==================== block 1
### The metal 3 layer, block 1

Bar = 20 um. Cells faint in the background.
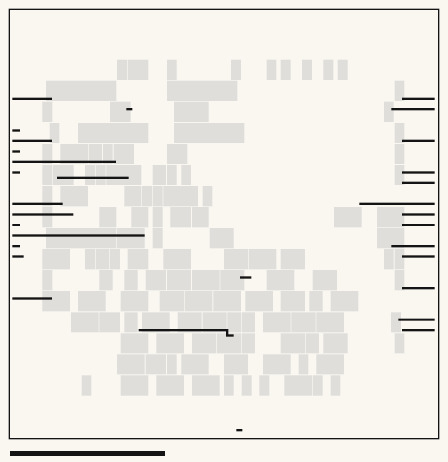
### Metal 1, block 1

Bar = 20 um. Cells faint in the background.
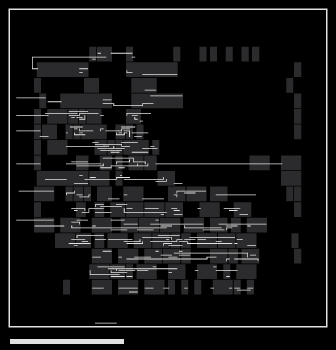
**src/rtl/pipe_ctrl_pkg.sv**
```systemverilog
// +----------------------------------------------------------------------+
// | pipe_ctrl_pkg                                                        |
// | Shared state encoding and sizing for the pipeline hazard controller. |
// | Rev 1.0 - initial release                                            |
// +----------------------------------------------------------------------+
`default_nettype none

package pipe_ctrl_pkg;

  localparam int INIT_CYCLES = 4;
  localparam int REG_ADDR_W  = 5;
  localparam int CNT_W       = 16;
  localparam int INIT_CNT_W  = $clog2(INIT_CYCLES);

  typedef enum logic [1:0] {
    INIT   = 2'd0,
    RUN    = 2'd1,
    FREEZE = 2'd2
  } state_t;

endpackage

`default_nettype wire

```
**src/rtl/pipe_hazard_ctrl_hazard_detect.sv**
```systemverilog
// +----------------------------------------------------------------------+
// | hazard_detect                                                        |
// | Combinational load-use detection against all three ID source regs.   |
// | Rev 1.0 - initial release                                            |
// +----------------------------------------------------------------------+
`default_nettype none

module hazard_detect
  import pipe_ctrl_pkg::*;
(
  input  logic [REG_ADDR_W-1:0] i_idRs,
  input  logic [REG_ADDR_W-1:0] i_idRt,
  input  logic [REG_ADDR_W-1:0] i_idRs1c,
  input  logic                  i_exMemRead,
  input  logic [REG_ADDR_W-1:0] i_exRegDest,
  output logic                  o_loadUse
);

  // r0 is hardwired zero, so a load targeting it can never create a hazard
  assign o_loadUse = i_exMemRead && (i_exRegDest != '0) &&
                     ((i_exRegDest == i_idRs) || (i_exRegDest == i_idRt) ||
                      (i_exRegDest == i_idRs1c));

endmodule

`default_nettype wire

```
**src/rtl/pipe_hazard_ctrl.sv**
```systemverilog
// +----------------------------------------------------------------------+
// | pipe_hazard_ctrl                                                     |
// | Pipeline stall/flush/freeze controller. Define HAZARD_PERF_CNT_EN to |
// | build the saturating stall/flush performance counters.               |
// | Rev 1.0 - initial release                                            |
// +----------------------------------------------------------------------+
`default_nettype none

module pipe_hazard_ctrl
  import pipe_ctrl_pkg::*;
(
  input  logic                  clk,
  input  logic                  reset,
  input  logic [REG_ADDR_W-1:0] id_rs,
  input  logic [REG_ADDR_W-1:0] id_rt,
  input  logic [REG_ADDR_W-1:0] id_rs1c,
  input  logic                  ex_memRead,
  input  logic [REG_ADDR_W-1:0] ex_regDest,
  input  logic                  branch_taken,
  input  logic                  mem_wait,
  output logic                  pc_write,
  output logic                  ifid_regWrite,
  output logic                  idex_regWrite,
  output logic                  exmem_regWrite,
  output logic                  memwb_regWrite,
  output logic                  ifid_flush,
  output logic                  idex_flush,
  output logic [CNT_W-1:0]      stall_count,
  output logic [CNT_W-1:0]      flush_count
);

  localparam logic [INIT_CNT_W-1:0] C_INIT_LAST = INIT_CNT_W'(INIT_CYCLES - 1);

  state_t                r_state;
  state_t                w_nextState;
  logic [INIT_CNT_W-1:0] r_initCnt;
  logic [INIT_CNT_W-1:0] w_nextInitCnt;
  logic                  r_pendFlush;
  logic                  w_nextPendFlush;
  logic                  w_loadUse;

  hazard_detect u_hazardDetect (
    .i_idRs      (id_rs),
    .i_idRt      (id_rt),
    .i_idRs1c    (id_rs1c),
    .i_exMemRead (ex_memRead),
    .i_exRegDest (ex_regDest),
    .o_loadUse   (w_loadUse)
  );

  always_ff @(posedge clk or posedge reset) begin
    if (reset) begin
      r_state     <= INIT;
      r_initCnt   <= '0;
      r_pendFlush <= 1'b0;
    end else begin
      r_state     <= w_nextState;
      r_initCnt   <= w_nextInitCnt;
      r_pendFlush <= w_nextPendFlush;
    end
  end

  always_comb begin
    w_nextState     = r_state;
    w_nextInitCnt   = r_initCnt;
    w_nextPendFlush = r_pendFlush;
    pc_write        = 1'b1;
    ifid_regWrite   = 1'b1;
    idex_regWrite   = 1'b1;
    exmem_regWrite  = 1'b1;
    memwb_regWrite  = 1'b1;
    ifid_flush      = 1'b0;
    idex_flush      = 1'b0;

    unique case (r_state)
      INIT: begin
        pc_write       = 1'b0;
        ifid_regWrite  = 1'b0;
        idex_regWrite  = 1'b0;
        exmem_regWrite = 1'b0;
        memwb_regWrite = 1'b0;
        ifid_flush     = 1'b1;
        idex_flush     = 1'b1;
        if (r_initCnt == C_INIT_LAST) begin
          w_nextState   = RUN;
          w_nextInitCnt = '0;
        end else begin
          w_nextInitCnt = r_initCnt + 1'b1;
        end
      end
      RUN, FREEZE: begin
        if (mem_wait) begin
          pc_write       = 1'b0;
          ifid_regWrite  = 1'b0;
          idex_regWrite  = 1'b0;
          exmem_regWrite = 1'b0;
          memwb_regWrite = 1'b0;
          w_nextState    = FREEZE;
          // A redirect during a freeze must survive until the pipeline moves
          if (branch_taken) w_nextPendFlush = 1'b1;
        end else begin
          w_nextState = RUN;
          if (branch_taken || r_pendFlush) begin
            ifid_flush      = 1'b1;
            idex_flush      = 1'b1;
            w_nextPendFlush = 1'b0;
          end else if (w_loadUse) begin
            pc_write      = 1'b0;
            ifid_regWrite = 1'b0;
            idex_flush    = 1'b1;
          end
        end
      end
      default: begin
        w_nextState   = INIT;
        w_nextInitCnt = '0;
      end
    endcase
  end

`ifdef HAZARD_PERF_CNT_EN
  logic             w_active;
  logic             w_stallEv;
  logic             w_flushEv;
  logic [CNT_W-1:0] r_stallCnt;
  logic [CNT_W-1:0] r_flushCnt;

  assign w_active  = (r_state == RUN) || (r_state == FREEZE);
  assign w_stallEv = w_active && (mem_wait ||
                     (!(branch_taken || r_pendFlush) && w_loadUse));
  assign w_flushEv = w_active && !mem_wait && (branch_taken || r_pendFlush);

  always_ff @(posedge clk or posedge reset) begin
    if (reset) begin
      r_stallCnt <= '0;
      r_flushCnt <= '0;
    end else begin
      if (w_stallEv && (r_stallCnt != '1)) r_stallCnt <= r_stallCnt + 1'b1;
      if (w_flushEv && (r_flushCnt != '1)) r_flushCnt <= r_flushCnt + 1'b1;
    end
  end

  assign stall_count = r_stallCnt;
  assign flush_count = r_flushCnt;
`else
  assign stall_count = '0;
  assign flush_count = '0;
`endif

endmodule

`default_nettype wire

```
**config.mk**
```make
export PLATFORM = sky130hd
export DESIGN_NAME = pipe_hazard_ctrl
export DESIGN_NICKNAME = d
export VERILOG_FILES = /design/src/rtl/pipe_ctrl_pkg.sv /design/src/rtl/pipe_hazard_ctrl_hazard_detect.sv /design/src/rtl/pipe_hazard_ctrl.sv
export SDC_FILE = /design/constraint.sdc
export NUM_CORES = 1
export LEC_CHECK = 0
export ABC_AREA = 0
export CAP_MARGIN = 20
export CORE_MARGIN = 4
export CORE_UTILIZATION = 34
export DETAILED_ROUTE_END_ITERATION = 6
export PLACE_DENSITY = 0.95
export SLEW_MARGIN = 15
export SYNTH_ARGS = -nofsm -noshare
export SYNTH_HDL_FRONTEND = slang
export SYNTH_SLANG_ARGS = --single-unit
```
**constraint.sdc**
```tcl
create_clock -name clk -period 5.3 [get_ports clk]
set_input_delay 1.06 -clock clk [delete_from_list [all_inputs] [get_ports clk]]
set_output_delay 1.06 -clock clk [all_outputs]
set_load 0.01 [all_outputs]
```
==> job_summary.md <==
## PnR job results

| Metric | Value |
|---|---|
| Outcome | finished clean |
| Synthesized cell area | 762 um2 |
| Nonclk inv count | 4 |
| Hold Buf Count CTS | 0 |
| Detailed-route DRC error count | 0 |
| DR WL met3 | 145 um |
| Wl on met1 | 556 um |
| Largest net degree at the start of global routing | 10 |
| Die Y | 55.3 um |
| Top cells by area | buf_4 34%, dfrtp_1 16%, xnor2_1 9.2% |
| Register Area | 125 um2 |
| Antenna Cells | 0 |
| Synth top cells by count | 35 x buf_4, 8 x xnor2_1, 7 x xor2_1 |
| Leading cell kind | multi-input combinational cells |
| Crit Path Category | input port to output pin |
| Comb/total area | 48.0% |
| Sequential power | 0.0663 mW |
| Area grow syn2layout | 28.7% |
About 'The metal 3 layer' of block 1:
The layer holds 8.7% of the routed length. The layer carries 146 um of wire. The wires run mostly horizontal.

About 'Metal 1' of block 1:
The layer carries 557 um of wire. The wires run mostly horizontal. The longest straight run is 22.1 um.


==================== block 2
### Metal 1, block 2

Bar = 20 um. Cells faint in the background.
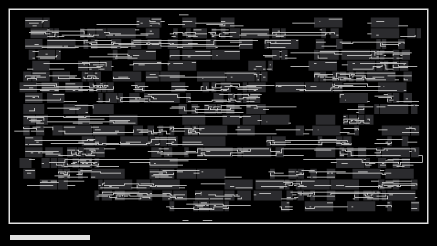
### The metal 2 layer, block 2

Cells faint in the background.
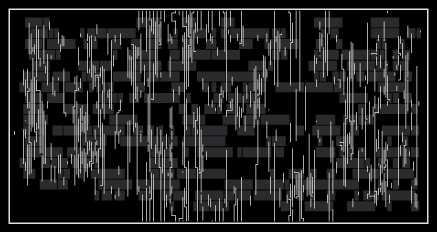
### The metal 3 layer, block 2

Bar = 20 um. Cells faint in the background.
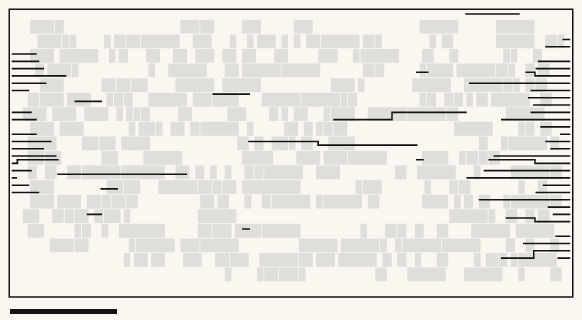
<file path="config.mk">
export PLATFORM = sky130hd
export DESIGN_NAME = image_read_arbiter
export DESIGN_NICKNAME = d
export VERILOG_FILES = /design/src/rtl/image_read_arbiter.sv
export SDC_FILE = /design/constraint.sdc
export NUM_CORES = 1
export LEC_CHECK = 0
export CORE_ASPECT_RATIO = 0.5
export CORE_UTILIZATION = 50
export CTS_BUF_LIST = sky130_fd_sc_hd__clkbuf_8
export DETAILED_ROUTE_END_ITERATION = 8
export DONT_BUFFER_PORTS = 1
export GPL_ROUTABILITY_DRIVEN = 0
export PLACE_DENSITY = 0.62
export SLEW_MARGIN = 20
export SYNTH_ARGS = -nofsm -noshare
export SYNTH_HDL_FRONTEND = slang
export SYNTH_SLANG_ARGS = --single-unit
</file>
<file path="constraint.sdc">
create_clock -name clk -period 7.6 [get_ports clk]
set_input_delay 1.52 -clock clk [delete_from_list [all_inputs] [get_ports clk]]
set_output_delay 1.52 -clock clk [all_outputs]
set_load 0.005 [all_outputs]
</file>
<file path="src/rtl/image_read_arbiter.sv">
// rtl/image_read_arbiter.sv - display/aux arbiter for the image pixel store read port
//
// Purpose:
//   Shares one synchronous-read pixel store between the VGA display scan
//   and an auxiliary requester. The display scan has strict priority and gets
//   a fixed two-edge pixel latency at one pixel per clock. The aux port
//   uses aux_req/aux_gnt to place a request and aux_rvalid/aux_rready to
//   return the data. It is serviced only in cycles the display leaves free.
//
// Optional build macro:
//   STARVE_GUARD_EN - when defined, an aux request that keeps losing slots
//                     gets a forced slot after STARVE_LIMIT denied WAIT
//                     cycles. The displaced display pixel is flagged with
//                     disp_miss and repeats the previous pixel. When the
//                     macro is undefined, disp_miss is tied to 0.
//
// Ports:
//   clk, rst                 clock, synchronous active-high reset
//   disp_req                 display wants a pixel this cycle
//   disp_haddr, disp_vaddr   display pixel coordinates
//   disp_pixel, disp_pvalid  returned pixel and its strobe (2-edge latency)
//   disp_miss                pixel slot was given to aux; pixel repeated
//   aux_req, aux_addr        aux request and linear index
//   aux_gnt                  combinational grant in the request cycle
//   aux_rvalid, aux_rdata    aux response, held until aux_rready
//   aux_err                  aux index was outside the image; data is 0
//   aux_rready               aux consumer accepts the response
//   mem_en, mem_addr         registered store read enable and index
//   mem_rdata                store data, valid in the cycle mem_en is high

module image_read_arbiter #(
    parameter int IMG_W  = 640,
    parameter int IMG_H  = 60,
    parameter int ADDR_W = 16,
    parameter int PIX_W  = 12
`ifdef STARVE_GUARD_EN
    ,
    parameter int STARVE_LIMIT = 15
`endif
) (
    input  logic              clk,
    input  logic              rst,
    input  logic              disp_req,
    input  logic [10:0]       disp_haddr,
    input  logic [10:0]       disp_vaddr,
    output logic [PIX_W-1:0]  disp_pixel,
    output logic              disp_pvalid,
    output logic              disp_miss,
    input  logic              aux_req,
    input  logic [ADDR_W-1:0] aux_addr,
    output logic              aux_gnt,
    output logic              aux_rvalid,
    output logic [PIX_W-1:0]  aux_rdata,
    output logic              aux_err,
    input  logic              aux_rready,
    output logic              mem_en,
    output logic [ADDR_W-1:0] mem_addr,
    input  logic [PIX_W-1:0]  mem_rdata
);

    localparam int IMG_SIZE = IMG_W * IMG_H;

    typedef enum logic [1:0] {
        S_IDLE,
        S_WAIT,
        S_READ,
        S_RESP
    } aux_state_t;

    aux_state_t        aux_state;

    logic              disp_in_range;
    logic [ADDR_W-1:0] disp_idx;
    logic              disp_own;
    logic              aux_in_range;
    logic              aux_forced;

    // Display stage between the address edge and the data edge:
    // d_req  - a display request was taken (always answered)
    // d_hit  - that request read the store
    logic              d_req;
    logic              d_hit;

    // Aux index was outside the image: the response is an error with 0 data
    logic              a_err;

`ifdef STARVE_GUARD_EN
    localparam int CNT_W = $clog2(STARVE_LIMIT + 1);

    logic [CNT_W-1:0]  starve_cnt;
    // The display request in the forced slot was displaced
    logic              d_miss;

    assign aux_forced = (aux_state == S_WAIT) && (starve_cnt == CNT_W'(STARVE_LIMIT));
`else
    assign aux_forced = 1'b0;
    assign disp_miss  = 1'b0;
`endif

    // The index is computed at full width, then truncated to the store index width
    assign disp_idx      = ADDR_W'(int'(disp_vaddr) * IMG_W + int'(disp_haddr));
    assign disp_in_range = (int'(disp_haddr) < IMG_W) && (int'(disp_vaddr) < IMG_H);
    assign aux_in_range  = int'(aux_addr) < IMG_SIZE;

    // An out-of-range display request uses no store slot. That slot stays free for aux.
    assign disp_own = disp_req && disp_in_range && !aux_forced;

    always_comb begin
        aux_gnt = 1'b0;
        if (!rst && !disp_own) begin
            if ((aux_state == S_IDLE && aux_req) || aux_state == S_WAIT) begin
                aux_gnt = 1'b1;
            end
        end
    end

    always_ff @(posedge clk) begin
        if (rst) begin
            aux_state   <= S_IDLE;
            mem_en      <= 1'b0;
            mem_addr    <= '0;
            d_req       <= 1'b0;
            d_hit       <= 1'b0;
            disp_pixel  <= '0;
            disp_pvalid <= 1'b0;
            aux_rvalid  <= 1'b0;
            aux_rdata   <= '0;
            aux_err     <= 1'b0;
            a_err       <= 1'b0;
`ifdef STARVE_GUARD_EN
            starve_cnt  <= '0;
            d_miss      <= 1'b0;
            disp_miss   <= 1'b0;
`endif
        end else begin
            // Store port: the display has priority. Aux gets the port only in its grant cycle.
            mem_en <= 1'b0;
            if (disp_own) begin
                mem_en   <= 1'b1;
                mem_addr <= disp_idx;
            end else if (aux_gnt && aux_in_range) begin
                mem_en   <= 1'b1;
                mem_addr <= aux_addr;
            end

            // Display return path, one edge after the address edge
            d_req       <= disp_req;
            d_hit       <= disp_own;
            disp_pvalid <= d_req;
            if (d_req) begin
                if (d_hit) begin
                    disp_pixel <= mem_rdata;
`ifdef STARVE_GUARD_EN
                end else if (!d_miss) begin
                    disp_pixel <= '0;
                end
`else
                end else begin
                    disp_pixel <= '0;
                end
`endif
            end

`ifdef STARVE_GUARD_EN
            d_miss    <= disp_req && disp_in_range && aux_forced;
            disp_miss <= d_miss;

            if (aux_gnt) begin
                starve_cnt <= '0;
            end else if (aux_state == S_WAIT) begin
                starve_cnt <= starve_cnt + 1'b1;
            end
`endif

            case (aux_state)
                S_IDLE: begin
                    if (aux_gnt) begin
                        a_err     <= !aux_in_range;
                        aux_state <= S_READ;
                    end else if (aux_req) begin
                        aux_state <= S_WAIT;
                    end
                end
                S_WAIT: begin
                    if (aux_gnt) begin
                        a_err     <= !aux_in_range;
                        aux_state <= S_READ;
                    end
                end
                S_READ: begin
                    aux_rvalid <= 1'b1;
                    aux_rdata  <= a_err ? '0 : mem_rdata;
                    aux_err    <= a_err;
                    aux_state  <= S_RESP;
                end
                S_RESP: begin
                    if (aux_rready) begin
                        aux_rvalid <= 1'b0;
                        aux_state  <= S_IDLE;
                    end
                end
                default: aux_state <= S_IDLE;
            endcase
        end
    end

endmodule

</file>
==> job_summary.md <==
## PnR job results

| Metric | Value |
|---|---|
| Crit path to | aux_gnt |
| Count of tool warnings | 30 |
| Syn avg cell area | 8.91 um2 |
| Worst hold endpoint | aux_state[0] |
| Max FO, Critical Path | 7 |
| Cell Area, Placed | 2660 um2 |
| P_comb | 0.182 mW |
| Largest register FFs | 16 |
| Post-DR vias/cell | 5.59 |
| Multi-input logic area | 1550 um2 |
| Busiest grt layer | met2 |
| Nonclk inv count | 10 |
| Util after Layout | 55.6% |
| Setup ws final | 3.67 ns |
| Tmin final | 3.93 ns |
| Commonest Layout Cell | dfxtp_1 |
| Global-route wire length before repair | 8.96 mm |
| Power Density | 245 nW/um2 |
| Worst r2r src | aux_state[0] |
| Synth area leader | dfxtp_1 |
| CP cell instances | nor4b_2 -> and4_1 -> nor2_1 |
| Outcome | finished clean |
| Met2 Routed Length | 2.60 mm |
| Internal power | 0.475 mW |
| GRT Util Overall | 20.8% |
| Post CTS Setup Buffer Count | 0 |
About 'Metal 1' of block 2:
The wires run mostly horizontal. 346 nets have wire on it. The layer carries 2630 um of wire.
DRT Wirelength: 5.75 mm
via count: 2012
met1 usage: 25.4%

About 'The metal 2 layer' of block 2:
The layer carries 2600 um of wire. The wires run mostly vertical. The longest straight run is 36.7 um. The layer holds 45% of the routed length. 304 nets have wire on it.
routing usage on met2: 34.9%

About 'The metal 3 layer' of block 2:
49 nets have wire on it. The layer holds 7.7% of the routed length.


==================== block 3
### config.mk
export PLATFORM = sky130hd
export DESIGN_NAME = halfword_store_packer
export DESIGN_NICKNAME = d
export VERILOG_FILES = /design/src/rtl/halfword_store_packer.sv
export SDC_FILE = /design/constraint.sdc
export NUM_CORES = 1
export LEC_CHECK = 0
export CELL_PAD_IN_SITES_DETAIL_PLACEMENT = 1
export CELL_PAD_IN_SITES_GLOBAL_PLACEMENT = 2
export CORE_MARGIN = 2
export CORE_UTILIZATION = 31
export CTS_CLUSTER_DIAMETER = 40
export DETAILED_ROUTE_END_ITERATION = 6
export PLACE_DENSITY_LB_ADDON = 0.05
export SETUP_SLACK_MARGIN = 0.02
export SLEW_MARGIN = 20
export SYNTH_ARGS = -nofsm -noshare
export SYNTH_HDL_FRONTEND = slang
export SYNTH_SLANG_ARGS = --single-unit
### constraint.sdc
create_clock -name Clk -period 3.4 [get_ports Clk]
set_clock_uncertainty 0.05 [all_clocks]
set_input_delay 0.85 -clock Clk [delete_from_list [all_inputs] [get_ports Clk]]
set_output_delay 0.85 -clock Clk [all_outputs]
set_load 0.005 [all_outputs]
### src/rtl/halfword_store_packer.sv
// Narrows signed 32-bit words to halfwords and packs pairs into masked 32-bit writes; define HALFWORD_STORE_PACKER_SAT_EN to saturate out-of-range values.
// Latency: word registered on the edge that accepts its second halfword (or flush); InReady drops only while an output word is stalled.
module halfword_store_packer #(
    parameter int COUNT_W = 8
) (
    input  logic               Clk,
    input  logic               Reset,
    input  logic               InValid,
    output logic               InReady,
    input  logic [31:0]        InData,
    input  logic               Flush,
    output logic               OutValid,
    input  logic               OutReady,
    output logic [31:0]        OutData,
    output logic [1:0]         OutMask,
    output logic               OvfFlag,
    output logic [COUNT_W-1:0] OvfCount
);

    typedef enum logic {
        EMPTY = 1'b0,
        HALF  = 1'b1
    } state_t;

    state_t      state;
    logic [15:0] hold;

    logic        in_fire;
    logic        out_fire;
    logic        flush_take;
    logic        fits;
    logic [15:0] narrowed;

    // A new word can be loaded whenever the output slot is empty or draining this cycle.
    assign InReady    = ~OutValid | OutReady;
    assign in_fire    = InValid & InReady;
    assign out_fire   = OutValid & OutReady;
    assign flush_take = Flush & InReady;

    assign fits = (&InData[31:15]) | ~(|InData[31:15]);

`ifdef HALFWORD_STORE_PACKER_SAT_EN
    assign narrowed = fits ? InData[15:0] : (InData[31] ? 16'h8000 : 16'h7FFF);
`else
    assign narrowed = InData[15:0];
`endif

    always_ff @(posedge Clk or posedge Reset) begin
        if (Reset) begin
            state    <= EMPTY;
            hold     <= 16'h0;
            OutValid <= 1'b0;
            OutData  <= 32'h0;
            OutMask  <= 2'b00;
            OvfFlag  <= 1'b0;
            OvfCount <= '0;
        end else begin
            OvfFlag <= in_fire & ~fits;
            if (in_fire && !fits && (OvfCount != '1)) begin
                OvfCount <= OvfCount + 1'b1;
            end

            // A load below overrides this clear, giving back-to-back output words.
            if (out_fire) begin
                OutValid <= 1'b0;
            end

            case (state)
                EMPTY: begin
                    if (in_fire) begin
                        hold <= narrowed;
                        if (flush_take) begin
                            OutValid <= 1'b1;
                            OutData  <= {16'h0, narrowed};
                            OutMask  <= 2'b01;
                        end else begin
                            state <= HALF;
                        end
                    end
                end
                HALF: begin
                    if (in_fire) begin
                        OutValid <= 1'b1;
                        OutData  <= {narrowed, hold};
                        OutMask  <= 2'b11;
                        state    <= EMPTY;
                    end else if (flush_take) begin
                        OutValid <= 1'b1;
                        OutData  <= {16'h0, hold};
                        OutMask  <= 2'b01;
                        state    <= EMPTY;
                    end
                end
                default: state <= EMPTY;
            endcase
        end
    end

endmodule
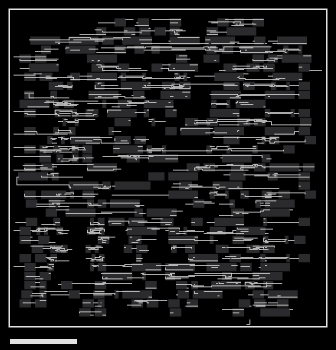
*Metal 1, block 3*
Bar = 20 um. Cells faint in the background.
The wires run mostly horizontal. The layer holds 46% of the routed length. The layer carries 2800 um of wire. The longest straight run is 39.6 um.

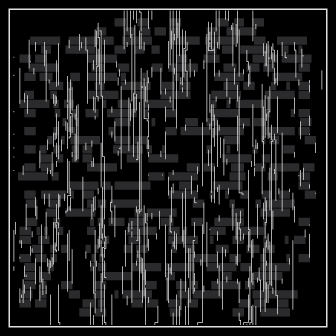
*The metal 2 layer, block 3*
Cells faint in the background.
The layer carries 2970 um of wire. The layer holds 48% of the routed length. The longest straight run is 43.4 um. The wires run mostly vertical.
DRT Wirelength: 6.15 mm
routing usage on met2: 23.6%
via count: 1931

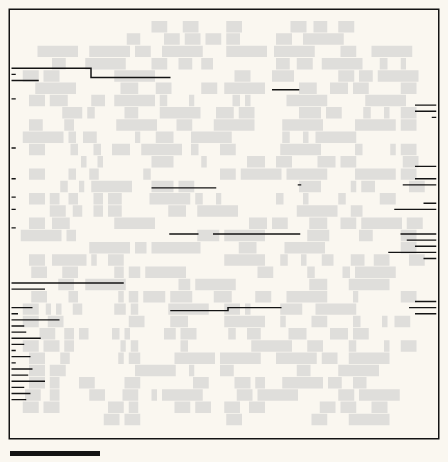
*The metal 3 layer, block 3*
Bar = 20 um. Cells faint in the background.
The longest straight run is 24.6 um. The wires run mostly horizontal. The layer carries 291 um of wire.
met3 Use GR: 4.31%

==> job_summary.md <==
## PnR job results

| Metric | Value |
|---|---|
| Outcome | finished clean |
| Post-DR vias/cell | 4.78 |
| Endpoints failing setup | 0 |
| CTS max path bufs | 2 |
| Crit Path Category | input port to output pin |
| Finished Layout Cells | 404 |
| Detailed-route DRC error count | 0 |
| Synthesized cell area | 2560 um2 |
| Yosys Chip Area | 2560 um2 |
| CTS Sinks | 61 |
| Filler cell count in the final layout | 893 |
| Max-slew violation count | 0 |
| Met2 Routed Length | 2.97 mm |
| Period utilization | 87.7% |

==================== block 4
$ cat src/rtl/dff_pkg.sv
// Shared constants and helpers for the registered delay line.
package dff_pkg;

    localparam int unsigned DEFAULT_WIDTH = 8;
    localparam int unsigned DEFAULT_DEPTH = 4;

    // Fill counter width: enough to hold 0..depth, never narrower than one bit.
    function automatic int unsigned cnt_w(input int unsigned depth);
        int unsigned w;
        w = $clog2(depth + 1);
        return (w < 1) ? 1 : w;
    endfunction

endpackage

$ cat src/rtl/dff_stage.sv
// One enabled, clearable data+valid register stage of the delay line.
module dff_stage
    import dff_pkg::*;
#(
    parameter int unsigned       WIDTH     = DEFAULT_WIDTH,
    parameter logic [WIDTH-1:0]  RESET_VAL = '0
) (
    input  logic             clk,
    input  logic             rst_n,
    input  logic             en,
    input  logic             sclr,
    input  logic [WIDTH-1:0] d,
    input  logic             vld_in,
    output logic [WIDTH-1:0] q,
    output logic             vld_out
);

    logic [WIDTH-1:0] data_q, data_d;
    logic             vld_q, vld_d;

    // Clear beats enable; otherwise hold.
    always_comb begin
        data_d = data_q;
        vld_d  = vld_q;
        if (sclr) begin
            data_d = RESET_VAL;
            vld_d  = 1'b0;
        end else if (en) begin
            data_d = d;
            vld_d  = vld_in;
        end
    end

    always_ff @(posedge clk or negedge rst_n) begin
        if (!rst_n) begin
            data_q <= RESET_VAL;
            vld_q  <= 1'b0;
        end else begin
            data_q <= data_d;
            vld_q  <= vld_d;
        end
    end

    assign q       = data_q;
    assign vld_out = vld_q;

endmodule

$ cat src/rtl/dff_delay_line.sv
// WIDTH-bit, DEPTH-stage delay line with enable, sync clear, valid tracking and fill count.
module dff_delay_line
    import dff_pkg::*;
#(
    parameter int unsigned       WIDTH     = DEFAULT_WIDTH,
    parameter int unsigned       DEPTH     = DEFAULT_DEPTH,
    parameter logic [WIDTH-1:0]  RESET_VAL = '0
) (
    input  logic                      clk,
    input  logic                      rst_n,
    input  logic                      en,
    input  logic                      sclr,
    input  logic [WIDTH-1:0]          d,
    input  logic                      vld_in,
    output logic [WIDTH-1:0]          q,
    output logic                      vld_out,
    output logic                      primed,
    output logic [cnt_w(DEPTH)-1:0]   fill_cnt
);

    localparam int unsigned CNT_W = cnt_w(DEPTH);

    if (DEPTH < 1) begin : g_bad_depth
        $error("dff_delay_line: DEPTH must be >= 1");
    end
    if (WIDTH < 1) begin : g_bad_width
        $error("dff_delay_line: WIDTH must be >= 1");
    end

    // Entry 0 is the input; entry i is the output of stage i-1.
    logic [WIDTH-1:0] data_chain [DEPTH+1];
    logic [DEPTH:0]   vld_chain;

    assign data_chain[0] = d;
    assign vld_chain[0]  = vld_in;

    for (genvar i = 0; i < DEPTH; i++) begin : g_stage
        dff_stage #(
            .WIDTH     (WIDTH),
            .RESET_VAL (RESET_VAL)
        ) u_stage (
            .clk     (clk),
            .rst_n   (rst_n),
            .en      (en),
            .sclr    (sclr),
            .d       (data_chain[i]),
            .vld_in  (vld_chain[i]),
            .q       (data_chain[i+1]),
            .vld_out (vld_chain[i+1])
        );
    end

    logic [CNT_W-1:0] fill_cnt_q, fill_cnt_d;
    logic             primed_q, primed_d;

    // Saturating count of advancing edges; primed tracks the next count so it stays a flop.
    always_comb begin
        fill_cnt_d = fill_cnt_q;
        if (sclr) begin
            fill_cnt_d = '0;
        end else if (en && (fill_cnt_q != CNT_W'(DEPTH))) begin
            fill_cnt_d = fill_cnt_q + CNT_W'(1);
        end
        primed_d = (fill_cnt_d == CNT_W'(DEPTH));
    end

    always_ff @(posedge clk or negedge rst_n) begin
        if (!rst_n) begin
            fill_cnt_q <= '0;
            primed_q   <= 1'b0;
        end else begin
            fill_cnt_q <= fill_cnt_d;
            primed_q   <= primed_d;
        end
    end

    assign q        = data_chain[DEPTH];
    assign vld_out  = vld_chain[DEPTH];
    assign fill_cnt = fill_cnt_q;
    assign primed   = primed_q;

endmodule

$ cat config.mk
export PLATFORM = sky130hd
export DESIGN_NAME = dff_delay_line
export DESIGN_NICKNAME = d
export VERILOG_FILES = /design/src/rtl/dff_pkg.sv /design/src/rtl/dff_stage.sv /design/src/rtl/dff_delay_line.sv
export SDC_FILE = /design/constraint.sdc
export NUM_CORES = 1
export LEC_CHECK = 0
export CORE_MARGIN = 3
export CORE_UTILIZATION = 53
export CTS_CLUSTER_DIAMETER = 40
export DETAILED_ROUTE_END_ITERATION = 8
export GPL_ROUTABILITY_DRIVEN = 0
export PLACE_DENSITY = 0.79
export SLEW_MARGIN = 20
export SYNTH_ARGS = -nofsm -noshare
export SYNTH_HDL_FRONTEND = slang
export SYNTH_SLANG_ARGS = --single-unit
export TNS_END_PERCENT = 1
$ cat constraint.sdc
create_clock -name clk -period 1.6 [get_ports clk]
set_input_delay 0.4 -clock clk [delete_from_list [all_inputs] [get_ports clk]]
set_output_delay 0.4 -clock clk [all_outputs]
set_load 0.02 [all_outputs]
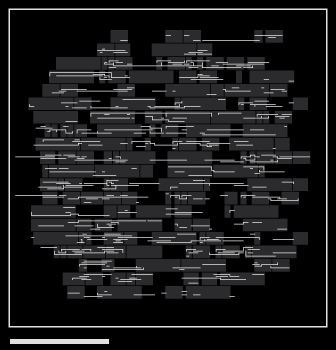
*Metal 1, block 4*
Bar = 20 um. Cells faint in the background.
159 nets have wire on it. The longest straight run is 24.4 um. The layer carries 1140 um of wire. The wires run mostly horizontal.
met1 usage: 19.1%
DRT Wirelength: 2.72 mm
via count: 1034

==> job_summary.md <==
## PnR job results

| Metric | Value |
|---|---|
| Power Density | 850 nW/um2 |
| Fmax | 0.655 GHz |
| Setup slack, reg-to-reg | 0.20 ns |
| GRT Util Overall | 15.6% |
| Synth flops | 40 |
| ANT nets after route | 0 |
| FA/HA/MAJ Cells, Area Fraction | 1.41% |
| CTS max path bufs | 2 |
| CTS tree | yes |
| Post-Synth AOI/OAI Area | 1.55% |
| Top pwr grp | sequential cells |
| Dominant flop cell | dfrtp_1 |
| Worst-Margin Slew | 0.400 ns |
| Final hold violations | 0 |
| Wl on met1 | 1.14 mm |
| Well Taps | 44 |
| Ys Warns | 0 |
| Worst path slowest cell | dfrtp_1 |
| Outcome | finished clean |
| Period utilization | 95.4% |
| Fraction of area in registers | 49.2% |

==================== block 5
### Metal 1, block 5

Bar = 10 um. Cells faint in the background.
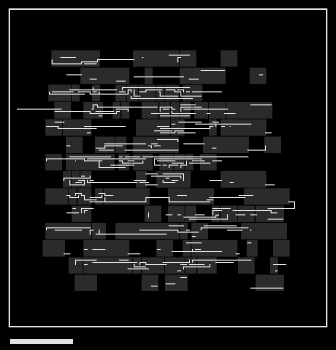
[config.mk]
export PLATFORM = sky130hd
export DESIGN_NAME = signal_debounce
export DESIGN_NICKNAME = d
export VERILOG_FILES = /design/src/rtl/signal_debounce.sv
export SDC_FILE = /design/constraint.sdc
export NUM_CORES = 1
export LEC_CHECK = 0
export CAP_MARGIN = 0
export CORE_MARGIN = 5
export CORE_UTILIZATION = 48
export CTS_CLUSTER_DIAMETER = 40
export DETAILED_ROUTE_END_ITERATION = 10
export PLACE_DENSITY = 0.76
export SLEW_MARGIN = 20
export SYNTH_ARGS = -nofsm -noshare
export SYNTH_HDL_FRONTEND = slang
export SYNTH_SLANG_ARGS = --single-unit
[constraint.sdc]
create_clock -name clk -period 1.98 [get_ports clk]
set_input_delay 0.396 -clock clk [delete_from_list [all_inputs] [get_ports clk]]
set_output_delay 0.396 -clock clk [all_outputs]
set_load 0.1 [all_outputs]
[src/rtl/signal_debounce.sv]
// Raw-input conditioner: synchroniser, run-length qualifier that rejects short
// pulses, registered rise/fall pulses and a saturating glitch counter.
module signal_debounce #(
  parameter int SYNC_STAGES   = 2,
  parameter int STABLE_CYCLES = 4,
  parameter int GLITCH_W      = 8
) (
  input  logic                clk,
  input  logic                reset,
  input  logic                raw_in,
  input  logic                enable,
  input  logic                clr_glitch,
  output logic                signal_out,
  output logic                rise_pulse,
  output logic                fall_pulse,
  output logic [GLITCH_W-1:0] glitch_count
);

  localparam int CNT_W = $clog2(STABLE_CYCLES + 1);
  localparam logic [CNT_W-1:0] CNT_LAST = CNT_W'(STABLE_CYCLES - 1);

  typedef enum logic {
    ST_STABLE  = 1'b0,
    ST_PENDING = 1'b1
  } state_t;

  logic [SYNC_STAGES-1:0] r_sync;
  state_t                 r_state;
  logic [CNT_W-1:0]       r_cnt;
  logic                   r_level;
  logic                   r_rise;
  logic                   r_fall;
  logic [GLITCH_W-1:0]    r_glitch;

  logic w_s;
  logic w_differs;
  logic w_glitch;

  assign w_s       = r_sync[SYNC_STAGES-1];
  assign w_differs = (w_s != r_level);
  // A reverted sample while pending is a rejected transition.
  assign w_glitch  = enable && (r_state == ST_PENDING) && !w_differs;

  always_ff @(posedge clk) begin
    if (reset) begin
      r_sync <= '0;
    end else begin
      r_sync <= {r_sync[SYNC_STAGES-2:0], raw_in};
    end
  end

  always_ff @(posedge clk) begin
    if (reset) begin
      r_state <= ST_STABLE;
      r_cnt   <= '0;
      r_level <= 1'b0;
      r_rise  <= 1'b0;
      r_fall  <= 1'b0;
    end else begin
      r_rise <= 1'b0;
      r_fall <= 1'b0;
      if (!enable) begin
        r_state <= ST_STABLE;
        r_cnt   <= '0;
      end else begin
        case (r_state)
          ST_STABLE: begin
            if (!w_differs) begin
              r_cnt <= '0;
            end else if (STABLE_CYCLES == 1) begin
              r_level <= w_s;
              r_rise  <= w_s;
              r_fall  <= ~w_s;
            end else begin
              r_state <= ST_PENDING;
              r_cnt   <= CNT_W'(1);
            end
          end
          ST_PENDING: begin
            if (!w_differs) begin
              r_state <= ST_STABLE;
              r_cnt   <= '0;
            end else if (r_cnt == CNT_LAST) begin
              r_level <= w_s;
              r_rise  <= w_s;
              r_fall  <= ~w_s;
              r_state <= ST_STABLE;
              r_cnt   <= '0;
            end else begin
              r_cnt <= r_cnt + 1'b1;
            end
          end
          default: begin
            r_state <= ST_STABLE;
            r_cnt   <= '0;
          end
        endcase
      end
    end
  end

  // Clear has priority over a coincident glitch; the count saturates.
  always_ff @(posedge clk) begin
    if (reset || clr_glitch) begin
      r_glitch <= '0;
    end else if (w_glitch && (r_glitch != {GLITCH_W{1'b1}})) begin
      r_glitch <= r_glitch + 1'b1;
    end
  end

  assign signal_out   = r_level;
  assign rise_pulse   = r_rise;
  assign fall_pulse   = r_fall;
  assign glitch_count = r_glitch;

endmodule

==> job_summary.md <==
## PnR job results

| Metric | Value |
|---|---|
| Comb/total area | 44.0% |
| Busiest grt layer | met2 |
| Post CTS Setup Buffer Count | 0 |
| Internal power | 0.434 mW |
| Critical Path Stages | 5 |
| Antenna Cells | 0 |
| Flip-flops | 17 |
| Data arrival, critical path | 1.88 ns |
| Peak per-stage delay on the critical path | 0.39 ns |
| Ys async rst share | 0% |
| Tmin final | 1.69 ns |
| Syn avg cell area | 9.88 um2 |
| Count of tool warnings | 27 |
| Multi-input logic area | 409 um2 |
| Outcome | finished clean |
| Vias in the first global route | 580 |
Notes on 'Metal 1' of block 5 above:
The longest straight run is 16.6 um. 89 nets have wire on it. The wires run mostly horizontal. The layer carries 609 um of wire. The layer holds 46% of the routed length.
via count: 594
met1 usage: 15.5%
DRT Wirelength: 1.32 mm


==================== block 6
`src/rtl/branch_operand_bypass_pkg.sv`:
```
// Shared types and defaults for the decode-stage branch operand bypass unit.
// Scoreboard entries store rd zero-extended to SB_REGW so the struct stays parameter-free.
package bypass_pkg;

  localparam int XLEN_DEF       = 32;
  localparam int NSRC_DEF       = 2;
  localparam int DEPTH_DEF      = 3;
  localparam int REGW_DEF       = 5;
  localparam int READY_ALU_DEF  = 1;
  localparam int READY_LOAD_DEF = 2;
  localparam int CNTW_DEF       = 16;

  localparam int SB_REGW = 8;
  localparam int FWD_RF  = DEPTH_DEF;

  typedef struct packed {
    logic               valid;
    logic [SB_REGW-1:0] rd;
    logic               is_load;
  } sb_entry_t;

endpackage

```
`src/rtl/branch_operand_bypass_if.sv`:
```
// Decode-side bundle for the bypass unit: decode fields, operand sources, resolved operands.
// master = decode stage, slave = bypass unit.
interface branch_operand_bypass_if
  import bypass_pkg::*;
#(
  parameter int XLEN  = XLEN_DEF,
  parameter int NSRC  = NSRC_DEF,
  parameter int DEPTH = DEPTH_DEF,
  parameter int REGW  = REGW_DEF,
  parameter int CNTW  = CNTW_DEF
);
  localparam int SELW = $clog2(DEPTH + 1);

  logic                   id_valid;
  logic [NSRC*REGW-1:0]   id_rs;
  logic [NSRC-1:0]        id_rs_used;
  logic [REGW-1:0]        id_rd;
  logic                   id_regwrite;
  logic                   id_memread;
  logic                   flush;
  logic [NSRC*XLEN-1:0]   rf_data;
  logic [DEPTH*XLEN-1:0]  stage_res;
  logic [NSRC*XLEN-1:0]   op_mod;
  logic [NSRC*SELW-1:0]   fwd_sel;
  logic                   stall;
  logic [CNTW-1:0]        stall_cnt;

  modport master (
    output id_valid, id_rs, id_rs_used, id_rd, id_regwrite, id_memread, flush,
           rf_data, stage_res,
    input  op_mod, fwd_sel, stall, stall_cnt
  );

  modport slave (
    input  id_valid, id_rs, id_rs_used, id_rd, id_regwrite, id_memread, flush,
           rf_data, stage_res,
    output op_mod, fwd_sel, stall, stall_cnt
  );
endinterface

```
`src/rtl/branch_operand_bypass_src_sel.sv`:
```
// Per-source youngest-producer match, readiness check and operand mux.
// Purely combinational; hazard flags a matching producer whose result is not yet visible.
module bypass_src_sel
  import bypass_pkg::*;
#(
  parameter int XLEN       = XLEN_DEF,
  parameter int DEPTH      = DEPTH_DEF,
  parameter int REGW       = REGW_DEF,
  parameter int READY_ALU  = READY_ALU_DEF,
  parameter int READY_LOAD = READY_LOAD_DEF,
  parameter int SELW       = $clog2(DEPTH + 1)
) (
  input  logic [REGW-1:0]       rs,
  input  logic                  rs_used,
  input  sb_entry_t [DEPTH-1:0] sb,
  input  logic [DEPTH*XLEN-1:0] stage_res,
  input  logic [XLEN-1:0]       rf_data,
  output logic [XLEN-1:0]       op_mod,
  output logic [SELW-1:0]       fwd_sel,
  output logic                  hazard
);

  logic [SB_REGW-1:0] rs_ext;
  logic               hit;
  logic               win_load;
  logic [SELW-1:0]    win;
  logic [SELW-1:0]    need;
  logic               ready;

  assign rs_ext = SB_REGW'(rs);

  // Scan oldest to youngest so the youngest match is the last one written.
  always_comb begin
    hit      = 1'b0;
    win      = '0;
    win_load = 1'b0;
    for (int k = DEPTH - 1; k >= 0; k--) begin
      if (sb[k].valid && sb[k].rd == rs_ext && rs_used && rs != '0) begin
        hit      = 1'b1;
        win      = SELW'(k);
        win_load = sb[k].is_load;
      end
    end
  end

  assign need   = win_load ? SELW'(READY_LOAD) : SELW'(READY_ALU);
  assign ready  = win >= need;
  assign hazard = hit && !ready;

  always_comb begin
    op_mod  = rf_data;
    fwd_sel = hit ? win : SELW'(DEPTH);
    for (int k = 0; k < DEPTH; k++) begin
      if (hit && ready && win == SELW'(k)) begin
        op_mod = stage_res[k*XLEN +: XLEN];
      end
    end
  end

endmodule

```
`src/rtl/branch_operand_bypass.sv`:
```
// Decode operand bypass: in-flight write scoreboard, per-source forwarding, stall and stall counter.
// Operands are combinational; stall holds decode while the downstream scoreboard keeps shifting.
module branch_operand_bypass
  import bypass_pkg::*;
#(
  parameter int XLEN       = XLEN_DEF,
  parameter int NSRC       = NSRC_DEF,
  parameter int DEPTH      = DEPTH_DEF,
  parameter int REGW       = REGW_DEF,
  parameter int READY_ALU  = READY_ALU_DEF,
  parameter int READY_LOAD = READY_LOAD_DEF,
  parameter int CNTW       = CNTW_DEF
) (
  input logic               clk,
  input logic               rst_n,
  branch_operand_bypass_if.slave bus
);

  localparam int SELW = $clog2(DEPTH + 1);

  sb_entry_t [DEPTH-1:0] sb;
  sb_entry_t             slot0;
  logic [NSRC-1:0]       hazard;
  logic [XLEN-1:0]       op_src  [NSRC];
  logic [SELW-1:0]       sel_src [NSRC];
  logic                  stall;
  logic [CNTW-1:0]       cnt;

  for (genvar i = 0; i < NSRC; i++) begin : g_src
    bypass_src_sel #(
      .XLEN      (XLEN),
      .DEPTH     (DEPTH),
      .REGW      (REGW),
      .READY_ALU (READY_ALU),
      .READY_LOAD(READY_LOAD),
      .SELW      (SELW)
    ) u_sel (
      .rs        (bus.id_rs[i*REGW +: REGW]),
      .rs_used   (bus.id_rs_used[i]),
      .sb        (sb),
      .stage_res (bus.stage_res),
      .rf_data   (bus.rf_data[i*XLEN +: XLEN]),
      .op_mod    (op_src[i]),
      .fwd_sel   (sel_src[i]),
      .hazard    (hazard[i])
    );
  end

  always_comb begin
    bus.op_mod  = '0;
    bus.fwd_sel = '0;
    for (int i = 0; i < NSRC; i++) begin
      bus.op_mod[i*XLEN +: XLEN]  = op_src[i];
      bus.fwd_sel[i*SELW +: SELW] = sel_src[i];
    end
  end

  // A flushed decode neither stalls nor enters the scoreboard.
  assign stall         = bus.id_valid && !bus.flush && (|hazard);
  assign bus.stall     = stall;
  assign bus.stall_cnt = cnt;

  always_comb begin
    slot0 = '0;
    if (bus.id_valid && !stall && !bus.flush && bus.id_regwrite && bus.id_rd != '0) begin
      slot0.valid   = 1'b1;
      slot0.rd      = SB_REGW'(bus.id_rd);
      slot0.is_load = bus.id_memread;
    end
  end

  always_ff @(posedge clk) begin
    if (!rst_n) begin
      sb  <= '0;
      cnt <= '0;
    end else begin
      sb[0] <= slot0;
      for (int k = 1; k < DEPTH; k++) begin
        sb[k] <= sb[k-1];
      end
      if (stall && cnt != '1) begin
        cnt <= cnt + 1'b1;
      end
    end
  end

endmodule

```
`src/flat_wrapper.sv`:
```
// flat-port wrapper written by rule: the top's interface ports become plain ports
module branch_operand_bypass_flat import bypass_pkg::*;
#(
  parameter int XLEN       = XLEN_DEF,
  parameter int NSRC       = NSRC_DEF,
  parameter int DEPTH      = DEPTH_DEF,
  parameter int REGW       = REGW_DEF,
  parameter int READY_ALU  = READY_ALU_DEF,
  parameter int READY_LOAD = READY_LOAD_DEF,
  parameter int CNTW       = CNTW_DEF
)
  (clk, rst_n, bus_id_valid, bus_id_rs, bus_id_rs_used, bus_id_rd, bus_id_regwrite, bus_id_memread, bus_flush, bus_rf_data, bus_stage_res, bus_op_mod, bus_fwd_sel, bus_stall, bus_stall_cnt);
  branch_operand_bypass_if #(.XLEN(XLEN), .NSRC(NSRC), .DEPTH(DEPTH), .REGW(REGW), .CNTW(CNTW)) bus_i ();
  input logic clk;
  input logic rst_n;
  input wire logic [$bits(bus_i.id_valid)-1:0] bus_id_valid;
  input wire logic [$bits(bus_i.id_rs)-1:0] bus_id_rs;
  input wire logic [$bits(bus_i.id_rs_used)-1:0] bus_id_rs_used;
  input wire logic [$bits(bus_i.id_rd)-1:0] bus_id_rd;
  input wire logic [$bits(bus_i.id_regwrite)-1:0] bus_id_regwrite;
  input wire logic [$bits(bus_i.id_memread)-1:0] bus_id_memread;
  input wire logic [$bits(bus_i.flush)-1:0] bus_flush;
  input wire logic [$bits(bus_i.rf_data)-1:0] bus_rf_data;
  input wire logic [$bits(bus_i.stage_res)-1:0] bus_stage_res;
  output wire logic [$bits(bus_i.op_mod)-1:0] bus_op_mod;
  output wire logic [$bits(bus_i.fwd_sel)-1:0] bus_fwd_sel;
  output wire logic [$bits(bus_i.stall)-1:0] bus_stall;
  output wire logic [$bits(bus_i.stall_cnt)-1:0] bus_stall_cnt;
  assign bus_i.id_valid = bus_id_valid;
  assign bus_i.id_rs = bus_id_rs;
  assign bus_i.id_rs_used = bus_id_rs_used;
  assign bus_i.id_rd = bus_id_rd;
  assign bus_i.id_regwrite = bus_id_regwrite;
  assign bus_i.id_memread = bus_id_memread;
  assign bus_i.flush = bus_flush;
  assign bus_i.rf_data = bus_rf_data;
  assign bus_i.stage_res = bus_stage_res;
  assign bus_op_mod = bus_i.op_mod;
  assign bus_fwd_sel = bus_i.fwd_sel;
  assign bus_stall = bus_i.stall;
  assign bus_stall_cnt = bus_i.stall_cnt;
  branch_operand_bypass #(.XLEN(XLEN), .NSRC(NSRC), .DEPTH(DEPTH), .REGW(REGW), .READY_ALU(READY_ALU), .READY_LOAD(READY_LOAD), .CNTW(CNTW)) u_core (.clk(clk), .rst_n(rst_n), .bus(bus_i));
endmodule
```
`config.mk`:
```
export PLATFORM = sky130hd
export DESIGN_NAME = branch_operand_bypass_flat
export DESIGN_NICKNAME = d
export VERILOG_FILES = /design/src/rtl/branch_operand_bypass_pkg.sv /design/src/rtl/branch_operand_bypass_if.sv /design/src/rtl/branch_operand_bypass_src_sel.sv /design/src/rtl/branch_operand_bypass.sv /design/src/flat_wrapper.sv
export SDC_FILE = /design/constraint.sdc
export NUM_CORES = 1
export LEC_CHECK = 0
export CORE_AREA = 5 5 92 158
export DETAILED_ROUTE_END_ITERATION = 12
export DIE_AREA = 0 0 97 163
export PLACE_DENSITY = 0.78
export SETUP_SLACK_MARGIN = 0.15
export SLEW_MARGIN = 20
export SYNTH_ARGS = -nofsm -noshare
export SYNTH_HDL_FRONTEND = slang
export SYNTH_SLANG_ARGS = --single-unit
```
`constraint.sdc`:
```
create_clock -name clk -period 7.4 [get_ports clk]
set_input_delay 1.48 -clock clk [delete_from_list [all_inputs] [get_ports clk]]
set_output_delay 1.48 -clock clk [all_outputs]
set_load 0.05 [all_outputs]
```
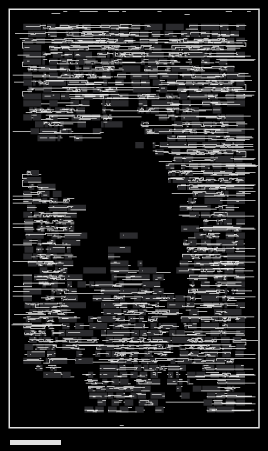
*Metal 1, block 6*
Bar = 20 um. Cells faint in the background.
The wires run mostly horizontal. The layer carries 7010 um of wire. The longest straight run is 46.9 um. The layer holds 37% of the routed length. 869 nets have wire on it.

==> job_summary.md <==
## PnR job results

| Metric | Value |
|---|---|
| Sequential power | 0.202 mW |
| Total power | 0.766 mW |
| ClkCell Share | 2.26% |
| Met1 usage | 24.8% |
| Outcome | finished clean |
| Synth Area in Simple Gates | 24.8% |
| Worst R2R End | u_core.bus.stall_cnt[4] |
| Comb area leader | multiplexers |
| Buffers on Ports | 267 |
| Die X | 97 um |
| Max FO, Critical Path | 48 |
| Ys Warns | 0 |
| EDFF count, synth | 0 |
| Worst path slowest cell | or3b_2 |
| Routability cong. | 0.944 |
| Hold Slack | 0.479 ns |
| Clock Root Buffer | clkbuf_16 |
| Met3 Use GR | 5.49% |
| HP Class | flip-flop to flip-flop |
| Endpoints failing setup | 0 |
| DR WL met3 | 1.22 mm |
| CP cell instances | clkdlybuf4s50_1 -> or4_4 -> o21ai_4 -> nand4b_1 -> nor2_1 -> a22oi_1 -> nor2_1 -> a21oi_1 -> ha_1 -> nand2b_1 -> a21oi_1 -> buf_4 -> or3b_2 -> buf_12 -> nand2_1 -> o21ai_0 -> o21ai_0 -> buf_12 |
| Wl on met1 | 7.01 mm |
| Top Metal Used | met5 |
| Vias in the first global route | 5064 |
| Mux share | 25.7% |
| Initial antenna violation count | 2 |
| Clk latency late pin | 0.28 ns |
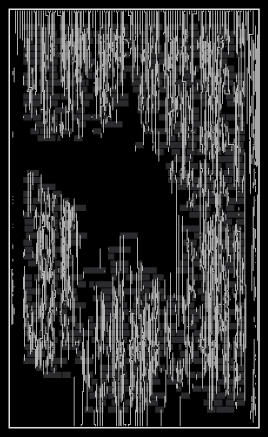
*The metal 2 layer, block 6*
Cells faint in the background.
The layer holds 53% of the routed length. The wires run mostly vertical.
via count: 5050
routing usage on met2: 41.8%
DRT Wirelength: 18.7 mm


==================== block 7
## src/rtl/std_pkg.sv

```systemverilog
// std_pkg: shared clock and technology descriptor types
package std_pkg;
  typedef struct packed {
    logic [31:0] period_ps;
    logic        inverted;
  } std_clock_info_t;
  typedef enum logic [1:0] {
    STD_TECHNOLOGY_GENERIC,
    STD_TECHNOLOGY_ASIC_TSMC,
    STD_TECHNOLOGY_FPGA
  } std_technology_t;
endpackage

```

## src/rtl/asic_latch_ram.sv

```systemverilog
// asic_latch_ram: latch-array storage with a registered write port and combinational read ports
module asic_latch_ram
  import std_pkg::*;
#(
  parameter std_clock_info_t CLOCK_INFO = 'b0,
  parameter std_technology_t TECHNOLOGY = STD_TECHNOLOGY_ASIC_TSMC,
  parameter int DATA_WIDTH = 1,
  parameter int ADDR_WIDTH = 5,
  parameter int READ_PORTS = 1
) (
  input  logic                                  clk,
  input  logic                                  rst,
  input  logic                                  write_enable,
  input  logic [ADDR_WIDTH-1:0]                 write_addr,
  input  logic [DATA_WIDTH-1:0]                 write_data_in,
  output logic [DATA_WIDTH-1:0]                 write_data_out,
  input  logic [READ_PORTS-1:0][ADDR_WIDTH-1:0] read_addr,
  output logic [READ_PORTS-1:0][DATA_WIDTH-1:0] read_data
);
  localparam int DEPTH = 1 << ADDR_WIDTH;
  logic                  we_q;
  logic [ADDR_WIDTH-1:0] wa_q;
  logic [DATA_WIDTH-1:0] wd_q;
  logic [DATA_WIDTH-1:0] mem [DEPTH];
  // capture the write request so the latches see stable address and data for a whole phase
  always_ff @(posedge clk or posedge rst)
    if (rst) begin
      we_q <= 1'b0;
      wa_q <= '0;
      wd_q <= '0;
    end else begin
      we_q <= write_enable;
      wa_q <= write_addr;
      wd_q <= write_data_in;
    end
  assign write_data_out = wd_q;
  if (TECHNOLOGY == STD_TECHNOLOGY_ASIC_TSMC) begin : g_latch
    logic phase;
    assign phase = clk ^ CLOCK_INFO.inverted;
    // the addressed row is transparent during the phase after the capture edge
    always_latch
      for (int i = 0; i < DEPTH; i++)
        if (phase && we_q && wa_q == ADDR_WIDTH'(i)) mem[i] <= wd_q;
  end else begin : g_flop
    // non-ASIC targets store directly at the push edge, keeping the same visible latency
    always_ff @(posedge clk)
      if (write_enable) mem[write_addr] <= write_data_in;
  end
  for (genvar r = 0; r < READ_PORTS; r++) begin : g_rd
    assign read_data[r] = mem[read_addr[r]];
  end
endmodule

```

## src/rtl/asic_latch_fifo.sv

```systemverilog
// asic_latch_fifo: valid/ready FIFO built on a single latch RAM with flop-based pointers
module asic_latch_fifo
  import std_pkg::*;
#(
  parameter std_clock_info_t CLOCK_INFO = 'b0,
  parameter std_technology_t TECHNOLOGY = STD_TECHNOLOGY_ASIC_TSMC,
  parameter int DATA_WIDTH = 1,
  parameter int ADDR_WIDTH = 5
) (
  input  logic                  clk,
  input  logic                  rst,
  input  logic                  clear,
  input  logic                  in_valid,
  output logic                  in_ready,
  input  logic [DATA_WIDTH-1:0] in_data,
  output logic                  out_valid,
  input  logic                  out_ready,
  output logic [DATA_WIDTH-1:0] out_data,
  output logic [ADDR_WIDTH:0]   count
);
  localparam int DEPTH = 1 << ADDR_WIDTH;
  localparam logic [ADDR_WIDTH:0] FULL = (ADDR_WIDTH + 1)'(DEPTH);
  logic [ADDR_WIDTH-1:0] wr_ptr;
  logic [ADDR_WIDTH-1:0] rd_ptr;
  logic                  push;
  logic                  pop;
  assign in_ready  = count != FULL && !clear && !rst;
  assign out_valid = count != '0 && !clear;
  assign push      = in_valid && in_ready;
  assign pop       = out_valid && out_ready;
  // pointers wrap naturally at DEPTH; clear flushes ahead of any handshake
  always_ff @(posedge clk or posedge rst)
    if (rst) begin
      wr_ptr <= '0;
      rd_ptr <= '0;
      count  <= '0;
    end else if (clear) begin
      wr_ptr <= '0;
      rd_ptr <= '0;
      count  <= '0;
    end else begin
      wr_ptr <= push ? wr_ptr + 1'b1 : wr_ptr;
      rd_ptr <= pop ? rd_ptr + 1'b1 : rd_ptr;
      count  <= push && !pop ? count + 1'b1 : pop && !push ? count - 1'b1 : count;
    end
  asic_latch_ram #(
    .CLOCK_INFO(CLOCK_INFO),
    .TECHNOLOGY(TECHNOLOGY),
    .DATA_WIDTH(DATA_WIDTH),
    .ADDR_WIDTH(ADDR_WIDTH),
    .READ_PORTS(1)
  ) u_ram (
    .clk           (clk),
    .rst           (rst),
    .write_enable  (push),
    .write_addr    (wr_ptr),
    .write_data_in (in_data),
    .write_data_out(),
    .read_addr     (rd_ptr),
    .read_data     (out_data)
  );
endmodule

```

## config.mk

```make
export PLATFORM = sky130hd
export DESIGN_NAME = asic_latch_fifo
export DESIGN_NICKNAME = d
export VERILOG_FILES = /design/src/rtl/std_pkg.sv /design/src/rtl/asic_latch_ram.sv /design/src/rtl/asic_latch_fifo.sv
export SDC_FILE = /design/constraint.sdc
export NUM_CORES = 1
export LEC_CHECK = 0
export CAP_MARGIN = 0
export CORE_MARGIN = 3
export CORE_UTILIZATION = 35
export DETAILED_ROUTE_END_ITERATION = 12
export PLACE_DENSITY = 0.55
export SYNTH_ARGS = -nofsm -noshare
export SYNTH_HDL_FRONTEND = slang
export SYNTH_SLANG_ARGS = --single-unit
export TNS_END_PERCENT = 5
```

## constraint.sdc

```tcl
create_clock -name clk -period 8.21 [get_ports clk]
set_clock_uncertainty 0.1 [all_clocks]
set_input_delay 2.463 -clock clk [delete_from_list [all_inputs] [get_ports clk]]
set_output_delay 2.463 -clock clk [all_outputs]
set_load 0.02 [all_outputs]
```

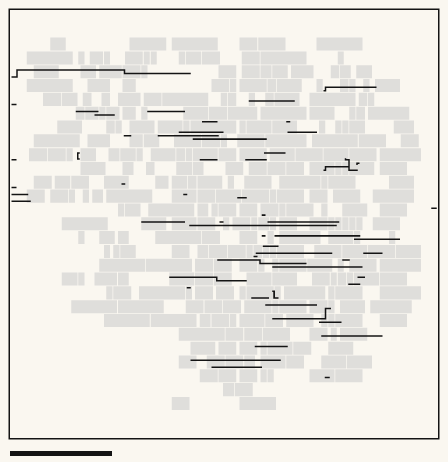
*The metal 3 layer, block 7*
Bar = 20 um. Cells faint in the background.
40 nets have wire on it. The layer carries 382 um of wire. The layer holds 6.2% of the routed length. The wires run mostly horizontal. The longest straight run is 28.8 um.

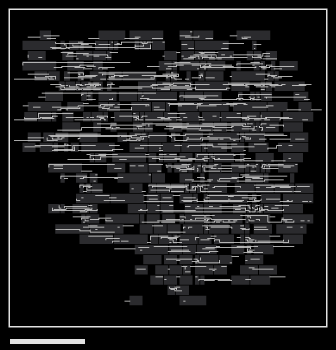
*Metal 1, block 7*
Bar = 20 um. Cells faint in the background.
302 nets have wire on it. The layer holds 40% of the routed length.

==> job_summary.md <==
## PnR job results

| Metric | Value |
|---|---|
| CP Launch Type | flip-flop |
| Net Switching | 0.219 mW |
| Multi-input logic area | 1000 um2 |
| Dpl ws | 0 ns |
| R2R cell count | 1 |
| Top flop regs | u_ram.mem (32), count (6) |
| ClkCell Share | 17.7% |
| Nonclk inv count | 9 |
| Power Clock | 0.217 mW |
| Outcome | finished clean |
| Drt first-iter violations | 106 |
| Routability cong. | 0.848 |
| Clk latency late pin | 1.00 ns |
| Top pwr grp | combinational cells |
| EDFF count, synth | 0 |
| # Cells Yosys | 212 |
| CP Buf/Inv Count | 1 |
| Non-clk buf share | 19.1% |
| Busiest grt layer | met2 |
| Synth Area in Simple Gates | 17.5% |
| Dominant flop cell | dlxtp_1 |
| Routed WL per cell | 16.0 um |
| Switching part of the total | 34.7% |
| Critical Path Stages | 1 |

==================== block 8
### Metal 1, block 8

Bar = 50 um. Cells faint in the background.
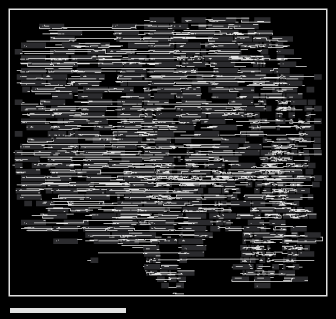
### The metal 2 layer, block 8

Cells faint in the background.
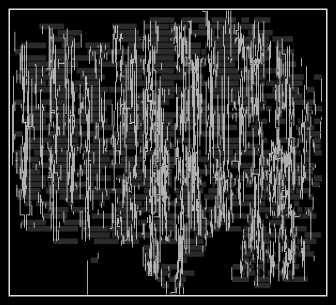
<file path="src/rtl/audio_sample_fifo_if.sv">
// ---------------------------------------------------------------------------
// audio_sample_fifo_if
//
// Bundles the CPU-side store/control signals and the playback/status outputs
// of audio_sample_fifo.
//
//   master : CPU / bus side. Drives the store strobe, sample data, playback
//            enable and flag clear. Observes duty/tick/status.
//   slave  : FIFO side (audio_sample_fifo).
//
// Signals
//   wr_en       one-cycle store strobe to the audio sample address
//   wr_data     10-bit PWM duty sample (store data bits [9:0])
//   enable      playback enable, gates the sample-rate counter
//   clr_flags   clears sticky underrun/overflow
//   duty_cycle  registered duty value for the PWM serializer
//   sample_tick one-cycle pulse per sample period
//   level       current entry count, clog2(DEPTH)+1 bits
//   full/empty  level == DEPTH / level == 0
//   underrun    sticky: a sample period ended with no data
//   overflow    sticky: a store was dropped because the FIFO was full
// ---------------------------------------------------------------------------
interface audio_sample_fifo_if #(
    parameter int DEPTH = 16
);
    localparam int LW = $clog2(DEPTH) + 1;

    logic          wr_en;
    logic [9:0]    wr_data;
    logic          enable;
    logic          clr_flags;
    logic [9:0]    duty_cycle;
    logic          sample_tick;
    logic [LW-1:0] level;
    logic          full;
    logic          empty;
    logic          underrun;
    logic          overflow;

    modport master (
        output wr_en,
        output wr_data,
        output enable,
        output clr_flags,
        input  duty_cycle,
        input  sample_tick,
        input  level,
        input  full,
        input  empty,
        input  underrun,
        input  overflow
    );

    modport slave (
        input  wr_en,
        input  wr_data,
        input  enable,
        input  clr_flags,
        output duty_cycle,
        output sample_tick,
        output level,
        output full,
        output empty,
        output underrun,
        output overflow
    );
endinterface

</file>
<file path="src/rtl/audio_sample_fifo.sv">
// ---------------------------------------------------------------------------
// audio_sample_fifo
//
// Sample buffer between a CPU store port and a PWM audio serializer. The CPU
// pushes 10-bit duty samples; a free-running sample-rate divider pops one
// sample per period into the registered duty_cycle output.
//
// Parameters
//   DEPTH      FIFO entries, power of two, 4..64
//   SAMPLE_DIV clock cycles per output sample, >= 2
//
// Ports
//   clock  system clock, all logic on its rising edge
//   reset  synchronous, active-high; flushes the FIFO and clears all outputs
//   bus    audio_sample_fifo_if.slave (store strobe/data, enable, clr_flags,
//          duty_cycle, sample_tick, level, full, empty, underrun, overflow)
//
// Build option
//   AUDIO_UNDERRUN_MIDSCALE_EN  when defined, an underrun period loads the
//                               silence midpoint (512) into duty_cycle;
//                               otherwise duty_cycle holds its last value.
// ---------------------------------------------------------------------------
module audio_sample_fifo #(
    parameter int DEPTH      = 16,
    parameter int SAMPLE_DIV = 6250
) (
    input  logic                 clock,
    input  logic                 reset,
    audio_sample_fifo_if.slave   bus
);
    localparam int PW = $clog2(DEPTH);
    localparam int LW = PW + 1;
    localparam int CW = $clog2(SAMPLE_DIV);

    localparam logic [CW-1:0] CNT_MAX    = CW'(SAMPLE_DIV - 1);
    localparam logic [LW-1:0] LEVEL_FULL = LW'(DEPTH);

    // Storage and state
    logic [9:0]    mem_q [DEPTH];
    logic [PW-1:0] wr_ptr_q;
    logic [PW-1:0] rd_ptr_q;
    logic [LW-1:0] level_q;
    logic [LW-1:0] level_d;
    logic [CW-1:0] cnt_q;
    logic [9:0]    duty_q;
    logic          tick_q;
    logic          underrun_q;
    logic          overflow_q;

    // Per-edge events
    logic wrap;
    logic empty;
    logic full;
    logic pop;
    logic push;
    logic ovf_evt;
    logic und_evt;

    always_comb begin
        wrap    = bus.enable && (cnt_q == CNT_MAX);
        empty   = (level_q == '0);
        full    = (level_q == LEVEL_FULL);
        pop     = wrap && !empty;
        // A pop on the same edge frees the slot, so a full FIFO still accepts.
        push    = bus.wr_en && (!full || pop);
        ovf_evt = bus.wr_en && full && !pop;
        // Empty is judged before this edge's write: a coincident store lands
        // in the FIFO but is not played until the next period.
        und_evt = wrap && empty;
    end

    always_comb begin
        level_d = level_q;
        unique case ({push, pop})
            2'b10:   level_d = level_q + LW'(1);
            2'b01:   level_d = level_q - LW'(1);
            default: level_d = level_q;
        endcase
    end

    // Sample storage carries no reset; a flush only needs the pointers cleared.
    always_ff @(posedge clock) begin
        if (push && !reset) begin
            mem_q[wr_ptr_q] <= bus.wr_data;
        end
    end

    always_ff @(posedge clock) begin
        if (reset) begin
            wr_ptr_q   <= '0;
            rd_ptr_q   <= '0;
            level_q    <= '0;
            cnt_q      <= '0;
            duty_q     <= '0;
            tick_q     <= 1'b0;
            underrun_q <= 1'b0;
            overflow_q <= 1'b0;
        end else begin
            // Divider: held at zero while playback is off.
            if (!bus.enable || wrap) begin
                cnt_q <= '0;
            end else begin
                cnt_q <= cnt_q + CW'(1);
            end

            tick_q <= wrap;

            // Pointers wrap modulo DEPTH by width (DEPTH is a power of two).
            if (push) begin
                wr_ptr_q <= wr_ptr_q + PW'(1);
            end
            if (pop) begin
                rd_ptr_q <= rd_ptr_q + PW'(1);
            end
            level_q <= level_d;

            if (pop) begin
                duty_q <= mem_q[rd_ptr_q];
            end
`ifdef AUDIO_UNDERRUN_MIDSCALE_EN
            else if (und_evt) begin
                duty_q <= 10'd512;
            end
`endif

            // A new error event on the clearing edge keeps the flag set.
            underrun_q <= und_evt || (underrun_q && !bus.clr_flags);
            overflow_q <= ovf_evt || (overflow_q && !bus.clr_flags);
        end
    end

    assign bus.duty_cycle  = duty_q;
    assign bus.sample_tick = tick_q;
    assign bus.level       = level_q;
    assign bus.full        = full;
    assign bus.empty       = empty;
    assign bus.underrun    = underrun_q;
    assign bus.overflow    = overflow_q;

endmodule

</file>
<file path="src/flat_wrapper.sv">
// flat-port wrapper written by rule: the top's interface ports become plain ports
module audio_sample_fifo_flat 
#(
    parameter int DEPTH      = 16,
    parameter int SAMPLE_DIV = 6250
)
  (clock, reset, bus_wr_en, bus_wr_data, bus_enable, bus_clr_flags, bus_duty_cycle, bus_sample_tick, bus_level, bus_full, bus_empty, bus_underrun, bus_overflow);
  audio_sample_fifo_if #(.DEPTH(DEPTH)) bus_i ();
  input  logic clock;
  input  logic reset;
  input wire logic [$bits(bus_i.wr_en)-1:0] bus_wr_en;
  input wire logic [$bits(bus_i.wr_data)-1:0] bus_wr_data;
  input wire logic [$bits(bus_i.enable)-1:0] bus_enable;
  input wire logic [$bits(bus_i.clr_flags)-1:0] bus_clr_flags;
  output wire logic [$bits(bus_i.duty_cycle)-1:0] bus_duty_cycle;
  output wire logic [$bits(bus_i.sample_tick)-1:0] bus_sample_tick;
  output wire logic [$bits(bus_i.level)-1:0] bus_level;
  output wire logic [$bits(bus_i.full)-1:0] bus_full;
  output wire logic [$bits(bus_i.empty)-1:0] bus_empty;
  output wire logic [$bits(bus_i.underrun)-1:0] bus_underrun;
  output wire logic [$bits(bus_i.overflow)-1:0] bus_overflow;
  assign bus_i.wr_en = bus_wr_en;
  assign bus_i.wr_data = bus_wr_data;
  assign bus_i.enable = bus_enable;
  assign bus_i.clr_flags = bus_clr_flags;
  assign bus_duty_cycle = bus_i.duty_cycle;
  assign bus_sample_tick = bus_i.sample_tick;
  assign bus_level = bus_i.level;
  assign bus_full = bus_i.full;
  assign bus_empty = bus_i.empty;
  assign bus_underrun = bus_i.underrun;
  assign bus_overflow = bus_i.overflow;
  audio_sample_fifo #(.DEPTH(DEPTH), .SAMPLE_DIV(SAMPLE_DIV)) u_core (.clock(clock), .reset(reset), .bus(bus_i));
endmodule
</file>
<file path="config.mk">
export PLATFORM = sky130hd
export DESIGN_NAME = audio_sample_fifo_flat
export DESIGN_NICKNAME = d
export VERILOG_FILES = /design/src/rtl/audio_sample_fifo_if.sv /design/src/rtl/audio_sample_fifo.sv /design/src/flat_wrapper.sv
export SDC_FILE = /design/constraint.sdc
export NUM_CORES = 1
export LEC_CHECK = 0
export CORE_ASPECT_RATIO = 0.9
export CORE_MARGIN = 1.5
export CORE_UTILIZATION = 50
export DETAILED_ROUTE_END_ITERATION = 7
export PLACE_DENSITY = 0.7
export SYNTH_ARGS = -nofsm -noshare
export SYNTH_HDL_FRONTEND = slang
export SYNTH_SLANG_ARGS = --single-unit
</file>
<file path="constraint.sdc">
create_clock -name clock -period 2.5 [get_ports clock]
set_clock_uncertainty 0.1 [all_clocks]
set_input_delay 0.5 -clock clock [delete_from_list [all_inputs] [get_ports clock]]
set_output_delay 0.5 -clock clock [all_outputs]
set_load 0.01 [all_outputs]
</file>
==> job_summary.md <==
## PnR job results

| Metric | Value |
|---|---|
| Critical Path Stages | 12 |
| Top Metal Used | met4 |
| Vias in the first global route | 4639 |
| Fraction of area in registers | 57.9% |
| Met2 Routed Length | 8.43 mm |
| Switching part of the total | 21.5% |
| Wl on met1 | 7.11 mm |
| Outcome | finished clean |
| Ys async rst share | 0% |
| ANT nets after route | 0 |
| CP Launch Type | flip-flop |
| GRT Util Overall | 21.8% |
| Well Taps | 202 |
| Worst path slowest cell | or4_1 |
| Multi-input logic area | 2250 um2 |
| Top cells by area | edfxtp_1 60%, mux4_2 11%, dfxtp_1 9.8% |
| Die ar. | 16700 um2 |
| Clk latency late pin | 0.43 ns |
| Internal power | 5.11 mW |
| Top-area cell share | 60.4% |
| Core ar. | 15500 um2 |
| Synthesized cell area | 7950 um2 |
| Most flops, register | u_core.mem_q |
| Non-clk buf share | 9.58% |
| Most frequent cell after synthesis | edfxtp_1 |
| Commonest Layout Cell | edfxtp_1 |
| CP Buf/Inv Count | 2 |
| Met1 usage | 29.5% |
| Clock Root Buffer | clkbuf_16 |
| P_comb | 0.213 mW |
Notes on 'Metal 1' of block 8 above:
The layer holds 43% of the routed length. The longest straight run is 52.9 um. 550 nets have wire on it. The wires run mostly horizontal. The layer carries 7110 um of wire.

Notes on 'The metal 2 layer' of block 8 above:
The longest straight run is 52.0 um. The wires run mostly vertical. The layer carries 8430 um of wire. The layer holds 51% of the routed length. 539 nets have wire on it.
routing usage on met2: 35.9%
via count: 4494
DRT Wirelength: 16.6 mm


==================== block 9
File: src/rtl/edge_gen_pkg.sv
// Shared types, default widths and the offset clamp helper for the edge-pair generator.
package edge_gen_pkg;

  localparam int unsigned PdetWidth = 5;
  localparam int unsigned HalfWidth = 6;
  localparam int unsigned CntWidth  = HalfWidth + 1;

  typedef enum logic [1:0] {
    StIdle,
    StRun,
    StPend
  } edge_state_e;

  // Limits an offset to +/-(half-1) so gen_o always stays within one period of ref_o.
  function automatic int clamp_offset(int off, int half);
    int lim;
    lim = half - 1;
    if (off > lim) return lim;
    if (off < -lim) return -lim;
    return off;
  endfunction

endpackage

File: src/rtl/edge_gen_phase_calc.sv
// Combinational phase compare: high when (cnt - off) mod 2*half falls in the first half-period.
module edge_gen_phase_calc #(
  parameter int unsigned CntWidth = 7,
  parameter int unsigned OffWidth = 5
) (
  input  logic [CntWidth-1:0]        cnt_i,
  input  logic [CntWidth-2:0]        half_i,
  input  logic signed [OffWidth-1:0] off_i,
  output logic                       high_o
);

  localparam int unsigned SW = CntWidth + OffWidth + 1;

  logic signed [SW-1:0] cnt_s, off_s, per_s, half_s, diff_s, idx_s;

  // |off| < half keeps the difference within one period of [0, P), so one correction suffices.
  always_comb begin
    cnt_s  = SW'(cnt_i);
    off_s  = SW'(off_i);
    per_s  = SW'({half_i, 1'b0});
    half_s = SW'(half_i);
    diff_s = cnt_s - off_s;
    if (diff_s[SW-1]) begin
      idx_s = diff_s + per_s;
    end else if (diff_s >= per_s) begin
      idx_s = diff_s - per_s;
    end else begin
      idx_s = diff_s;
    end
    high_o = idx_s < half_s;
  end

endmodule

File: src/rtl/edge_pair_gen.sv
// Reference/generated square-wave pair with programmable signed phase offset.
// Optional EDGE_GEN_SWEEP_EN adds sweep_i, stepping the offset once per period.
module edge_pair_gen
  import edge_gen_pkg::*;
#(
  parameter int unsigned PDET_WIDTH   = PdetWidth,
  parameter int unsigned HALF_WIDTH   = HalfWidth,
  parameter int unsigned DEFAULT_HALF = 16
) (
  input  logic                         fpga_clk_i,
  input  logic                         reset_i,
  input  logic                         enable_i,
  input  logic [HALF_WIDTH-1:0]        half_i,
  input  logic signed [PDET_WIDTH-1:0] offset_i,
  input  logic                         cfg_valid_i,
`ifdef EDGE_GEN_SWEEP_EN
  input  logic                         sweep_i,
`endif
  output logic                         cfg_ready_o,
  output logic                         ref_o,
  output logic                         gen_o,
  output logic                         wrap_o
);

  localparam int unsigned CW = HALF_WIDTH + 1;

  edge_state_e                  state_q, state_d;
  logic [CW-1:0]                cnt_q, cnt_d;
  logic [HALF_WIDTH-1:0]        half_q, half_d, sh_half_q, sh_half_d, sh_h_eff;
  logic signed [PDET_WIDTH-1:0] off_q, off_d, sh_off_q, sh_off_d, sh_off_eff;
  logic                         idle_apply_q, idle_apply_d;
  logic                         ready_q, ready_d;
  logic                         ref_q, ref_d, gen_q, gen_d, wrap_q, wrap_d;
  logic                         xfer, at_end, run, ref_hi, gen_hi;

  assign xfer       = cfg_valid_i & ready_q;
  assign at_end     = (cnt_q == ({half_q, 1'b0} - CW'(1)));
  assign sh_h_eff   = (sh_half_q == '0) ? HALF_WIDTH'(1) : sh_half_q;
  assign sh_off_eff = PDET_WIDTH'(clamp_offset(int'(sh_off_q), int'(sh_h_eff)));

  always_comb begin
    state_d      = state_q;
    cnt_d        = cnt_q;
    half_d       = half_q;
    off_d        = off_q;
    sh_half_d    = sh_half_q;
    sh_off_d     = sh_off_q;
    idle_apply_d = 1'b0;
    ready_d      = ready_q;
    wrap_d       = 1'b0;
    run          = 1'b0;
    if (xfer) begin
      sh_half_d = half_i;
      sh_off_d  = offset_i;
    end
    unique case (state_q)
      StIdle: begin
        if (idle_apply_q) begin
          half_d = sh_h_eff;
          off_d  = sh_off_eff;
        end
        cnt_d   = '0;
        ready_d = 1'b1;
        if (enable_i) begin
          run    = 1'b1;
          wrap_d = 1'b1;
          // A request accepted on the start edge waits for the first wrap.
          if (xfer) begin
            state_d = StPend;
            ready_d = 1'b0;
          end else begin
            state_d = StRun;
          end
        end else begin
          idle_apply_d = xfer;
        end
      end
      StRun, StPend: begin
        if (!enable_i) begin
          state_d      = StIdle;
          cnt_d        = '0;
          ready_d      = 1'b1;
          idle_apply_d = xfer;
          if (state_q == StPend) begin
            half_d = sh_h_eff;
            off_d  = sh_off_eff;
          end
        end else begin
          run    = 1'b1;
          cnt_d  = at_end ? '0 : cnt_q + CW'(1);
          wrap_d = at_end;
          if (state_q == StPend) begin
            ready_d = 1'b0;
            if (at_end) begin
              half_d  = sh_h_eff;
              off_d   = sh_off_eff;
              state_d = StRun;
            end
          end else begin
            ready_d = !xfer;
            if (xfer) state_d = StPend;
`ifdef EDGE_GEN_SWEEP_EN
            if (sweep_i && at_end) begin
              off_d = (int'(off_q) >= int'(half_q) - 1) ? PDET_WIDTH'(1 - int'(half_q))
                                                         : off_q + PDET_WIDTH'(1);
            end
`endif
          end
        end
      end
      default: state_d = StIdle;
    endcase
  end

  // Both outputs see the next counter and next active config, so they land on the same edge.
  edge_gen_phase_calc #(
    .CntWidth(CW),
    .OffWidth(PDET_WIDTH)
  ) u_ref_calc (
    .cnt_i (cnt_d),
    .half_i(half_d),
    .off_i ('0),
    .high_o(ref_hi)
  );

  edge_gen_phase_calc #(
    .CntWidth(CW),
    .OffWidth(PDET_WIDTH)
  ) u_gen_calc (
    .cnt_i (cnt_d),
    .half_i(half_d),
    .off_i (off_d),
    .high_o(gen_hi)
  );

  assign ref_d = run & ref_hi;
  assign gen_d = run & gen_hi;

  always_ff @(posedge fpga_clk_i or posedge reset_i) begin
    if (reset_i) begin
      state_q      <= StIdle;
      cnt_q        <= '0;
      half_q       <= HALF_WIDTH'(DEFAULT_HALF);
      off_q        <= '0;
      sh_half_q    <= '0;
      sh_off_q     <= '0;
      idle_apply_q <= 1'b0;
      ready_q      <= 1'b1;
      ref_q        <= 1'b0;
      gen_q        <= 1'b0;
      wrap_q       <= 1'b0;
    end else begin
      state_q      <= state_d;
      cnt_q        <= cnt_d;
      half_q       <= half_d;
      off_q        <= off_d;
      sh_half_q    <= sh_half_d;
      sh_off_q     <= sh_off_d;
      idle_apply_q <= idle_apply_d;
      ready_q      <= ready_d;
      ref_q        <= ref_d;
      gen_q        <= gen_d;
      wrap_q       <= wrap_d;
    end
  end

  assign cfg_ready_o = ready_q;
  assign ref_o       = ref_q;
  assign gen_o       = gen_q;
  assign wrap_o      = wrap_q;

endmodule
File: config.mk
export PLATFORM = sky130hd
export DESIGN_NAME = edge_pair_gen
export DESIGN_NICKNAME = d
export VERILOG_FILES = /design/src/rtl/edge_gen_pkg.sv /design/src/rtl/edge_gen_phase_calc.sv /design/src/rtl/edge_pair_gen.sv
export SDC_FILE = /design/constraint.sdc
export NUM_CORES = 1
export LEC_CHECK = 0
export CELL_PAD_IN_SITES_DETAIL_PLACEMENT = 1
export CELL_PAD_IN_SITES_GLOBAL_PLACEMENT = 1
export CORE_MARGIN = 2
export CORE_UTILIZATION = 35
export DETAILED_ROUTE_END_ITERATION = 12
export PLACE_DENSITY_LB_ADDON = 0.1
export SYNTH_ARGS = -nofsm -noshare
export SYNTH_HDL_FRONTEND = slang
export SYNTH_SLANG_ARGS = --single-unit
File: constraint.sdc
create_clock -name fpga_clk_i -period 13.68 [get_ports fpga_clk_i]
set_input_delay 2.052 -clock fpga_clk_i [delete_from_list [all_inputs] [get_ports fpga_clk_i]]
set_output_delay 2.052 -clock fpga_clk_i [all_outputs]
set_load 0.03 [all_outputs]
==> job_summary.md <==
## PnR job results

| Metric | Value |
|---|---|
| Outcome | finished clean |
| Critical Path Stages | 39 |
| Post CTS Setup Buffer Count | 0 |
| Synth area leader | ha_1 |
| Mux share | 5.58% |
| Largest net degree at the start of global routing | 37 |
| H-tree Lvls | 2 |
| Clk_skew | 0.00168 ns |
| R2R cell count | 39 |
| Setup ws final | 4.07 ns |
| Hold Slack | 0.492 ns |
| HP Class | flip-flop to flip-flop |
| Comb area leader | adder cells |
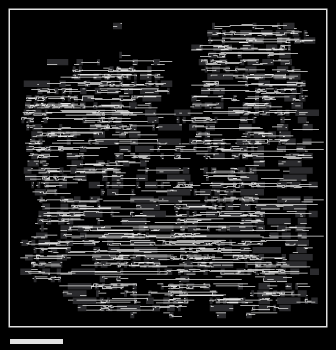
*Metal 1, block 9*
Bar = 20 um. Cells faint in the background.
The wires run mostly horizontal. The longest straight run is 57.0 um.


==================== block 10
===== src/rtl/key_repeat_pkg.sv =====
// Shared types and default timing for the key repeat generators (100 MHz clock).
package key_repeat_pkg;

  typedef enum logic [1:0] {
    IDLE   = 2'd0,
    DELAY  = 2'd1,
    REPEAT = 2'd2
  } state_t;

  localparam int unsigned DEF_INITIAL_DELAY = 29_999_999;
  localparam int unsigned DEF_REPEAT_PERIOD = 9_999_999;
  localparam int unsigned DEF_ACCEL_AFTER   = 4;
  localparam int unsigned DEF_FAST_PERIOD   = 4_999_999;

endpackage


===== src/rtl/key_repeat_gen_if.sv =====
// Button-side signal bundle between debouncer/game FSM and key_repeat_gen.
interface key_repeat_gen_if;
  logic debounced;
  logic enable;
  logic pulse;
  logic held;
  logic repeating;

  modport master (output debounced, enable, input pulse, held, repeating);
  modport slave  (input debounced, enable, output pulse, held, repeating);
endinterface


===== src/rtl/key_repeat_gen_load_counter.sv =====
// Loadable down-counter that stops at zero; load wins over decrement.
module load_counter #(
  parameter int CW = 4
) (
  input  logic          clk,
  input  logic          reset_n,
  input  logic          load,
  input  logic [CW-1:0] load_val,
  input  logic          dec,
  output logic          zero
);

  logic [CW-1:0] cnt;

  always_ff @(posedge clk) begin
    if (!reset_n) begin
      cnt <= '0;
    end else if (load) begin
      cnt <= load_val;
    end else if (dec && cnt != '0) begin
      cnt <= cnt - CW'(1);
    end
  end

  assign zero = (cnt == '0);

endmodule


===== src/rtl/key_repeat_gen.sv =====
// Press/auto-repeat pulse generator for one button. Optional repeat acceleration
// is compiled in with `define KEY_REPEAT_ACCEL_EN.
module key_repeat_gen
  import key_repeat_pkg::*;
#(
  parameter int unsigned INITIAL_DELAY = DEF_INITIAL_DELAY,
  parameter int unsigned REPEAT_PERIOD = DEF_REPEAT_PERIOD,
`ifdef KEY_REPEAT_ACCEL_EN
  parameter int unsigned ACCEL_AFTER   = DEF_ACCEL_AFTER,
  parameter int unsigned FAST_PERIOD   = DEF_FAST_PERIOD,
`endif
  parameter int          CW            = $clog2(INITIAL_DELAY + 1)
) (
  input  logic           clk,
  input  logic           reset_n,
  key_repeat_gen_if.slave bus
);

  if (REPEAT_PERIOD > INITIAL_DELAY) begin : g_chk_period_fit
    $error("key_repeat_gen: REPEAT_PERIOD must not exceed INITIAL_DELAY");
  end
  if (REPEAT_PERIOD < 1) begin : g_chk_period_min
    $error("key_repeat_gen: REPEAT_PERIOD must be at least 1");
  end
  if (CW < $clog2(INITIAL_DELAY + 1)) begin : g_chk_cw
    $error("key_repeat_gen: CW too narrow for INITIAL_DELAY");
  end
`ifdef KEY_REPEAT_ACCEL_EN
  if (FAST_PERIOD < 1 || FAST_PERIOD > INITIAL_DELAY) begin : g_chk_fast
    $error("key_repeat_gen: FAST_PERIOD must be in 1..INITIAL_DELAY");
  end
`endif

  state_t        state, state_n;
  logic          pulse_q, pulse_n;
  logic          repeating_q;
  logic          prev;
  logic          armed;
  logic          rise;
  logic          load, dec, zero;
  logic [CW-1:0] load_val;
  logic [CW-1:0] period;

  // armed blocks a level that was already high out of reset until it is released once.
  assign rise = bus.debounced & ~prev & armed;

  always_comb begin
    state_n  = state;
    pulse_n  = 1'b0;
    load     = 1'b0;
    load_val = period;
    dec      = 1'b0;
    case (state)
      IDLE: begin
        if (rise) begin
          state_n  = DELAY;
          pulse_n  = 1'b1;
          load     = 1'b1;
          load_val = CW'(INITIAL_DELAY);
        end
      end
      DELAY, REPEAT: begin
        if (!bus.debounced) begin
          state_n = IDLE;
        end else if (zero) begin
          state_n = REPEAT;
          pulse_n = 1'b1;
          load    = 1'b1;
        end else begin
          dec = 1'b1;
        end
      end
      default: state_n = IDLE;
    endcase
    if (!bus.enable) begin
      state_n = IDLE;
      pulse_n = 1'b0;
      load    = 1'b0;
      dec     = 1'b0;
    end
  end

  always_ff @(posedge clk) begin
    if (!reset_n) begin
      state       <= IDLE;
      pulse_q     <= 1'b0;
      repeating_q <= 1'b0;
      prev        <= 1'b0;
      armed       <= 1'b0;
    end else begin
      state       <= state_n;
      pulse_q     <= pulse_n;
      repeating_q <= (state_n == REPEAT);
      prev        <= bus.debounced;
      armed       <= armed | ~bus.debounced;
    end
  end

`ifdef KEY_REPEAT_ACCEL_EN
  localparam int AW = (ACCEL_AFTER > 0) ? $clog2(ACCEL_AFTER + 1) : 1;
  logic [AW-1:0] rpt_cnt;

  // Reload choice uses the count of repeats emitted before the current one.
  always_ff @(posedge clk) begin
    if (!reset_n || state_n == IDLE) begin
      rpt_cnt <= '0;
    end else if (pulse_n && state != IDLE && rpt_cnt < AW'(ACCEL_AFTER)) begin
      rpt_cnt <= rpt_cnt + AW'(1);
    end
  end

  assign period = (rpt_cnt >= AW'(ACCEL_AFTER)) ? CW'(FAST_PERIOD) : CW'(REPEAT_PERIOD);
`else
  assign period = CW'(REPEAT_PERIOD);
`endif

  load_counter #(.CW(CW)) u_cnt (
    .clk      (clk),
    .reset_n  (reset_n),
    .load     (load),
    .load_val (load_val),
    .dec      (dec),
    .zero     (zero)
  );

  assign bus.pulse     = pulse_q;
  assign bus.held      = prev;
  assign bus.repeating = repeating_q;

endmodule


===== src/flat_wrapper.sv =====
// flat-port wrapper written by rule: the top's interface ports become plain ports
module key_repeat_gen_flat import key_repeat_pkg::*;
#(
  parameter int unsigned INITIAL_DELAY = DEF_INITIAL_DELAY,
  parameter int unsigned REPEAT_PERIOD = DEF_REPEAT_PERIOD,

  parameter int          CW            = $clog2(INITIAL_DELAY + 1)
)
  (clk, reset_n, bus_debounced, bus_enable, bus_pulse, bus_held, bus_repeating);
  key_repeat_gen_if bus_i ();
  input  logic clk;
  input  logic reset_n;
  input wire logic [$bits(bus_i.debounced)-1:0] bus_debounced;
  input wire logic [$bits(bus_i.enable)-1:0] bus_enable;
  output wire logic [$bits(bus_i.pulse)-1:0] bus_pulse;
  output wire logic [$bits(bus_i.held)-1:0] bus_held;
  output wire logic [$bits(bus_i.repeating)-1:0] bus_repeating;
  assign bus_i.debounced = bus_debounced;
  assign bus_i.enable = bus_enable;
  assign bus_pulse = bus_i.pulse;
  assign bus_held = bus_i.held;
  assign bus_repeating = bus_i.repeating;
  key_repeat_gen #(.INITIAL_DELAY(INITIAL_DELAY), .REPEAT_PERIOD(REPEAT_PERIOD), .CW(CW)) u_core (.clk(clk), .reset_n(reset_n), .bus(bus_i));
endmodule

===== config.mk =====
export PLATFORM = sky130hd
export DESIGN_NAME = key_repeat_gen_flat
export DESIGN_NICKNAME = d
export VERILOG_FILES = /design/src/rtl/key_repeat_pkg.sv /design/src/rtl/key_repeat_gen_if.sv /design/src/rtl/key_repeat_gen_load_counter.sv /design/src/rtl/key_repeat_gen.sv /design/src/flat_wrapper.sv
export SDC_FILE = /design/constraint.sdc
export NUM_CORES = 1
export LEC_CHECK = 0
export CAP_MARGIN = 20
export CORE_MARGIN = 1.5
export CORE_UTILIZATION = 35
export DETAILED_ROUTE_END_ITERATION = 7
export PLACE_DENSITY = 0.58
export REMOVE_ABC_BUFFERS = 1
export SKIP_CTS_REPAIR_TIMING = 1
export SLEW_MARGIN = 20
export SYNTH_ARGS = -nofsm -noshare
export SYNTH_HDL_FRONTEND = slang
export SYNTH_HIERARCHICAL = 1
export SYNTH_SLANG_ARGS = --single-unit

===== constraint.sdc =====
create_clock -name clk -period 4.1 [get_ports clk]
set_input_delay 1.025 -clock clk [delete_from_list [all_inputs] [get_ports clk]]
set_output_delay 1.025 -clock clk [all_outputs]
set_load 0.005 [all_outputs]

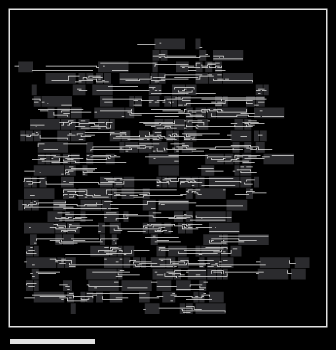
*Metal 1, block 10*
Bar = 20 um. Cells faint in the background.
The longest straight run is 19.3 um. The layer carries 1940 um of wire. The layer holds 49% of the routed length. 229 nets have wire on it.
DRT Wirelength: 3.97 mm
via count: 1597
met1 usage: 21.7%

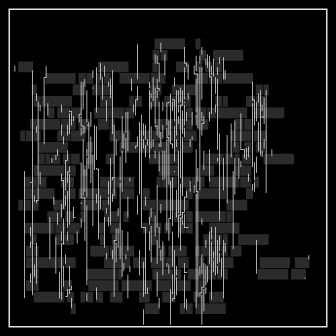
*The metal 2 layer, block 10*
Cells faint in the background.
The wires run mostly vertical. The longest straight run is 53.0 um. The layer holds 47% of the routed length.
routing usage on met2: 26.4%

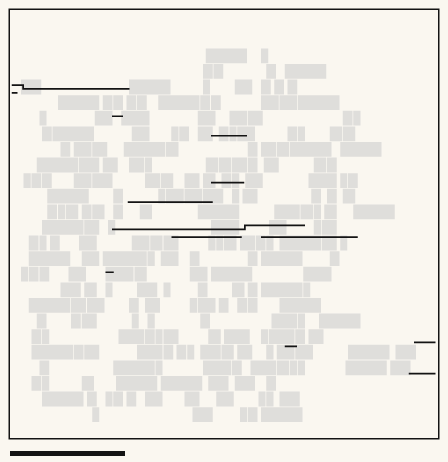
*The metal 3 layer, block 10*
Bar = 20 um. Cells faint in the background.
The longest straight run is 23.0 um. The wires run mostly horizontal.
met3 Use GR: 4.15%

==> job_summary.md <==
## PnR job results

| Metric | Value |
|---|---|
| Outcome | finished clean |
| Power Clock | 0.229 mW |
| Total power | 0.697 mW |
| DR WL met3 | 122 um |
| Finished Layout Cells | 306 |
| Netlist cell types | 52 |
| Max-Slew Margin vs Limit | 36.6% |
| Crit Path Category | input port to flip-flop |
| CTS Sinks | 31 |
| Comb/total area | 56.1% |
| Die ar. | 5570 um2 |
| Met2 Routed Length | 1.86 mm |
| Hpwl dp | 2.74 mm |
| Register Area | 621 um2 |
| Fraction of area in registers | 30.1% |
| Leakage | 0.731 nW |
| FA/HA/MAJ Cells, Area Fraction | 2.79% |
| Worst r2r src | u_core/u_cnt/cnt[14] |
| Clk_skew | 0.00450 ns |
| Top Metal Used | met4 |
| Most flops, register | u_core/u_cnt/cnt |
| Synth flops | 31 |

==================== block 11
[src/rtl/mdu_pkg.sv]
// Shared encodings for the multiply/divide unit: operation codes and one-hot FSM states.
package mdu_pkg;

  typedef enum logic [1:0] {
    MDU_MULT  = 2'b00,
    MDU_MULTU = 2'b01,
    MDU_DIV   = 2'b10,
    MDU_DIVU  = 2'b11
  } mdu_op_e;

  typedef enum logic [3:0] {
    S_IDLE  = 4'b0001,
    S_CALC  = 4'b0010,
    S_FIXUP = 4'b0100,
    S_DONE  = 4'b1000
  } mdu_state_e;

endpackage

[src/rtl/mdu_negate.sv]
// Two's-complement conditional negate, used for operand magnitudes and result sign fixup.
module mdu_negate #(
  parameter int WIDTH = 32
) (
  input  logic             i_neg,
  input  logic [WIDTH-1:0] i_val,
  output logic [WIDTH-1:0] o_val
);

  assign o_val = i_neg ? (~i_val + WIDTH'(1)) : i_val;

endmodule

[src/rtl/mul_div_unit.sv]
// Iterative MULT/MULTU/DIV/DIVU unit with HI/LO registers and MTHI/MTLO writes.
// Handshake: start is taken only in IDLE; busy stays high until and including the done cycle.
module mul_div_unit
  import mdu_pkg::*;
#(
  parameter int WIDTH = 32
) (
  input  logic             clk,
  input  logic             rst,
  input  logic             start,
  input  logic [1:0]       op,
  input  logic [WIDTH-1:0] src_a,
  input  logic [WIDTH-1:0] src_b,
  input  logic             cancel,
  input  logic             hi_wen,
  input  logic             lo_wen,
  input  logic [WIDTH-1:0] wdata,
  output logic             busy,
  output logic             done,
  output logic [WIDTH-1:0] hi,
  output logic [WIDTH-1:0] lo,
  output logic [3:0]       dbg_state
);

  localparam int CNT_W = $clog2(WIDTH) + 1;

  mdu_state_e r_state;
  mdu_state_e w_next;

  logic [CNT_W-1:0]   r_cnt;
  logic [2*WIDTH-1:0] r_acc;
  logic [WIDTH-1:0]   r_opnd;
  logic               r_is_div;
  logic               r_neg_q;
  logic               r_neg_r;
  logic               r_b_zero;
  logic [WIDTH-1:0]   r_hi;
  logic [WIDTH-1:0]   r_lo;

  mdu_op_e          w_op;
  logic             w_is_div;
  logic             w_signed;
  logic             w_sign_a;
  logic             w_sign_b;
  logic [WIDTH-1:0] w_abs_a;
  logic [WIDTH-1:0] w_abs_b;
  logic             w_accept;
  logic             w_last;
  logic             w_finish;

  assign w_op     = mdu_op_e'(op);
  assign w_is_div = (w_op == MDU_DIV) || (w_op == MDU_DIVU);
  assign w_signed = (w_op == MDU_MULT) || (w_op == MDU_DIV);
  assign w_sign_a = w_signed & src_a[WIDTH-1];
  assign w_sign_b = w_signed & src_b[WIDTH-1];
  assign w_accept = (r_state == S_IDLE) && start && !cancel;
  assign w_last   = (r_cnt == CNT_W'(1));
  assign w_finish = (r_state == S_FIXUP) && !cancel;

  mdu_negate #(.WIDTH(WIDTH)) u_abs_a (.i_neg(w_sign_a), .i_val(src_a), .o_val(w_abs_a));
  mdu_negate #(.WIDTH(WIDTH)) u_abs_b (.i_neg(w_sign_b), .i_val(src_b), .o_val(w_abs_b));

  // Shift-add: add the multiplicand into the upper half when the multiplier LSB is set.
  logic [WIDTH:0]     w_mul_sum;
  logic [2*WIDTH-1:0] w_mul_step;
  assign w_mul_sum  = {1'b0, r_acc[2*WIDTH-1:WIDTH]} + (r_acc[0] ? {1'b0, r_opnd} : '0);
  assign w_mul_step = {w_mul_sum, r_acc[WIDTH-1:1]};

  // Restoring divide: upper half is the partial remainder, lower half shifts in quotient bits.
  logic [WIDTH:0]     w_div_trial;
  logic [WIDTH:0]     w_div_diff;
  logic               w_div_ge;
  logic [2*WIDTH-1:0] w_div_step;
  assign w_div_trial = r_acc[2*WIDTH-1:WIDTH-1];
  assign w_div_diff  = w_div_trial - {1'b0, r_opnd};
  assign w_div_ge    = (w_div_trial >= {1'b0, r_opnd});
  assign w_div_step  = {(w_div_ge ? w_div_diff[WIDTH-1:0] : w_div_trial[WIDTH-1:0]),
                        r_acc[WIDTH-2:0], w_div_ge};

  logic [2*WIDTH-1:0] w_prod_fix;
  logic [WIDTH-1:0]   w_quo_fix;
  logic [WIDTH-1:0]   w_rem_fix;
  logic [WIDTH-1:0]   w_res_hi;
  logic [WIDTH-1:0]   w_res_lo;

  mdu_negate #(.WIDTH(2*WIDTH)) u_fix_prod (
    .i_neg(!r_is_div && r_neg_q), .i_val(r_acc), .o_val(w_prod_fix)
  );
  // A zero divisor returns the raw algorithm output, so sign fixup is suppressed.
  mdu_negate #(.WIDTH(WIDTH)) u_fix_quo (
    .i_neg(r_neg_q && !r_b_zero), .i_val(r_acc[WIDTH-1:0]), .o_val(w_quo_fix)
  );
  mdu_negate #(.WIDTH(WIDTH)) u_fix_rem (
    .i_neg(r_neg_r && !r_b_zero), .i_val(r_acc[2*WIDTH-1:WIDTH]), .o_val(w_rem_fix)
  );

  assign w_res_hi = r_is_div ? w_rem_fix : w_prod_fix[2*WIDTH-1:WIDTH];
  assign w_res_lo = r_is_div ? w_quo_fix : w_prod_fix[WIDTH-1:0];

  always_ff @(posedge clk) begin
    if (rst) r_state <= S_IDLE;
    else     r_state <= w_next;
  end

  always_comb begin
    w_next = r_state;
    unique case (r_state)
      S_IDLE:  if (w_accept) w_next = S_CALC;
      S_CALC: begin
        if (cancel)      w_next = S_IDLE;
        else if (w_last) w_next = S_FIXUP;
      end
      S_FIXUP: w_next = cancel ? S_IDLE : S_DONE;
      S_DONE:  w_next = S_IDLE;
      default: w_next = S_IDLE;
    endcase
  end

  always_ff @(posedge clk) begin
    if (rst) begin
      r_cnt    <= '0;
      r_acc    <= '0;
      r_opnd   <= '0;
      r_is_div <= 1'b0;
      r_neg_q  <= 1'b0;
      r_neg_r  <= 1'b0;
      r_b_zero <= 1'b0;
    end else if (w_accept) begin
      r_cnt    <= CNT_W'(WIDTH);
      r_acc    <= {{WIDTH{1'b0}}, (w_is_div ? w_abs_a : w_abs_b)};
      r_opnd   <= w_is_div ? w_abs_b : w_abs_a;
      r_is_div <= w_is_div;
      r_neg_q  <= w_sign_a ^ w_sign_b;
      r_neg_r  <= w_sign_a;
      r_b_zero <= (src_b == '0);
    end else if (r_state == S_CALC) begin
      r_cnt <= r_cnt - CNT_W'(1);
      r_acc <= r_is_div ? w_div_step : w_mul_step;
    end
  end

  // A finishing result takes priority over a coincident MTHI/MTLO write.
  always_ff @(posedge clk) begin
    if (rst) begin
      r_hi <= '0;
      r_lo <= '0;
    end else if (w_finish) begin
      r_hi <= w_res_hi;
      r_lo <= w_res_lo;
    end else begin
      if (hi_wen) r_hi <= wdata;
      if (lo_wen) r_lo <= wdata;
    end
  end

  assign busy      = !r_state[0];
  assign done      = r_state[3];
  assign hi        = r_hi;
  assign lo        = r_lo;
  assign dbg_state = r_state;

endmodule

[config.mk]
export PLATFORM = sky130hd
export DESIGN_NAME = mul_div_unit
export DESIGN_NICKNAME = d
export VERILOG_FILES = /design/src/rtl/mdu_pkg.sv /design/src/rtl/mdu_negate.sv /design/src/rtl/mul_div_unit.sv
export SDC_FILE = /design/constraint.sdc
export NUM_CORES = 1
export LEC_CHECK = 0
export CORE_UTILIZATION = 25
export DETAILED_ROUTE_END_ITERATION = 10
export SYNTH_ARGS = -nofsm -noshare
export SYNTH_HDL_FRONTEND = slang
export SYNTH_HIERARCHICAL = 1
export SYNTH_SLANG_ARGS = --single-unit
[constraint.sdc]
create_clock -name clk -period 7 [get_ports clk]
set_input_delay 0.7 -clock clk [delete_from_list [all_inputs] [get_ports clk]]
set_output_delay 0.7 -clock clk [all_outputs]
set_load 0.01 [all_outputs]
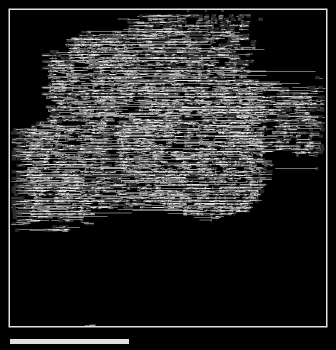
*Metal 1, block 11*
Bar = 100 um. Cells faint in the background.
The wires run mostly horizontal. The layer holds 49% of the routed length.

==> job_summary.md <==
## PnR job results

| Metric | Value |
|---|---|
| Outcome | finished clean |
| Clk_skew | 0.0179 ns |
| Finished Layout Cells | 3089 |
| Multi-input logic area | 13100 um2 |
| Cell Area, Placed | 19700 um2 |
| Setup ws final | 2.93 ns |
| Worst hold endpoint | r_neg_r |
| Period utilization | 58.1% |
| Routed WL per cell | 19.0 um |
| Peak per-stage delay on the critical path | 0.54 ns |
| Synth flops | 174 |
| Routing usage on met2 | 23.7% |
| Setup slack, reg-to-reg | 2.93 ns |
| Mapped Nets | 2299 |
| Fp_density | 25.5% |
| Post-route cell area | 20400 um2 |
| Filler cell count in the final layout | 7285 |
| Row cnt | 95 |
| Top Metal Used | met4 |
| Power Clock | 1.04 mW |
| Combinational power share | 29.5% |
| Drt first-iter violations | 1405 |
| Layout cell share with drive strength beyond 1 | 6.59% |
| Most flops, register | r_acc |
| Die Y | 265 um |
| CTS resizes | 0 |

==================== block 12
**config.mk**
```make
export PLATFORM = sky130hd
export DESIGN_NAME = painel_entrada
export DESIGN_NICKNAME = d
export VERILOG_FILES = /design/src/rtl/painel_entrada.sv
export SDC_FILE = /design/constraint.sdc
export NUM_CORES = 1
export LEC_CHECK = 0
export CORE_UTILIZATION = 50
export DETAILED_ROUTE_END_ITERATION = 6
export PLACE_DENSITY = 0.73
export SYNTH_ARGS = -nofsm -noshare
export SYNTH_HDL_FRONTEND = slang
export SYNTH_SLANG_ARGS = --single-unit
```
**constraint.sdc**
```tcl
create_clock -name clock -period 4.75 [get_ports clock]
set_clock_uncertainty 0.2 [all_clocks]
set_input_delay 0.95 -clock clock [delete_from_list [all_inputs] [get_ports clock]]
set_output_delay 0.95 -clock clock [all_outputs]
set_load 0.01 [all_outputs]
```
**src/rtl/painel_entrada.sv**
```systemverilog
// Input front end: synchronises and debounces note buttons and navigation keys, encodes the
// active note with a small FSM and emits active-low navigation strobes with arrow auto-repeat.
module painel_entrada #(
    parameter int unsigned CLOCK_FREQ      = 50000000,
    parameter int unsigned N_BOTOES        = 12,
    parameter int unsigned DEBOUNCE_MS     = 10,
    parameter int unsigned REPEAT_DELAY_MS = 500,
    parameter int unsigned REPEAT_RATE_MS  = 150
) (
    input  logic                clock,
    input  logic                reset,
    input  logic [N_BOTOES-1:0] botoes,
    input  logic                right_arrow,
    input  logic                left_arrow,
    input  logic                enter,
    output logic [3:0]          botoes_encoded,
    output logic                nota_pulso,
    output logic                right_arrow_pressed,
    output logic                left_arrow_pressed,
    output logic                enter_pressed,
    output logic [1:0]          db_estado
);

    localparam int unsigned TickDiv = CLOCK_FREQ / 1000;
    localparam int unsigned NIn     = N_BOTOES + 3;
    localparam int unsigned TickW   = $clog2(TickDiv + 1);
    localparam int unsigned DbW     = $clog2(DEBOUNCE_MS + 1);
    localparam int unsigned RepMax  = (REPEAT_DELAY_MS > REPEAT_RATE_MS) ? REPEAT_DELAY_MS
                                                                         : REPEAT_RATE_MS;
    localparam int unsigned RepW    = $clog2(RepMax + 1);

    typedef enum logic [1:0] {
        StOcioso      = 2'd0,
        StPressionado = 2'd1,
        StSoltando    = 2'd2
    } estado_t;

    // Navigation bits sit above the notes: [N]=right, [N+1]=left, [N+2]=enter.
    logic [NIn-1:0]           raw;
    logic [NIn-1:0]           sync1_q, sync2_q;
    logic [NIn-1:0]           db_q;
    logic [NIn-1:0][DbW-1:0]  db_cnt_q;
    logic [TickW-1:0]         tick_cnt_q;
    logic                     tick;

    assign raw  = {enter, left_arrow, right_arrow, botoes};
    assign tick = (tick_cnt_q == TickW'(TickDiv - 1));

    always_ff @(posedge clock or negedge reset) begin
        if (!reset) begin
            sync1_q    <= '0;
            sync2_q    <= '0;
            tick_cnt_q <= '0;
            db_q       <= '0;
            db_cnt_q   <= '0;
        end else begin
            sync1_q    <= raw;
            sync2_q    <= sync1_q;
            tick_cnt_q <= tick ? '0 : tick_cnt_q + TickW'(1);
            if (tick) begin
                for (int i = 0; i < NIn; i++) begin
                    if (sync2_q[i] != db_q[i]) begin
                        if (db_cnt_q[i] == DbW'(DEBOUNCE_MS - 1)) begin
                            db_q[i]     <= sync2_q[i];
                            db_cnt_q[i] <= '0;
                        end else begin
                            db_cnt_q[i] <= db_cnt_q[i] + DbW'(1);
                        end
                    end else begin
                        db_cnt_q[i] <= '0;
                    end
                end
            end
        end
    end

    // Note FSM
    logic [N_BOTOES-1:0] notas;
    logic [3:0]          low_code;
    logic                held;
    estado_t             state_q, state_d;
    logic [3:0]          code_q, code_d;
    logic                pulse_q, pulse_d;

    assign notas = db_q[N_BOTOES-1:0];

    always_comb begin
        low_code = '0;
        held     = 1'b0;
        for (int i = N_BOTOES - 1; i >= 0; i--) begin
            if (notas[i]) low_code = 4'(i + 1);
        end
        for (int i = 0; i < N_BOTOES; i++) begin
            if (code_q == 4'(i + 1)) held = notas[i];
        end
    end

    always_comb begin
        state_d = state_q;
        code_d  = code_q;
        pulse_d = 1'b0;
        unique case (state_q)
            StOcioso: begin
                if (|notas) begin
                    code_d  = low_code;
                    pulse_d = 1'b1;
                    state_d = StPressionado;
                end
            end
            StPressionado: begin
                if (!held) begin
                    code_d  = '0;
                    state_d = StSoltando;
                end
            end
            StSoltando: state_d = StOcioso;
            default: begin
                code_d  = '0;
                state_d = StOcioso;
            end
        endcase
    end

    always_ff @(posedge clock or negedge reset) begin
        if (!reset) begin
            state_q <= StOcioso;
            code_q  <= '0;
            pulse_q <= 1'b0;
        end else begin
            state_q <= state_d;
            code_q  <= code_d;
            pulse_q <= pulse_d;
        end
    end

    assign botoes_encoded = code_q;
    assign nota_pulso     = pulse_q;
    assign db_estado      = state_q;

    // Navigation
    logic [2:0]            nav, nav_prev_q, rise, strobe_q;
    logic [1:0][RepW-1:0]  rep_cnt_q, rep_cnt_d;
    logic [1:0]            armed_q, armed_d, fire, fire_q;
    logic                  both;

    assign nav  = db_q[NIn-1:N_BOTOES];
    assign rise = nav & ~nav_prev_q;
    assign both = nav[0] & nav[1];

    always_comb begin
        rep_cnt_d = rep_cnt_q;
        armed_d   = armed_q;
        fire      = '0;
        for (int j = 0; j < 2; j++) begin
            if (!nav[j] || both) begin
                rep_cnt_d[j] = '0;
                armed_d[j]   = 1'b0;
            end else if (tick) begin
                if ((!armed_q[j] && rep_cnt_q[j] == RepW'(REPEAT_DELAY_MS - 1)) ||
                    (armed_q[j] && rep_cnt_q[j] == RepW'(REPEAT_RATE_MS - 1))) begin
                    fire[j]      = 1'b1;
                    rep_cnt_d[j] = '0;
                    armed_d[j]   = 1'b1;
                end else begin
                    rep_cnt_d[j] = rep_cnt_q[j] + RepW'(1);
                end
            end
        end
    end

    // fire is delayed one cycle so repeat spacing matches the edge-detect latency of the press.
    always_ff @(posedge clock or negedge reset) begin
        if (!reset) begin
            nav_prev_q <= '0;
            rep_cnt_q  <= '0;
            armed_q    <= '0;
            fire_q     <= '0;
            strobe_q   <= '0;
        end else begin
            nav_prev_q <= nav;
            rep_cnt_q  <= rep_cnt_d;
            armed_q    <= armed_d;
            fire_q     <= fire;
            strobe_q   <= {rise[2], rise[1] | fire_q[1], rise[0] | fire_q[0]};
        end
    end

    assign right_arrow_pressed = ~strobe_q[0];
    assign left_arrow_pressed  = ~strobe_q[1];
    assign enter_pressed       = ~strobe_q[2];

endmodule

```
==> job_summary.md <==
## PnR job results

| Metric | Value |
|---|---|
| Period utilization | 62.4% |
| Max-Slew Margin vs Limit | 16.5% |
| Setup ws final | 1.78 ns |
| Largest register FFs | 60 |
| HP Class | flip-flop to flip-flop |
| Syn avg cell area | 10.1 um2 |
| Most frequent cell after synthesis | dfrtp_1 |
| Hpwl dp | 9.94 mm |
| Worst hold start | sync1_q[13] |
| Data arrival, critical path | 1.82 ns |
| Met2 Routed Length | 7.61 mm |
| CP Capture Type | output pin |
| Area grow syn2layout | 12.7% |
| Fraction of area in registers | 45.0% |
| Outcome | finished clean |
| Clock Root Buffer | clkbuf_16 |
| Sequential power | 1.35 mW |
| Register Area | 3900 um2 |
| Detailed-route DRC error count | 0 |
| TritonCTS buffer count | 17 |
| Clock Buffer Count | 20 |
| Vias in the first global route | 5696 |
| Buffers on Ports | 26 |
| Dpl ws | 1.87 ns |
| Row cnt | 44 |
| Post-Synth AOI/OAI Area | 13.6% |
| Worst hold endpoint | sync2_q[13] |
| CP required | 3.60 ns |
| Post-route cell area | 8670 um2 |
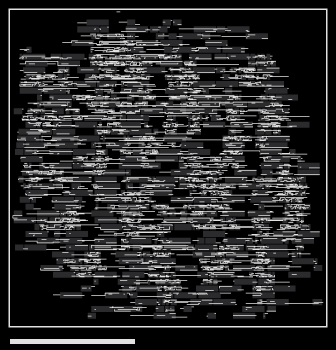
*Metal 1, block 12*
Bar = 50 um. Cells faint in the background.
The layer holds 45% of the routed length. The wires run mostly horizontal.
via count: 5734
DRT Wirelength: 15.1 mm

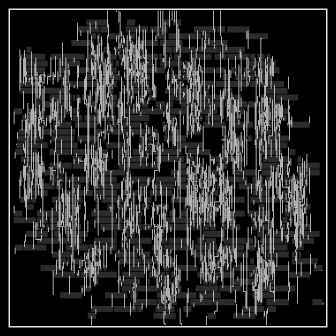
*The metal 2 layer, block 12*
Cells faint in the background.
The layer carries 7610 um of wire. The layer holds 50% of the routed length. The longest straight run is 46.6 um. 690 nets have wire on it.
routing usage on met2: 34.8%


==================== block 13
### The metal 2 layer, block 13

Cells faint in the background.
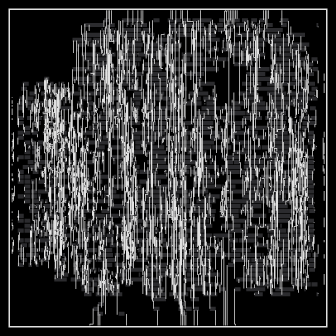
### Metal 1, block 13

Bar = 50 um. Cells faint in the background.
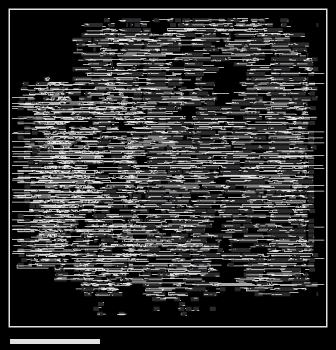
## src/rtl/riscv_soft_fetch_pkg.sv

```systemverilog
// riscv_soft_fetch_pkg: shared constants for the fetch stage.
package riscv_soft_fetch_pkg;
  localparam int INST_LEN = 32;
  localparam logic [31:0] RESET_PC_DEF = 32'h0000_0200;
  localparam logic [31:0] NOP = 32'h0000_0013;
  localparam int PC_INC = 4;
endpackage

```

## src/rtl/riscv_soft_fetch_if.sv

```systemverilog
// riscv_soft_fetch_if: I-cache request/response, EX redirect and core instruction handshakes.
interface riscv_soft_fetch_if
  import riscv_soft_fetch_pkg::*;
#(
  parameter int XPR_LEN = 32
);
  logic                i_cache_req_ready;
  logic                i_cache_req_valid;
  logic [XPR_LEN-1:0]  i_cache_req_addr;
  logic                i_cache_resp_valid;
  logic [INST_LEN-1:0] i_cache_resp_data;
  logic                redirect_valid;
  logic [XPR_LEN-1:0]  redirect_pc;
  logic                inst_valid;
  logic                inst_ready;
  logic [INST_LEN-1:0] inst_data;
  logic [XPR_LEN-1:0]  inst_pc;
  modport master (
    input  i_cache_req_ready, i_cache_resp_valid, i_cache_resp_data, redirect_valid, redirect_pc, inst_ready,
    output i_cache_req_valid, i_cache_req_addr, inst_valid, inst_data, inst_pc
  );
  modport slave (
    output i_cache_req_ready, i_cache_resp_valid, i_cache_resp_data, redirect_valid, redirect_pc, inst_ready,
    input  i_cache_req_valid, i_cache_req_addr, inst_valid, inst_data, inst_pc
  );
endinterface

```

## src/rtl/riscv_soft_fetch_fifo.sv

```systemverilog
// riscv_soft_fetch_fifo: flushable sync FIFO with same-cycle push/pop at any occupancy.
module riscv_soft_fetch_fifo #(
  parameter int W = 64,
  parameter int DEPTH = 4
) (
  input  logic                   clk,
  input  logic                   reset,
  input  logic                   flush_i,
  input  logic                   push_i,
  input  logic                   pop_i,
  input  logic [W-1:0]           din_i,
  output logic [W-1:0]           dout_o,
  output logic [$clog2(DEPTH):0] count_o,
  output logic                   empty_o
);
  localparam int AW = $clog2(DEPTH);
  logic [W-1:0] mem_q [DEPTH];
  logic [AW-1:0] wr_q, rd_q;
  logic [AW:0] cnt_q;
  assign dout_o = mem_q[rd_q];
  assign count_o = cnt_q;
  assign empty_o = cnt_q == '0;
  always_ff @(posedge clk) begin
    if (!reset || flush_i) begin
      wr_q <= '0;
      rd_q <= '0;
      cnt_q <= '0;
    end else begin
      if (push_i) begin
        mem_q[wr_q] <= din_i;
        wr_q <= wr_q + AW'(1);
      end
      if (pop_i) rd_q <= rd_q + AW'(1);
      cnt_q <= cnt_q + (AW+1)'(push_i) - (AW+1)'(pop_i);
    end
  end
endmodule

```

## src/rtl/riscv_soft_fetch.sv

```systemverilog
// riscv_soft_fetch: credit-limited sequential I-fetch with flushable response buffer and redirect.
// Define RISCV_SOFT_FETCH_BYPASS_EN to forward a kept response straight to the core when the buffer is empty.
module riscv_soft_fetch
  import riscv_soft_fetch_pkg::*;
#(
  parameter int XPR_LEN = 32,
  parameter logic [XPR_LEN-1:0] RESET_PC = XPR_LEN'(RESET_PC_DEF),
  parameter int FETCH_DEPTH = 4
) (
  input logic clk,
  input logic reset,
  riscv_soft_fetch_if.master bus_io
);
  localparam int CW = $clog2(FETCH_DEPTH) + 1;
  localparam logic [XPR_LEN-1:0] INC = XPR_LEN'(PC_INC);
  logic [XPR_LEN-1:0] fetch_pc_q, fetch_pc_d, resp_pc_q, resp_pc_d, target;
  logic [CW-1:0] out_q, out_d, drop_q, drop_d, cnt;
  logic [XPR_LEN+INST_LEN-1:0] head;
  logic redir, fire, resp, dec, keep, push, pop, empty, byp;
  assign redir = bus_io.redirect_valid;
  assign target = {bus_io.redirect_pc[XPR_LEN-1:2], 2'b00};
  assign resp = bus_io.i_cache_resp_valid;
  assign dec = resp && out_q != '0;
  assign keep = resp && drop_q == '0;
  assign fire = bus_io.i_cache_req_valid && bus_io.i_cache_req_ready;
  assign bus_io.i_cache_req_valid = reset && !redir &&
                                    ({1'b0, cnt} + {1'b0, out_q} < (CW+1)'(FETCH_DEPTH));
  assign bus_io.i_cache_req_addr = reset ? fetch_pc_q : RESET_PC;
`ifdef RISCV_SOFT_FETCH_BYPASS_EN
  assign byp = empty && keep && !redir;
`else
  assign byp = 1'b0;
`endif
  assign bus_io.inst_valid = reset && (!empty || byp);
  assign {bus_io.inst_pc, bus_io.inst_data} = !reset ? '0 :
                                              empty ? {resp_pc_q, bus_io.i_cache_resp_data} : head;
  assign pop = bus_io.inst_valid && bus_io.inst_ready && !empty && !redir;
  assign push = keep && !redir && !(byp && bus_io.inst_ready);
  riscv_soft_fetch_fifo #(.W(XPR_LEN + INST_LEN), .DEPTH(FETCH_DEPTH)) u_fifo (
    .clk(clk),
    .reset(reset),
    .flush_i(redir),
    .push_i(push),
    .pop_i(pop),
    .din_i({resp_pc_q, bus_io.i_cache_resp_data}),
    .dout_o(head),
    .count_o(cnt),
    .empty_o(empty)
  );
  // A redirect turns every request still in flight (minus the one landing now) into a stale drop.
  always_comb begin
    out_d = out_q + CW'(fire) - CW'(dec);
    drop_d = redir ? out_q - CW'(dec) : drop_q - CW'(resp && drop_q != '0);
    fetch_pc_d = redir ? target : fire ? fetch_pc_q + INC : fetch_pc_q;
    resp_pc_d = redir ? target : keep ? resp_pc_q + INC : resp_pc_q;
  end
  always_ff @(posedge clk) begin
    if (!reset) begin
      fetch_pc_q <= RESET_PC;
      resp_pc_q <= RESET_PC;
      out_q <= '0;
      drop_q <= '0;
    end else begin
      fetch_pc_q <= fetch_pc_d;
      resp_pc_q <= resp_pc_d;
      out_q <= out_d;
      drop_q <= drop_d;
    end
  end
  assert property (@(posedge clk) disable iff (!reset) !(resp && out_q == '0));
endmodule

```

## src/flat_wrapper.sv

```systemverilog
// flat-port wrapper written by rule: the top's interface ports become plain ports
module riscv_soft_fetch_flat import riscv_soft_fetch_pkg::*;
#(
  parameter int XPR_LEN = 32,
  parameter logic [XPR_LEN-1:0] RESET_PC = XPR_LEN'(RESET_PC_DEF),
  parameter int FETCH_DEPTH = 4
)
  (clk, reset, bus_io_i_cache_req_ready, bus_io_i_cache_resp_valid, bus_io_i_cache_resp_data, bus_io_redirect_valid, bus_io_redirect_pc, bus_io_inst_ready, bus_io_i_cache_req_valid, bus_io_i_cache_req_addr, bus_io_inst_valid, bus_io_inst_data, bus_io_inst_pc);
  riscv_soft_fetch_if #(.XPR_LEN(XPR_LEN)) bus_io_i ();
  input logic clk;
  input logic reset;
  input wire logic [$bits(bus_io_i.i_cache_req_ready)-1:0] bus_io_i_cache_req_ready;
  input wire logic [$bits(bus_io_i.i_cache_resp_valid)-1:0] bus_io_i_cache_resp_valid;
  input wire logic [$bits(bus_io_i.i_cache_resp_data)-1:0] bus_io_i_cache_resp_data;
  input wire logic [$bits(bus_io_i.redirect_valid)-1:0] bus_io_redirect_valid;
  input wire logic [$bits(bus_io_i.redirect_pc)-1:0] bus_io_redirect_pc;
  input wire logic [$bits(bus_io_i.inst_ready)-1:0] bus_io_inst_ready;
  output wire logic [$bits(bus_io_i.i_cache_req_valid)-1:0] bus_io_i_cache_req_valid;
  output wire logic [$bits(bus_io_i.i_cache_req_addr)-1:0] bus_io_i_cache_req_addr;
  output wire logic [$bits(bus_io_i.inst_valid)-1:0] bus_io_inst_valid;
  output wire logic [$bits(bus_io_i.inst_data)-1:0] bus_io_inst_data;
  output wire logic [$bits(bus_io_i.inst_pc)-1:0] bus_io_inst_pc;
  assign bus_io_i.i_cache_req_ready = bus_io_i_cache_req_ready;
  assign bus_io_i.i_cache_resp_valid = bus_io_i_cache_resp_valid;
  assign bus_io_i.i_cache_resp_data = bus_io_i_cache_resp_data;
  assign bus_io_i.redirect_valid = bus_io_redirect_valid;
  assign bus_io_i.redirect_pc = bus_io_redirect_pc;
  assign bus_io_i.inst_ready = bus_io_inst_ready;
  assign bus_io_i_cache_req_valid = bus_io_i.i_cache_req_valid;
  assign bus_io_i_cache_req_addr = bus_io_i.i_cache_req_addr;
  assign bus_io_inst_valid = bus_io_i.inst_valid;
  assign bus_io_inst_data = bus_io_i.inst_data;
  assign bus_io_inst_pc = bus_io_i.inst_pc;
  riscv_soft_fetch #(.XPR_LEN(XPR_LEN), .RESET_PC(RESET_PC), .FETCH_DEPTH(FETCH_DEPTH)) u_core (.clk(clk), .reset(reset), .bus_io(bus_io_i));
endmodule
```

## config.mk

```make
export PLATFORM = sky130hd
export DESIGN_NAME = riscv_soft_fetch_flat
export DESIGN_NICKNAME = d
export VERILOG_FILES = /design/src/rtl/riscv_soft_fetch_pkg.sv /design/src/rtl/riscv_soft_fetch_if.sv /design/src/rtl/riscv_soft_fetch_fifo.sv /design/src/rtl/riscv_soft_fetch.sv /design/src/flat_wrapper.sv
export SDC_FILE = /design/constraint.sdc
export NUM_CORES = 1
export LEC_CHECK = 0
export CORE_MARGIN = 4
export CORE_UTILIZATION = 50
export CTS_BUF_LIST = sky130_fd_sc_hd__clkbuf_8
export CTS_CLUSTER_SIZE = 10
export DETAILED_ROUTE_END_ITERATION = 6
export PLACE_DENSITY = 0.73
export SLEW_MARGIN = 20
export SYNTH_ARGS = -nofsm -noshare
export SYNTH_HDL_FRONTEND = slang
export SYNTH_SLANG_ARGS = --single-unit
```

## constraint.sdc

```tcl
create_clock -name clk -period 6 [get_ports clk]
set_input_delay 0.9 -clock clk [delete_from_list [all_inputs] [get_ports clk]]
set_output_delay 0.9 -clock clk [all_outputs]
set_load 0.02 [all_outputs]
```

==> job_summary.md <==
## PnR job results

| Metric | Value |
|---|---|
| Outcome | finished clean |
| Finished Layout Cells | 1662 |
| Crit path to | bus_io_inst_pc[31] |
| Sequential power | 2.56 mW |
| Post CTS Setup Buffer Count | 0 |
| Synth top cells by count | 248 x edfxtp_1, 175 x nand2_1, 108 x a21oi_1 |
| Worst hold endpoint | u_core.u_fifo.wr_q[1] |
| R2R cell count | 7 |
| NumNets Final | 1336 |
| Peak per-stage delay on the critical path | 0.84 ns |
| CP Capture Type | output pin |
| Die ar. | 30900 um2 |
| Met2 Routed Length | 15.4 mm |
| CTS tree | yes |
| Comb area leader | simple AND/OR/NAND/NOR gates |
| Total power | 4.77 mW |
About 'The metal 2 layer' of block 13:
The wires run mostly vertical. 1096 nets have wire on it. The longest straight run is 105 um.

About 'Metal 1' of block 13:
The longest straight run is 40.2 um. The wires run mostly horizontal.
via count: 9393
DRT Wirelength: 32.5 mm
met1 usage: 29.7%


==================== block 14
### Clock network drawn from the DEF, block 14

Bar = 10 um.
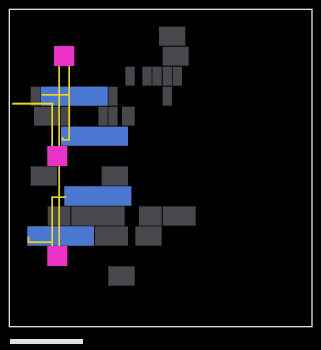
### The metal 2 layer, block 14

Cells faint in the background.
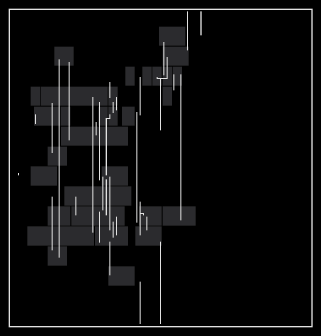
File: src/rtl/dvsd_binary_counter_4bit_pkg.sv
// Shared constants and types for the 4-bit up/down binary counter.
package dvsd_binary_counter_4bit_pkg;

  // Counter width and the value the register takes under reset.
  localparam int unsigned CNT_WIDTH     = 4;
  localparam int unsigned CNT_RESET_VAL = 0;

  // Direction select encodings for the updown input.
  localparam logic DIR_UP   = 1'b1;
  localparam logic DIR_DOWN = 1'b0;

  // Count value type.
  typedef logic [CNT_WIDTH-1:0] cnt_t;

endpackage : dvsd_binary_counter_4bit_pkg

File: src/rtl/dvsd_binary_counter_4bit_updown_step.sv
// Combinational +1 / -1 step of a WIDTH-bit count. Arithmetic wraps
// naturally modulo 2^WIDTH because the result is truncated to WIDTH bits.
module updown_step
  import dvsd_binary_counter_4bit_pkg::*;
#(
  parameter int unsigned WIDTH = CNT_WIDTH
) (
  input  logic [WIDTH-1:0] cnt,
  input  logic             updown,
  output logic [WIDTH-1:0] next_cnt
);

  // Select increment or decrement of the current count from the direction bit.
  always_comb begin
    next_cnt = cnt;
    case (updown)
      DIR_UP:   next_cnt = cnt + WIDTH'(1);
      DIR_DOWN: next_cnt = cnt - WIDTH'(1);
      default:  next_cnt = cnt;
    endcase
  end

endmodule : updown_step

File: src/rtl/dvsd_binary_counter_4bit.sv
// Free-running 4-bit binary up/down counter with asynchronous active-high
// reset. The output is taken straight from the count register, so there is
// no combinational path from any input to out.
module dvsd_binary_counter_4bit
  import dvsd_binary_counter_4bit_pkg::*;
#(
  parameter int unsigned WIDTH = CNT_WIDTH
) (
  input  logic             clk,
  input  logic             reset,
  input  logic             updown,
  output logic [WIDTH-1:0] out
);

  logic [WIDTH-1:0] cnt_r;
  logic [WIDTH-1:0] next_cnt_s;

  updown_step #(
    .WIDTH (WIDTH)
  ) u_step (
    .cnt      (cnt_r),
    .updown   (updown),
    .next_cnt (next_cnt_s)
  );

  // Count register: cleared immediately by reset, otherwise steps every edge.
  always_ff @(posedge clk or posedge reset) begin
    if (reset) begin
      cnt_r <= WIDTH'(CNT_RESET_VAL);
    end else begin
      cnt_r <= next_cnt_s;
    end
  end

  assign out = cnt_r;

endmodule : dvsd_binary_counter_4bit

File: config.mk
export PLATFORM = sky130hd
export DESIGN_NAME = dvsd_binary_counter_4bit
export DESIGN_NICKNAME = d
export VERILOG_FILES = /design/src/rtl/dvsd_binary_counter_4bit_pkg.sv /design/src/rtl/dvsd_binary_counter_4bit_updown_step.sv /design/src/rtl/dvsd_binary_counter_4bit.sv
export SDC_FILE = /design/constraint.sdc
export NUM_CORES = 1
export LEC_CHECK = 0
export ABC_AREA = 1
export CAP_MARGIN = 40
export CORE_AREA = 2 2 39 41
export DETAILED_ROUTE_END_ITERATION = 7
export DIE_AREA = 0 0 41 43
export GPL_ROUTABILITY_DRIVEN = 0
export PLACE_DENSITY_LB_ADDON = 0.08
export SYNTH_ARGS = -nofsm -noshare
export SYNTH_HDL_FRONTEND = slang
export SYNTH_SLANG_ARGS = --single-unit
File: constraint.sdc
create_clock -name clk -period 3.19 [get_ports clk]
set_input_delay 0.319 -clock clk [delete_from_list [all_inputs] [get_ports clk]]
set_output_delay 0.319 -clock clk [all_outputs]
set_load 0.01 [all_outputs]
==> job_summary.md <==
## PnR job results

| Metric | Value |
|---|---|
| Register Area | 100 um2 |
| DRT Wirelength | 385 um |
| Non-clk bufs | 6 |
| HP Class | input port to asynchronous set/reset pin |
| Worst-Margin Slew | 0.192 ns |
| Largest net degree at the start of global routing | 5 |
| Die Y | 43 um |
| Hold Slack | 0.267 ns |
| Ys async rst share | 100% |
| Finished Layout Cells | 47 |
| Syn avg cell area | 9.95 um2 |
| Post-Synth AOI/OAI Area | 4.00% |
| Clk pin slew, worst setup/hold paths | 0.04 ns |
| Synth top cells by count | 6 x nand2_1, 5 x inv_1, 4 x dfrtp_1 |
| Global-route wire length before repair | 765 um |
| Detailed-route DRC error count | 0 |
| CP cell instances | clkdlybuf4s50_1 |
| Multi-input logic area | 100 um2 |
| Outcome | finished clean |
| Nonclk inv count | 5 |
| Setup ws final | 1.64 ns |
| Max-Slew Margin vs Limit | 87.2% |
| CP Buf/Inv Count | 1 |
| Worst R2R End | out[3] |
| Top Metal Used | met3 |
| Comb area leader | adder cells |
## Picture notes: 'Clock network drawn from the DEF' of block 14
flip-flops: shown in blue, count 4. clock wires: shown in yellow, length 68.5 um. cells driving clock nets: shown in magenta, count 3.
There are 4 routed clock nets. Position of the flops: west.
Clk pwr share: 21.9%
Power Clock: 0.0609 mW
clk latency late pin: 0.23 ns
clk_skew: 0.000252 ns

## Picture notes: 'The metal 2 layer' of block 14
The longest straight run is 26.9 um. 30 nets have wire on it. The layer holds 56% of the routed length. The wires run mostly vertical. The layer carries 218 um of wire.


==================== block 15
### Metal 1, block 15

Bar = 20 um. Cells faint in the background.
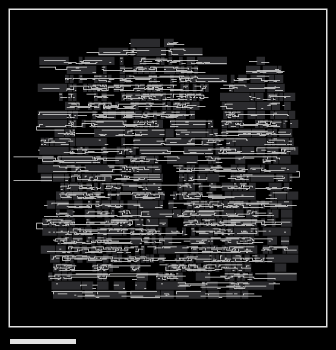
### The metal 2 layer, block 15

Cells faint in the background.
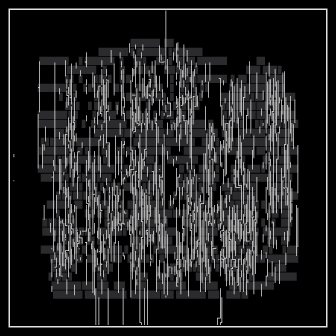
`config.mk`:
```
export PLATFORM = sky130hd
export DESIGN_NAME = ghost_four_flat
export DESIGN_NICKNAME = d
export VERILOG_FILES = /design/src/rtl/ghost_pkg.sv /design/src/rtl/ghost_four_if.sv /design/src/rtl/step_prescaler.sv /design/src/rtl/ghost_four.sv /design/src/flat_wrapper.sv
export SDC_FILE = /design/constraint.sdc
export NUM_CORES = 1
export LEC_CHECK = 0
export ABC_AREA = 1
export ABC_CLOCK_PERIOD_IN_PS = 2950
export CAP_MARGIN = 30
export CORE_MARGIN = 8
export CORE_UTILIZATION = 56
export CTS_BUF_LIST = sky130_fd_sc_hd__clkbuf_4
export CTS_CLUSTER_DIAMETER = 50
export DETAILED_ROUTE_END_ITERATION = 10
export PLACE_DENSITY_LB_ADDON = 0.2
export SYNTH_ARGS = -nofsm -noshare
export SYNTH_HDL_FRONTEND = slang
export SYNTH_SLANG_ARGS = --single-unit
```
`constraint.sdc`:
```
create_clock -name clk -period 2.95 [get_ports clk]
set_input_delay 0.59 -clock clk [delete_from_list [all_inputs] [get_ports clk]]
set_output_delay 0.59 -clock clk [all_outputs]
set_load 0.01 [all_outputs]
```
`src/rtl/ghost_pkg.sv`:
```
// ghost_pkg: shared constants and types for the ghost movers.
//   Coordinate widths, waypoint type, ghost #4 patrol loop and reset state.
//   next_idx() wraps a waypoint index around the loop.
package ghost_pkg;

  localparam int unsigned X_W    = 10;
  localparam int unsigned Y_W    = 9;
  localparam int unsigned NUM_WP = 6;
  localparam int unsigned IDX_W  = 3;

  typedef logic [X_W-1:0]   x_t;
  typedef logic [Y_W-1:0]   y_t;
  typedef logic [IDX_W-1:0] idx_t;

  typedef struct packed {
    x_t x;
    y_t y;
  } wp_t;

  // Entry 0 sits in the low bits, so GHOST4_WP[i] is waypoint i.
  localparam wp_t [NUM_WP-1:0] GHOST4_WP = {
    wp_t'{x: x_t'(608), y: y_t'(416)},  // 5
    wp_t'{x: x_t'(608), y: y_t'(208)},  // 4
    wp_t'{x: x_t'(416), y: y_t'(208)},  // 3
    wp_t'{x: x_t'(416), y: y_t'(304)},  // 2
    wp_t'{x: x_t'(576), y: y_t'(304)},  // 1
    wp_t'{x: x_t'(576), y: y_t'(416)}   // 0
  };

  localparam x_t   GHOST4_RST_X   = x_t'(576);
  localparam y_t   GHOST4_RST_Y   = y_t'(416);
  localparam idx_t GHOST4_RST_IDX = idx_t'(1);

  function automatic idx_t next_idx(input idx_t i);
    return (i == idx_t'(NUM_WP - 1)) ? '0 : i + 1'b1;
  endfunction

endpackage

```
`src/rtl/ghost_four_if.sv`:
```
// ghost_four_if: position bus from the ghost #4 mover to its consumers.
//   x      ghost top-left x, pixels
//   y      ghost top-left y, pixels
//   freeze hold request (only with GHOST_FOUR_FREEZE_EN defined)
// Modports: master = the mover, slave = renderer / crash checker.
interface ghost_four_if;
  import ghost_pkg::*;

  x_t x;
  y_t y;
`ifdef GHOST_FOUR_FREEZE_EN
  logic freeze;

  modport master (output x, output y, input  freeze);
  modport slave  (input  x, input  y, output freeze);
`else
  modport master (output x, output y);
  modport slave  (input  x, input  y);
`endif
endinterface

```
`src/rtl/step_prescaler.sv`:
```
// step_prescaler: divides clk into a one-cycle step tick.
//   clk  system clock
//   rst  asynchronous active-high reset (count returns to 0)
//   en   count enable; while low the count and tick are held off
//   tick high for the cycle in which the count sits at STEP_DIV-1
module step_prescaler #(
  parameter int unsigned STEP_DIV = 1_000_000,
  parameter int unsigned STEP_W   = 20
) (
  input  logic clk,
  input  logic rst,
  input  logic en,
  output logic tick
);

  localparam logic [STEP_W-1:0] LAST = STEP_W'(STEP_DIV - 1);

  logic [STEP_W-1:0] cnt;

  assign tick = en && (cnt == LAST);

  always_ff @(posedge clk or posedge rst) begin
    if (rst) begin
      cnt <= '0;
    end else if (en) begin
      cnt <= (cnt == LAST) ? '0 : cnt + 1'b1;
    end
  end

endmodule

```
`src/rtl/ghost_four.sv`:
```
// ghost_four: autonomous ghost #4 mover walking a fixed closed patrol loop,
// one pixel per step tick, toward the current waypoint (x first, then y).
//   clk  system clock
//   rst  asynchronous active-high reset
//   bus  ghost_four_if.master: x, y out (registered); freeze in when
//        GHOST_FOUR_FREEZE_EN is defined (holds prescaler, position, index)
module ghost_four
  import ghost_pkg::*;
#(
  parameter int unsigned STEP_DIV = 1_000_000,
  parameter int unsigned STEP_W   = 20
) (
  input logic           clk,
  input logic           rst,
  ghost_four_if.master  bus
);

  logic en;
  logic tick;
  x_t   x_q, x_n;
  y_t   y_q, y_n;
  idx_t tidx_q;
  wp_t  tgt;
  logic arrive;

`ifdef GHOST_FOUR_FREEZE_EN
  assign en = ~bus.freeze;
`else
  assign en = 1'b1;
`endif

  step_prescaler #(
    .STEP_DIV (STEP_DIV),
    .STEP_W   (STEP_W)
  ) u_prescaler (
    .clk  (clk),
    .rst  (rst),
    .en   (en),
    .tick (tick)
  );

  always_comb begin
    tgt = GHOST4_WP[tidx_q];
    x_n = x_q;
    y_n = y_q;
    if (x_q < tgt.x) begin
      x_n = x_q + 1'b1;
    end else if (x_q > tgt.x) begin
      x_n = x_q - 1'b1;
    end else if (y_q < tgt.y) begin
      y_n = y_q + 1'b1;
    end else if (y_q > tgt.y) begin
      y_n = y_q - 1'b1;
    end
    // Covers both the arriving step and a tick taken while already on target.
    arrive = (x_n == tgt.x) && (y_n == tgt.y);
  end

  always_ff @(posedge clk or posedge rst) begin
    if (rst) begin
      x_q    <= GHOST4_RST_X;
      y_q    <= GHOST4_RST_Y;
      tidx_q <= GHOST4_RST_IDX;
    end else if (tick) begin
      x_q <= x_n;
      y_q <= y_n;
      if (arrive) begin
        tidx_q <= next_idx(tidx_q);
      end
    end
  end

  assign bus.x = x_q;
  assign bus.y = y_q;

endmodule

```
`src/flat_wrapper.sv`:
```
// flat-port wrapper written by rule: the top's interface ports become plain ports
module ghost_four_flat import ghost_pkg::*;
#(
  parameter int unsigned STEP_DIV = 1_000_000,
  parameter int unsigned STEP_W   = 20
)
  (clk, rst, bus_x, bus_y);
  ghost_four_if bus_i ();
  input logic clk;
  input logic rst;
  output wire logic [$bits(bus_i.x)-1:0] bus_x;
  output wire logic [$bits(bus_i.y)-1:0] bus_y;
  assign bus_x = bus_i.x;
  assign bus_y = bus_i.y;
  ghost_four #(.STEP_DIV(STEP_DIV), .STEP_W(STEP_W)) u_core (.clk(clk), .rst(rst), .bus(bus_i));
endmodule
```
==> job_summary.md <==
## PnR job results

| Metric | Value |
|---|---|
| Drt first-iter violations | 119 |
| GRT Util Overall | 19.8% |
| Synthesized cell area | 3550 um2 |
| Endpoints failing setup | 3 |
| Comb area leader | simple AND/OR/NAND/NOR gates |
| Setup slack, reg-to-reg | -0.03 ns |
| Outcome | complete, but fails checks |
| Switching part of the total | 25.7% |
| Post CTS Setup Buffer Count | 0 |
| Count of tool warnings | 34 |
| Top Metal Used | met4 |
| Failing checks | negative setup slack |
| Ys Warns | 0 |
| CP Launch Type | flip-flop |
| Setup ws final | -0.0332 ns |
| Largest register FFs | 20 |
| Nonclk inv count | 84 |
## Picture notes: 'Metal 1' of block 15
The wires run mostly horizontal. The layer holds 46% of the routed length. The layer carries 3960 um of wire. The longest straight run is 31.7 um.

## Picture notes: 'The metal 2 layer' of block 15
The wires run mostly vertical. The longest straight run is 40.5 um. The layer holds 48% of the routed length.
via count: 3457
DRT Wirelength: 8.69 mm
routing usage on met2: 33.6%


==================== block 16
## config.mk

```make
export PLATFORM = sky130hd
export DESIGN_NAME = jtkiwi_shram_arb
export DESIGN_NICKNAME = d
export VERILOG_FILES = /design/src/rtl/jtkiwi_shram_arb.sv
export SDC_FILE = /design/constraint.sdc
export NUM_CORES = 1
export LEC_CHECK = 0
export ABC_CLOCK_PERIOD_IN_PS = 2200
export CAP_MARGIN = 20
export CORE_MARGIN = 2
export CORE_UTILIZATION = 38
export CTS_BUF_LIST = sky130_fd_sc_hd__clkbuf_16
export DETAILED_ROUTE_END_ITERATION = 8
export PLACE_DENSITY = 0.79
export SETUP_SLACK_MARGIN = 0.5
export SYNTH_ARGS = -nofsm -noshare
export SYNTH_HDL_FRONTEND = slang
export SYNTH_SLANG_ARGS = --single-unit
```

## constraint.sdc

```tcl
create_clock -name clk -period 2.2 [get_ports clk]
set_clock_uncertainty 0.1 [all_clocks]
set_input_delay 0.44 -clock clk [delete_from_list [all_inputs] [get_ports clk]]
set_output_delay 0.44 -clock clk [all_outputs]
set_load 0.01 [all_outputs]
```

## src/rtl/jtkiwi_shram_arb.sv

```systemverilog
// Arbitrates one single-port comm RAM between the main CPU and the sub CPU.
// Optional contention statistics are built when JTKIWI_SHRAM_STATS_EN is defined.
module jtkiwi_shram_arb #(
  parameter int AW       = 13,
  parameter int DW       = 8,
  parameter int SUB_PRIO = 0
) (
  input  logic          clk,
  input  logic          rst_n,
  input  logic          main_cs,
  input  logic          main_we,
  input  logic [AW-1:0] main_addr,
  input  logic [DW-1:0] main_din,
  output logic [DW-1:0] main_dout,
  output logic          main_busy,
  input  logic          sub_cs,
  input  logic          sub_we,
  input  logic [AW-1:0] sub_addr,
  input  logic [DW-1:0] sub_din,
  output logic [DW-1:0] sub_dout,
  output logic          sub_busy,
  output logic [AW-1:0] ram_addr,
  output logic [DW-1:0] ram_din,
  output logic          ram_we,
  input  logic [DW-1:0] ram_dout,
  output logic [15:0]   stall_cnt
);

  typedef enum logic [1:0] {IDLE, ADDR, DATA} state_t;
  localparam logic OWN_MAIN = 1'b0;
  localparam logic OWN_SUB  = 1'b1;

  state_t        state_q;
  logic          owner_q, last_q;
  logic          done_main_q, done_sub_q;
  logic          rd_q;
  logic [AW-1:0] ram_addr_q;
  logic [DW-1:0] ram_din_q;
  logic [DW-1:0] main_dout_q, sub_dout_q;

  logic          act_main, act_sub, pend_main, pend_sub, pick_sub;
  logic          own_cs, own_we;
  logic [AW-1:0] own_addr;
  logic [DW-1:0] own_din;

  assign main_busy = main_cs & ~done_main_q;
  assign sub_busy  = sub_cs  & ~done_sub_q;
  assign act_main  = (state_q != IDLE) & (owner_q == OWN_MAIN);
  assign act_sub   = (state_q != IDLE) & (owner_q == OWN_SUB);
  assign pend_main = main_busy & ~act_main;
  assign pend_sub  = sub_busy  & ~act_sub;
  // Round-robin: whoever was served last loses a tie
  assign pick_sub  = (SUB_PRIO != 0) ? 1'b1 : (last_q == OWN_MAIN);

  assign own_cs   = (owner_q == OWN_SUB) ? sub_cs   : main_cs;
  assign own_we   = (owner_q == OWN_SUB) ? sub_we   : main_we;
  assign own_addr = (owner_q == OWN_SUB) ? sub_addr : main_addr;
  assign own_din  = (owner_q == OWN_SUB) ? sub_din  : main_din;

  // RAM side follows the owner's live bus during ADDR and holds otherwise
  assign ram_we    = (state_q == ADDR) & own_we & own_cs;
  assign ram_addr  = (state_q == ADDR) ? own_addr : ram_addr_q;
  assign ram_din   = (state_q == ADDR) ? own_din  : ram_din_q;
  assign main_dout = main_dout_q;
  assign sub_dout  = sub_dout_q;

  always_ff @(posedge clk or negedge rst_n) begin
    if (!rst_n) begin
      state_q     <= IDLE;
      owner_q     <= OWN_MAIN;
      last_q      <= OWN_MAIN;
      done_main_q <= 1'b0;
      done_sub_q  <= 1'b0;
      rd_q        <= 1'b0;
      ram_addr_q  <= '0;
      ram_din_q   <= '0;
      main_dout_q <= '0;
      sub_dout_q  <= '0;
    end else begin
      if (!main_cs) done_main_q <= 1'b0;
      if (!sub_cs)  done_sub_q  <= 1'b0;
      case (state_q)
        IDLE: begin
          if (pend_main && pend_sub) begin
            owner_q <= pick_sub;
            state_q <= ADDR;
          end else if (pend_main) begin
            owner_q <= OWN_MAIN;
            state_q <= ADDR;
          end else if (pend_sub) begin
            owner_q <= OWN_SUB;
            state_q <= ADDR;
          end
        end
        ADDR: begin
          ram_addr_q <= own_addr;
          ram_din_q  <= own_din;
          rd_q       <= ~(own_we & own_cs);
          state_q    <= DATA;
        end
        DATA: begin
          last_q <= owner_q;
          if (owner_q == OWN_SUB) begin
            if (rd_q) sub_dout_q <= ram_dout;
            done_sub_q <= sub_cs;
          end else begin
            if (rd_q) main_dout_q <= ram_dout;
            done_main_q <= main_cs;
          end
          // Hand straight over to a waiting requester without an idle cycle
          if ((owner_q == OWN_SUB) ? pend_main : pend_sub) begin
            owner_q <= ~owner_q;
            state_q <= ADDR;
          end else begin
            state_q <= IDLE;
          end
        end
        default: state_q <= IDLE;
      endcase
    end
  end

`ifdef JTKIWI_SHRAM_STATS_EN
  logic [15:0] stall_q, stall_d;

  always_comb begin
    stall_d = stall_q;
    if (main_busy && sub_busy && (stall_q != 16'hFFFF)) stall_d = stall_q + 16'd1;
  end

  always_ff @(posedge clk or negedge rst_n) begin
    if (!rst_n) stall_q <= '0;
    else        stall_q <= stall_d;
  end

  assign stall_cnt = stall_q;
`else
  assign stall_cnt = '0;
`endif

endmodule
```

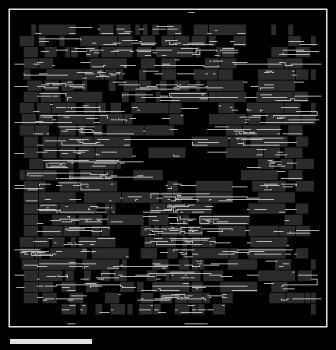
*Metal 1, block 16*
Bar = 20 um. Cells faint in the background.
The wires run mostly horizontal. The longest straight run is 23.5 um.
met1 usage: 18.6%
via count: 1691
DRT Wirelength: 4.78 mm

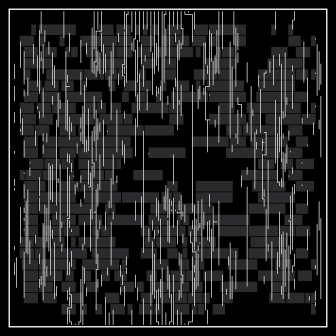
*The metal 2 layer, block 16*
Cells faint in the background.
The layer carries 2510 um of wire. The wires run mostly vertical. The longest straight run is 30.9 um. 306 nets have wire on it. The layer holds 53% of the routed length.

==> job_summary.md <==
## PnR job results

| Metric | Value |
|---|---|
| Outcome | finished clean |
| EDFF count, synth | 0 |
| Layout cell share with drive strength beyond 1 | 37.0% |
| CTS tree | yes |
| Delay-heaviest family, CP | simple AND/OR/NAND/NOR gates |
| Comb/total area | 29.6% |
| CTS max path bufs | 2 |
| Crit Path Category | flip-flop to output pin |
| Worst r2r src | owner_q |
| Final setup TNS | 0 ns |
| Endpoints failing setup | 0 |
| Clock Buffer Count | 5 |
| Syn avg cell area | 11.5 um2 |
| Routing usage on met2 | 29.6% |
| CTS resizes | 123 |
| Worst path slowest cell | dfrtp_1 |
| TritonCTS buffer count | 5 |
| Dominant flop cell | dfrtp_1 |
| Row cnt | 26 |
| Hpwl dp | 3.38 mm |
| NumNets Final | 340 |
| Non-clk bufs | 111 |
| Fmax | 0.504 GHz |
| Worst R2R End | sub_dout[0] |
| R2R cell count | 4 |
| Finished Layout Cells | 354 |
| FA/HA/MAJ Cells, Area Fraction | 0% |
| Detailed-route DRC error count | 0 |
| Flip-flops | 44 |
| Largest net degree at the start of global routing | 30 |

==================== block 17
$ cat config.mk
export PLATFORM = sky130hd
export DESIGN_NAME = cpc_ram_ctrl
export DESIGN_NICKNAME = d
export VERILOG_FILES = /design/src/rtl/cpc_ram_ctrl.sv
export SDC_FILE = /design/constraint.sdc
export NUM_CORES = 1
export LEC_CHECK = 0
export ABC_AREA = 1
export CAP_MARGIN = 5
export CORE_MARGIN = 4
export CORE_UTILIZATION = 46
export DETAILED_ROUTE_END_ITERATION = 7
export HOLD_SLACK_MARGIN = 0.15
export PLACE_DENSITY = 0.87
export SETUP_SLACK_MARGIN = 0.5
export SLEW_MARGIN = 10
export SYNTH_ARGS = -nofsm -noshare
export SYNTH_HDL_FRONTEND = slang
export SYNTH_SLANG_ARGS = --single-unit
$ cat constraint.sdc
create_clock -name clk -period 2.86 [get_ports clk]
set_clock_uncertainty 0.15 [all_clocks]
set_input_delay 0.572 -clock clk [delete_from_list [all_inputs] [get_ports clk]]
set_output_delay 0.572 -clock clk [all_outputs]
set_load 0.1 [all_outputs]
$ cat src/rtl/cpc_ram_ctrl.sv
// cpc_ram_ctrl: CPC 512K SRAM bank mapper and strobe sequencer (optional I/O read-back under CONFIG_READBACK_EN)
module cpc_ram_ctrl (
    input  logic       clk,
    input  logic       reset_b,
    input  logic       a15,
    input  logic       a14,
    input  logic [7:0] d,
    input  logic       mreq_b,
    input  logic       ioreq_b,
    input  logic       rd_b,
    input  logic       wr_b,
    input  logic       m1_b,
    input  logic       rfsh_b,
    input  logic       ramrd_b,
    output logic [4:0] hiadr,
    output logic       ramcs_b,
    output logic       ramoe_b,
    output logic       ramwe_b,
    output logic       ramdis,
    output logic [7:0] dout,
    output logic       doe
);
    typedef enum logic [1:0] {IDLE, MEM, IO_WAIT, IO_RD} state_t;
    state_t state, state_n;
    logic [2:0] bank, cfg, bank_n, cfg_n;
    logic [4:0] hiadr_n;
    logic [1:0] blk, page;
    logic hit, mem_hit, cfg_wr, rd_hit, oe_in, we_in, cs_n, oe_n, we_n, dis_n;
    assign blk = {a15, a14};
    assign hit = (cfg == 3'd2) || ((cfg == 3'd1 || cfg == 3'd3) && blk == 2'd3) || (cfg[2] && blk == 2'd1);
    assign page = cfg == 3'd2 ? blk : cfg[2] ? cfg[1:0] : 2'd3;
    assign mem_hit = !mreq_b && rfsh_b && hit;
    assign cfg_wr = !ioreq_b && !wr_b && m1_b && !a15 && d[7:6] == 2'b11;
`ifdef CONFIG_READBACK_EN
    assign rd_hit = !ioreq_b && !rd_b && m1_b && !a15 && a14;
`else
    assign rd_hit = 1'b0;
`endif
    assign oe_in = rd_b | ramrd_b;
    assign we_in = wr_b | ~oe_in;
    // next state, config load and next strobe values
    always_comb begin
        state_n = state;
        bank_n = bank;
        cfg_n = cfg;
        hiadr_n = hiadr;
        cs_n = 1'b1;
        oe_n = 1'b1;
        we_n = 1'b1;
        dis_n = 1'b0;
        case (state)
            IDLE: begin
                if (mem_hit) begin
                    state_n = MEM;
                    hiadr_n = {bank, page};
                    cs_n = 1'b0;
                    dis_n = 1'b1;
                    oe_n = oe_in;
                    we_n = we_in;
                end else if (cfg_wr) begin
                    state_n = IO_WAIT;
                    bank_n = d[5:3];
                    cfg_n = d[2:0];
                end else if (rd_hit) begin
                    state_n = IO_RD;
                end
            end
            MEM: begin
                if (mreq_b) begin
                    state_n = IDLE;
                end else begin
                    cs_n = 1'b0;
                    dis_n = 1'b1;
                    oe_n = oe_in;
                    we_n = we_in;
                end
            end
            IO_WAIT: state_n = ioreq_b ? IDLE : IO_WAIT;
            IO_RD: state_n = (rd_b || ioreq_b) ? IO_WAIT : IO_RD;
            default: state_n = IDLE;
        endcase
    end
    // state, config and registered SRAM strobes
    always_ff @(posedge clk) begin
        if (!reset_b) begin
            state <= IDLE;
            bank <= '0;
            cfg <= '0;
            hiadr <= '0;
            ramcs_b <= 1'b1;
            ramoe_b <= 1'b1;
            ramwe_b <= 1'b1;
            ramdis <= 1'b0;
        end else begin
            state <= state_n;
            bank <= bank_n;
            cfg <= cfg_n;
            hiadr <= hiadr_n;
            ramcs_b <= cs_n;
            ramoe_b <= oe_n;
            ramwe_b <= we_n;
            ramdis <= dis_n;
        end
    end
`ifdef CONFIG_READBACK_EN
    // read-back data is driven only while the I/O read is in progress
    always_ff @(posedge clk) begin
        if (!reset_b) begin
            doe <= 1'b0;
            dout <= '0;
        end else begin
            doe <= state_n == IO_RD;
            dout <= state_n == IO_RD ? {2'b11, bank, cfg} : 8'h00;
        end
    end
`else
    assign doe = 1'b0;
    assign dout = 8'h00;
`endif
endmodule

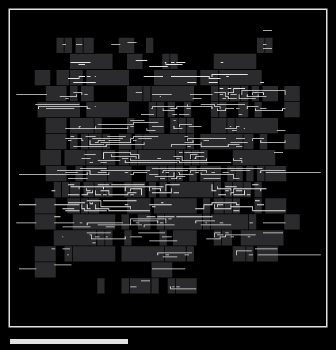
*Metal 1, block 17*
Bar = 20 um. Cells faint in the background.
The wires run mostly horizontal. 151 nets have wire on it.

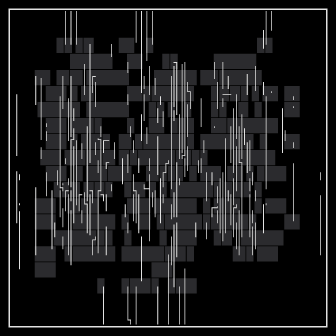
*The metal 2 layer, block 17*
Cells faint in the background.
The longest straight run is 20.1 um. 145 nets have wire on it. The layer holds 51% of the routed length. The wires run mostly vertical. The layer carries 942 um of wire.

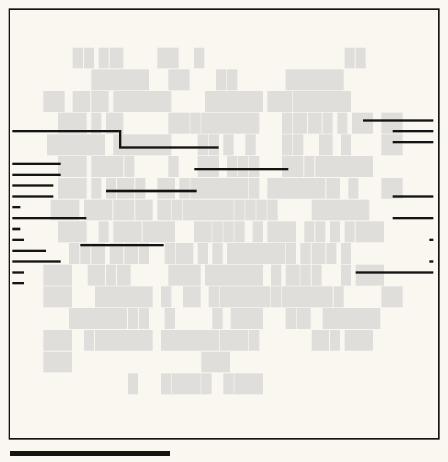
*The metal 3 layer, block 17*
Bar = 20 um. Cells faint in the background.
The wires run mostly horizontal. The layer carries 143 um of wire. 23 nets have wire on it. The layer holds 7.7% of the routed length.
DRT Wirelength: 1.86 mm
met3 Use GR: 6.09%
via count: 824

==> job_summary.md <==
## PnR job results

| Metric | Value |
|---|---|
| Outcome | finished clean |
| Dpl ws | 0.788 ns |
| Met1 usage | 16.1% |
| Net Switching | 0.158 mW |
| Internal power | 0.321 mW |
| Largest register FFs | 5 |
| Leading cell kind | multi-input combinational cells |
| Syn avg cell area | 7.36 um2 |
| Mux share | 0% |
| Clock Buffer Count | 3 |
| Worst vdd ir | 0.269 mV |
| Ys Warns | 0 |
| Yosys Chip Area | 957 um2 |
| Post-route cell area | 1220 um2 |
| HP Class | flip-flop to flip-flop |
| Io pins | 37 |
| Power Clock | 0.130 mW |

==================== block 18
`src/rtl/cam_timing_pkg.sv`:
```
// Shared constants, fr encoding and state type for the camera sync timing blocks.
package cam_timing_pkg;

  localparam int CAM_LINE_LEN    = 1064;
  localparam int CAM_FRAME_LINES = 1028;
  localparam int CAM_MIN_LINE    = 16;
  localparam int CAM_TRIM_MAX    = 64;

  localparam logic [1:0] FR_60  = 2'd0;
  localparam logic [1:0] FR_120 = 2'd1;
  localparam logic [1:0] FR_240 = 2'd2;
  localparam logic [1:0] FR_480 = 2'd3;

  typedef enum logic {
    ST_RESTART = 1'b0,
    ST_RUN     = 1'b1
  } cam_state_e;

  // Accumulate one uph/downh step into the trim, saturating at +/-CAM_TRIM_MAX.
  function automatic logic signed [7:0] trim_next(input logic signed [7:0] t,
                                                  input logic up, input logic dn);
    logic signed [8:0] s;
    logic signed [8:0] lim;
    lim = 9'(CAM_TRIM_MAX);
    s   = 9'(t) - $signed({8'd0, up}) + $signed({8'd0, dn});
    if (s > lim)
      s = lim;
    else if (s < -lim)
      s = -lim;
    return s[7:0];
  endfunction

endpackage

```
`src/rtl/cam_sync_timing_gen_if.sv`:
```
// Bus between the sync timing generator (master) and the external-sync comparator (slave).
interface cam_sync_timing_gen_if;
  import cam_timing_pkg::*;

  // fr/uph/downh are levels; beginsyn, th and tv are single-cycle pulses;
  // ah/av/cur_len are registered and valid every cycle. No backpressure.
  logic [1:0]  fr;
  logic        uph;
  logic        downh;
  logic        beginsyn;
  logic [10:0] ah;
  logic [10:0] av;
  logic        th;
  logic        tv;
  logic [10:0] cur_len;
  cam_state_e  state;

  modport master (
    input  fr, uph, downh, beginsyn,
    output ah, av, th, tv, cur_len, state
  );

  modport slave (
    output fr, uph, downh, beginsyn,
    input  ah, av, th, tv, cur_len, state
  );

endinterface

```
`src/rtl/cam_line_len_calc.sv`:
```
// Effective line length: (LINE_LEN >> fr) - uph + downh + trim, clamped below at MIN_LINE.
module cam_line_len_calc #(
  parameter int LINE_LEN = 1064,
  parameter int MIN_LINE = 16
) (
  input  logic [1:0]        fr,
  input  logic              uph,
  input  logic              downh,
  input  logic signed [7:0] trim,
  output logic [10:0]       len
);

  localparam logic [12:0]        BASE_U = 13'(LINE_LEN);
  localparam logic signed [12:0] MIN_S  = 13'(MIN_LINE);

  logic signed [12:0] sum;

  always_comb begin
    sum = $signed(BASE_U >> fr) - $signed({12'd0, uph}) + $signed({12'd0, downh})
          + 13'(trim);
    len = (sum < MIN_S) ? 11'(MIN_LINE) : sum[10:0];
  end

endmodule

```
`src/rtl/cam_sync_timing_gen.sv`:
```
// Sensor line/frame timing generator with external-sync trim and restart.
// Optional persistent trim accumulator: define CAM_SYNC_TRIM_ACC_EN.
module cam_sync_timing_gen
  import cam_timing_pkg::*;
#(
  parameter int LINE_LEN    = CAM_LINE_LEN,
  parameter int FRAME_LINES = CAM_FRAME_LINES,
  parameter int MIN_LINE    = CAM_MIN_LINE
) (
  input  logic                 clk,
  input  logic                 rst_n,
  cam_sync_timing_gen_if.master bus
);

  cam_state_e state_q, state_d;

  logic [10:0] ah_q, ah_d;
  logic [10:0] av_q, av_d;
  logic [10:0] len_q, len_d;
  logic        th_q, th_d;
  logic        tv_q, tv_d;
  logic [1:0]  fr_q, fr_d;
  logic [1:0]  fr_sel;
  logic [10:0] calc_len;
  logic        do_restart;
  logic        line_end;
  logic        wrap;

`ifdef CAM_SYNC_TRIM_ACC_EN
  logic signed [7:0] trim_q, trim_d;

  always_comb trim_d = line_end ? trim_next(trim_q, bus.uph, bus.downh) : trim_q;

  always_ff @(posedge clk or negedge rst_n) begin
    if (!rst_n) trim_q <= '0;
    else        trim_q <= trim_d;
  end
`else
  logic signed [7:0] trim_q;
  assign trim_q = '0;
`endif

  // beginsyn restarts on the same edge it is sampled, so it is folded into do_restart.
  always_ff @(posedge clk or negedge rst_n) begin
    if (!rst_n) state_q <= ST_RESTART;
    else        state_q <= state_d;
  end

  always_comb begin
    state_d = state_q;
    case (state_q)
      ST_RESTART: state_d = ST_RUN;
      ST_RUN:     state_d = ST_RUN;
      default:    state_d = ST_RESTART;
    endcase
  end

  assign do_restart = (state_q == ST_RESTART) || bus.beginsyn;
  assign line_end   = (state_q == ST_RUN) && (ah_q == len_q - 11'd1);
  assign wrap       = line_end && (av_q == 11'(FRAME_LINES - 1));
  // A new fr only takes effect on the line that starts with a tv.
  assign fr_sel     = (do_restart || wrap) ? bus.fr : fr_q;

  cam_line_len_calc #(
    .LINE_LEN (LINE_LEN),
    .MIN_LINE (MIN_LINE)
  ) u_len (
    .fr    (fr_sel),
    .uph   (bus.uph),
    .downh (bus.downh),
    .trim  (trim_q),
    .len   (calc_len)
  );

  always_comb begin
    ah_d  = ah_q + 11'd1;
    av_d  = av_q;
    len_d = len_q;
    fr_d  = fr_q;
    th_d  = 1'b0;
    tv_d  = 1'b0;
    if (do_restart) begin
      ah_d  = '0;
      av_d  = '0;
      th_d  = 1'b1;
      tv_d  = 1'b1;
      fr_d  = fr_sel;
      len_d = calc_len;
    end else if (line_end) begin
      ah_d  = '0;
      av_d  = wrap ? 11'd0 : av_q + 11'd1;
      th_d  = 1'b1;
      tv_d  = wrap;
      fr_d  = fr_sel;
      len_d = calc_len;
    end
  end

  always_ff @(posedge clk or negedge rst_n) begin
    if (!rst_n) begin
      ah_q  <= '0;
      av_q  <= '0;
      th_q  <= 1'b0;
      tv_q  <= 1'b0;
      len_q <= 11'(LINE_LEN);
      fr_q  <= FR_60;
    end else begin
      ah_q  <= ah_d;
      av_q  <= av_d;
      th_q  <= th_d;
      tv_q  <= tv_d;
      len_q <= len_d;
      fr_q  <= fr_d;
    end
  end

  assign bus.ah      = ah_q;
  assign bus.av      = av_q;
  assign bus.th      = th_q;
  assign bus.tv      = tv_q;
  assign bus.cur_len = len_q;
  assign bus.state   = state_q;

endmodule
```
`src/flat_wrapper.sv`:
```
// flat-port wrapper written by rule: the top's interface ports become plain ports
module cam_sync_timing_gen_flat import cam_timing_pkg::*;
#(
  parameter int LINE_LEN    = CAM_LINE_LEN,
  parameter int FRAME_LINES = CAM_FRAME_LINES,
  parameter int MIN_LINE    = CAM_MIN_LINE
)
  (clk, rst_n, bus_fr, bus_uph, bus_downh, bus_beginsyn, bus_ah, bus_av, bus_th, bus_tv, bus_cur_len, bus_state);
  cam_sync_timing_gen_if bus_i ();
  input  logic clk;
  input  logic rst_n;
  input wire logic [$bits(bus_i.fr)-1:0] bus_fr;
  input wire logic [$bits(bus_i.uph)-1:0] bus_uph;
  input wire logic [$bits(bus_i.downh)-1:0] bus_downh;
  input wire logic [$bits(bus_i.beginsyn)-1:0] bus_beginsyn;
  output wire logic [$bits(bus_i.ah)-1:0] bus_ah;
  output wire logic [$bits(bus_i.av)-1:0] bus_av;
  output wire logic [$bits(bus_i.th)-1:0] bus_th;
  output wire logic [$bits(bus_i.tv)-1:0] bus_tv;
  output wire logic [$bits(bus_i.cur_len)-1:0] bus_cur_len;
  output wire logic [$bits(bus_i.state)-1:0] bus_state;
  assign bus_i.fr = bus_fr;
  assign bus_i.uph = bus_uph;
  assign bus_i.downh = bus_downh;
  assign bus_i.beginsyn = bus_beginsyn;
  assign bus_ah = bus_i.ah;
  assign bus_av = bus_i.av;
  assign bus_th = bus_i.th;
  assign bus_tv = bus_i.tv;
  assign bus_cur_len = bus_i.cur_len;
  assign bus_state = bus_i.state;
  cam_sync_timing_gen #(.LINE_LEN(LINE_LEN), .FRAME_LINES(FRAME_LINES), .MIN_LINE(MIN_LINE)) u_core (.clk(clk), .rst_n(rst_n), .bus(bus_i));
endmodule
```
`config.mk`:
```
export PLATFORM = sky130hd
export DESIGN_NAME = cam_sync_timing_gen_flat
export DESIGN_NICKNAME = d
export VERILOG_FILES = /design/src/rtl/cam_timing_pkg.sv /design/src/rtl/cam_sync_timing_gen_if.sv /design/src/rtl/cam_line_len_calc.sv /design/src/rtl/cam_sync_timing_gen.sv /design/src/flat_wrapper.sv
export SDC_FILE = /design/constraint.sdc
export NUM_CORES = 1
export LEC_CHECK = 0
export CAP_MARGIN = 20
export CORE_ASPECT_RATIO = 1.1
export CORE_MARGIN = 2
export CORE_UTILIZATION = 35
export CTS_BUF_LIST = sky130_fd_sc_hd__clkbuf_4 sky130_fd_sc_hd__clkbuf_8
export CTS_CLUSTER_DIAMETER = 200
export DETAILED_ROUTE_END_ITERATION = 16
export GPL_TIMING_DRIVEN = 0
export PLACE_DENSITY = 0.62
export SETUP_SLACK_MARGIN = 0.02
export SLEW_MARGIN = 20
export SYNTH_ARGS = -nofsm -noshare
export SYNTH_HDL_FRONTEND = slang
export SYNTH_SLANG_ARGS = --single-unit
```
`constraint.sdc`:
```
create_clock -name clk -period 4.5 [get_ports clk]
set_clock_uncertainty 0.1 [all_clocks]
set_input_delay 1.125 -clock clk [delete_from_list [all_inputs] [get_ports clk]]
set_output_delay 1.125 -clock clk [all_outputs]
set_load 0.05 [all_outputs]
```
==> job_summary.md <==
## PnR job results

| Metric | Value |
|---|---|
| Outcome | finished clean |
| Tmin final | 4.17 ns |
| Die Y | 86.7 um |
| Worst r2r src | u_core.bus.cur_len[0] |
| Top-area cell share | 39.1% |
| Ys Warns | 0 |
| CTS resizes | 1 |
| Comb/total area | 42.1% |
| Util after Layout | 47.2% |
| P_comb | 0.248 mW |
| Largest net degree at the start of global routing | 28 |
| EDFF count, synth | 0 |
| Power Density | 314 nW/um2 |
| DR WL met3 | 104 um |
| Endpoints failing setup | 0 |
| Count of tool warnings | 31 |
| Post-Synth AOI/OAI Area | 12.7% |
| Mux share | 2.93% |
| Drt first-iter violations | 60 |
| Met2 Routed Length | 2.41 mm |
| Filler cell count in the final layout | 605 |
| Mapped Nets | 253 |
| Crit path to | u_core.bus.cur_len[2] |
| Flip-flops | 36 |
| Dpl ws | -0.0426 ns |
| Placed Instances | 358 |
| Initial antenna violation count | 0 |
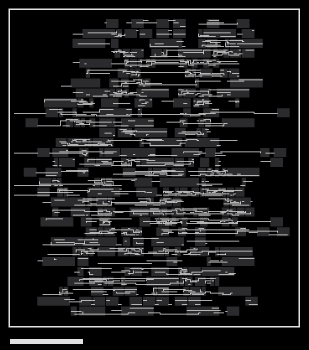
*Metal 1, block 18*
Bar = 20 um. Cells faint in the background.
The layer holds 48% of the routed length. The layer carries 2450 um of wire. The longest straight run is 26.2 um. The wires run mostly horizontal.
via count: 1832
DRT Wirelength: 5.06 mm
met1 usage: 21.1%

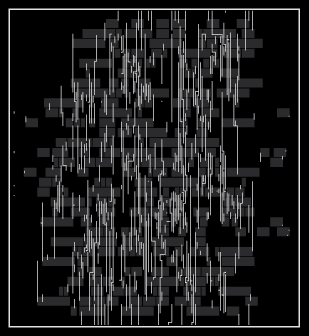
*The metal 2 layer, block 18*
Cells faint in the background.
247 nets have wire on it. The wires run mostly vertical. The longest straight run is 32.6 um. The layer carries 2420 um of wire.
routing usage on met2: 24.8%


==================== block 19
### Metal 1, block 19

Bar = 50 um. Cells faint in the background.
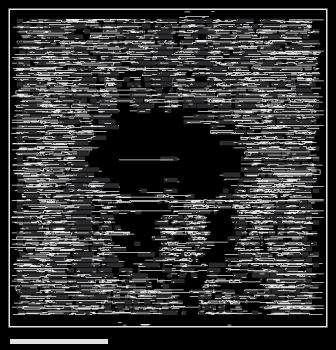
### The metal 2 layer, block 19

Cells faint in the background.
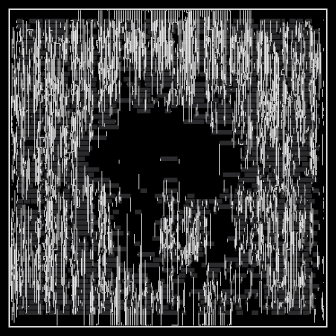
### The metal 3 layer, block 19

Bar = 50 um. Cells faint in the background.
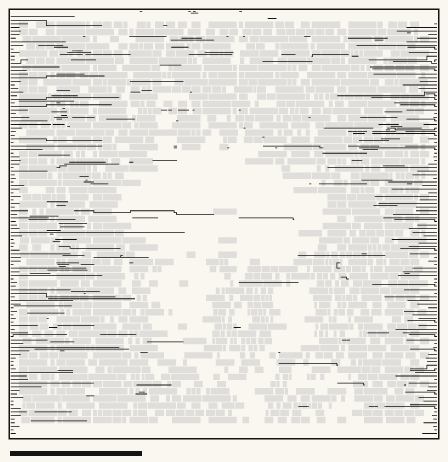
`src/rtl/up_arbiter_if.sv`:
```
// Bundle between two up-bus requesters, the arbiter and the shared up register slave.
// The master modport is the arbiter's view; the slave modport is the surrounding environment.
interface up_arbiter_if #(
    parameter int ADDRESS_WIDTH = 32
) ();
    localparam int AW = ADDRESS_WIDTH - 2;

    logic [1:0]      m_up_wreq;
    logic [2*AW-1:0] m_up_waddr;
    logic [63:0]     m_up_wdata;
    logic [1:0]      m_up_wack;
    logic [1:0]      m_up_rreq;
    logic [2*AW-1:0] m_up_raddr;
    logic [31:0]     m_up_rdata;
    logic [1:0]      m_up_rack;

    logic            s_up_wreq;
    logic [AW-1:0]   s_up_waddr;
    logic [31:0]     s_up_wdata;
    logic            s_up_wack;
    logic            s_up_rreq;
    logic [AW-1:0]   s_up_raddr;
    logic            s_up_rack;
    logic [31:0]     s_up_rdata;

    logic [1:0]      err_timeout;

    modport master (
        input  m_up_wreq, m_up_waddr, m_up_wdata, m_up_rreq, m_up_raddr,
        input  s_up_wack, s_up_rack, s_up_rdata,
        output m_up_wack, m_up_rack, m_up_rdata,
        output s_up_wreq, s_up_waddr, s_up_wdata, s_up_rreq, s_up_raddr,
        output err_timeout
    );

    modport slave (
        output m_up_wreq, m_up_waddr, m_up_wdata, m_up_rreq, m_up_raddr,
        output s_up_wack, s_up_rack, s_up_rdata,
        input  m_up_wack, m_up_rack, m_up_rdata,
        input  s_up_wreq, s_up_waddr, s_up_wdata, s_up_rreq, s_up_raddr,
        input  err_timeout
    );
endinterface

```
`src/rtl/up_arbiter.sv`:
```
// Two-requester arbiter in front of one up register slave. Read and write run as
// independent copies of the same IDLE/ISSUE/WAIT channel with per-requester holding registers.
module up_arbiter #(
    parameter int ADDRESS_WIDTH  = 32,
    parameter int TIMEOUT_CYCLES = 255
) (
    input  logic         aclk,
    input  logic         arstn,
    up_arbiter_if.master bus
);
    localparam int AW = ADDRESS_WIDTH - 2;
    localparam int CW = (TIMEOUT_CYCLES > 1) ? $clog2(TIMEOUT_CYCLES) : 1;
    localparam logic [CW-1:0] CNT_LAST = CW'((TIMEOUT_CYCLES > 0) ? TIMEOUT_CYCLES - 1 : 0);
    localparam logic [31:0]   TIMEOUT_RDATA = 32'hDEAD_DEAD;

    localparam logic [1:0] ST_IDLE  = 2'd0;
    localparam logic [1:0] ST_ISSUE = 2'd1;
    localparam logic [1:0] ST_WAIT  = 2'd2;

    // Channel index 0 = write, 1 = read.
    logic [1:0]    m_req  [2];
    logic [AW-1:0] m_addr [2][2];
    logic          s_ack  [2];
    logic          s_req  [2];
    logic [AW-1:0] s_addr [2];
    logic [1:0]    m_ack  [2];
    logic          err    [2];

    assign m_req[0] = bus.m_up_wreq;
    assign m_req[1] = bus.m_up_rreq;
    assign s_ack[0] = bus.s_up_wack;
    assign s_ack[1] = bus.s_up_rack;

    genvar gi;
    generate
        for (gi = 0; gi < 2; gi++) begin : g_map
            assign m_addr[0][gi] = bus.m_up_waddr[gi*AW +: AW];
            assign m_addr[1][gi] = bus.m_up_raddr[gi*AW +: AW];
        end

        for (gi = 0; gi < 2; gi++) begin : g_chan
            logic [1:0]    state_q, state_d;
            logic [1:0]    pend_q, pend_d;
            logic [1:0]    cap;
            logic          last_q;
            logic          gnt_q, gnt_d;
            logic [CW-1:0] cnt_q;
            logic          s_req_q;
            logic [AW-1:0] s_addr_q;
            logic [1:0]    m_ack_q;
            logic          err_q;
            logic [AW-1:0] hold_q [2];
            logic          start, close_ack, close_to;

            always_comb begin
                cap       = m_req[gi] & ~pend_q;
                start     = 1'b0;
                close_ack = 1'b0;
                close_to  = 1'b0;
                gnt_d     = (pend_q == 2'b11) ? ~last_q : pend_q[1];
                state_d   = state_q;
                case (state_q)
                    ST_IDLE: begin
                        if (pend_q != 2'b00) begin
                            start   = 1'b1;
                            state_d = ST_ISSUE;
                        end
                    end
                    ST_ISSUE: begin
                        state_d = ST_WAIT;
                        if (s_ack[gi]) begin
                            close_ack = 1'b1;
                            state_d   = ST_IDLE;
                        end
                    end
                    ST_WAIT: begin
                        if (s_ack[gi]) begin
                            close_ack = 1'b1;
                            state_d   = ST_IDLE;
                        end else if ((TIMEOUT_CYCLES != 0) && (cnt_q == CNT_LAST)) begin
                            close_to = 1'b1;
                            state_d  = ST_IDLE;
                        end
                    end
                    default: state_d = ST_IDLE;
                endcase
                // cap[g] is always 0 here because pend[g] is held for the whole transaction.
                pend_d = pend_q | cap;
                if (close_ack || close_to) begin
                    pend_d[gnt_q] = 1'b0;
                end
            end

            always_ff @(posedge aclk) begin
                if (!arstn) begin
                    state_q  <= ST_IDLE;
                    pend_q   <= 2'b00;
                    last_q   <= 1'b0;
                    gnt_q    <= 1'b0;
                    cnt_q    <= '0;
                    s_req_q  <= 1'b0;
                    s_addr_q <= '0;
                    m_ack_q  <= 2'b00;
                    err_q    <= 1'b0;
                end else begin
                    state_q <= state_d;
                    pend_q  <= pend_d;
                    s_req_q <= start;
                    err_q   <= close_to;
                    m_ack_q <= 2'b00;
                    if (start) begin
                        gnt_q    <= gnt_d;
                        last_q   <= gnt_d;
                        s_addr_q <= hold_q[gnt_d];
                    end
                    if (state_q == ST_WAIT) begin
                        cnt_q <= cnt_q + CW'(1);
                    end else begin
                        cnt_q <= '0;
                    end
                    if (close_ack || close_to) begin
                        m_ack_q[gnt_q] <= 1'b1;
                    end
                end
            end

            always_ff @(posedge aclk) begin
                for (int r = 0; r < 2; r++) begin
                    if (cap[r]) begin
                        hold_q[r] <= m_addr[gi][r];
                    end
                end
            end

            assign s_req[gi]  = s_req_q;
            assign s_addr[gi] = s_addr_q;
            assign m_ack[gi]  = m_ack_q;
            assign err[gi]    = err_q;

            if (gi == 0) begin : g_wr
                logic [31:0] wdata_hold_q [2];
                logic [31:0] s_wdata_q;

                always_ff @(posedge aclk) begin
                    for (int r = 0; r < 2; r++) begin
                        if (cap[r]) begin
                            wdata_hold_q[r] <= bus.m_up_wdata[r*32 +: 32];
                        end
                    end
                end

                always_ff @(posedge aclk) begin
                    if (!arstn) begin
                        s_wdata_q <= '0;
                    end else if (start) begin
                        s_wdata_q <= wdata_hold_q[gnt_d];
                    end
                end

                assign bus.s_up_wdata = s_wdata_q;
            end else begin : g_rd
                logic [31:0] rdata_q;

                // Read data only moves on a closing edge, so it is stable outside rack.
                always_ff @(posedge aclk) begin
                    if (!arstn) begin
                        rdata_q <= '0;
                    end else if (close_ack) begin
                        rdata_q <= bus.s_up_rdata;
                    end else if (close_to) begin
                        rdata_q <= TIMEOUT_RDATA;
                    end
                end

                assign bus.m_up_rdata = rdata_q;
            end
        end
    endgenerate

    assign bus.s_up_wreq   = s_req[0];
    assign bus.s_up_waddr  = s_addr[0];
    assign bus.m_up_wack   = m_ack[0];
    assign bus.s_up_rreq   = s_req[1];
    assign bus.s_up_raddr  = s_addr[1];
    assign bus.m_up_rack   = m_ack[1];
    assign bus.err_timeout = {err[1], err[0]};
endmodule

```
`src/flat_wrapper.sv`:
```
// flat-port wrapper written by rule: the top's interface ports become plain ports
module up_arbiter_flat 
#(
    parameter int ADDRESS_WIDTH  = 32,
    parameter int TIMEOUT_CYCLES = 255
)
  (aclk, arstn, bus_m_up_wreq, bus_m_up_waddr, bus_m_up_wdata, bus_m_up_rreq, bus_m_up_raddr, bus_s_up_wack, bus_s_up_rack, bus_s_up_rdata, bus_m_up_wack, bus_m_up_rack, bus_m_up_rdata, bus_s_up_wreq, bus_s_up_waddr, bus_s_up_wdata, bus_s_up_rreq, bus_s_up_raddr, bus_err_timeout);
  up_arbiter_if #(.ADDRESS_WIDTH(ADDRESS_WIDTH)) bus_i ();
  input  logic aclk;
  input  logic arstn;
  input wire logic [$bits(bus_i.m_up_wreq)-1:0] bus_m_up_wreq;
  input wire logic [$bits(bus_i.m_up_waddr)-1:0] bus_m_up_waddr;
  input wire logic [$bits(bus_i.m_up_wdata)-1:0] bus_m_up_wdata;
  input wire logic [$bits(bus_i.m_up_rreq)-1:0] bus_m_up_rreq;
  input wire logic [$bits(bus_i.m_up_raddr)-1:0] bus_m_up_raddr;
  input wire logic [$bits(bus_i.s_up_wack)-1:0] bus_s_up_wack;
  input wire logic [$bits(bus_i.s_up_rack)-1:0] bus_s_up_rack;
  input wire logic [$bits(bus_i.s_up_rdata)-1:0] bus_s_up_rdata;
  output wire logic [$bits(bus_i.m_up_wack)-1:0] bus_m_up_wack;
  output wire logic [$bits(bus_i.m_up_rack)-1:0] bus_m_up_rack;
  output wire logic [$bits(bus_i.m_up_rdata)-1:0] bus_m_up_rdata;
  output wire logic [$bits(bus_i.s_up_wreq)-1:0] bus_s_up_wreq;
  output wire logic [$bits(bus_i.s_up_waddr)-1:0] bus_s_up_waddr;
  output wire logic [$bits(bus_i.s_up_wdata)-1:0] bus_s_up_wdata;
  output wire logic [$bits(bus_i.s_up_rreq)-1:0] bus_s_up_rreq;
  output wire logic [$bits(bus_i.s_up_raddr)-1:0] bus_s_up_raddr;
  output wire logic [$bits(bus_i.err_timeout)-1:0] bus_err_timeout;
  assign bus_i.m_up_wreq = bus_m_up_wreq;
  assign bus_i.m_up_waddr = bus_m_up_waddr;
  assign bus_i.m_up_wdata = bus_m_up_wdata;
  assign bus_i.m_up_rreq = bus_m_up_rreq;
  assign bus_i.m_up_raddr = bus_m_up_raddr;
  assign bus_i.s_up_wack = bus_s_up_wack;
  assign bus_i.s_up_rack = bus_s_up_rack;
  assign bus_i.s_up_rdata = bus_s_up_rdata;
  assign bus_m_up_wack = bus_i.m_up_wack;
  assign bus_m_up_rack = bus_i.m_up_rack;
  assign bus_m_up_rdata = bus_i.m_up_rdata;
  assign bus_s_up_wreq = bus_i.s_up_wreq;
  assign bus_s_up_waddr = bus_i.s_up_waddr;
  assign bus_s_up_wdata = bus_i.s_up_wdata;
  assign bus_s_up_rreq = bus_i.s_up_rreq;
  assign bus_s_up_raddr = bus_i.s_up_raddr;
  assign bus_err_timeout = bus_i.err_timeout;
  up_arbiter #(.ADDRESS_WIDTH(ADDRESS_WIDTH), .TIMEOUT_CYCLES(TIMEOUT_CYCLES)) u_core (.aclk(aclk), .arstn(arstn), .bus(bus_i));
endmodule
```
`config.mk`:
```
export PLATFORM = sky130hd
export DESIGN_NAME = up_arbiter_flat
export DESIGN_NICKNAME = d
export VERILOG_FILES = /design/src/rtl/up_arbiter_if.sv /design/src/rtl/up_arbiter.sv /design/src/flat_wrapper.sv
export SDC_FILE = /design/constraint.sdc
export NUM_CORES = 1
export LEC_CHECK = 0
export ABC_CLOCK_PERIOD_IN_PS = 11700
export CAP_MARGIN = 20
export CORE_MARGIN = 3
export CORE_UTILIZATION = 50
export DETAILED_ROUTE_END_ITERATION = 10
export MAX_ROUTING_LAYER = met4
export PLACE_DENSITY = 0.95
export SETUP_SLACK_MARGIN = 0.2
export SLEW_MARGIN = 20
export SYNTH_ARGS = -nofsm -noshare
export SYNTH_HDL_FRONTEND = slang
export SYNTH_SLANG_ARGS = --single-unit
```
`constraint.sdc`:
```
create_clock -name aclk -period 11.7 [get_ports aclk]
set_clock_uncertainty 0.2 [all_clocks]
set_input_delay 1.17 -clock aclk [delete_from_list [all_inputs] [get_ports aclk]]
set_output_delay 1.17 -clock aclk [all_outputs]
set_load 0.02 [all_outputs]
```
==> job_summary.md <==
## PnR job results

| Metric | Value |
|---|---|
| Detailed-route DRC error count | 0 |
| GRT overflow | 0 |
| Clock Buffer Count | 45 |
| Outcome | finished clean |
| Delay-heaviest family, CP | buffers and inverters |
| Busiest grt layer | met2 |
| Core ar. | 23700 um2 |
| Worst vdd ir | 0.167 mV |
| Post CTS Setup Buffer Count | 0 |
| Peak per-stage delay on the critical path | 0.73 ns |
| Setup ws final | 8.39 ns |
| Post-DR vias/cell | 5.61 |
| Worst path slowest cell | buf_4 |
| ANT nets after route | 0 |
| Count of tool warnings | 36 |
| Tmin final | 3.31 ns |
About 'Metal 1' of block 19:
The wires run mostly horizontal. The layer carries 12700 um of wire. The longest straight run is 36.8 um.
DRT Wirelength: 34.3 mm
met1 usage: 29.0%

About 'The metal 2 layer' of block 19:
The layer holds 50% of the routed length. The wires run mostly vertical. The layer carries 17200 um of wire.

About 'The metal 3 layer' of block 19:
The layer holds 9.8% of the routed length. The wires run mostly horizontal.


==================== block 20
### Metal 1, block 20

Bar = 20 um. Cells faint in the background.
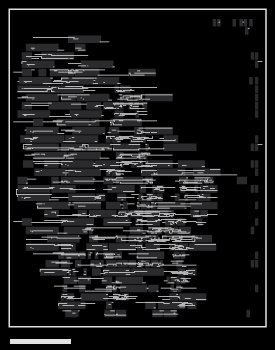
### The metal 3 layer, block 20

Bar = 20 um. Cells faint in the background.
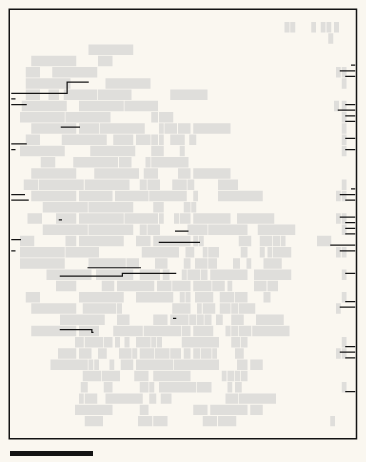
### The metal 2 layer, block 20

Cells faint in the background.
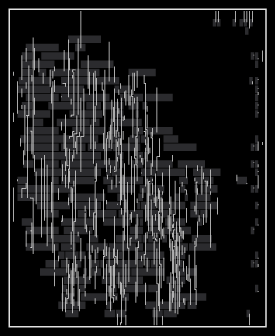
$ cat config.mk
export PLATFORM = sky130hd
export DESIGN_NAME = exotiny_uart_tx
export DESIGN_NICKNAME = d
export VERILOG_FILES = /design/src/rtl/exotiny_uart_tx.sv
export SDC_FILE = /design/constraint.sdc
export NUM_CORES = 1
export LEC_CHECK = 0
export CAP_MARGIN = 5
export CORE_ASPECT_RATIO = 1.25
export CORE_MARGIN = 2
export CORE_UTILIZATION = 39
export DETAILED_ROUTE_END_ITERATION = 8
export PLACE_DENSITY = 0.7
export SLEW_MARGIN = 15
export SYNTH_ARGS = -nofsm -noshare
export SYNTH_HDL_FRONTEND = slang
export SYNTH_SLANG_ARGS = --single-unit
$ cat constraint.sdc
create_clock -name clk_i -period 7.1 [get_ports clk_i]
set_input_delay 2.13 -clock clk_i [delete_from_list [all_inputs] [get_ports clk_i]]
set_output_delay 2.13 -clock clk_i [all_outputs]
set_load 0.05 [all_outputs]
$ cat src/rtl/exotiny_uart_tx.sv
// exotiny_uart_tx: Wishbone byte sink that queues writes in a small FIFO and
// serialises them as 8N1 UART frames on tx_o (CLKDIV clocks per bit).
// Optional feature macro: EXOTINY_UART_DONE_DETECT_EN enables sticky
// "DONE"/"ERR" detectors on the accepted write byte stream (done_o/err_o).
module exotiny_uart_tx #(
    parameter int CLKDIV    = 16,
    parameter int FIFODEPTH = 4
) (
    input  logic        clk_i,
    input  logic        rst_in,
    input  logic        wb_stb_i,
    input  logic        wb_we_i,
    input  logic [7:0]  wb_wdat_i,
    output logic [31:0] wb_rdat_o,
    output logic        wb_ack_o,
    output logic        tx_o,
    output logic        busy_o,
    output logic        done_o,
    output logic        err_o
);

    localparam int PW = $clog2(FIFODEPTH);
    localparam int TW = $clog2(CLKDIV);
    localparam logic [TW-1:0] TMAX = TW'(CLKDIV - 1);

    typedef enum logic [1:0] {
        IDLE,
        START,
        DATA,
        STOP
    } state_t;

    state_t          state, state_n;
    logic [TW-1:0]   timer, timer_n;
    logic [2:0]      bit_idx, bit_idx_n;
    logic [7:0]      shift, shift_n;
    logic            tx_n;
    logic            pop;

    logic [7:0]      mem [FIFODEPTH];
    logic [PW-1:0]   wr_ptr, rd_ptr;
    logic [PW:0]     count;
    logic            full, empty, busy;
    logic            accept, push;
    logic            ack;
    logic [31:0]     rdat;
    logic            tx;

    // full comes from the registered count, so a pop never unblocks a write in the same cycle
    assign full   = (count == (PW + 1)'(FIFODEPTH));
    assign empty  = (count == '0);
    assign busy   = !empty || (state != IDLE);
    assign accept = wb_stb_i && !ack && (!wb_we_i || !full);
    assign push   = accept && wb_we_i;

    assign wb_ack_o  = ack;
    assign wb_rdat_o = rdat;
    assign tx_o      = tx;
    assign busy_o    = busy;

    // Bus handshake: one-cycle ack after each accepted request, status captured on reads
    always_ff @(posedge clk_i or negedge rst_in) begin
        if (!rst_in) begin
            ack  <= 1'b0;
            rdat <= '0;
        end else begin
            ack  <= accept;
            rdat <= (accept && !wb_we_i) ? {30'b0, full, busy} : 32'b0;
        end
    end

    // FIFO storage; contents need no reset because the count gates every read
    always_ff @(posedge clk_i) begin
        if (push) begin
            mem[wr_ptr] <= wb_wdat_i;
        end
    end

    // FIFO pointers and occupancy; pointers wrap naturally at the power-of-two depth
    always_ff @(posedge clk_i or negedge rst_in) begin
        if (!rst_in) begin
            wr_ptr <= '0;
            rd_ptr <= '0;
            count  <= '0;
        end else begin
            if (push) begin
                wr_ptr <= wr_ptr + PW'(1);
            end
            if (pop) begin
                rd_ptr <= rd_ptr + PW'(1);
            end
            case ({push, pop})
                2'b10:   count <= count + (PW + 1)'(1);
                2'b01:   count <= count - (PW + 1)'(1);
                default: count <= count;
            endcase
        end
    end

    // Transmitter state register; tx is registered so the line has no combinational path
    always_ff @(posedge clk_i or negedge rst_in) begin
        if (!rst_in) begin
            state   <= IDLE;
            timer   <= '0;
            bit_idx <= '0;
            shift   <= '0;
            tx      <= 1'b1;
        end else begin
            state   <= state_n;
            timer   <= timer_n;
            bit_idx <= bit_idx_n;
            shift   <= shift_n;
            tx      <= tx_n;
        end
    end

    // Frame sequencing: each state holds for CLKDIV cycles, back-to-back frames chain from STOP
    always_comb begin
        state_n   = state;
        timer_n   = timer;
        bit_idx_n = bit_idx;
        shift_n   = shift;
        pop       = 1'b0;
        case (state)
            IDLE: begin
                if (!empty) begin
                    pop     = 1'b1;
                    state_n = START;
                    timer_n = TMAX;
                    shift_n = mem[rd_ptr];
                end
            end
            START: begin
                if (timer == '0) begin
                    state_n   = DATA;
                    bit_idx_n = 3'd0;
                    timer_n   = TMAX;
                end else begin
                    timer_n = timer - TW'(1);
                end
            end
            DATA: begin
                if (timer == '0) begin
                    timer_n = TMAX;
                    shift_n = shift >> 1;
                    if (bit_idx == 3'd7) begin
                        state_n = STOP;
                    end else begin
                        bit_idx_n = bit_idx + 3'd1;
                    end
                end else begin
                    timer_n = timer - TW'(1);
                end
            end
            STOP: begin
                if (timer == '0) begin
                    if (!empty) begin
                        pop     = 1'b1;
                        state_n = START;
                        timer_n = TMAX;
                        shift_n = mem[rd_ptr];
                    end else begin
                        state_n = IDLE;
                        timer_n = '0;
                    end
                end else begin
                    timer_n = timer - TW'(1);
                end
            end
            default: begin
                state_n = IDLE;
                timer_n = '0;
            end
        endcase
        case (state_n)
            START:   tx_n = 1'b0;
            DATA:    tx_n = shift_n[0];
            default: tx_n = 1'b1;
        endcase
    end

`ifdef EXOTINY_UART_DONE_DETECT_EN
    logic [31:0] history;
    logic        done_q, err_q;

    // End-of-test detector: remembers the last four accepted bytes and latches the markers
    always_ff @(posedge clk_i or negedge rst_in) begin
        if (!rst_in) begin
            history <= '0;
            done_q  <= 1'b0;
            err_q   <= 1'b0;
        end else begin
            if (push) begin
                history <= {history[23:0], wb_wdat_i};
            end
            if (history == 32'h444F4E45) begin
                done_q <= 1'b1;
            end
            if (history[23:0] == 24'h455252) begin
                err_q <= 1'b1;
            end
        end
    end

    assign done_o = done_q;
    assign err_o  = err_q;
`else
    assign done_o = 1'b0;
    assign err_o  = 1'b0;
`endif

endmodule
==> job_summary.md <==
## PnR job results

| Metric | Value |
|---|---|
| TritonCTS buffer count | 9 |
| Top pwr grp | sequential cells |
| Post-DR vias/cell | 4.89 |
| Routing usage on met2 | 22.0% |
| Leakage | 1.40 nW |
| Peak per-stage delay on the critical path | 0.82 ns |
| Row cnt | 36 |
| Dominant flop cell | edfxtp_1 |
| Non-clk buf share | 5.06% |
| Clk pwr share | 39.6% |
| Top cells by area | edfxtp_1 31%, dfrtp_1 22%, buf_4 7.8% |
| Fp_density | 39.8% |
| Worst R2R End | count[2] |
| XOR/XNOR Area Share | 1.70% |
| Die Y | 103 um |
| Cell Area, Placed | 3210 um2 |
| # Cells Yosys | 245 |
| Outcome | finished clean |
| Hold Slack | 0.517 ns |
| Sequential power | 0.418 mW |
| Mux share | 8.11% |
| Buffers on Ports | 16 |
| CP Launch Type | flip-flop |
About 'Metal 1' of block 20:
The wires run mostly horizontal. The layer carries 2130 um of wire. The layer holds 44% of the routed length. 239 nets have wire on it.
met1 usage: 14.4%
via count: 1785
DRT Wirelength: 4.88 mm

About 'The metal 3 layer' of block 20:
The wires run mostly horizontal. The layer carries 169 um of wire.
met3 Use GR: 3.81%

About 'The metal 2 layer' of block 20:
The longest straight run is 56.1 um. 246 nets have wire on it. The layer carries 2490 um of wire. The wires run mostly vertical.


==================== block 21
### Metal 1, block 21

Bar = 20 um. Cells faint in the background.
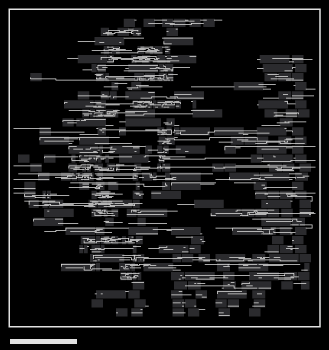
### The metal 2 layer, block 21

Cells faint in the background.
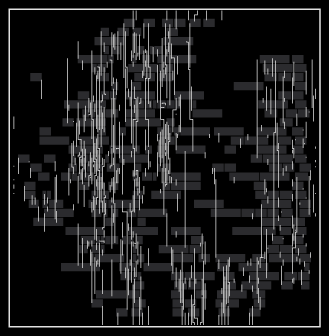
==> src/rtl/haze_pkg.sv <==
// Shared types and constants for the haze-removal pipeline controllers.
package haze_pkg;

  localparam int PIX_W     = 8;
  localparam int IMG_W_DEF = 640;
  localparam int IMG_H_DEF = 480;

  typedef enum logic [2:0] {
    S_IDLE  = 3'd0,
    S_CLEAR = 3'd1,
    S_RUN   = 3'd2,
    S_DRAIN = 3'd3,
    S_LATCH = 3'd4
  } state_e;

endpackage

==> src/rtl/alight_ctrl_lat_cnt.sv <==
// Loadable down-counter with zero flag, used to wait out pipeline latency.
module alight_ctrl_lat_cnt #(
  parameter int W = 2
) (
  input  logic         clock,
  input  logic         reset_n,
  input  logic         load_i,
  input  logic [W-1:0] load_val_i,
  input  logic         dec_i,
  output logic         zero_o
);

  logic [W-1:0] cnt_q;

  always_ff @(posedge clock or negedge reset_n) begin
    if (!reset_n) begin
      cnt_q <= '0;
    end else if (load_i) begin
      cnt_q <= load_val_i;
    end else if (dec_i && (cnt_q != '0)) begin
      cnt_q <= cnt_q - W'(1);
    end
  end

  assign zero_o = (cnt_q == '0);

endmodule

==> src/rtl/alight_ctrl.sv <==
// Frame sequencer for the R/G/B atmospheric-light estimators.
// state | meaning
// IDLE  | waiting for start; latched A held
// CLEAR | one-cycle clear of estimator maxima, window count reset
// RUN   | accepting windows, est_enable follows each accept
// DRAIN | waiting EST_LAT cycles for estimator outputs to settle
// LATCH | capture final A values, pulse done
module alight_ctrl import haze_pkg::*; #(
  parameter int IMG_W   = IMG_W_DEF,
  parameter int IMG_H   = IMG_H_DEF,
  parameter int EST_LAT = 2,
  parameter int CW      = 20
) (
  input  logic             clock,
  input  logic             reset_n,
  input  logic             start,
  input  logic             abort,
  input  logic             win_valid,
  output logic             win_ready,
  output logic             est_enable,
  output logic             est_clear,
  input  logic [PIX_W-1:0] a_r_in,
  input  logic [PIX_W-1:0] a_g_in,
  input  logic [PIX_W-1:0] a_b_in,
  output logic [PIX_W-1:0] a_r,
  output logic [PIX_W-1:0] a_g,
  output logic [PIX_W-1:0] a_b,
  output logic             a_valid,
  output logic             busy,
  output logic             done,
  output logic [CW-1:0]    win_cnt
);

  localparam int NWIN = (IMG_W - 2) * (IMG_H - 2);
  localparam logic [CW-1:0] NWIN_M1 = CW'(NWIN - 1);
  localparam int LW = (EST_LAT > 1) ? $clog2(EST_LAT) : 1;
  localparam logic [LW-1:0] LAT_LOAD = LW'(EST_LAT - 1);

  state_e           state_q, state_d;
  logic [CW-1:0]    win_cnt_q, win_cnt_d;
  logic             a_valid_q, a_valid_d;
  logic [PIX_W-1:0] a_r_q, a_g_q, a_b_q;
  logic             latch_en;
  logic             lat_load, lat_dec, lat_zero;

  alight_ctrl_lat_cnt #(.W(LW)) u_lat_cnt (
    .clock      (clock),
    .reset_n    (reset_n),
    .load_i     (lat_load),
    .load_val_i (LAT_LOAD),
    .dec_i      (lat_dec),
    .zero_o     (lat_zero)
  );

  always_ff @(posedge clock or negedge reset_n) begin
    if (!reset_n) begin
      state_q   <= S_IDLE;
      win_cnt_q <= '0;
      a_valid_q <= 1'b0;
      a_r_q     <= '0;
      a_g_q     <= '0;
      a_b_q     <= '0;
    end else begin
      state_q   <= state_d;
      win_cnt_q <= win_cnt_d;
      a_valid_q <= a_valid_d;
      if (latch_en) begin
        a_r_q <= a_r_in;
        a_g_q <= a_g_in;
        a_b_q <= a_b_in;
      end
    end
  end

  always_comb begin
    state_d    = state_q;
    win_cnt_d  = win_cnt_q;
    a_valid_d  = a_valid_q;
    win_ready  = 1'b0;
    est_enable = 1'b0;
    est_clear  = 1'b0;
    done       = 1'b0;
    latch_en   = 1'b0;
    lat_load   = 1'b0;
    lat_dec    = 1'b0;
    // abort overrides every active state; handshake outputs stay low that cycle
    if (abort && (state_q != S_IDLE)) begin
      state_d   = S_IDLE;
      a_valid_d = 1'b0;
    end else begin
      case (state_q)
        S_IDLE: begin
          if (start && !abort) begin
            state_d   = S_CLEAR;
            a_valid_d = 1'b0;
          end
        end
        S_CLEAR: begin
          est_clear = 1'b1;
          win_cnt_d = '0;
          state_d   = S_RUN;
        end
        S_RUN: begin
          win_ready = 1'b1;
          if (win_valid) begin
            est_enable = 1'b1;
            win_cnt_d  = win_cnt_q + CW'(1);
            if (win_cnt_q == NWIN_M1) begin
              state_d  = S_DRAIN;
              lat_load = 1'b1;
            end
          end
        end
        S_DRAIN: begin
          if (lat_zero) state_d = S_LATCH;
          else          lat_dec = 1'b1;
        end
        S_LATCH: begin
          done      = 1'b1;
          latch_en  = 1'b1;
          a_valid_d = 1'b1;
          state_d   = S_IDLE;
        end
        default: state_d = S_IDLE;
      endcase
    end
  end

  assign busy    = (state_q != S_IDLE);
  assign a_valid = a_valid_q;
  assign a_r     = a_r_q;
  assign a_g     = a_g_q;
  assign a_b     = a_b_q;
  assign win_cnt = win_cnt_q;

endmodule

==> config.mk <==
export PLATFORM = sky130hd
export DESIGN_NAME = alight_ctrl
export DESIGN_NICKNAME = d
export VERILOG_FILES = /design/src/rtl/haze_pkg.sv /design/src/rtl/alight_ctrl_lat_cnt.sv /design/src/rtl/alight_ctrl.sv
export SDC_FILE = /design/constraint.sdc
export NUM_CORES = 1
export LEC_CHECK = 0
export CAP_MARGIN = 20
export CORE_AREA = 2 2 91 93
export CTS_BUF_LIST = sky130_fd_sc_hd__clkbuf_16
export CTS_CLUSTER_SIZE = 25
export DETAILED_ROUTE_END_ITERATION = 7
export DIE_AREA = 0 0 93 95
export HOLD_SLACK_MARGIN = 0.08
export PLACE_DENSITY = 0.6
export SYNTH_ARGS = -nofsm -noshare
export SYNTH_HDL_FRONTEND = slang
export SYNTH_HIERARCHICAL = 1
export SYNTH_SLANG_ARGS = --single-unit
==> constraint.sdc <==
create_clock -name clock -period 3.9 [get_ports clock]
set_input_delay 0.78 -clock clock [delete_from_list [all_inputs] [get_ports clock]]
set_output_delay 0.78 -clock clock [all_outputs]
set_load 0.005 [all_outputs]
==> job_summary.md <==
## PnR job results

| Metric | Value |
|---|---|
| Drt first-iter violations | 66 |
| Commonest Layout Cell | clkdlybuf4s50_1 |
| Netlist cell types | 44 |
| Net Switching | 0.268 mW |
| Dominant flop cell | dfrtp_1 |
| GRT overflow | 0 |
| ANT nets after route | 0 |
| Setup slack, reg-to-reg | 1.83 ns |
| TritonCTS buffer count | 5 |
| Critical Path Stages | 5 |
| Met2 Routed Length | 2.42 mm |
| Synth flops | 49 |
| Outcome | finished clean |
| Post-route cell area | 3340 um2 |
| R2R cell count | 4 |
| CP Launch Type | input port |
| CP Capture Type | output pin |
| Mux share | 12.2% |
| Buffers on Ports | 78 |
| # Cells Yosys | 203 |
| Top cells by area | dfrtp_1 53%, mux2_1 7.8%, or4_1 4.2% |
| Worst hold start | a_r[1] |
| GRT Util Overall | 12.7% |
| Io pins | 79 |
| Top pwr grp | sequential cells |
| Hold Slack | 0.482 ns |
About 'Metal 1' of block 21:
The layer holds 48% of the routed length. The longest straight run is 27.1 um. The wires run mostly horizontal.
via count: 1884
met1 usage: 16.9%
DRT Wirelength: 5.49 mm

About 'The metal 2 layer' of block 21:
The longest straight run is 29.6 um. The layer carries 2420 um of wire. The layer holds 44% of the routed length. The wires run mostly vertical.
routing usage on met2: 19.8%


==================== block 22
<file path="config.mk">
export PLATFORM = sky130hd
export DESIGN_NAME = mem_port_arbiter
export DESIGN_NICKNAME = d
export VERILOG_FILES = /design/src/rtl/mem_arb_pkg.sv /design/src/rtl/mem_arb_picker.sv /design/src/rtl/mem_port_arbiter.sv
export SDC_FILE = /design/constraint.sdc
export NUM_CORES = 1
export LEC_CHECK = 0
export CAP_MARGIN = 20
export CORE_MARGIN = 5
export CORE_UTILIZATION = 44
export CTS_CLUSTER_DIAMETER = 200
export DETAILED_ROUTE_END_ITERATION = 10
export GPL_TIMING_DRIVEN = 1
export PLACE_DENSITY = 0.87
export SYNTH_ARGS = -nofsm -noshare
export SYNTH_HDL_FRONTEND = slang
export SYNTH_SLANG_ARGS = --single-unit
</file>
<file path="constraint.sdc">
create_clock -name clk_i -period 7.9 [get_ports clk_i]
set_input_delay 1.58 -clock clk_i [delete_from_list [all_inputs] [get_ports clk_i]]
set_output_delay 1.58 -clock clk_i [all_outputs]
set_load 0.05 [all_outputs]
</file>
<file path="src/rtl/mem_arb_pkg.sv">
// Shared types and helpers for the memory port arbiter.
// Grant and state encodings used by the top and the picker.
package mem_arb_pkg;

   typedef enum logic {
      ST_IDLE,
      ST_WAIT
   } state_e;

   typedef enum logic [1:0] {
      GNT_NONE,
      GNT_IF,
      GNT_DRD,
      GNT_DWR
   } gnt_e;

   // Bits needed to hold a counter that reaches max_val.
   function automatic int cnt_width(input int max_val);
      if (max_val < 1) begin
         return 1;
      end
      return $clog2(max_val + 1);
   endfunction

endpackage

</file>
<file path="src/rtl/mem_arb_picker.sv">
// Combinational grant selection: writes over reads over fetch,
// unless fetch has waited too long behind data traffic.
module mem_arb_picker
   import mem_arb_pkg::*;
(
   input  logic if_req,
   input  logic drd_req,
   input  logic dwr_req,
   input  logic starve,
   output gnt_e gnt
);

   always_comb begin
      gnt = GNT_NONE;
      if (starve && if_req) begin
         gnt = GNT_IF;
      end else if (dwr_req) begin
         gnt = GNT_DWR;
      end else if (drd_req) begin
         gnt = GNT_DRD;
      end else if (if_req) begin
         gnt = GNT_IF;
      end
   end

endmodule

</file>
<file path="src/rtl/mem_port_arbiter.sv">
// Serialises fetch, data-read and data-write ports onto one memory bus,
// with fetch starvation protection and a bus timeout with sticky error.
module mem_port_arbiter
   import mem_arb_pkg::*;
#(
   parameter int ADDR_W     = 32,
   parameter int DATA_W     = 32,
   parameter int STARVE_MAX = 4,
   parameter int TIMEOUT    = 255
) (
   input  logic                clk_i,
   input  logic                reset_i,
   input  logic                if_req_i,
   input  logic [ADDR_W-1:0]   if_addr_i,
   output logic                if_ack_o,
   output logic [DATA_W-1:0]   if_rdata_o,
   input  logic                drd_req_i,
   input  logic [ADDR_W-1:0]   drd_addr_i,
   output logic                drd_ack_o,
   output logic [DATA_W-1:0]   drd_rdata_o,
   input  logic                dwr_req_i,
   input  logic [ADDR_W-1:0]   dwr_addr_i,
   input  logic [DATA_W-1:0]   dwr_wdata_i,
   input  logic [DATA_W/8-1:0] dwr_wmask_i,
   output logic                dwr_ack_o,
   output logic                mem_req_o,
   output logic                mem_we_o,
   output logic [ADDR_W-1:0]   mem_addr_o,
   output logic [DATA_W-1:0]   mem_wdata_o,
   output logic [DATA_W/8-1:0] mem_wmask_o,
   input  logic                mem_ack_i,
   input  logic [DATA_W-1:0]   mem_rdata_i,
   output logic                stall_o,
   output logic                err_o,
   output logic [ADDR_W-1:0]   err_addr_o
);

   localparam int MASK_W = DATA_W / 8;
   localparam int TMO_W  = cnt_width(TIMEOUT);
   localparam int STV_W  = cnt_width(STARVE_MAX);

   state_e           state;
   state_e           state_nx;
   gnt_e             pick;
   gnt_e             gnt;
   logic [TMO_W-1:0] tmo_cnt;
   logic [STV_W-1:0] starve_cnt;
   logic             starve;
   logic             expired;
   logic             issue;
   logic             done;
   logic             abort;

   assign starve  = (starve_cnt == STV_W'(STARVE_MAX));
   assign expired = (tmo_cnt == TMO_W'(TIMEOUT - 1));
   assign issue   = (state == ST_IDLE) && (pick != GNT_NONE);
   assign done    = (state == ST_WAIT) && (mem_ack_i || expired);
   assign abort   = done && !mem_ack_i;

   assign stall_o = (if_req_i  && !if_ack_o)
                 || (drd_req_i && !drd_ack_o)
                 || (dwr_req_i && !dwr_ack_o);

   mem_arb_picker u_picker (
      .if_req  (if_req_i),
      .drd_req (drd_req_i),
      .dwr_req (dwr_req_i),
      .starve  (starve),
      .gnt     (pick)
   );

   always_ff @(posedge clk_i or posedge reset_i) begin
      if (reset_i) begin
         state <= ST_IDLE;
      end else begin
         state <= state_nx;
      end
   end

   always_comb begin
      state_nx = state;
      unique case (state)
         ST_IDLE: if (issue) state_nx = ST_WAIT;
         ST_WAIT: if (done)  state_nx = ST_IDLE;
         default: state_nx = ST_IDLE;
      endcase
   end

   // Request fields are captured once at grant and held through WAIT.
   always_ff @(posedge clk_i or posedge reset_i) begin
      if (reset_i) begin
         gnt         <= GNT_NONE;
         mem_we_o    <= 1'b0;
         mem_addr_o  <= '0;
         mem_wdata_o <= '0;
         mem_wmask_o <= '0;
      end else if (issue) begin
         gnt      <= pick;
         mem_we_o <= (pick == GNT_DWR);
         unique case (pick)
            GNT_DWR: begin
               mem_addr_o  <= dwr_addr_i;
               mem_wdata_o <= dwr_wdata_i;
               mem_wmask_o <= dwr_wmask_i;
            end
            GNT_DRD: begin
               mem_addr_o  <= drd_addr_i;
               mem_wdata_o <= '0;
               mem_wmask_o <= MASK_W'(0);
            end
            default: begin
               mem_addr_o  <= if_addr_i;
               mem_wdata_o <= '0;
               mem_wmask_o <= MASK_W'(0);
            end
         endcase
      end
   end

   always_ff @(posedge clk_i or posedge reset_i) begin
      if (reset_i) begin
         mem_req_o <= 1'b0;
      end else if (issue) begin
         mem_req_o <= 1'b1;
      end else if (done) begin
         mem_req_o <= 1'b0;
      end
   end

   always_ff @(posedge clk_i or posedge reset_i) begin
      if (reset_i) begin
         tmo_cnt <= '0;
      end else if ((state == ST_WAIT) && !done) begin
         tmo_cnt <= tmo_cnt + TMO_W'(1);
      end else begin
         tmo_cnt <= '0;
      end
   end

   always_ff @(posedge clk_i or posedge reset_i) begin
      if (reset_i) begin
         if_ack_o  <= 1'b0;
         drd_ack_o <= 1'b0;
         dwr_ack_o <= 1'b0;
      end else begin
         if_ack_o  <= done && (gnt == GNT_IF);
         drd_ack_o <= done && (gnt == GNT_DRD);
         dwr_ack_o <= done && (gnt == GNT_DWR);
      end
   end

   // An aborted read returns zero rather than whatever is on the bus.
   always_ff @(posedge clk_i or posedge reset_i) begin
      if (reset_i) begin
         if_rdata_o  <= '0;
         drd_rdata_o <= '0;
      end else if (done) begin
         if (gnt == GNT_IF) begin
            if_rdata_o <= abort ? '0 : mem_rdata_i;
         end
         if (gnt == GNT_DRD) begin
            drd_rdata_o <= abort ? '0 : mem_rdata_i;
         end
      end
   end

   always_ff @(posedge clk_i or posedge reset_i) begin
      if (reset_i) begin
         err_o      <= 1'b0;
         err_addr_o <= '0;
      end else if (abort) begin
         err_o <= 1'b1;
         if (!err_o) begin
            err_addr_o <= mem_addr_o;
         end
      end
   end

   // Counts data grants won while fetch was waiting.
   always_ff @(posedge clk_i or posedge reset_i) begin
      if (reset_i) begin
         starve_cnt <= '0;
      end else if (state == ST_IDLE) begin
         if (!if_req_i || (pick == GNT_IF)) begin
            starve_cnt <= '0;
         end else if ((pick != GNT_NONE) && !starve) begin
            starve_cnt <= starve_cnt + STV_W'(1);
         end
      end
   end

endmodule
</file>
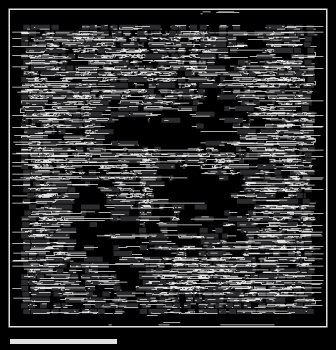
*Metal 1, block 22*
Bar = 50 um. Cells faint in the background.
The layer holds 40% of the routed length. The wires run mostly horizontal. 1101 nets have wire on it. The layer carries 10900 um of wire.
met1 usage: 30.0%
via count: 7393

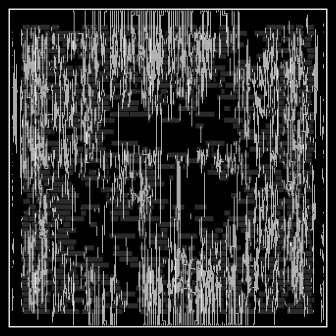
*The metal 2 layer, block 22*
Cells faint in the background.
The layer holds 48% of the routed length. The longest straight run is 60.0 um.

==> job_summary.md <==
## PnR job results

| Metric | Value |
|---|---|
| Outcome | finished clean |
| Hold Slack | 0.483 ns |
| Max-slew violation count | 0 |
| Critical Path Stages | 5 |
| Ys Warns | 0 |
| Worst hold endpoint | mem_we_o |
| Global-route wire length before repair | 41.7 mm |
| Net Switching | 2.16 mW |
| Top cells by area | dfrtp_1 55%, a22oi_1 5.8%, o21ai_0 4.1% |
| R2R cell count | 7 |
| Top Layout Cells | 339 x clkdlybuf4s50_1, 183 x dfrtp_1, 73 x inv_1 |
| H-tree Lvls | 4 |
| Seq pwr share | 31.1% |
| Top Metal Used | met4 |
| Routing usage on met2 | 38.6% |
| Final hold violations | 0 |
| CTS max path bufs | 2 |
| Busiest grt layer | met2 |
| Most frequent cell after synthesis | dfrtp_1 |
| Crit Path Category | input port to output pin |
| Buffers on Ports | 340 |
| Hpwl dp | 18.8 mm |
| Top-area cell share | 54.8% |
| Met2 Routed Length | 12.9 mm |
| Ys async rst share | 100% |
| Vias in the first global route | 7525 |
| Worst path slowest cell | clkdlybuf4s50_1 |
| Initial antenna violation count | 0 |

==================== block 23
### Metal 1, block 23

Bar = 20 um. Cells faint in the background.
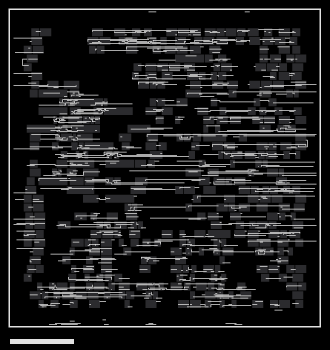
### The metal 2 layer, block 23

Cells faint in the background.
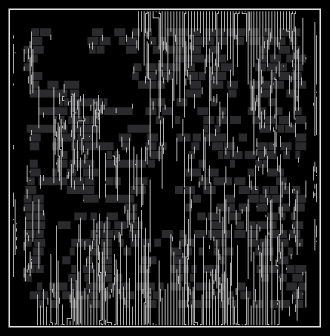
File: src/rtl/mem_arbiter_if.sv
// Signal bundle for mem_arbiter: video read port, CPU read/write port,
// shared RAM port and debug grant. slave = arbiter view, master = environment view.
interface mem_arbiter_if #(
  parameter int unsigned ADDR_WIDTH = 32,
  parameter int unsigned DATA_WIDTH = 32
);
  localparam int unsigned STRB_WIDTH = DATA_WIDTH / 8;

  logic                  vid_valid_i;
  logic [ADDR_WIDTH-1:0] vid_addr_i;
  logic                  vid_ready_o;

  logic                  cpu_valid_i;
  logic [ADDR_WIDTH-1:0] cpu_addr_i;
  logic [DATA_WIDTH-1:0] cpu_wdata_i;
  logic [STRB_WIDTH-1:0] cpu_wstrb_i;
  logic                  cpu_ready_o;

  logic [DATA_WIDTH-1:0] rdata_o;

  logic                  mem_valid_o;
  logic [ADDR_WIDTH-1:0] mem_addr_o;
  logic [DATA_WIDTH-1:0] mem_wdata_o;
  logic [STRB_WIDTH-1:0] mem_wstrb_o;
  logic                  mem_ready_i;
  logic [DATA_WIDTH-1:0] mem_rdata_i;

  logic [1:0]            grant_o;

  modport slave (
    input  vid_valid_i, vid_addr_i,
    input  cpu_valid_i, cpu_addr_i, cpu_wdata_i, cpu_wstrb_i,
    input  mem_ready_i, mem_rdata_i,
    output vid_ready_o, cpu_ready_o, rdata_o,
    output mem_valid_o, mem_addr_o, mem_wdata_o, mem_wstrb_o,
    output grant_o
  );

  modport master (
    output vid_valid_i, vid_addr_i,
    output cpu_valid_i, cpu_addr_i, cpu_wdata_i, cpu_wstrb_i,
    output mem_ready_i, mem_rdata_i,
    input  vid_ready_o, cpu_ready_o, rdata_o,
    input  mem_valid_o, mem_addr_o, mem_wdata_o, mem_wstrb_o,
    input  grant_o
  );
endinterface

File: src/rtl/mem_arbiter.sv
// Shares one RAM port between video scan-out (priority, read-only) and the CPU,
// with a saturating loss counter that forces a CPU grant after STARVE_LIMIT losses.
module mem_arbiter #(
  parameter int unsigned ADDR_WIDTH   = 32,
  parameter int unsigned DATA_WIDTH   = 32,
  parameter int unsigned STARVE_LIMIT = 2
) (
  input  logic         clk,
  input  logic         reset_i,
  mem_arbiter_if.slave bus
);
  localparam int unsigned STRB_WIDTH = DATA_WIDTH / 8;
  localparam logic [7:0]  LIMIT      = 8'(STARVE_LIMIT);

  typedef enum logic {S_IDLE, S_BUSY} state_t;

  state_t                r_state;
  logic                  r_owner;
  logic [7:0]            r_lose_cnt;

  logic                  w_busy;
  logic                  w_vid_own;
  logic                  w_cpu_own;
  logic [ADDR_WIDTH-1:0] w_addr;
  logic [DATA_WIDTH-1:0] w_wdata;
  logic [STRB_WIDTH-1:0] w_wstrb;

  always_ff @(posedge clk or negedge reset_i) begin
    if (!reset_i) begin
      r_state    <= S_IDLE;
      r_owner    <= 1'b0;
      r_lose_cnt <= '0;
    end else begin
      case (r_state)
        S_IDLE: begin
          // CPU wins when alone, or when contending after enough losses
          if (bus.cpu_valid_i && (!bus.vid_valid_i || (r_lose_cnt >= LIMIT))) begin
            r_state    <= S_BUSY;
            r_owner    <= 1'b1;
            r_lose_cnt <= '0;
          end else if (bus.vid_valid_i) begin
            r_state <= S_BUSY;
            r_owner <= 1'b0;
            if (bus.cpu_valid_i && (r_lose_cnt < LIMIT))
              r_lose_cnt <= r_lose_cnt + 8'd1;
          end
        end
        S_BUSY: begin
          if (bus.mem_ready_i)
            r_state <= S_IDLE;
        end
      endcase
    end
  end

  assign w_busy    = (r_state == S_BUSY);
  assign w_cpu_own = w_busy && r_owner;
  assign w_vid_own = w_busy && !r_owner;

  always_comb begin
    w_addr  = '0;
    w_wdata = '0;
    w_wstrb = '0;
    if (w_cpu_own) begin
      w_addr  = bus.cpu_addr_i;
      w_wdata = bus.cpu_wdata_i;
      w_wstrb = bus.cpu_wstrb_i;
    end else if (w_vid_own) begin
      w_addr  = bus.vid_addr_i;
    end
  end

  assign bus.mem_valid_o = w_busy;
  assign bus.mem_addr_o  = w_addr;
  assign bus.mem_wdata_o = w_wdata;
  assign bus.mem_wstrb_o = w_wstrb;

  assign bus.vid_ready_o = w_vid_own && bus.mem_ready_i;
  assign bus.cpu_ready_o = w_cpu_own && bus.mem_ready_i;
  assign bus.rdata_o     = bus.mem_rdata_i;
  assign bus.grant_o     = {w_cpu_own, w_vid_own};
endmodule

File: src/flat_wrapper.sv
// flat-port wrapper written by rule: the top's interface ports become plain ports
module mem_arbiter_flat 
#(
  parameter int unsigned ADDR_WIDTH   = 32,
  parameter int unsigned DATA_WIDTH   = 32,
  parameter int unsigned STARVE_LIMIT = 2
)
  (clk, reset_i, bus_vid_valid_i, bus_vid_addr_i, bus_cpu_valid_i, bus_cpu_addr_i, bus_cpu_wdata_i, bus_cpu_wstrb_i, bus_mem_ready_i, bus_mem_rdata_i, bus_vid_ready_o, bus_cpu_ready_o, bus_rdata_o, bus_mem_valid_o, bus_mem_addr_o, bus_mem_wdata_o, bus_mem_wstrb_o, bus_grant_o);
  mem_arbiter_if #(.ADDR_WIDTH(ADDR_WIDTH), .DATA_WIDTH(DATA_WIDTH)) bus_i ();
  input  logic clk;
  input  logic reset_i;
  input wire logic [$bits(bus_i.vid_valid_i)-1:0] bus_vid_valid_i;
  input wire logic [$bits(bus_i.vid_addr_i)-1:0] bus_vid_addr_i;
  input wire logic [$bits(bus_i.cpu_valid_i)-1:0] bus_cpu_valid_i;
  input wire logic [$bits(bus_i.cpu_addr_i)-1:0] bus_cpu_addr_i;
  input wire logic [$bits(bus_i.cpu_wdata_i)-1:0] bus_cpu_wdata_i;
  input wire logic [$bits(bus_i.cpu_wstrb_i)-1:0] bus_cpu_wstrb_i;
  input wire logic [$bits(bus_i.mem_ready_i)-1:0] bus_mem_ready_i;
  input wire logic [$bits(bus_i.mem_rdata_i)-1:0] bus_mem_rdata_i;
  output wire logic [$bits(bus_i.vid_ready_o)-1:0] bus_vid_ready_o;
  output wire logic [$bits(bus_i.cpu_ready_o)-1:0] bus_cpu_ready_o;
  output wire logic [$bits(bus_i.rdata_o)-1:0] bus_rdata_o;
  output wire logic [$bits(bus_i.mem_valid_o)-1:0] bus_mem_valid_o;
  output wire logic [$bits(bus_i.mem_addr_o)-1:0] bus_mem_addr_o;
  output wire logic [$bits(bus_i.mem_wdata_o)-1:0] bus_mem_wdata_o;
  output wire logic [$bits(bus_i.mem_wstrb_o)-1:0] bus_mem_wstrb_o;
  output wire logic [$bits(bus_i.grant_o)-1:0] bus_grant_o;
  assign bus_i.vid_valid_i = bus_vid_valid_i;
  assign bus_i.vid_addr_i = bus_vid_addr_i;
  assign bus_i.cpu_valid_i = bus_cpu_valid_i;
  assign bus_i.cpu_addr_i = bus_cpu_addr_i;
  assign bus_i.cpu_wdata_i = bus_cpu_wdata_i;
  assign bus_i.cpu_wstrb_i = bus_cpu_wstrb_i;
  assign bus_i.mem_ready_i = bus_mem_ready_i;
  assign bus_i.mem_rdata_i = bus_mem_rdata_i;
  assign bus_vid_ready_o = bus_i.vid_ready_o;
  assign bus_cpu_ready_o = bus_i.cpu_ready_o;
  assign bus_rdata_o = bus_i.rdata_o;
  assign bus_mem_valid_o = bus_i.mem_valid_o;
  assign bus_mem_addr_o = bus_i.mem_addr_o;
  assign bus_mem_wdata_o = bus_i.mem_wdata_o;
  assign bus_mem_wstrb_o = bus_i.mem_wstrb_o;
  assign bus_grant_o = bus_i.grant_o;
  mem_arbiter #(.ADDR_WIDTH(ADDR_WIDTH), .DATA_WIDTH(DATA_WIDTH), .STARVE_LIMIT(STARVE_LIMIT)) u_core (.clk(clk), .reset_i(reset_i), .bus(bus_i));
endmodule
File: config.mk
export PLATFORM = sky130hd
export DESIGN_NAME = mem_arbiter_flat
export DESIGN_NICKNAME = d
export VERILOG_FILES = /design/src/rtl/mem_arbiter_if.sv /design/src/rtl/mem_arbiter.sv /design/src/flat_wrapper.sv
export SDC_FILE = /design/constraint.sdc
export NUM_CORES = 1
export LEC_CHECK = 0
export CAP_MARGIN = 20
export CORE_AREA = 4 4 92 94
export CTS_BUF_LIST = sky130_fd_sc_hd__clkbuf_8
export CTS_CLUSTER_SIZE = 28
export DETAILED_ROUTE_END_ITERATION = 10
export DIE_AREA = 0 0 96 98
export GPL_ROUTABILITY_DRIVEN = 0
export GPL_TIMING_DRIVEN = 0
export PLACE_DENSITY_LB_ADDON = 0.05
export SYNTH_ARGS = -nofsm -noshare
export SYNTH_HDL_FRONTEND = slang
export SYNTH_SLANG_ARGS = --single-unit
File: constraint.sdc
create_clock -name clk -period 1.9 [get_ports clk]
set_clock_uncertainty 0.2 [all_clocks]
set_input_delay 0.38 -clock clk [delete_from_list [all_inputs] [get_ports clk]]
set_output_delay 0.38 -clock clk [all_outputs]
set_load 0.02 [all_outputs]
==> job_summary.md <==
## PnR job results

| Metric | Value |
|---|---|
| CTS tree | yes |
| Setup slack, reg-to-reg | 0.18 ns |
| # Cells Yosys | 197 |
| Power Clock | 0.274 mW |
| Crit-path most repeated cell | buf_4 |
| Global-route wire length before repair | 12.1 mm |
| Worst-Margin Slew | 0.469 ns |
| Max FO, Critical Path | 10 |
| Setup ws final | -0.0389 ns |
| Endpoints failing setup | 13 |
| Comb area leader | simple AND/OR/NAND/NOR gates |
| Wl on met1 | 3.16 mm |
| Delay-heaviest family, CP | buffers and inverters |
| Outcome | complete, but fails checks |
| Leakage | 1.90 nW |
| Failing checks | negative setup slack |
| CTS Sinks | 10 |
| Crit Path Category | flip-flop to output pin |
| Hold Slack | 0.261 ns |
| Multi-input logic area | 1010 um2 |
| Leading cell kind | buffers |
| Clock Root Buffer | clkbuf_8 |
| Synth Area in Simple Gates | 36.1% |
| Met3 Use GR | 4.24% |
| Dominant flop cell | dfrtp_1 |
| Mux share | 20.2% |
| Synth top cells by count | 38 x and3_1, 37 x buf_4, 34 x nor2b_1 |
| TritonCTS buffer count | 3 |
| Worst R2R End | u_core.r_owner |
| Die ar. | 9410 um2 |
Notes on 'Metal 1' of block 23 above:
The wires run mostly horizontal. The longest straight run is 52.4 um. The layer holds 37% of the routed length. The layer carries 3160 um of wire. 475 nets have wire on it.

Notes on 'The metal 2 layer' of block 23 above:
The wires run mostly vertical. The longest straight run is 41.8 um.
via count: 2128
DRT Wirelength: 8.45 mm
routing usage on met2: 30.2%


==================== block 24
==> src/rtl/motor_link_pkg.sv <==
// Shared types and frame layout for the motor link arbiter.
package motor_link_pkg;

  typedef logic [4:0] motor_cmd_t;

  localparam motor_cmd_t CMD_STOP = 5'd0;

  typedef enum logic [1:0] {
    IDLE,
    SEND,
    GAP
  } link_state_t;

  localparam int FRM_MARK = 7;
  localparam int FRM_SRC  = 6;
  localparam int FRM_KA   = 5;

  function automatic logic [7:0] make_frame(input logic src, input logic ka, input motor_cmd_t cmd);
    logic [7:0] f;
    f           = '0;
    f[FRM_MARK] = 1'b1;
    f[FRM_SRC]  = src;
    f[FRM_KA]   = ka;
    f[4:0]      = cmd;
    return f;
  endfunction

endpackage

==> src/rtl/motor_link_timer.sv <==
// Loadable down-counter with a terminal-count (zero) flag; saturates at zero.
module motor_link_timer #(
  parameter int unsigned      WIDTH = 8,
  parameter logic [WIDTH-1:0] INIT  = '0
) (
  input  logic             CLOCK_50,
  input  logic             reset,
  input  logic             load,
  input  logic [WIDTH-1:0] load_val,
  input  logic             en,
  output logic             zero
);

  logic [WIDTH-1:0] count_q;
  logic [WIDTH-1:0] count_d;

  always_comb begin
    count_d = count_q;
    if (load) begin
      count_d = load_val;
    end else if (en && (count_q != '0)) begin
      count_d = count_q - WIDTH'(1);
    end
  end

  always_ff @(posedge CLOCK_50) begin
    if (reset) begin
      count_q <= INIT;
    end else begin
      count_q <= count_d;
    end
  end

  assign zero = (count_q == '0);

endmodule

==> src/rtl/motor_link_arbiter.sv <==
// Arbitrates manual/auto motor commands onto one UART byte link with stop priority
// and a minimum inter-frame gap. Optional keepalive resend: define MOTOR_KEEPALIVE_EN.
//
// state | meaning
// IDLE  | link free; arbitrate pending requests each cycle
// SEND  | framed byte presented, waiting for tx_ready
// GAP   | enforced idle time after an accepted byte
module motor_link_arbiter
  import motor_link_pkg::*;
#(
  parameter int unsigned GAP_CYCLES       = 5000,
  parameter int unsigned KEEPALIVE_CYCLES = 5_000_000
) (
  input  logic       CLOCK_50,
  input  logic       reset,
  input  motor_cmd_t man_cmd,
  input  logic       man_req,
  output logic       man_gnt,
  input  motor_cmd_t auto_cmd,
  input  logic       auto_req,
  output logic       auto_gnt,
  output logic [7:0] tx_data,
  output logic       tx_valid,
  input  logic       tx_ready,
  output logic       busy
);

  localparam int unsigned      GAP_W    = $clog2(GAP_CYCLES + 1);
  localparam logic [GAP_W-1:0] GAP_LOAD = GAP_W'(GAP_CYCLES - 1);

  if ((GAP_CYCLES < 1) || (KEEPALIVE_CYCLES < 1)) begin : g_bad_param
    $error("motor_link_arbiter: GAP_CYCLES and KEEPALIVE_CYCLES must be at least 1");
  end

  link_state_t state_q, state_d;
  logic        man_gnt_q, man_gnt_d;
  logic        auto_gnt_q, auto_gnt_d;
  logic [7:0]  tx_data_q, tx_data_d;
  logic        gap_load;
  logic        gap_zero;
  logic        pick_man;
  logic        pick_auto;

  // A stop from either source pre-empts everything; manual wins ties.
  assign pick_man  = man_req && ((man_cmd == CMD_STOP) || !(auto_req && (auto_cmd == CMD_STOP)));
  assign pick_auto = auto_req && !pick_man;

  motor_link_timer #(
    .WIDTH (GAP_W),
    .INIT  ('0)
  ) u_gap_timer (
    .CLOCK_50 (CLOCK_50),
    .reset    (reset),
    .load     (gap_load),
    .load_val (GAP_LOAD),
    .en       (state_q == GAP),
    .zero     (gap_zero)
  );

`ifdef MOTOR_KEEPALIVE_EN
  localparam int unsigned     KA_W    = $clog2(KEEPALIVE_CYCLES + 1);
  localparam logic [KA_W-1:0] KA_LOAD = KA_W'(KEEPALIVE_CYCLES - 1);

  logic ka_zero;

  // Held at its reload value outside IDLE, so every IDLE stretch starts a fresh count.
  motor_link_timer #(
    .WIDTH (KA_W),
    .INIT  (KA_LOAD)
  ) u_ka_timer (
    .CLOCK_50 (CLOCK_50),
    .reset    (reset),
    .load     (state_q != IDLE),
    .load_val (KA_LOAD),
    .en       (state_q == IDLE),
    .zero     (ka_zero)
  );
`endif

  always_comb begin
    state_d    = state_q;
    tx_data_d  = tx_data_q;
    man_gnt_d  = 1'b0;
    auto_gnt_d = 1'b0;
    gap_load   = 1'b0;
    case (state_q)
      IDLE: begin
        if (pick_man) begin
          man_gnt_d = 1'b1;
          tx_data_d = make_frame(1'b0, 1'b0, man_cmd);
          state_d   = SEND;
        end else if (pick_auto) begin
          auto_gnt_d = 1'b1;
          tx_data_d  = make_frame(1'b1, 1'b0, auto_cmd);
          state_d    = SEND;
        end
`ifdef MOTOR_KEEPALIVE_EN
        // The last frame doubles as last_src/last_cmd storage; reset leaves it at zero.
        else if (ka_zero) begin
          tx_data_d = make_frame(tx_data_q[FRM_SRC], 1'b1, tx_data_q[4:0]);
          state_d   = SEND;
        end
`endif
      end
      SEND: begin
        if (tx_ready) begin
          gap_load = 1'b1;
          state_d  = GAP;
        end
      end
      GAP: begin
        if (gap_zero) begin
          state_d = IDLE;
        end
      end
      default: state_d = IDLE;
    endcase
  end

  always_ff @(posedge CLOCK_50) begin
    if (reset) begin
      state_q    <= IDLE;
      man_gnt_q  <= 1'b0;
      auto_gnt_q <= 1'b0;
      tx_data_q  <= 8'h00;
    end else begin
      state_q    <= state_d;
      man_gnt_q  <= man_gnt_d;
      auto_gnt_q <= auto_gnt_d;
      tx_data_q  <= tx_data_d;
    end
  end

  assign man_gnt  = man_gnt_q;
  assign auto_gnt = auto_gnt_q;
  assign tx_data  = tx_data_q;
  assign tx_valid = (state_q == SEND);
  assign busy     = (state_q != IDLE);

endmodule

==> config.mk <==
export PLATFORM = sky130hd
export DESIGN_NAME = motor_link_arbiter
export DESIGN_NICKNAME = d
export VERILOG_FILES = /design/src/rtl/motor_link_pkg.sv /design/src/rtl/motor_link_timer.sv /design/src/rtl/motor_link_arbiter.sv
export SDC_FILE = /design/constraint.sdc
export NUM_CORES = 1
export LEC_CHECK = 0
export ABC_AREA = 0
export CORE_MARGIN = 2
export CORE_UTILIZATION = 45
export DETAILED_ROUTE_END_ITERATION = 10
export PLACE_DENSITY_LB_ADDON = 0.12
export SETUP_SLACK_MARGIN = 0.1
export SLEW_MARGIN = 20
export SYNTH_ARGS = -nofsm -noshare
export SYNTH_HDL_FRONTEND = slang
export SYNTH_SLANG_ARGS = --single-unit
==> constraint.sdc <==
create_clock -name CLOCK_50 -period 2.93 [get_ports CLOCK_50]
set_input_delay 0.293 -clock CLOCK_50 [delete_from_list [all_inputs] [get_ports CLOCK_50]]
set_output_delay 0.293 -clock CLOCK_50 [all_outputs]
set_load 0.02 [all_outputs]
==> job_summary.md <==
## PnR job results

| Metric | Value |
|---|---|
| CTS max path bufs | 2 |
| Clk pin slew, worst setup/hold paths | 0.14 ns |
| Hold Buf Count CTS | 0 |
| Ys Warns | 0 |
| Outcome | finished clean |
| Area grow syn2layout | 27.6% |
| Non-clk bufs | 26 |
| Hold Slack | 0.499 ns |
| Delay-heaviest family, CP | simple AND/OR/NAND/NOR gates |
| Synthesized cell area | 1180 um2 |
| DR WL met3 | 157 um |
| Hpwl dp | 2.04 mm |
| Crit path launch | u_gap_timer.count_q[0] |
| Critical Path Stages | 6 |
| Worst hold endpoint | tx_data[7] |
| CP Buf/Inv Count | 1 |
| Io pins | 27 |
| GRT overflow | 0 |
| Nonclk inv count | 4 |
| Count of tool warnings | 27 |
| Initial antenna violation count | 0 |
| Netlist cell types | 34 |
| Global-route wire length before repair | 4.40 mm |
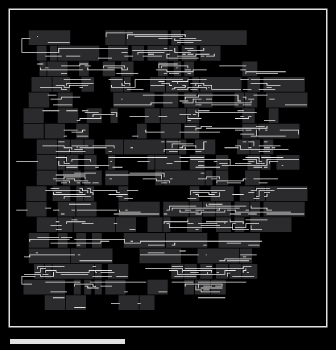
*Metal 1, block 24*
Bar = 20 um. Cells faint in the background.
The layer holds 44% of the routed length. The longest straight run is 21.2 um. 160 nets have wire on it. The layer carries 1190 um of wire. The wires run mostly horizontal.
via count: 1128
met1 usage: 22.5%
DRT Wirelength: 2.72 mm


==================== block 25
### Metal 1, block 25

Bar = 20 um. Cells faint in the background.
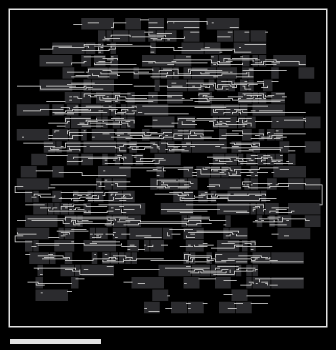
### The metal 2 layer, block 25

Cells faint in the background.
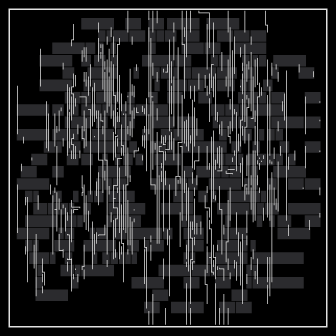
### The metal 3 layer, block 25

Bar = 20 um. Cells faint in the background.
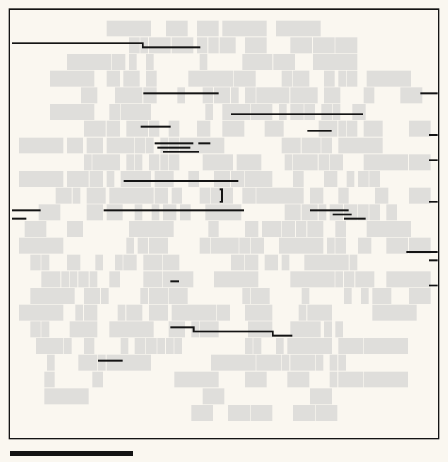
File: src/rtl/config_loader.sv
// Configuration chain loader.
// Accepts WORD_W-bit words over a valid/ready handshake and shifts them
// LSB-first into a serial configuration chain of CHAIN_LEN bits. Once the
// full chain is loaded the fabric run enable (clb_en) is raised. The loader
// gives up with an error when it is aborted or starved for TIMEOUT cycles.
//
// state | meaning
// ------+-------------------------------------------------------------
// IDLE  | out of reset, waiting for start
// LOAD  | accepting words and shifting bits into the chain
// DONE  | chain fully loaded, fabric enabled, outputs held
// ERROR | pass ended by abort or starve timeout, fabric disabled
module config_loader #(
    parameter int CHAIN_LEN = 552,
    parameter int WORD_W    = 8,
    parameter int TIMEOUT   = 255,
    localparam int CNT_W    = $clog2(CHAIN_LEN + 1)
) (
    input  logic              prog_clk,
    input  logic              rst,
    input  logic              start,
    input  logic              abort,
    input  logic [WORD_W-1:0] cfg_data,
    input  logic              cfg_valid,
    output logic              cfg_ready,
    output logic              prog_in,
    output logic              prog_en,
    output logic              clb_en,
    output logic              busy,
    output logic              done,
    output logic              error,
    output logic [CNT_W-1:0]  bit_count
);

    localparam int REM_W = $clog2(WORD_W + 1);
    localparam int ST_W  = $clog2(TIMEOUT + 1);

    typedef enum logic [1:0] {
        ST_IDLE,
        ST_LOAD,
        ST_DONE,
        ST_ERROR
    } state_t;

    state_t            state_q, state_d;
    logic [WORD_W-1:0] sr_q, sr_d;
    logic [REM_W-1:0]  rem_q, rem_d;
    logic              prog_en_q, prog_en_d;
    logic              prog_in_q, prog_in_d;
    logic [CNT_W-1:0]  bit_count_q, bit_count_d;
    logic [ST_W-1:0]   starve_q, starve_d;
    logic              done_q, done_d;
    logic              error_q, error_d;
    logic              clb_en_q, clb_en_d;

    logic [CNT_W-1:0]  bc_next;
    logic              chain_full;
    logic              ready_c;
    logic              xfer;
    logic              starved;

    // Handshake and status terms derived from the current register state.
    // rem_q counts the word bits still waiting behind the one on prog_in, so
    // rem_q == 0 covers both "empty" and "presenting the final bit".
    always_comb begin
        bc_next    = bit_count_q + CNT_W'(prog_en_q);
        chain_full = (bc_next == CNT_W'(CHAIN_LEN));
        ready_c    = (state_q == ST_LOAD) && (rem_q == '0) && !chain_full;
        xfer       = cfg_valid && ready_c;
        starved    = (rem_q == '0) && !prog_en_q && !xfer;
    end

    // Next-state and datapath update; abort beats completion beats timeout.
    always_comb begin
        state_d     = state_q;
        sr_d        = sr_q;
        rem_d       = rem_q;
        prog_en_d   = 1'b0;
        prog_in_d   = prog_in_q;
        bit_count_d = bit_count_q;
        starve_d    = starve_q;
        done_d      = done_q;
        error_d     = error_q;
        clb_en_d    = clb_en_q;

        case (state_q)
            ST_IDLE, ST_DONE, ST_ERROR: begin
                if (start) begin
                    state_d     = ST_LOAD;
                    bit_count_d = '0;
                    starve_d    = '0;
                    rem_d       = '0;
                    done_d      = 1'b0;
                    error_d     = 1'b0;
                    clb_en_d    = 1'b0;
                end
            end
            ST_LOAD: begin
                bit_count_d = bc_next;
                if (xfer) begin
                    prog_en_d = 1'b1;
                    prog_in_d = cfg_data[0];
                    sr_d      = cfg_data >> 1;
                    rem_d     = REM_W'(WORD_W - 1);
                end else if (rem_q != '0) begin
                    prog_en_d = 1'b1;
                    prog_in_d = sr_q[0];
                    sr_d      = sr_q >> 1;
                    rem_d     = rem_q - REM_W'(1);
                end
                starve_d = starved ? starve_q + ST_W'(1) : '0;

                if (abort) begin
                    state_d   = ST_ERROR;
                    error_d   = 1'b1;
                    prog_en_d = 1'b0;
                    prog_in_d = prog_in_q;
                    rem_d     = '0;
                    starve_d  = '0;
                end else if (chain_full) begin
                    state_d   = ST_DONE;
                    done_d    = 1'b1;
                    clb_en_d  = 1'b1;
                    prog_en_d = 1'b0;
                    prog_in_d = prog_in_q;
                    rem_d     = '0;
                    starve_d  = '0;
                end else if (starved && (starve_q == ST_W'(TIMEOUT - 1))) begin
                    state_d  = ST_ERROR;
                    error_d  = 1'b1;
                    rem_d    = '0;
                    starve_d = '0;
                end
            end
            default: begin
                state_d = ST_IDLE;
            end
        endcase
    end

    // State and datapath registers with synchronous reset.
    always_ff @(posedge prog_clk) begin
        if (rst) begin
            state_q     <= ST_IDLE;
            sr_q        <= '0;
            rem_q       <= '0;
            prog_en_q   <= 1'b0;
            prog_in_q   <= 1'b0;
            bit_count_q <= '0;
            starve_q    <= '0;
            done_q      <= 1'b0;
            error_q     <= 1'b0;
            clb_en_q    <= 1'b0;
        end else begin
            state_q     <= state_d;
            sr_q        <= sr_d;
            rem_q       <= rem_d;
            prog_en_q   <= prog_en_d;
            prog_in_q   <= prog_in_d;
            bit_count_q <= bit_count_d;
            starve_q    <= starve_d;
            done_q      <= done_d;
            error_q     <= error_d;
            clb_en_q    <= clb_en_d;
        end
    end

    assign cfg_ready = ready_c;
    assign prog_in   = prog_in_q;
    assign prog_en   = prog_en_q;
    assign busy      = (state_q == ST_LOAD);
    assign done      = done_q;
    assign error     = error_q;
    assign clb_en    = clb_en_q;
    assign bit_count = bit_count_q;

endmodule

File: config.mk
export PLATFORM = sky130hd
export DESIGN_NAME = config_loader
export DESIGN_NICKNAME = d
export VERILOG_FILES = /design/src/rtl/config_loader.sv
export SDC_FILE = /design/constraint.sdc
export NUM_CORES = 1
export LEC_CHECK = 0
export CAP_MARGIN = 20
export CORE_MARGIN = 1
export CORE_UTILIZATION = 45
export CTS_BUF_LIST = sky130_fd_sc_hd__clkbuf_8
export CTS_CLUSTER_SIZE = 28
export DETAILED_ROUTE_END_ITERATION = 8
export PLACE_DENSITY_LB_ADDON = 0.2
export SLEW_MARGIN = 20
export SYNTH_ARGS = -nofsm -noshare
export SYNTH_HDL_FRONTEND = slang
export SYNTH_SLANG_ARGS = --single-unit
File: constraint.sdc
create_clock -name prog_clk -period 7 [get_ports prog_clk]
set_clock_uncertainty 0.15 [all_clocks]
set_input_delay 1.4 -clock prog_clk [delete_from_list [all_inputs] [get_ports prog_clk]]
set_output_delay 1.4 -clock prog_clk [all_outputs]
set_load 0.005 [all_outputs]
==> job_summary.md <==
## PnR job results

| Metric | Value |
|---|---|
| Die Y | 69.7 um |
| # Cells Yosys | 255 |
| Hpwl dp | 3.37 mm |
| Peak per-stage delay on the critical path | 0.47 ns |
| Die ar. | 4850 um2 |
| CTS resizes | 0 |
| Layout cell share with drive strength beyond 1 | 9.68% |
| Synthesized cell area | 2060 um2 |
| Placed Instances | 324 |
| Leading cell kind | multi-input combinational cells |
| Flip-flops | 35 |
| Register Area | 701 um2 |
| Max-slew violation count | 0 |
| Clock Buffer Count | 6 |
| Multi-input logic area | 1260 um2 |
| Outcome | finished clean |
| Yosys Chip Area | 2060 um2 |
| Largest net degree at the start of global routing | 32 |
| Dominant flop cell | dfxtp_1 |
| Core ar. | 4380 um2 |
| Setup slack, reg-to-reg | 4.27 ns |
| NumNets Final | 298 |
| Well Taps | 52 |
| Non-clk buf share | 12.5% |
| Filler cell count in the final layout | 426 |
| Syn avg cell area | 8.08 um2 |
| Comb/total area | 51.5% |
| Post CTS Setup Buffer Count | 0 |
## Picture notes: 'Metal 1' of block 25
The layer holds 49% of the routed length. The longest straight run is 27.6 um. The layer carries 2340 um of wire.
met1 usage: 27.4%
DRT Wirelength: 4.76 mm

## Picture notes: 'The metal 2 layer' of block 25
233 nets have wire on it. The layer holds 46% of the routed length.

## Picture notes: 'The metal 3 layer' of block 25
The wires run mostly horizontal. 23 nets have wire on it.
met3 Use GR: 4.36%
via count: 1940


==================== block 26
**config.mk**
```make
export PLATFORM = sky130hd
export DESIGN_NAME = dmem_arbiter
export DESIGN_NICKNAME = d
export VERILOG_FILES = /design/src/rtl/dmem_arbiter.sv
export SDC_FILE = /design/constraint.sdc
export NUM_CORES = 1
export LEC_CHECK = 0
export CORE_AREA = 2 2 120 122
export DETAILED_ROUTE_END_ITERATION = 10
export DIE_AREA = 0 0 122 124
export PLACE_DENSITY = 0.62
export SYNTH_ARGS = -nofsm -noshare
export SYNTH_HDL_FRONTEND = slang
export SYNTH_SLANG_ARGS = --single-unit
export TNS_END_PERCENT = 20
```
**constraint.sdc**
```tcl
create_clock -name clk -period 3.12 [get_ports clk]
set_input_delay 0.468 -clock clk [delete_from_list [all_inputs] [get_ports clk]]
set_output_delay 0.468 -clock clk [all_outputs]
set_load 0.05 [all_outputs]
```
**src/rtl/dmem_arbiter.sv**
```systemverilog
// Two-master arbiter in front of the single-ported data memory.
// Round-robin with a bounded hold so a streaming master cannot starve the other.
module dmem_arbiter #(
    parameter int MAX_HOLD = 4,
    parameter int AW       = 32,
    parameter int DW       = 32
) (
    input  logic          clk,
    input  logic          reset,

    input  logic          m0_req,
    input  logic [AW-1:0] m0_addr,
    input  logic [DW-1:0] m0_wdata,
    input  logic [3:0]    m0_we,
    output logic          m0_gnt,
    output logic          m0_rvalid,
    output logic [DW-1:0] m0_rdata,

    input  logic          m1_req,
    input  logic [AW-1:0] m1_addr,
    input  logic [DW-1:0] m1_wdata,
    input  logic [3:0]    m1_we,
    output logic          m1_gnt,
    output logic          m1_rvalid,
    output logic [DW-1:0] m1_rdata,

    output logic          mem_en,
    output logic [AW-1:0] mem_addr,
    output logic [DW-1:0] mem_wdata,
    output logic [3:0]    mem_we,
    input  logic [DW-1:0] mem_rdata
);

    localparam int HW = (MAX_HOLD > 1) ? $clog2(MAX_HOLD + 1) : 1;

    typedef enum logic [1:0] {
        OWN_NONE = 2'd0,
        OWN_M0   = 2'd1,
        OWN_M1   = 2'd2
    } owner_t;

    owner_t          owner_reg;
    owner_t          winner;
    logic [HW-1:0]   hold_cnt_reg;
    logic [HW-1:0]   hold_cnt_next;
    logic            prio_reg;      // 0: m0 wins a tie, 1: m1 wins a tie
    logic            prio_next;
    logic            hold_full;
    logic            m0_rvalid_reg;
    logic            m1_rvalid_reg;

    assign hold_full = (hold_cnt_reg >= HW'(MAX_HOLD));

    // Winner selection and next-state computation
    always_comb begin
        winner        = OWN_NONE;
        hold_cnt_next = '0;
        prio_next     = prio_reg;

        if (owner_reg == OWN_M0 && m0_req && (!m1_req || !hold_full)) begin
            winner = OWN_M0;
        end else if (owner_reg == OWN_M1 && m1_req && (!m0_req || !hold_full)) begin
            winner = OWN_M1;
        end else if (owner_reg == OWN_M0 && m1_req) begin
            winner = OWN_M1;
        end else if (owner_reg == OWN_M1 && m0_req) begin
            winner = OWN_M0;
        end else if (m0_req && !m1_req) begin
            winner = OWN_M0;
        end else if (m1_req && !m0_req) begin
            winner = OWN_M1;
        end else if (m0_req && m1_req) begin
            winner = prio_reg ? OWN_M1 : OWN_M0;
        end

        if (winner == OWN_NONE) begin
            hold_cnt_next = '0;
        end else if (winner == owner_reg) begin
            hold_cnt_next = hold_full ? hold_cnt_reg : hold_cnt_reg + HW'(1);
        end else begin
            hold_cnt_next = HW'(1);
        end

        if (winner == OWN_M0) begin
            prio_next = 1'b1;
        end else if (winner == OWN_M1) begin
            prio_next = 1'b0;
        end
    end

    // Grants are masked while reset is held so nothing reaches memory
    assign m0_gnt = !reset && (winner == OWN_M0);
    assign m1_gnt = !reset && (winner == OWN_M1);
    assign mem_en = m0_gnt || m1_gnt;

    assign mem_addr = m0_gnt ? m0_addr : (m1_gnt ? m1_addr : '0);
    assign mem_we   = m0_gnt ? m0_we   : (m1_gnt ? m1_we   : 4'b0000);

    for (genvar gi = 0; gi < DW / 8; gi++) begin : g_lane
        assign mem_wdata[gi*8 +: 8] = m0_gnt ? m0_wdata[gi*8 +: 8]
                                    : (m1_gnt ? m1_wdata[gi*8 +: 8] : 8'h00);
    end

    always_ff @(posedge clk or posedge reset) begin
        if (reset) begin
            owner_reg     <= OWN_NONE;
            hold_cnt_reg  <= '0;
            prio_reg      <= 1'b0;
            m0_rvalid_reg <= 1'b0;
            m1_rvalid_reg <= 1'b0;
        end else begin
            owner_reg     <= winner;
            hold_cnt_reg  <= hold_cnt_next;
            prio_reg      <= prio_next;
            m0_rvalid_reg <= m0_gnt && (m0_we == 4'b0000);
            m1_rvalid_reg <= m1_gnt && (m1_we == 4'b0000);
        end
    end

    assign m0_rvalid = m0_rvalid_reg;
    assign m1_rvalid = m1_rvalid_reg;

    // Read data is broadcast; each master qualifies it with its own rvalid
    assign m0_rdata = mem_rdata;
    assign m1_rdata = mem_rdata;

endmodule

```
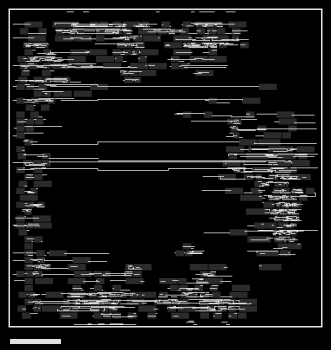
*Metal 1, block 26*
Bar = 20 um. Cells faint in the background.
The layer carries 3360 um of wire. The longest straight run is 85.1 um. 411 nets have wire on it. The wires run mostly horizontal.
met1 usage: 12.6%
via count: 2109

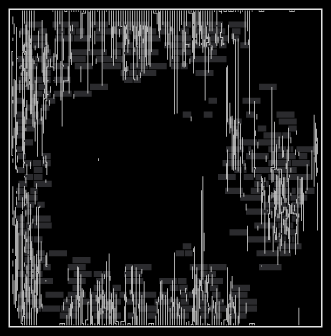
*The metal 2 layer, block 26*
Cells faint in the background.
The layer carries 5030 um of wire. The wires run mostly vertical. 470 nets have wire on it.
DRT Wirelength: 9.11 mm
routing usage on met2: 21.0%

==> job_summary.md <==
## PnR job results

| Metric | Value |
|---|---|
| Top Layout Cells | 141 x clkdlybuf4s50_1, 75 x buf_12, 62 x a22o_1 |
| Max FO, Critical Path | 37 |
| GRT Util Overall | 11.0% |
| ANT nets after route | 0 |
| H-tree Lvls | 1 |
| Gate Count Post-Synth | 205 |
| Cell Area, Placed | 4290 um2 |
| Yosys Chip Area | 1680 um2 |
| Syn avg cell area | 8.21 um2 |
| NumNets Final | 527 |
| Leading cell kind | buffers |
| Delay-heaviest family, CP | AND-OR/OR-AND gates |
| Flip-flops | 8 |
| Multi-input logic area | 925 um2 |
| Ys Warns | 0 |
| Outcome | finished clean |
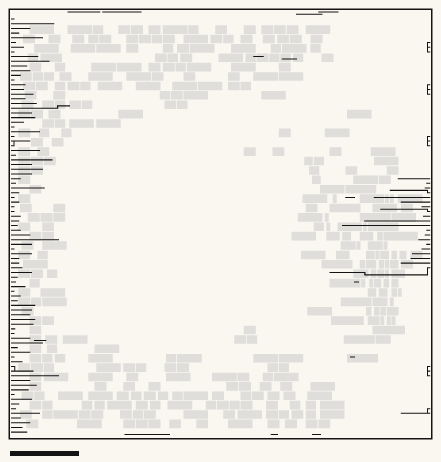
*The metal 3 layer, block 26*
Bar = 20 um. Cells faint in the background.
The layer carries 657 um of wire. The longest straight run is 25.2 um. The wires run mostly horizontal. 111 nets have wire on it.
met3 Use GR: 2.29%


==================== block 27
File: config.mk
export PLATFORM = sky130hd
export DESIGN_NAME = crc_lut_slice4
export DESIGN_NICKNAME = d
export VERILOG_FILES = /design/src/rtl/crc_lut_slice4.sv
export SDC_FILE = /design/constraint.sdc
export NUM_CORES = 1
export LEC_CHECK = 0
export CAP_MARGIN = 30
export CORE_ASPECT_RATIO = 1.75
export CORE_MARGIN = 3
export CORE_UTILIZATION = 43
export DETAILED_ROUTE_END_ITERATION = 10
export PLACE_DENSITY = 0.9
export SLEW_MARGIN = 40
export SYNTH_ARGS = -nofsm -noshare
export SYNTH_HDL_FRONTEND = slang
export SYNTH_SLANG_ARGS = --single-unit
File: constraint.sdc
create_clock -name clk -period 2.1 [get_ports clk]
set_clock_uncertainty 0.15 [all_clocks]
set_input_delay 0.63 -clock clk [delete_from_list [all_inputs] [get_ports clk]]
set_output_delay 0.63 -clock clk [all_outputs]
set_load 0.01 [all_outputs]
File: src/rtl/crc_lut_slice4.sv
`timescale 1ns/1ps
`default_nettype none
// ============================================================================
// Module   : crc_lut_slice4
// Brief    : Slicing-by-4 CRC-32 (poly 0x04C11DB7, MSB-first) engine driving
//            four external combinational byte lookup tables. Full words are
//            folded in one cycle; partial final words finish byte-serially
//            through table 0.
// Options  : CRC_LUT_SLICE4_XOROUT_EN - when defined, crc_out is inverted
//            (CRC-32/BZIP2); otherwise crc_out is the raw register
//            (CRC-32/MPEG-2).
// Revision : 1.0 - initial release
// ============================================================================
module crc_lut_slice4 #(
    parameter logic [31:0] INIT = 32'hFFFF_FFFF
) (
    input  logic        clk,
    input  logic        rst,
    input  logic [31:0] s_data,
    input  logic        s_valid,
    output logic        s_ready,
    input  logic        s_last,
    input  logic [1:0]  s_nbytes,
    output logic [31:0] tab_addr0,
    output logic [31:0] tab_addr1,
    output logic [31:0] tab_addr2,
    output logic [31:0] tab_addr3,
    input  logic [31:0] tab_rdata0,
    input  logic [31:0] tab_rdata1,
    input  logic [31:0] tab_rdata2,
    input  logic [31:0] tab_rdata3,
    output logic [31:0] crc_out,
    output logic        crc_valid
);

    localparam logic [1:0] S_IDLE = 2'd0;
    localparam logic [1:0] S_RUN  = 2'd1;
    localparam logic [1:0] S_TAIL = 2'd2;
    localparam logic [1:0] S_DONE = 2'd3;

`ifdef CRC_LUT_SLICE4_XOROUT_EN
    localparam logic [31:0] c_xorout = 32'hFFFF_FFFF;
`else
    localparam logic [31:0] c_xorout = 32'h0000_0000;
`endif

    logic [1:0]  r_state;
    logic [31:0] r_crc;
    logic [31:0] r_shift;
    logic [1:0]  r_cnt;
    logic [31:0] r_crc_out;
    logic        r_crc_valid;

    logic [1:0]  w_next_state;
    logic [31:0] w_crc_next;
    logic [31:0] w_shift_next;
    logic [1:0]  w_cnt_next;
    logic        w_load_out;
    logic [31:0] w_result;
    logic [31:0] w_c;
    logic [31:0] w_x;
    logic [31:0] w_full;
    logic [31:0] w_tail;

    // A new frame always starts from INIT, so IDLE ignores whatever the
    // register still holds from the previous frame.
    assign w_c    = (r_state == S_IDLE) ? INIT : r_crc;
    assign w_x    = w_c ^ s_data;
    assign w_full = tab_rdata3 ^ tab_rdata2 ^ tab_rdata1 ^ tab_rdata0;
    assign w_tail = {r_crc[23:0], 8'h00} ^ tab_rdata0;

    assign crc_out   = r_crc_out;
    assign crc_valid = r_crc_valid;

    // Next-state, table addressing and handshake decode
    always_comb begin
        w_next_state = r_state;
        w_crc_next   = r_crc;
        w_shift_next = r_shift;
        w_cnt_next   = r_cnt;
        w_load_out   = 1'b0;
        w_result     = w_full;
        s_ready      = 1'b0;
        tab_addr0    = 32'h0;
        tab_addr1    = 32'h0;
        tab_addr2    = 32'h0;
        tab_addr3    = 32'h0;
        case (r_state)
            S_IDLE, S_RUN: begin
                s_ready = 1'b1;
                if (s_valid) begin
                    tab_addr3 = {24'h0, w_x[31:24]};
                    tab_addr2 = {24'h0, w_x[23:16]};
                    tab_addr1 = {24'h0, w_x[15:8]};
                    tab_addr0 = {24'h0, w_x[7:0]};
                    if (!s_last) begin
                        w_crc_next   = w_full;
                        w_next_state = S_RUN;
                    end else if (s_nbytes == 2'd3) begin
                        w_crc_next   = w_full;
                        w_load_out   = 1'b1;
                        w_result     = w_full;
                        w_next_state = S_DONE;
                    end else begin
                        // Partial word: keep the running CRC and let TAIL
                        // fold the valid bytes in one at a time.
                        w_crc_next   = w_c;
                        w_shift_next = s_data;
                        w_cnt_next   = s_nbytes + 2'd1;
                        w_next_state = S_TAIL;
                    end
                end
            end
            S_TAIL: begin
                tab_addr0    = {24'h0, r_crc[31:24] ^ r_shift[31:24]};
                w_crc_next   = w_tail;
                w_shift_next = {r_shift[23:0], 8'h00};
                w_cnt_next   = r_cnt - 2'd1;
                if (r_cnt == 2'd1) begin
                    w_load_out   = 1'b1;
                    w_result     = w_tail;
                    w_next_state = S_DONE;
                end
            end
            S_DONE: begin
                w_next_state = S_IDLE;
            end
            default: begin
                w_next_state = S_IDLE;
            end
        endcase
    end

    // State, CRC datapath and registered result
    always_ff @(posedge clk) begin
        if (rst) begin
            r_state     <= S_IDLE;
            r_crc       <= INIT;
            r_shift     <= 32'h0;
            r_cnt       <= 2'd0;
            r_crc_out   <= 32'h0;
            r_crc_valid <= 1'b0;
        end else begin
            r_state     <= w_next_state;
            r_crc       <= w_crc_next;
            r_shift     <= w_shift_next;
            r_cnt       <= w_cnt_next;
            r_crc_valid <= w_load_out;
            if (w_load_out) begin
                r_crc_out <= w_result ^ c_xorout;
            end
        end
    end

endmodule
`default_nettype wire

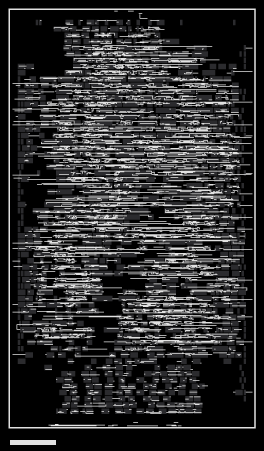
*Metal 1, block 27*
Bar = 20 um. Cells faint in the background.
The layer holds 34% of the routed length. The layer carries 9290 um of wire. The wires run mostly horizontal. The longest straight run is 40.0 um.
met1 usage: 28.6%
DRT Wirelength: 27.5 mm

==> job_summary.md <==
## PnR job results

| Metric | Value |
|---|---|
| Met3 Use GR | 4.76% |
| Drt first-iter violations | 462 |
| Multi-input logic area | 5080 um2 |
| Die Y | 181 um |
| Worst hold endpoint | crc_out[6] |
| Leakage | 4.42 nW |
| Comb/total area | 45.8% |
| Cell Area, Placed | 10600 um2 |
| MI comb cells | 758 |
| Failing checks | negative setup slack |
| Die ar. | 19200 um2 |
| Max FO, Critical Path | 2 |
| Outcome | complete, but fails checks |
| Setup ws final | -0.312 ns |
| GRT overflow | 0 |
| Met2 Routed Length | 14.8 mm |
| DR WL met3 | 1.95 mm |
| Gate Count Post-Synth | 927 |
| Antenna Cells | 1 |
| CP Launch Type | flip-flop |
| Endpoints failing setup | 33 |
| Ys async rst share | 0% |
| R2R cell count | 6 |
| Synth top cells by count | 117 x nor2_1, 106 x buf_4, 101 x dfxtp_1 |
| Hold Slack | 0.305 ns |
| CTS tree | yes |
| Dominant flop cell | dfxtp_1 |
| Max_cap viols | 0 |

==================== block 28
===== config.mk =====
export PLATFORM = sky130hd
export DESIGN_NAME = pcie_vc_injector
export DESIGN_NICKNAME = d
export VERILOG_FILES = /design/src/rtl/pcie_vc_injector.sv
export SDC_FILE = /design/constraint.sdc
export NUM_CORES = 1
export LEC_CHECK = 0
export ABC_CLOCK_PERIOD_IN_PS = 2500
export CAP_MARGIN = 20
export CORE_MARGIN = 2
export CORE_UTILIZATION = 35
export CTS_CLUSTER_SIZE = 20
export DETAILED_ROUTE_END_ITERATION = 10
export SYNTH_ARGS = -nofsm -noshare
export SYNTH_HDL_FRONTEND = slang
export SYNTH_SLANG_ARGS = --single-unit

===== constraint.sdc =====
create_clock -name clk -period 2.5 [get_ports clk]
set_input_delay 0.5 -clock clk [delete_from_list [all_inputs] [get_ports clk]]
set_output_delay 0.5 -clock clk [all_outputs]
set_load 0.01 [all_outputs]

===== src/rtl/pcie_vc_injector.sv =====
// pcie_vc_injector: two-VC upstream word queue with round-robin issue and per-VC pause/continue flow control.
module pcie_vc_injector #(
  parameter int ADDR_WIDTH = 2,
  parameter int BUS_SIZE   = 5
) (
  input  logic                  clk,
  input  logic                  reset,
  input  logic [BUS_SIZE-1:0]   in_data,
  input  logic                  in_vc,
  input  logic                  in_valid,
  output logic                  in_ready,
  input  logic                  pause_VC0,
  input  logic                  continue_VC0,
  input  logic                  pause_VC1,
  input  logic                  continue_VC1,
  output logic [BUS_SIZE:0]     data_p,
  output logic                  valid_p,
  output logic [ADDR_WIDTH:0]   occ_vc0,
  output logic [ADDR_WIDTH:0]   occ_vc1
);
  localparam int DEPTH = 1 << ADDR_WIDTH;
  localparam logic [ADDR_WIDTH:0] FULL = DEPTH[ADDR_WIDTH:0];
  logic [1:0][DEPTH-1:0][BUS_SIZE-1:0] mem_q, mem_d;
  logic [1:0][ADDR_WIDTH-1:0] wr_q, wr_d, rd_q, rd_d;
  logic [1:0][ADDR_WIDTH:0] occ_q, occ_d;
  logic [1:0] hold_q, hold_d, pause, cont, elig, push, pop;
  logic rr_last_q, rr_last_d, valid_p_q, valid_p_d, gnt, gvc;
  logic [BUS_SIZE:0] data_p_q, data_p_d;
  assign pause    = {pause_VC1, pause_VC0};
  assign cont     = {continue_VC1, continue_VC0};
  assign in_ready = !reset && (occ_q[in_vc] != FULL);
  assign data_p   = data_p_q;
  assign valid_p  = valid_p_q;
  assign occ_vc0  = occ_q[0];
  assign occ_vc1  = occ_q[1];
  always_comb begin
    // pause dominates continue; the new hold value gates issue in the same cycle
    hold_d    = pause | (hold_q & ~cont);
    elig      = ~hold_d & {occ_q[1] != '0, occ_q[0] != '0};
    gnt       = |elig;
    gvc       = &elig ? !rr_last_q : elig[1];
    pop       = gnt ? {gvc, !gvc} : 2'b00;
    push      = (in_valid && in_ready) ? {in_vc, !in_vc} : 2'b00;
    mem_d     = mem_q;
    if (push[0]) mem_d[0][wr_q[0]] = in_data;
    if (push[1]) mem_d[1][wr_q[1]] = in_data;
    wr_d[0]   = wr_q[0] + ADDR_WIDTH'(push[0]);
    wr_d[1]   = wr_q[1] + ADDR_WIDTH'(push[1]);
    rd_d[0]   = rd_q[0] + ADDR_WIDTH'(pop[0]);
    rd_d[1]   = rd_q[1] + ADDR_WIDTH'(pop[1]);
    occ_d[0]  = occ_q[0] + (ADDR_WIDTH+1)'(push[0]) - (ADDR_WIDTH+1)'(pop[0]);
    occ_d[1]  = occ_q[1] + (ADDR_WIDTH+1)'(push[1]) - (ADDR_WIDTH+1)'(pop[1]);
    rr_last_d = gnt ? gvc : rr_last_q;
    valid_p_d = gnt;
    data_p_d  = gnt ? {gvc, mem_q[gvc][rd_q[gvc]]} : data_p_q;
  end
  always_ff @(posedge clk) begin
    mem_q <= mem_d;
    if (reset) begin
      wr_q      <= '0;
      rd_q      <= '0;
      occ_q     <= '0;
      hold_q    <= '0;
      rr_last_q <= 1'b1;
      valid_p_q <= 1'b0;
      data_p_q  <= '0;
    end else begin
      wr_q      <= wr_d;
      rd_q      <= rd_d;
      occ_q     <= occ_d;
      hold_q    <= hold_d;
      rr_last_q <= rr_last_d;
      valid_p_q <= valid_p_d;
      data_p_q  <= data_p_d;
    end
  end
endmodule


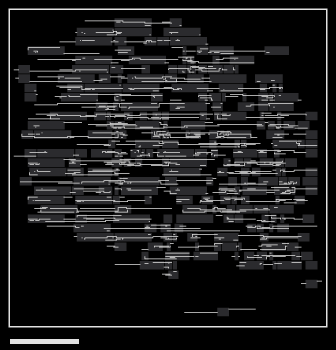
*Metal 1, block 28*
Bar = 20 um. Cells faint in the background.
237 nets have wire on it. The layer holds 46% of the routed length.

==> job_summary.md <==
## PnR job results

| Metric | Value |
|---|---|
| Non-clk buf share | 11.3% |
| Worst hold start | data_p[5] |
| CTS Sinks | 64 |
| TritonCTS buffer count | 9 |
| Outcome | finished clean |
| Met3 Use GR | 5.51% |
| Register Area | 1680 um2 |
| HP Class | flip-flop to flip-flop |
| Cell Area, Placed | 3160 um2 |
| TritonRoute pass-1 iters | 4 |
| CTS max path bufs | 2 |
| R2R cell count | 10 |
| Peak per-stage delay on the critical path | 0.53 ns |
| Non-clk bufs | 42 |
| Top pwr grp | sequential cells |
| P_comb | 1.03 mW |
| Global-route wire length before repair | 8.42 mm |
| Gate Count Post-Synth | 207 |
| Switching part of the total | 29.3% |
| Worst hold endpoint | data_p[5] |
| Mux share | 7.47% |
| Core ar. | 7610 um2 |
| Worst-Margin Slew | 0.648 ns |

==================== block 29
<file path="config.mk">
export PLATFORM = sky130hd
export DESIGN_NAME = fpu_op_sequencer
export DESIGN_NICKNAME = d
export VERILOG_FILES = /design/src/rtl/fpu_op_sequencer.sv
export SDC_FILE = /design/constraint.sdc
export NUM_CORES = 1
export LEC_CHECK = 0
export ABC_AREA = 1
export CELL_PAD_IN_SITES_DETAIL_PLACEMENT = 1
export CELL_PAD_IN_SITES_GLOBAL_PLACEMENT = 1
export CORE_ASPECT_RATIO = 1.2
export CORE_MARGIN = 10
export CORE_UTILIZATION = 29
export CTS_CLUSTER_DIAMETER = 80
export CTS_CLUSTER_SIZE = 25
export DETAILED_ROUTE_END_ITERATION = 16
export MAX_ROUTING_LAYER = met4
export PLACE_DENSITY = 0.95
export SYNTH_ARGS = -nofsm -noshare
export SYNTH_HDL_FRONTEND = slang
export SYNTH_SLANG_ARGS = --single-unit
</file>
<file path="constraint.sdc">
create_clock -name clk -period 2.02 [get_ports clk]
set_input_delay 0.303 -clock clk [delete_from_list [all_inputs] [get_ports clk]]
set_output_delay 0.303 -clock clk [all_outputs]
set_load 0.01 [all_outputs]
</file>
<file path="src/rtl/fpu_op_sequencer.sv">
// fpu_op_sequencer: issues one FPU operation at a time, times the unit latency, returns the result on valid/ready.
module fpu_op_sequencer #(
  parameter int LAT_ADD  = 3,
  parameter int LAT_MUL  = 4,
  parameter int LAT_DIV  = 16,
  parameter int LAT_SQRT = 16,
  parameter int LAT_MAC  = 6,
  parameter int LAT_CONV = 2,
  parameter int LAT_MISC = 1
) (
  input  logic        clk,
  input  logic        rst,
  input  logic        req_valid,
  output logic        req_ready,
  input  logic [3:0]  req_op,
  input  logic        req_sub,
  input  logic [31:0] req_a,
  input  logic [31:0] req_b,
  input  logic [31:0] req_c,
  output logic [3:0]  ena,
  output logic        start,
  output logic        sub,
  output logic [31:0] op_a,
  output logic [31:0] op_b,
  output logic [31:0] op_c,
  input  logic [31:0] out_muxed,
  output logic        resp_valid,
  input  logic        resp_ready,
  output logic [31:0] resp_data,
  output logic        resp_err
);
  typedef enum logic [1:0] {IDLE, BUSY, RESP} state_t;
  state_t      state_q;
  logic [4:0]  cnt_q;
  logic [3:0]  ena_q;
  logic        start_q;
  logic        sub_q;
  logic [31:0] a_q;
  logic [31:0] b_q;
  logic [31:0] c_q;
  logic [31:0] resp_data_q;
  logic        resp_err_q;
  logic [4:0]  lat_d;
  logic        legal_d;
  always_comb begin
    legal_d = (req_op >= 4'd1) && (req_op <= 4'd9);
    lat_d = (req_op == 4'd1) ? 5'(LAT_ADD)  :
            (req_op == 4'd2) ? 5'(LAT_MUL)  :
            (req_op == 4'd3) ? 5'(LAT_DIV)  :
            (req_op == 4'd4) ? 5'(LAT_SQRT) :
            (req_op == 4'd5 || req_op == 4'd6) ? 5'(LAT_MISC) :
            (req_op == 4'd7 || req_op == 4'd8) ? 5'(LAT_CONV) :
            5'(LAT_MAC);
  end
  // Counter holds cycles left in BUSY including the current one; capture when it reads 1.
  always_ff @(posedge clk) begin
    if (rst) begin
      state_q     <= IDLE;
      cnt_q       <= '0;
      ena_q       <= '0;
      start_q     <= 1'b0;
      sub_q       <= 1'b0;
      a_q         <= '0;
      b_q         <= '0;
      c_q         <= '0;
      resp_data_q <= '0;
      resp_err_q  <= 1'b0;
    end else begin
      case (state_q)
        IDLE: if (req_valid) begin
          sub_q <= req_sub;
          a_q   <= req_a;
          b_q   <= req_b;
          c_q   <= req_c;
          if (legal_d) begin
            ena_q   <= req_op;
            cnt_q   <= lat_d;
            start_q <= 1'b1;
            state_q <= BUSY;
          end else begin
            resp_data_q <= '0;
            resp_err_q  <= 1'b1;
            state_q     <= RESP;
          end
        end
        BUSY: begin
          start_q <= 1'b0;
          cnt_q   <= cnt_q - 5'd1;
          if (cnt_q == 5'd1) begin
            resp_data_q <= out_muxed;
            resp_err_q  <= 1'b0;
            ena_q       <= '0;
            state_q     <= RESP;
          end
        end
        RESP: if (resp_ready) state_q <= IDLE;
        default: state_q <= IDLE;
      endcase
    end
  end
  assign req_ready  = (state_q == IDLE);
  assign resp_valid = (state_q == RESP);
  assign ena        = ena_q;
  assign start      = start_q;
  assign sub        = sub_q;
  assign op_a       = a_q;
  assign op_b       = b_q;
  assign op_c       = c_q;
  assign resp_data  = resp_data_q;
  assign resp_err   = resp_err_q;
endmodule

</file>
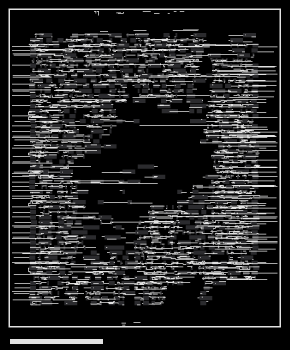
*Metal 1, block 29*
Bar = 50 um. Cells faint in the background.
The layer holds 39% of the routed length. The longest straight run is 52.4 um.

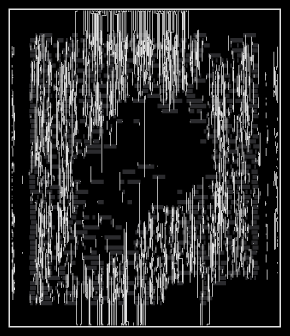
*The metal 2 layer, block 29*
Cells faint in the background.
The longest straight run is 56.1 um. 1004 nets have wire on it. The layer carries 10600 um of wire. The wires run mostly vertical. The layer holds 49% of the routed length.
via count: 5838
DRT Wirelength: 21.8 mm
routing usage on met2: 30.0%

==> job_summary.md <==
## PnR job results

| Metric | Value |
|---|---|
| Outcome | finished clean |
| Initial antenna violation count | 0 |
| Multi-input logic area | 2170 um2 |
| Filler cell count in the final layout | 2204 |
| Top Layout Cells | 273 x clkdlybuf4s50_1, 239 x nor2_1, 142 x dfxtp_1 |
| Io pins | 274 |
| Yosys Chip Area | 5430 um2 |
| Dpl ws | 0.113 ns |
| Mapped Nets | 885 |
| Sequential power | 3.36 mW |
| Leakage | 3.73 nW |
| Synth top cells by count | 239 x nor2_1, 142 x dfxtp_1, 99 x nand2_1 |
| Most frequent cell after synthesis | nor2_1 |
| Top Metal Used | met4 |
| Hold Slack | 0.474 ns |
| Fp_density | 29.7% |
| CTS max path bufs | 2 |
| Clk pwr share | 34.3% |
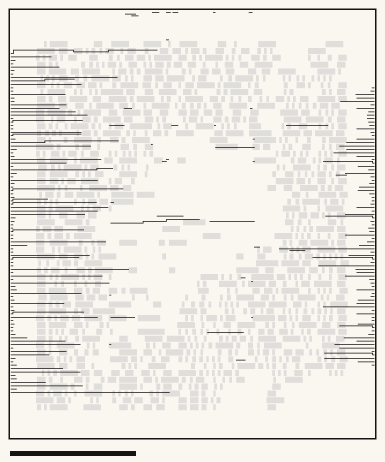
*The metal 3 layer, block 29*
Bar = 50 um. Cells faint in the background.
The wires run mostly horizontal. The longest straight run is 62.8 um. 194 nets have wire on it.
met3 Use GR: 8.15%



==> screenshots <==
The metal 3 layer.
shot_01.png
Bar = 20 um. Cells faint in the background.
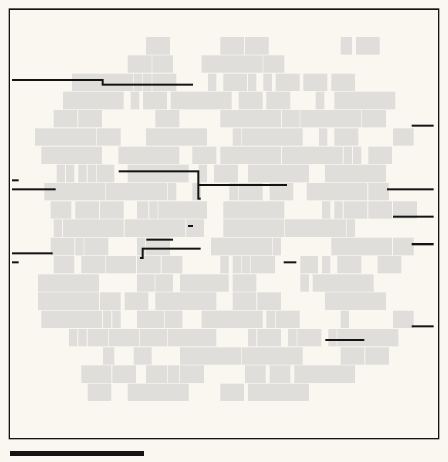
shot_02.png
Bar = 20 um. Cells faint in the background.
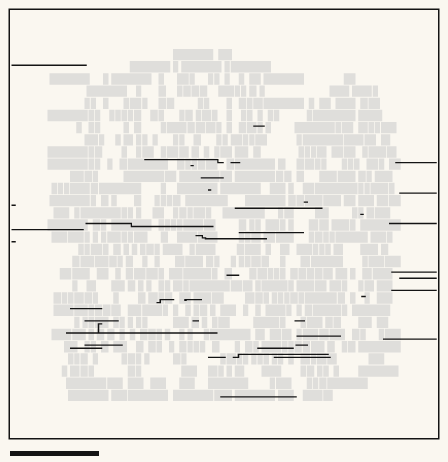
shot_03.png
Bar = 50 um. Cells faint in the background.
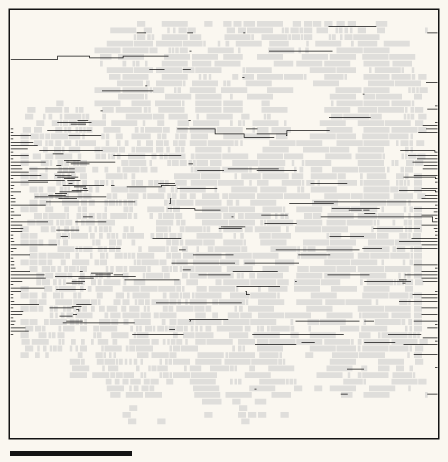
shot_04.png
Bar = 10 um. Cells faint in the background.
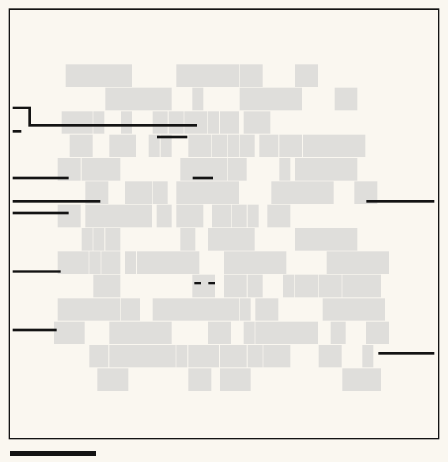
shot_05.png
Bar = 50 um. Cells faint in the background.
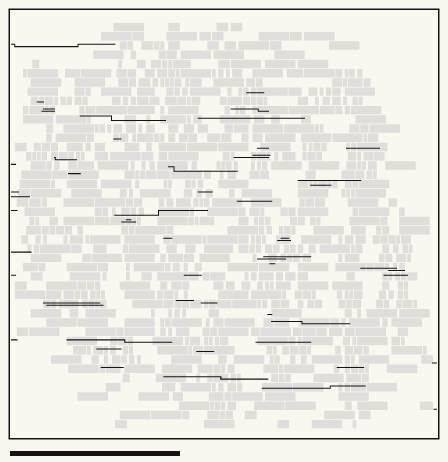
shot_06.png
Bar = 20 um. Cells faint in the background.
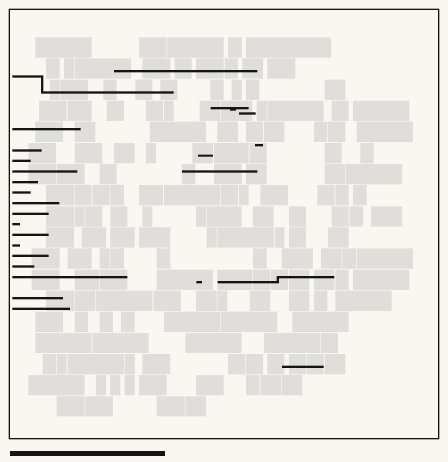
Of these, smallest die: shot_04.png
Of these, largest die: shot_03.png
shot_04.png comes from block 5.
shot_01.png comes from block 4.
shot_02.png comes from block 15.
shot_06.png comes from block 24.
shot_05.png comes from block 12.
shot_03.png comes from block 13.


## Gallery

A small window of the routed layout.
panel A
Region (22, 22) to (52, 52) um. Cells in grey, sequential cells in the stronger grey; small squares are vias.
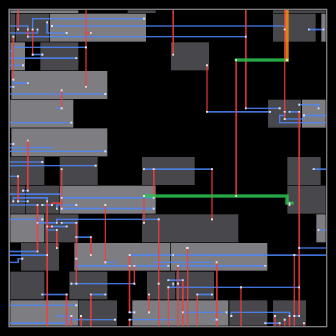
panel B
Region (9, 10) to (39, 40) um. Cells in grey, sequential cells in the stronger grey; small squares are vias.
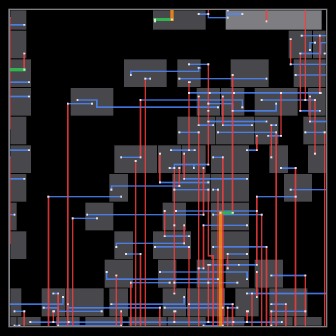
panel C
Region (0, 0) to (30, 30) um. Cells in grey, sequential cells in the stronger grey; small squares are vias.
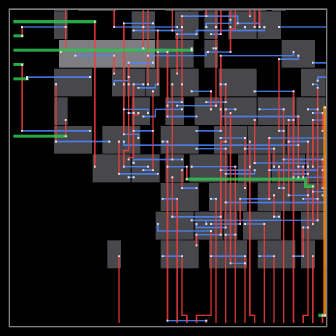
Panel B comes from block 23.
Panel A comes from block 22.
Panel C comes from block 1.

Key to panel A:
met4: shown in orange. met2: shown in red. met3: shown in green. met1: shown in blue.
Most frequent: clkdlybuf4s50_1 (10), dfrtp_1 (9), a22o_1 (5). Sequential cells in the window: 9. 29 logic cells have their middle in the window. Netlist names of flops here include mem_wdata_o (7).

Power is estimated from default activity; no workload was simulated.
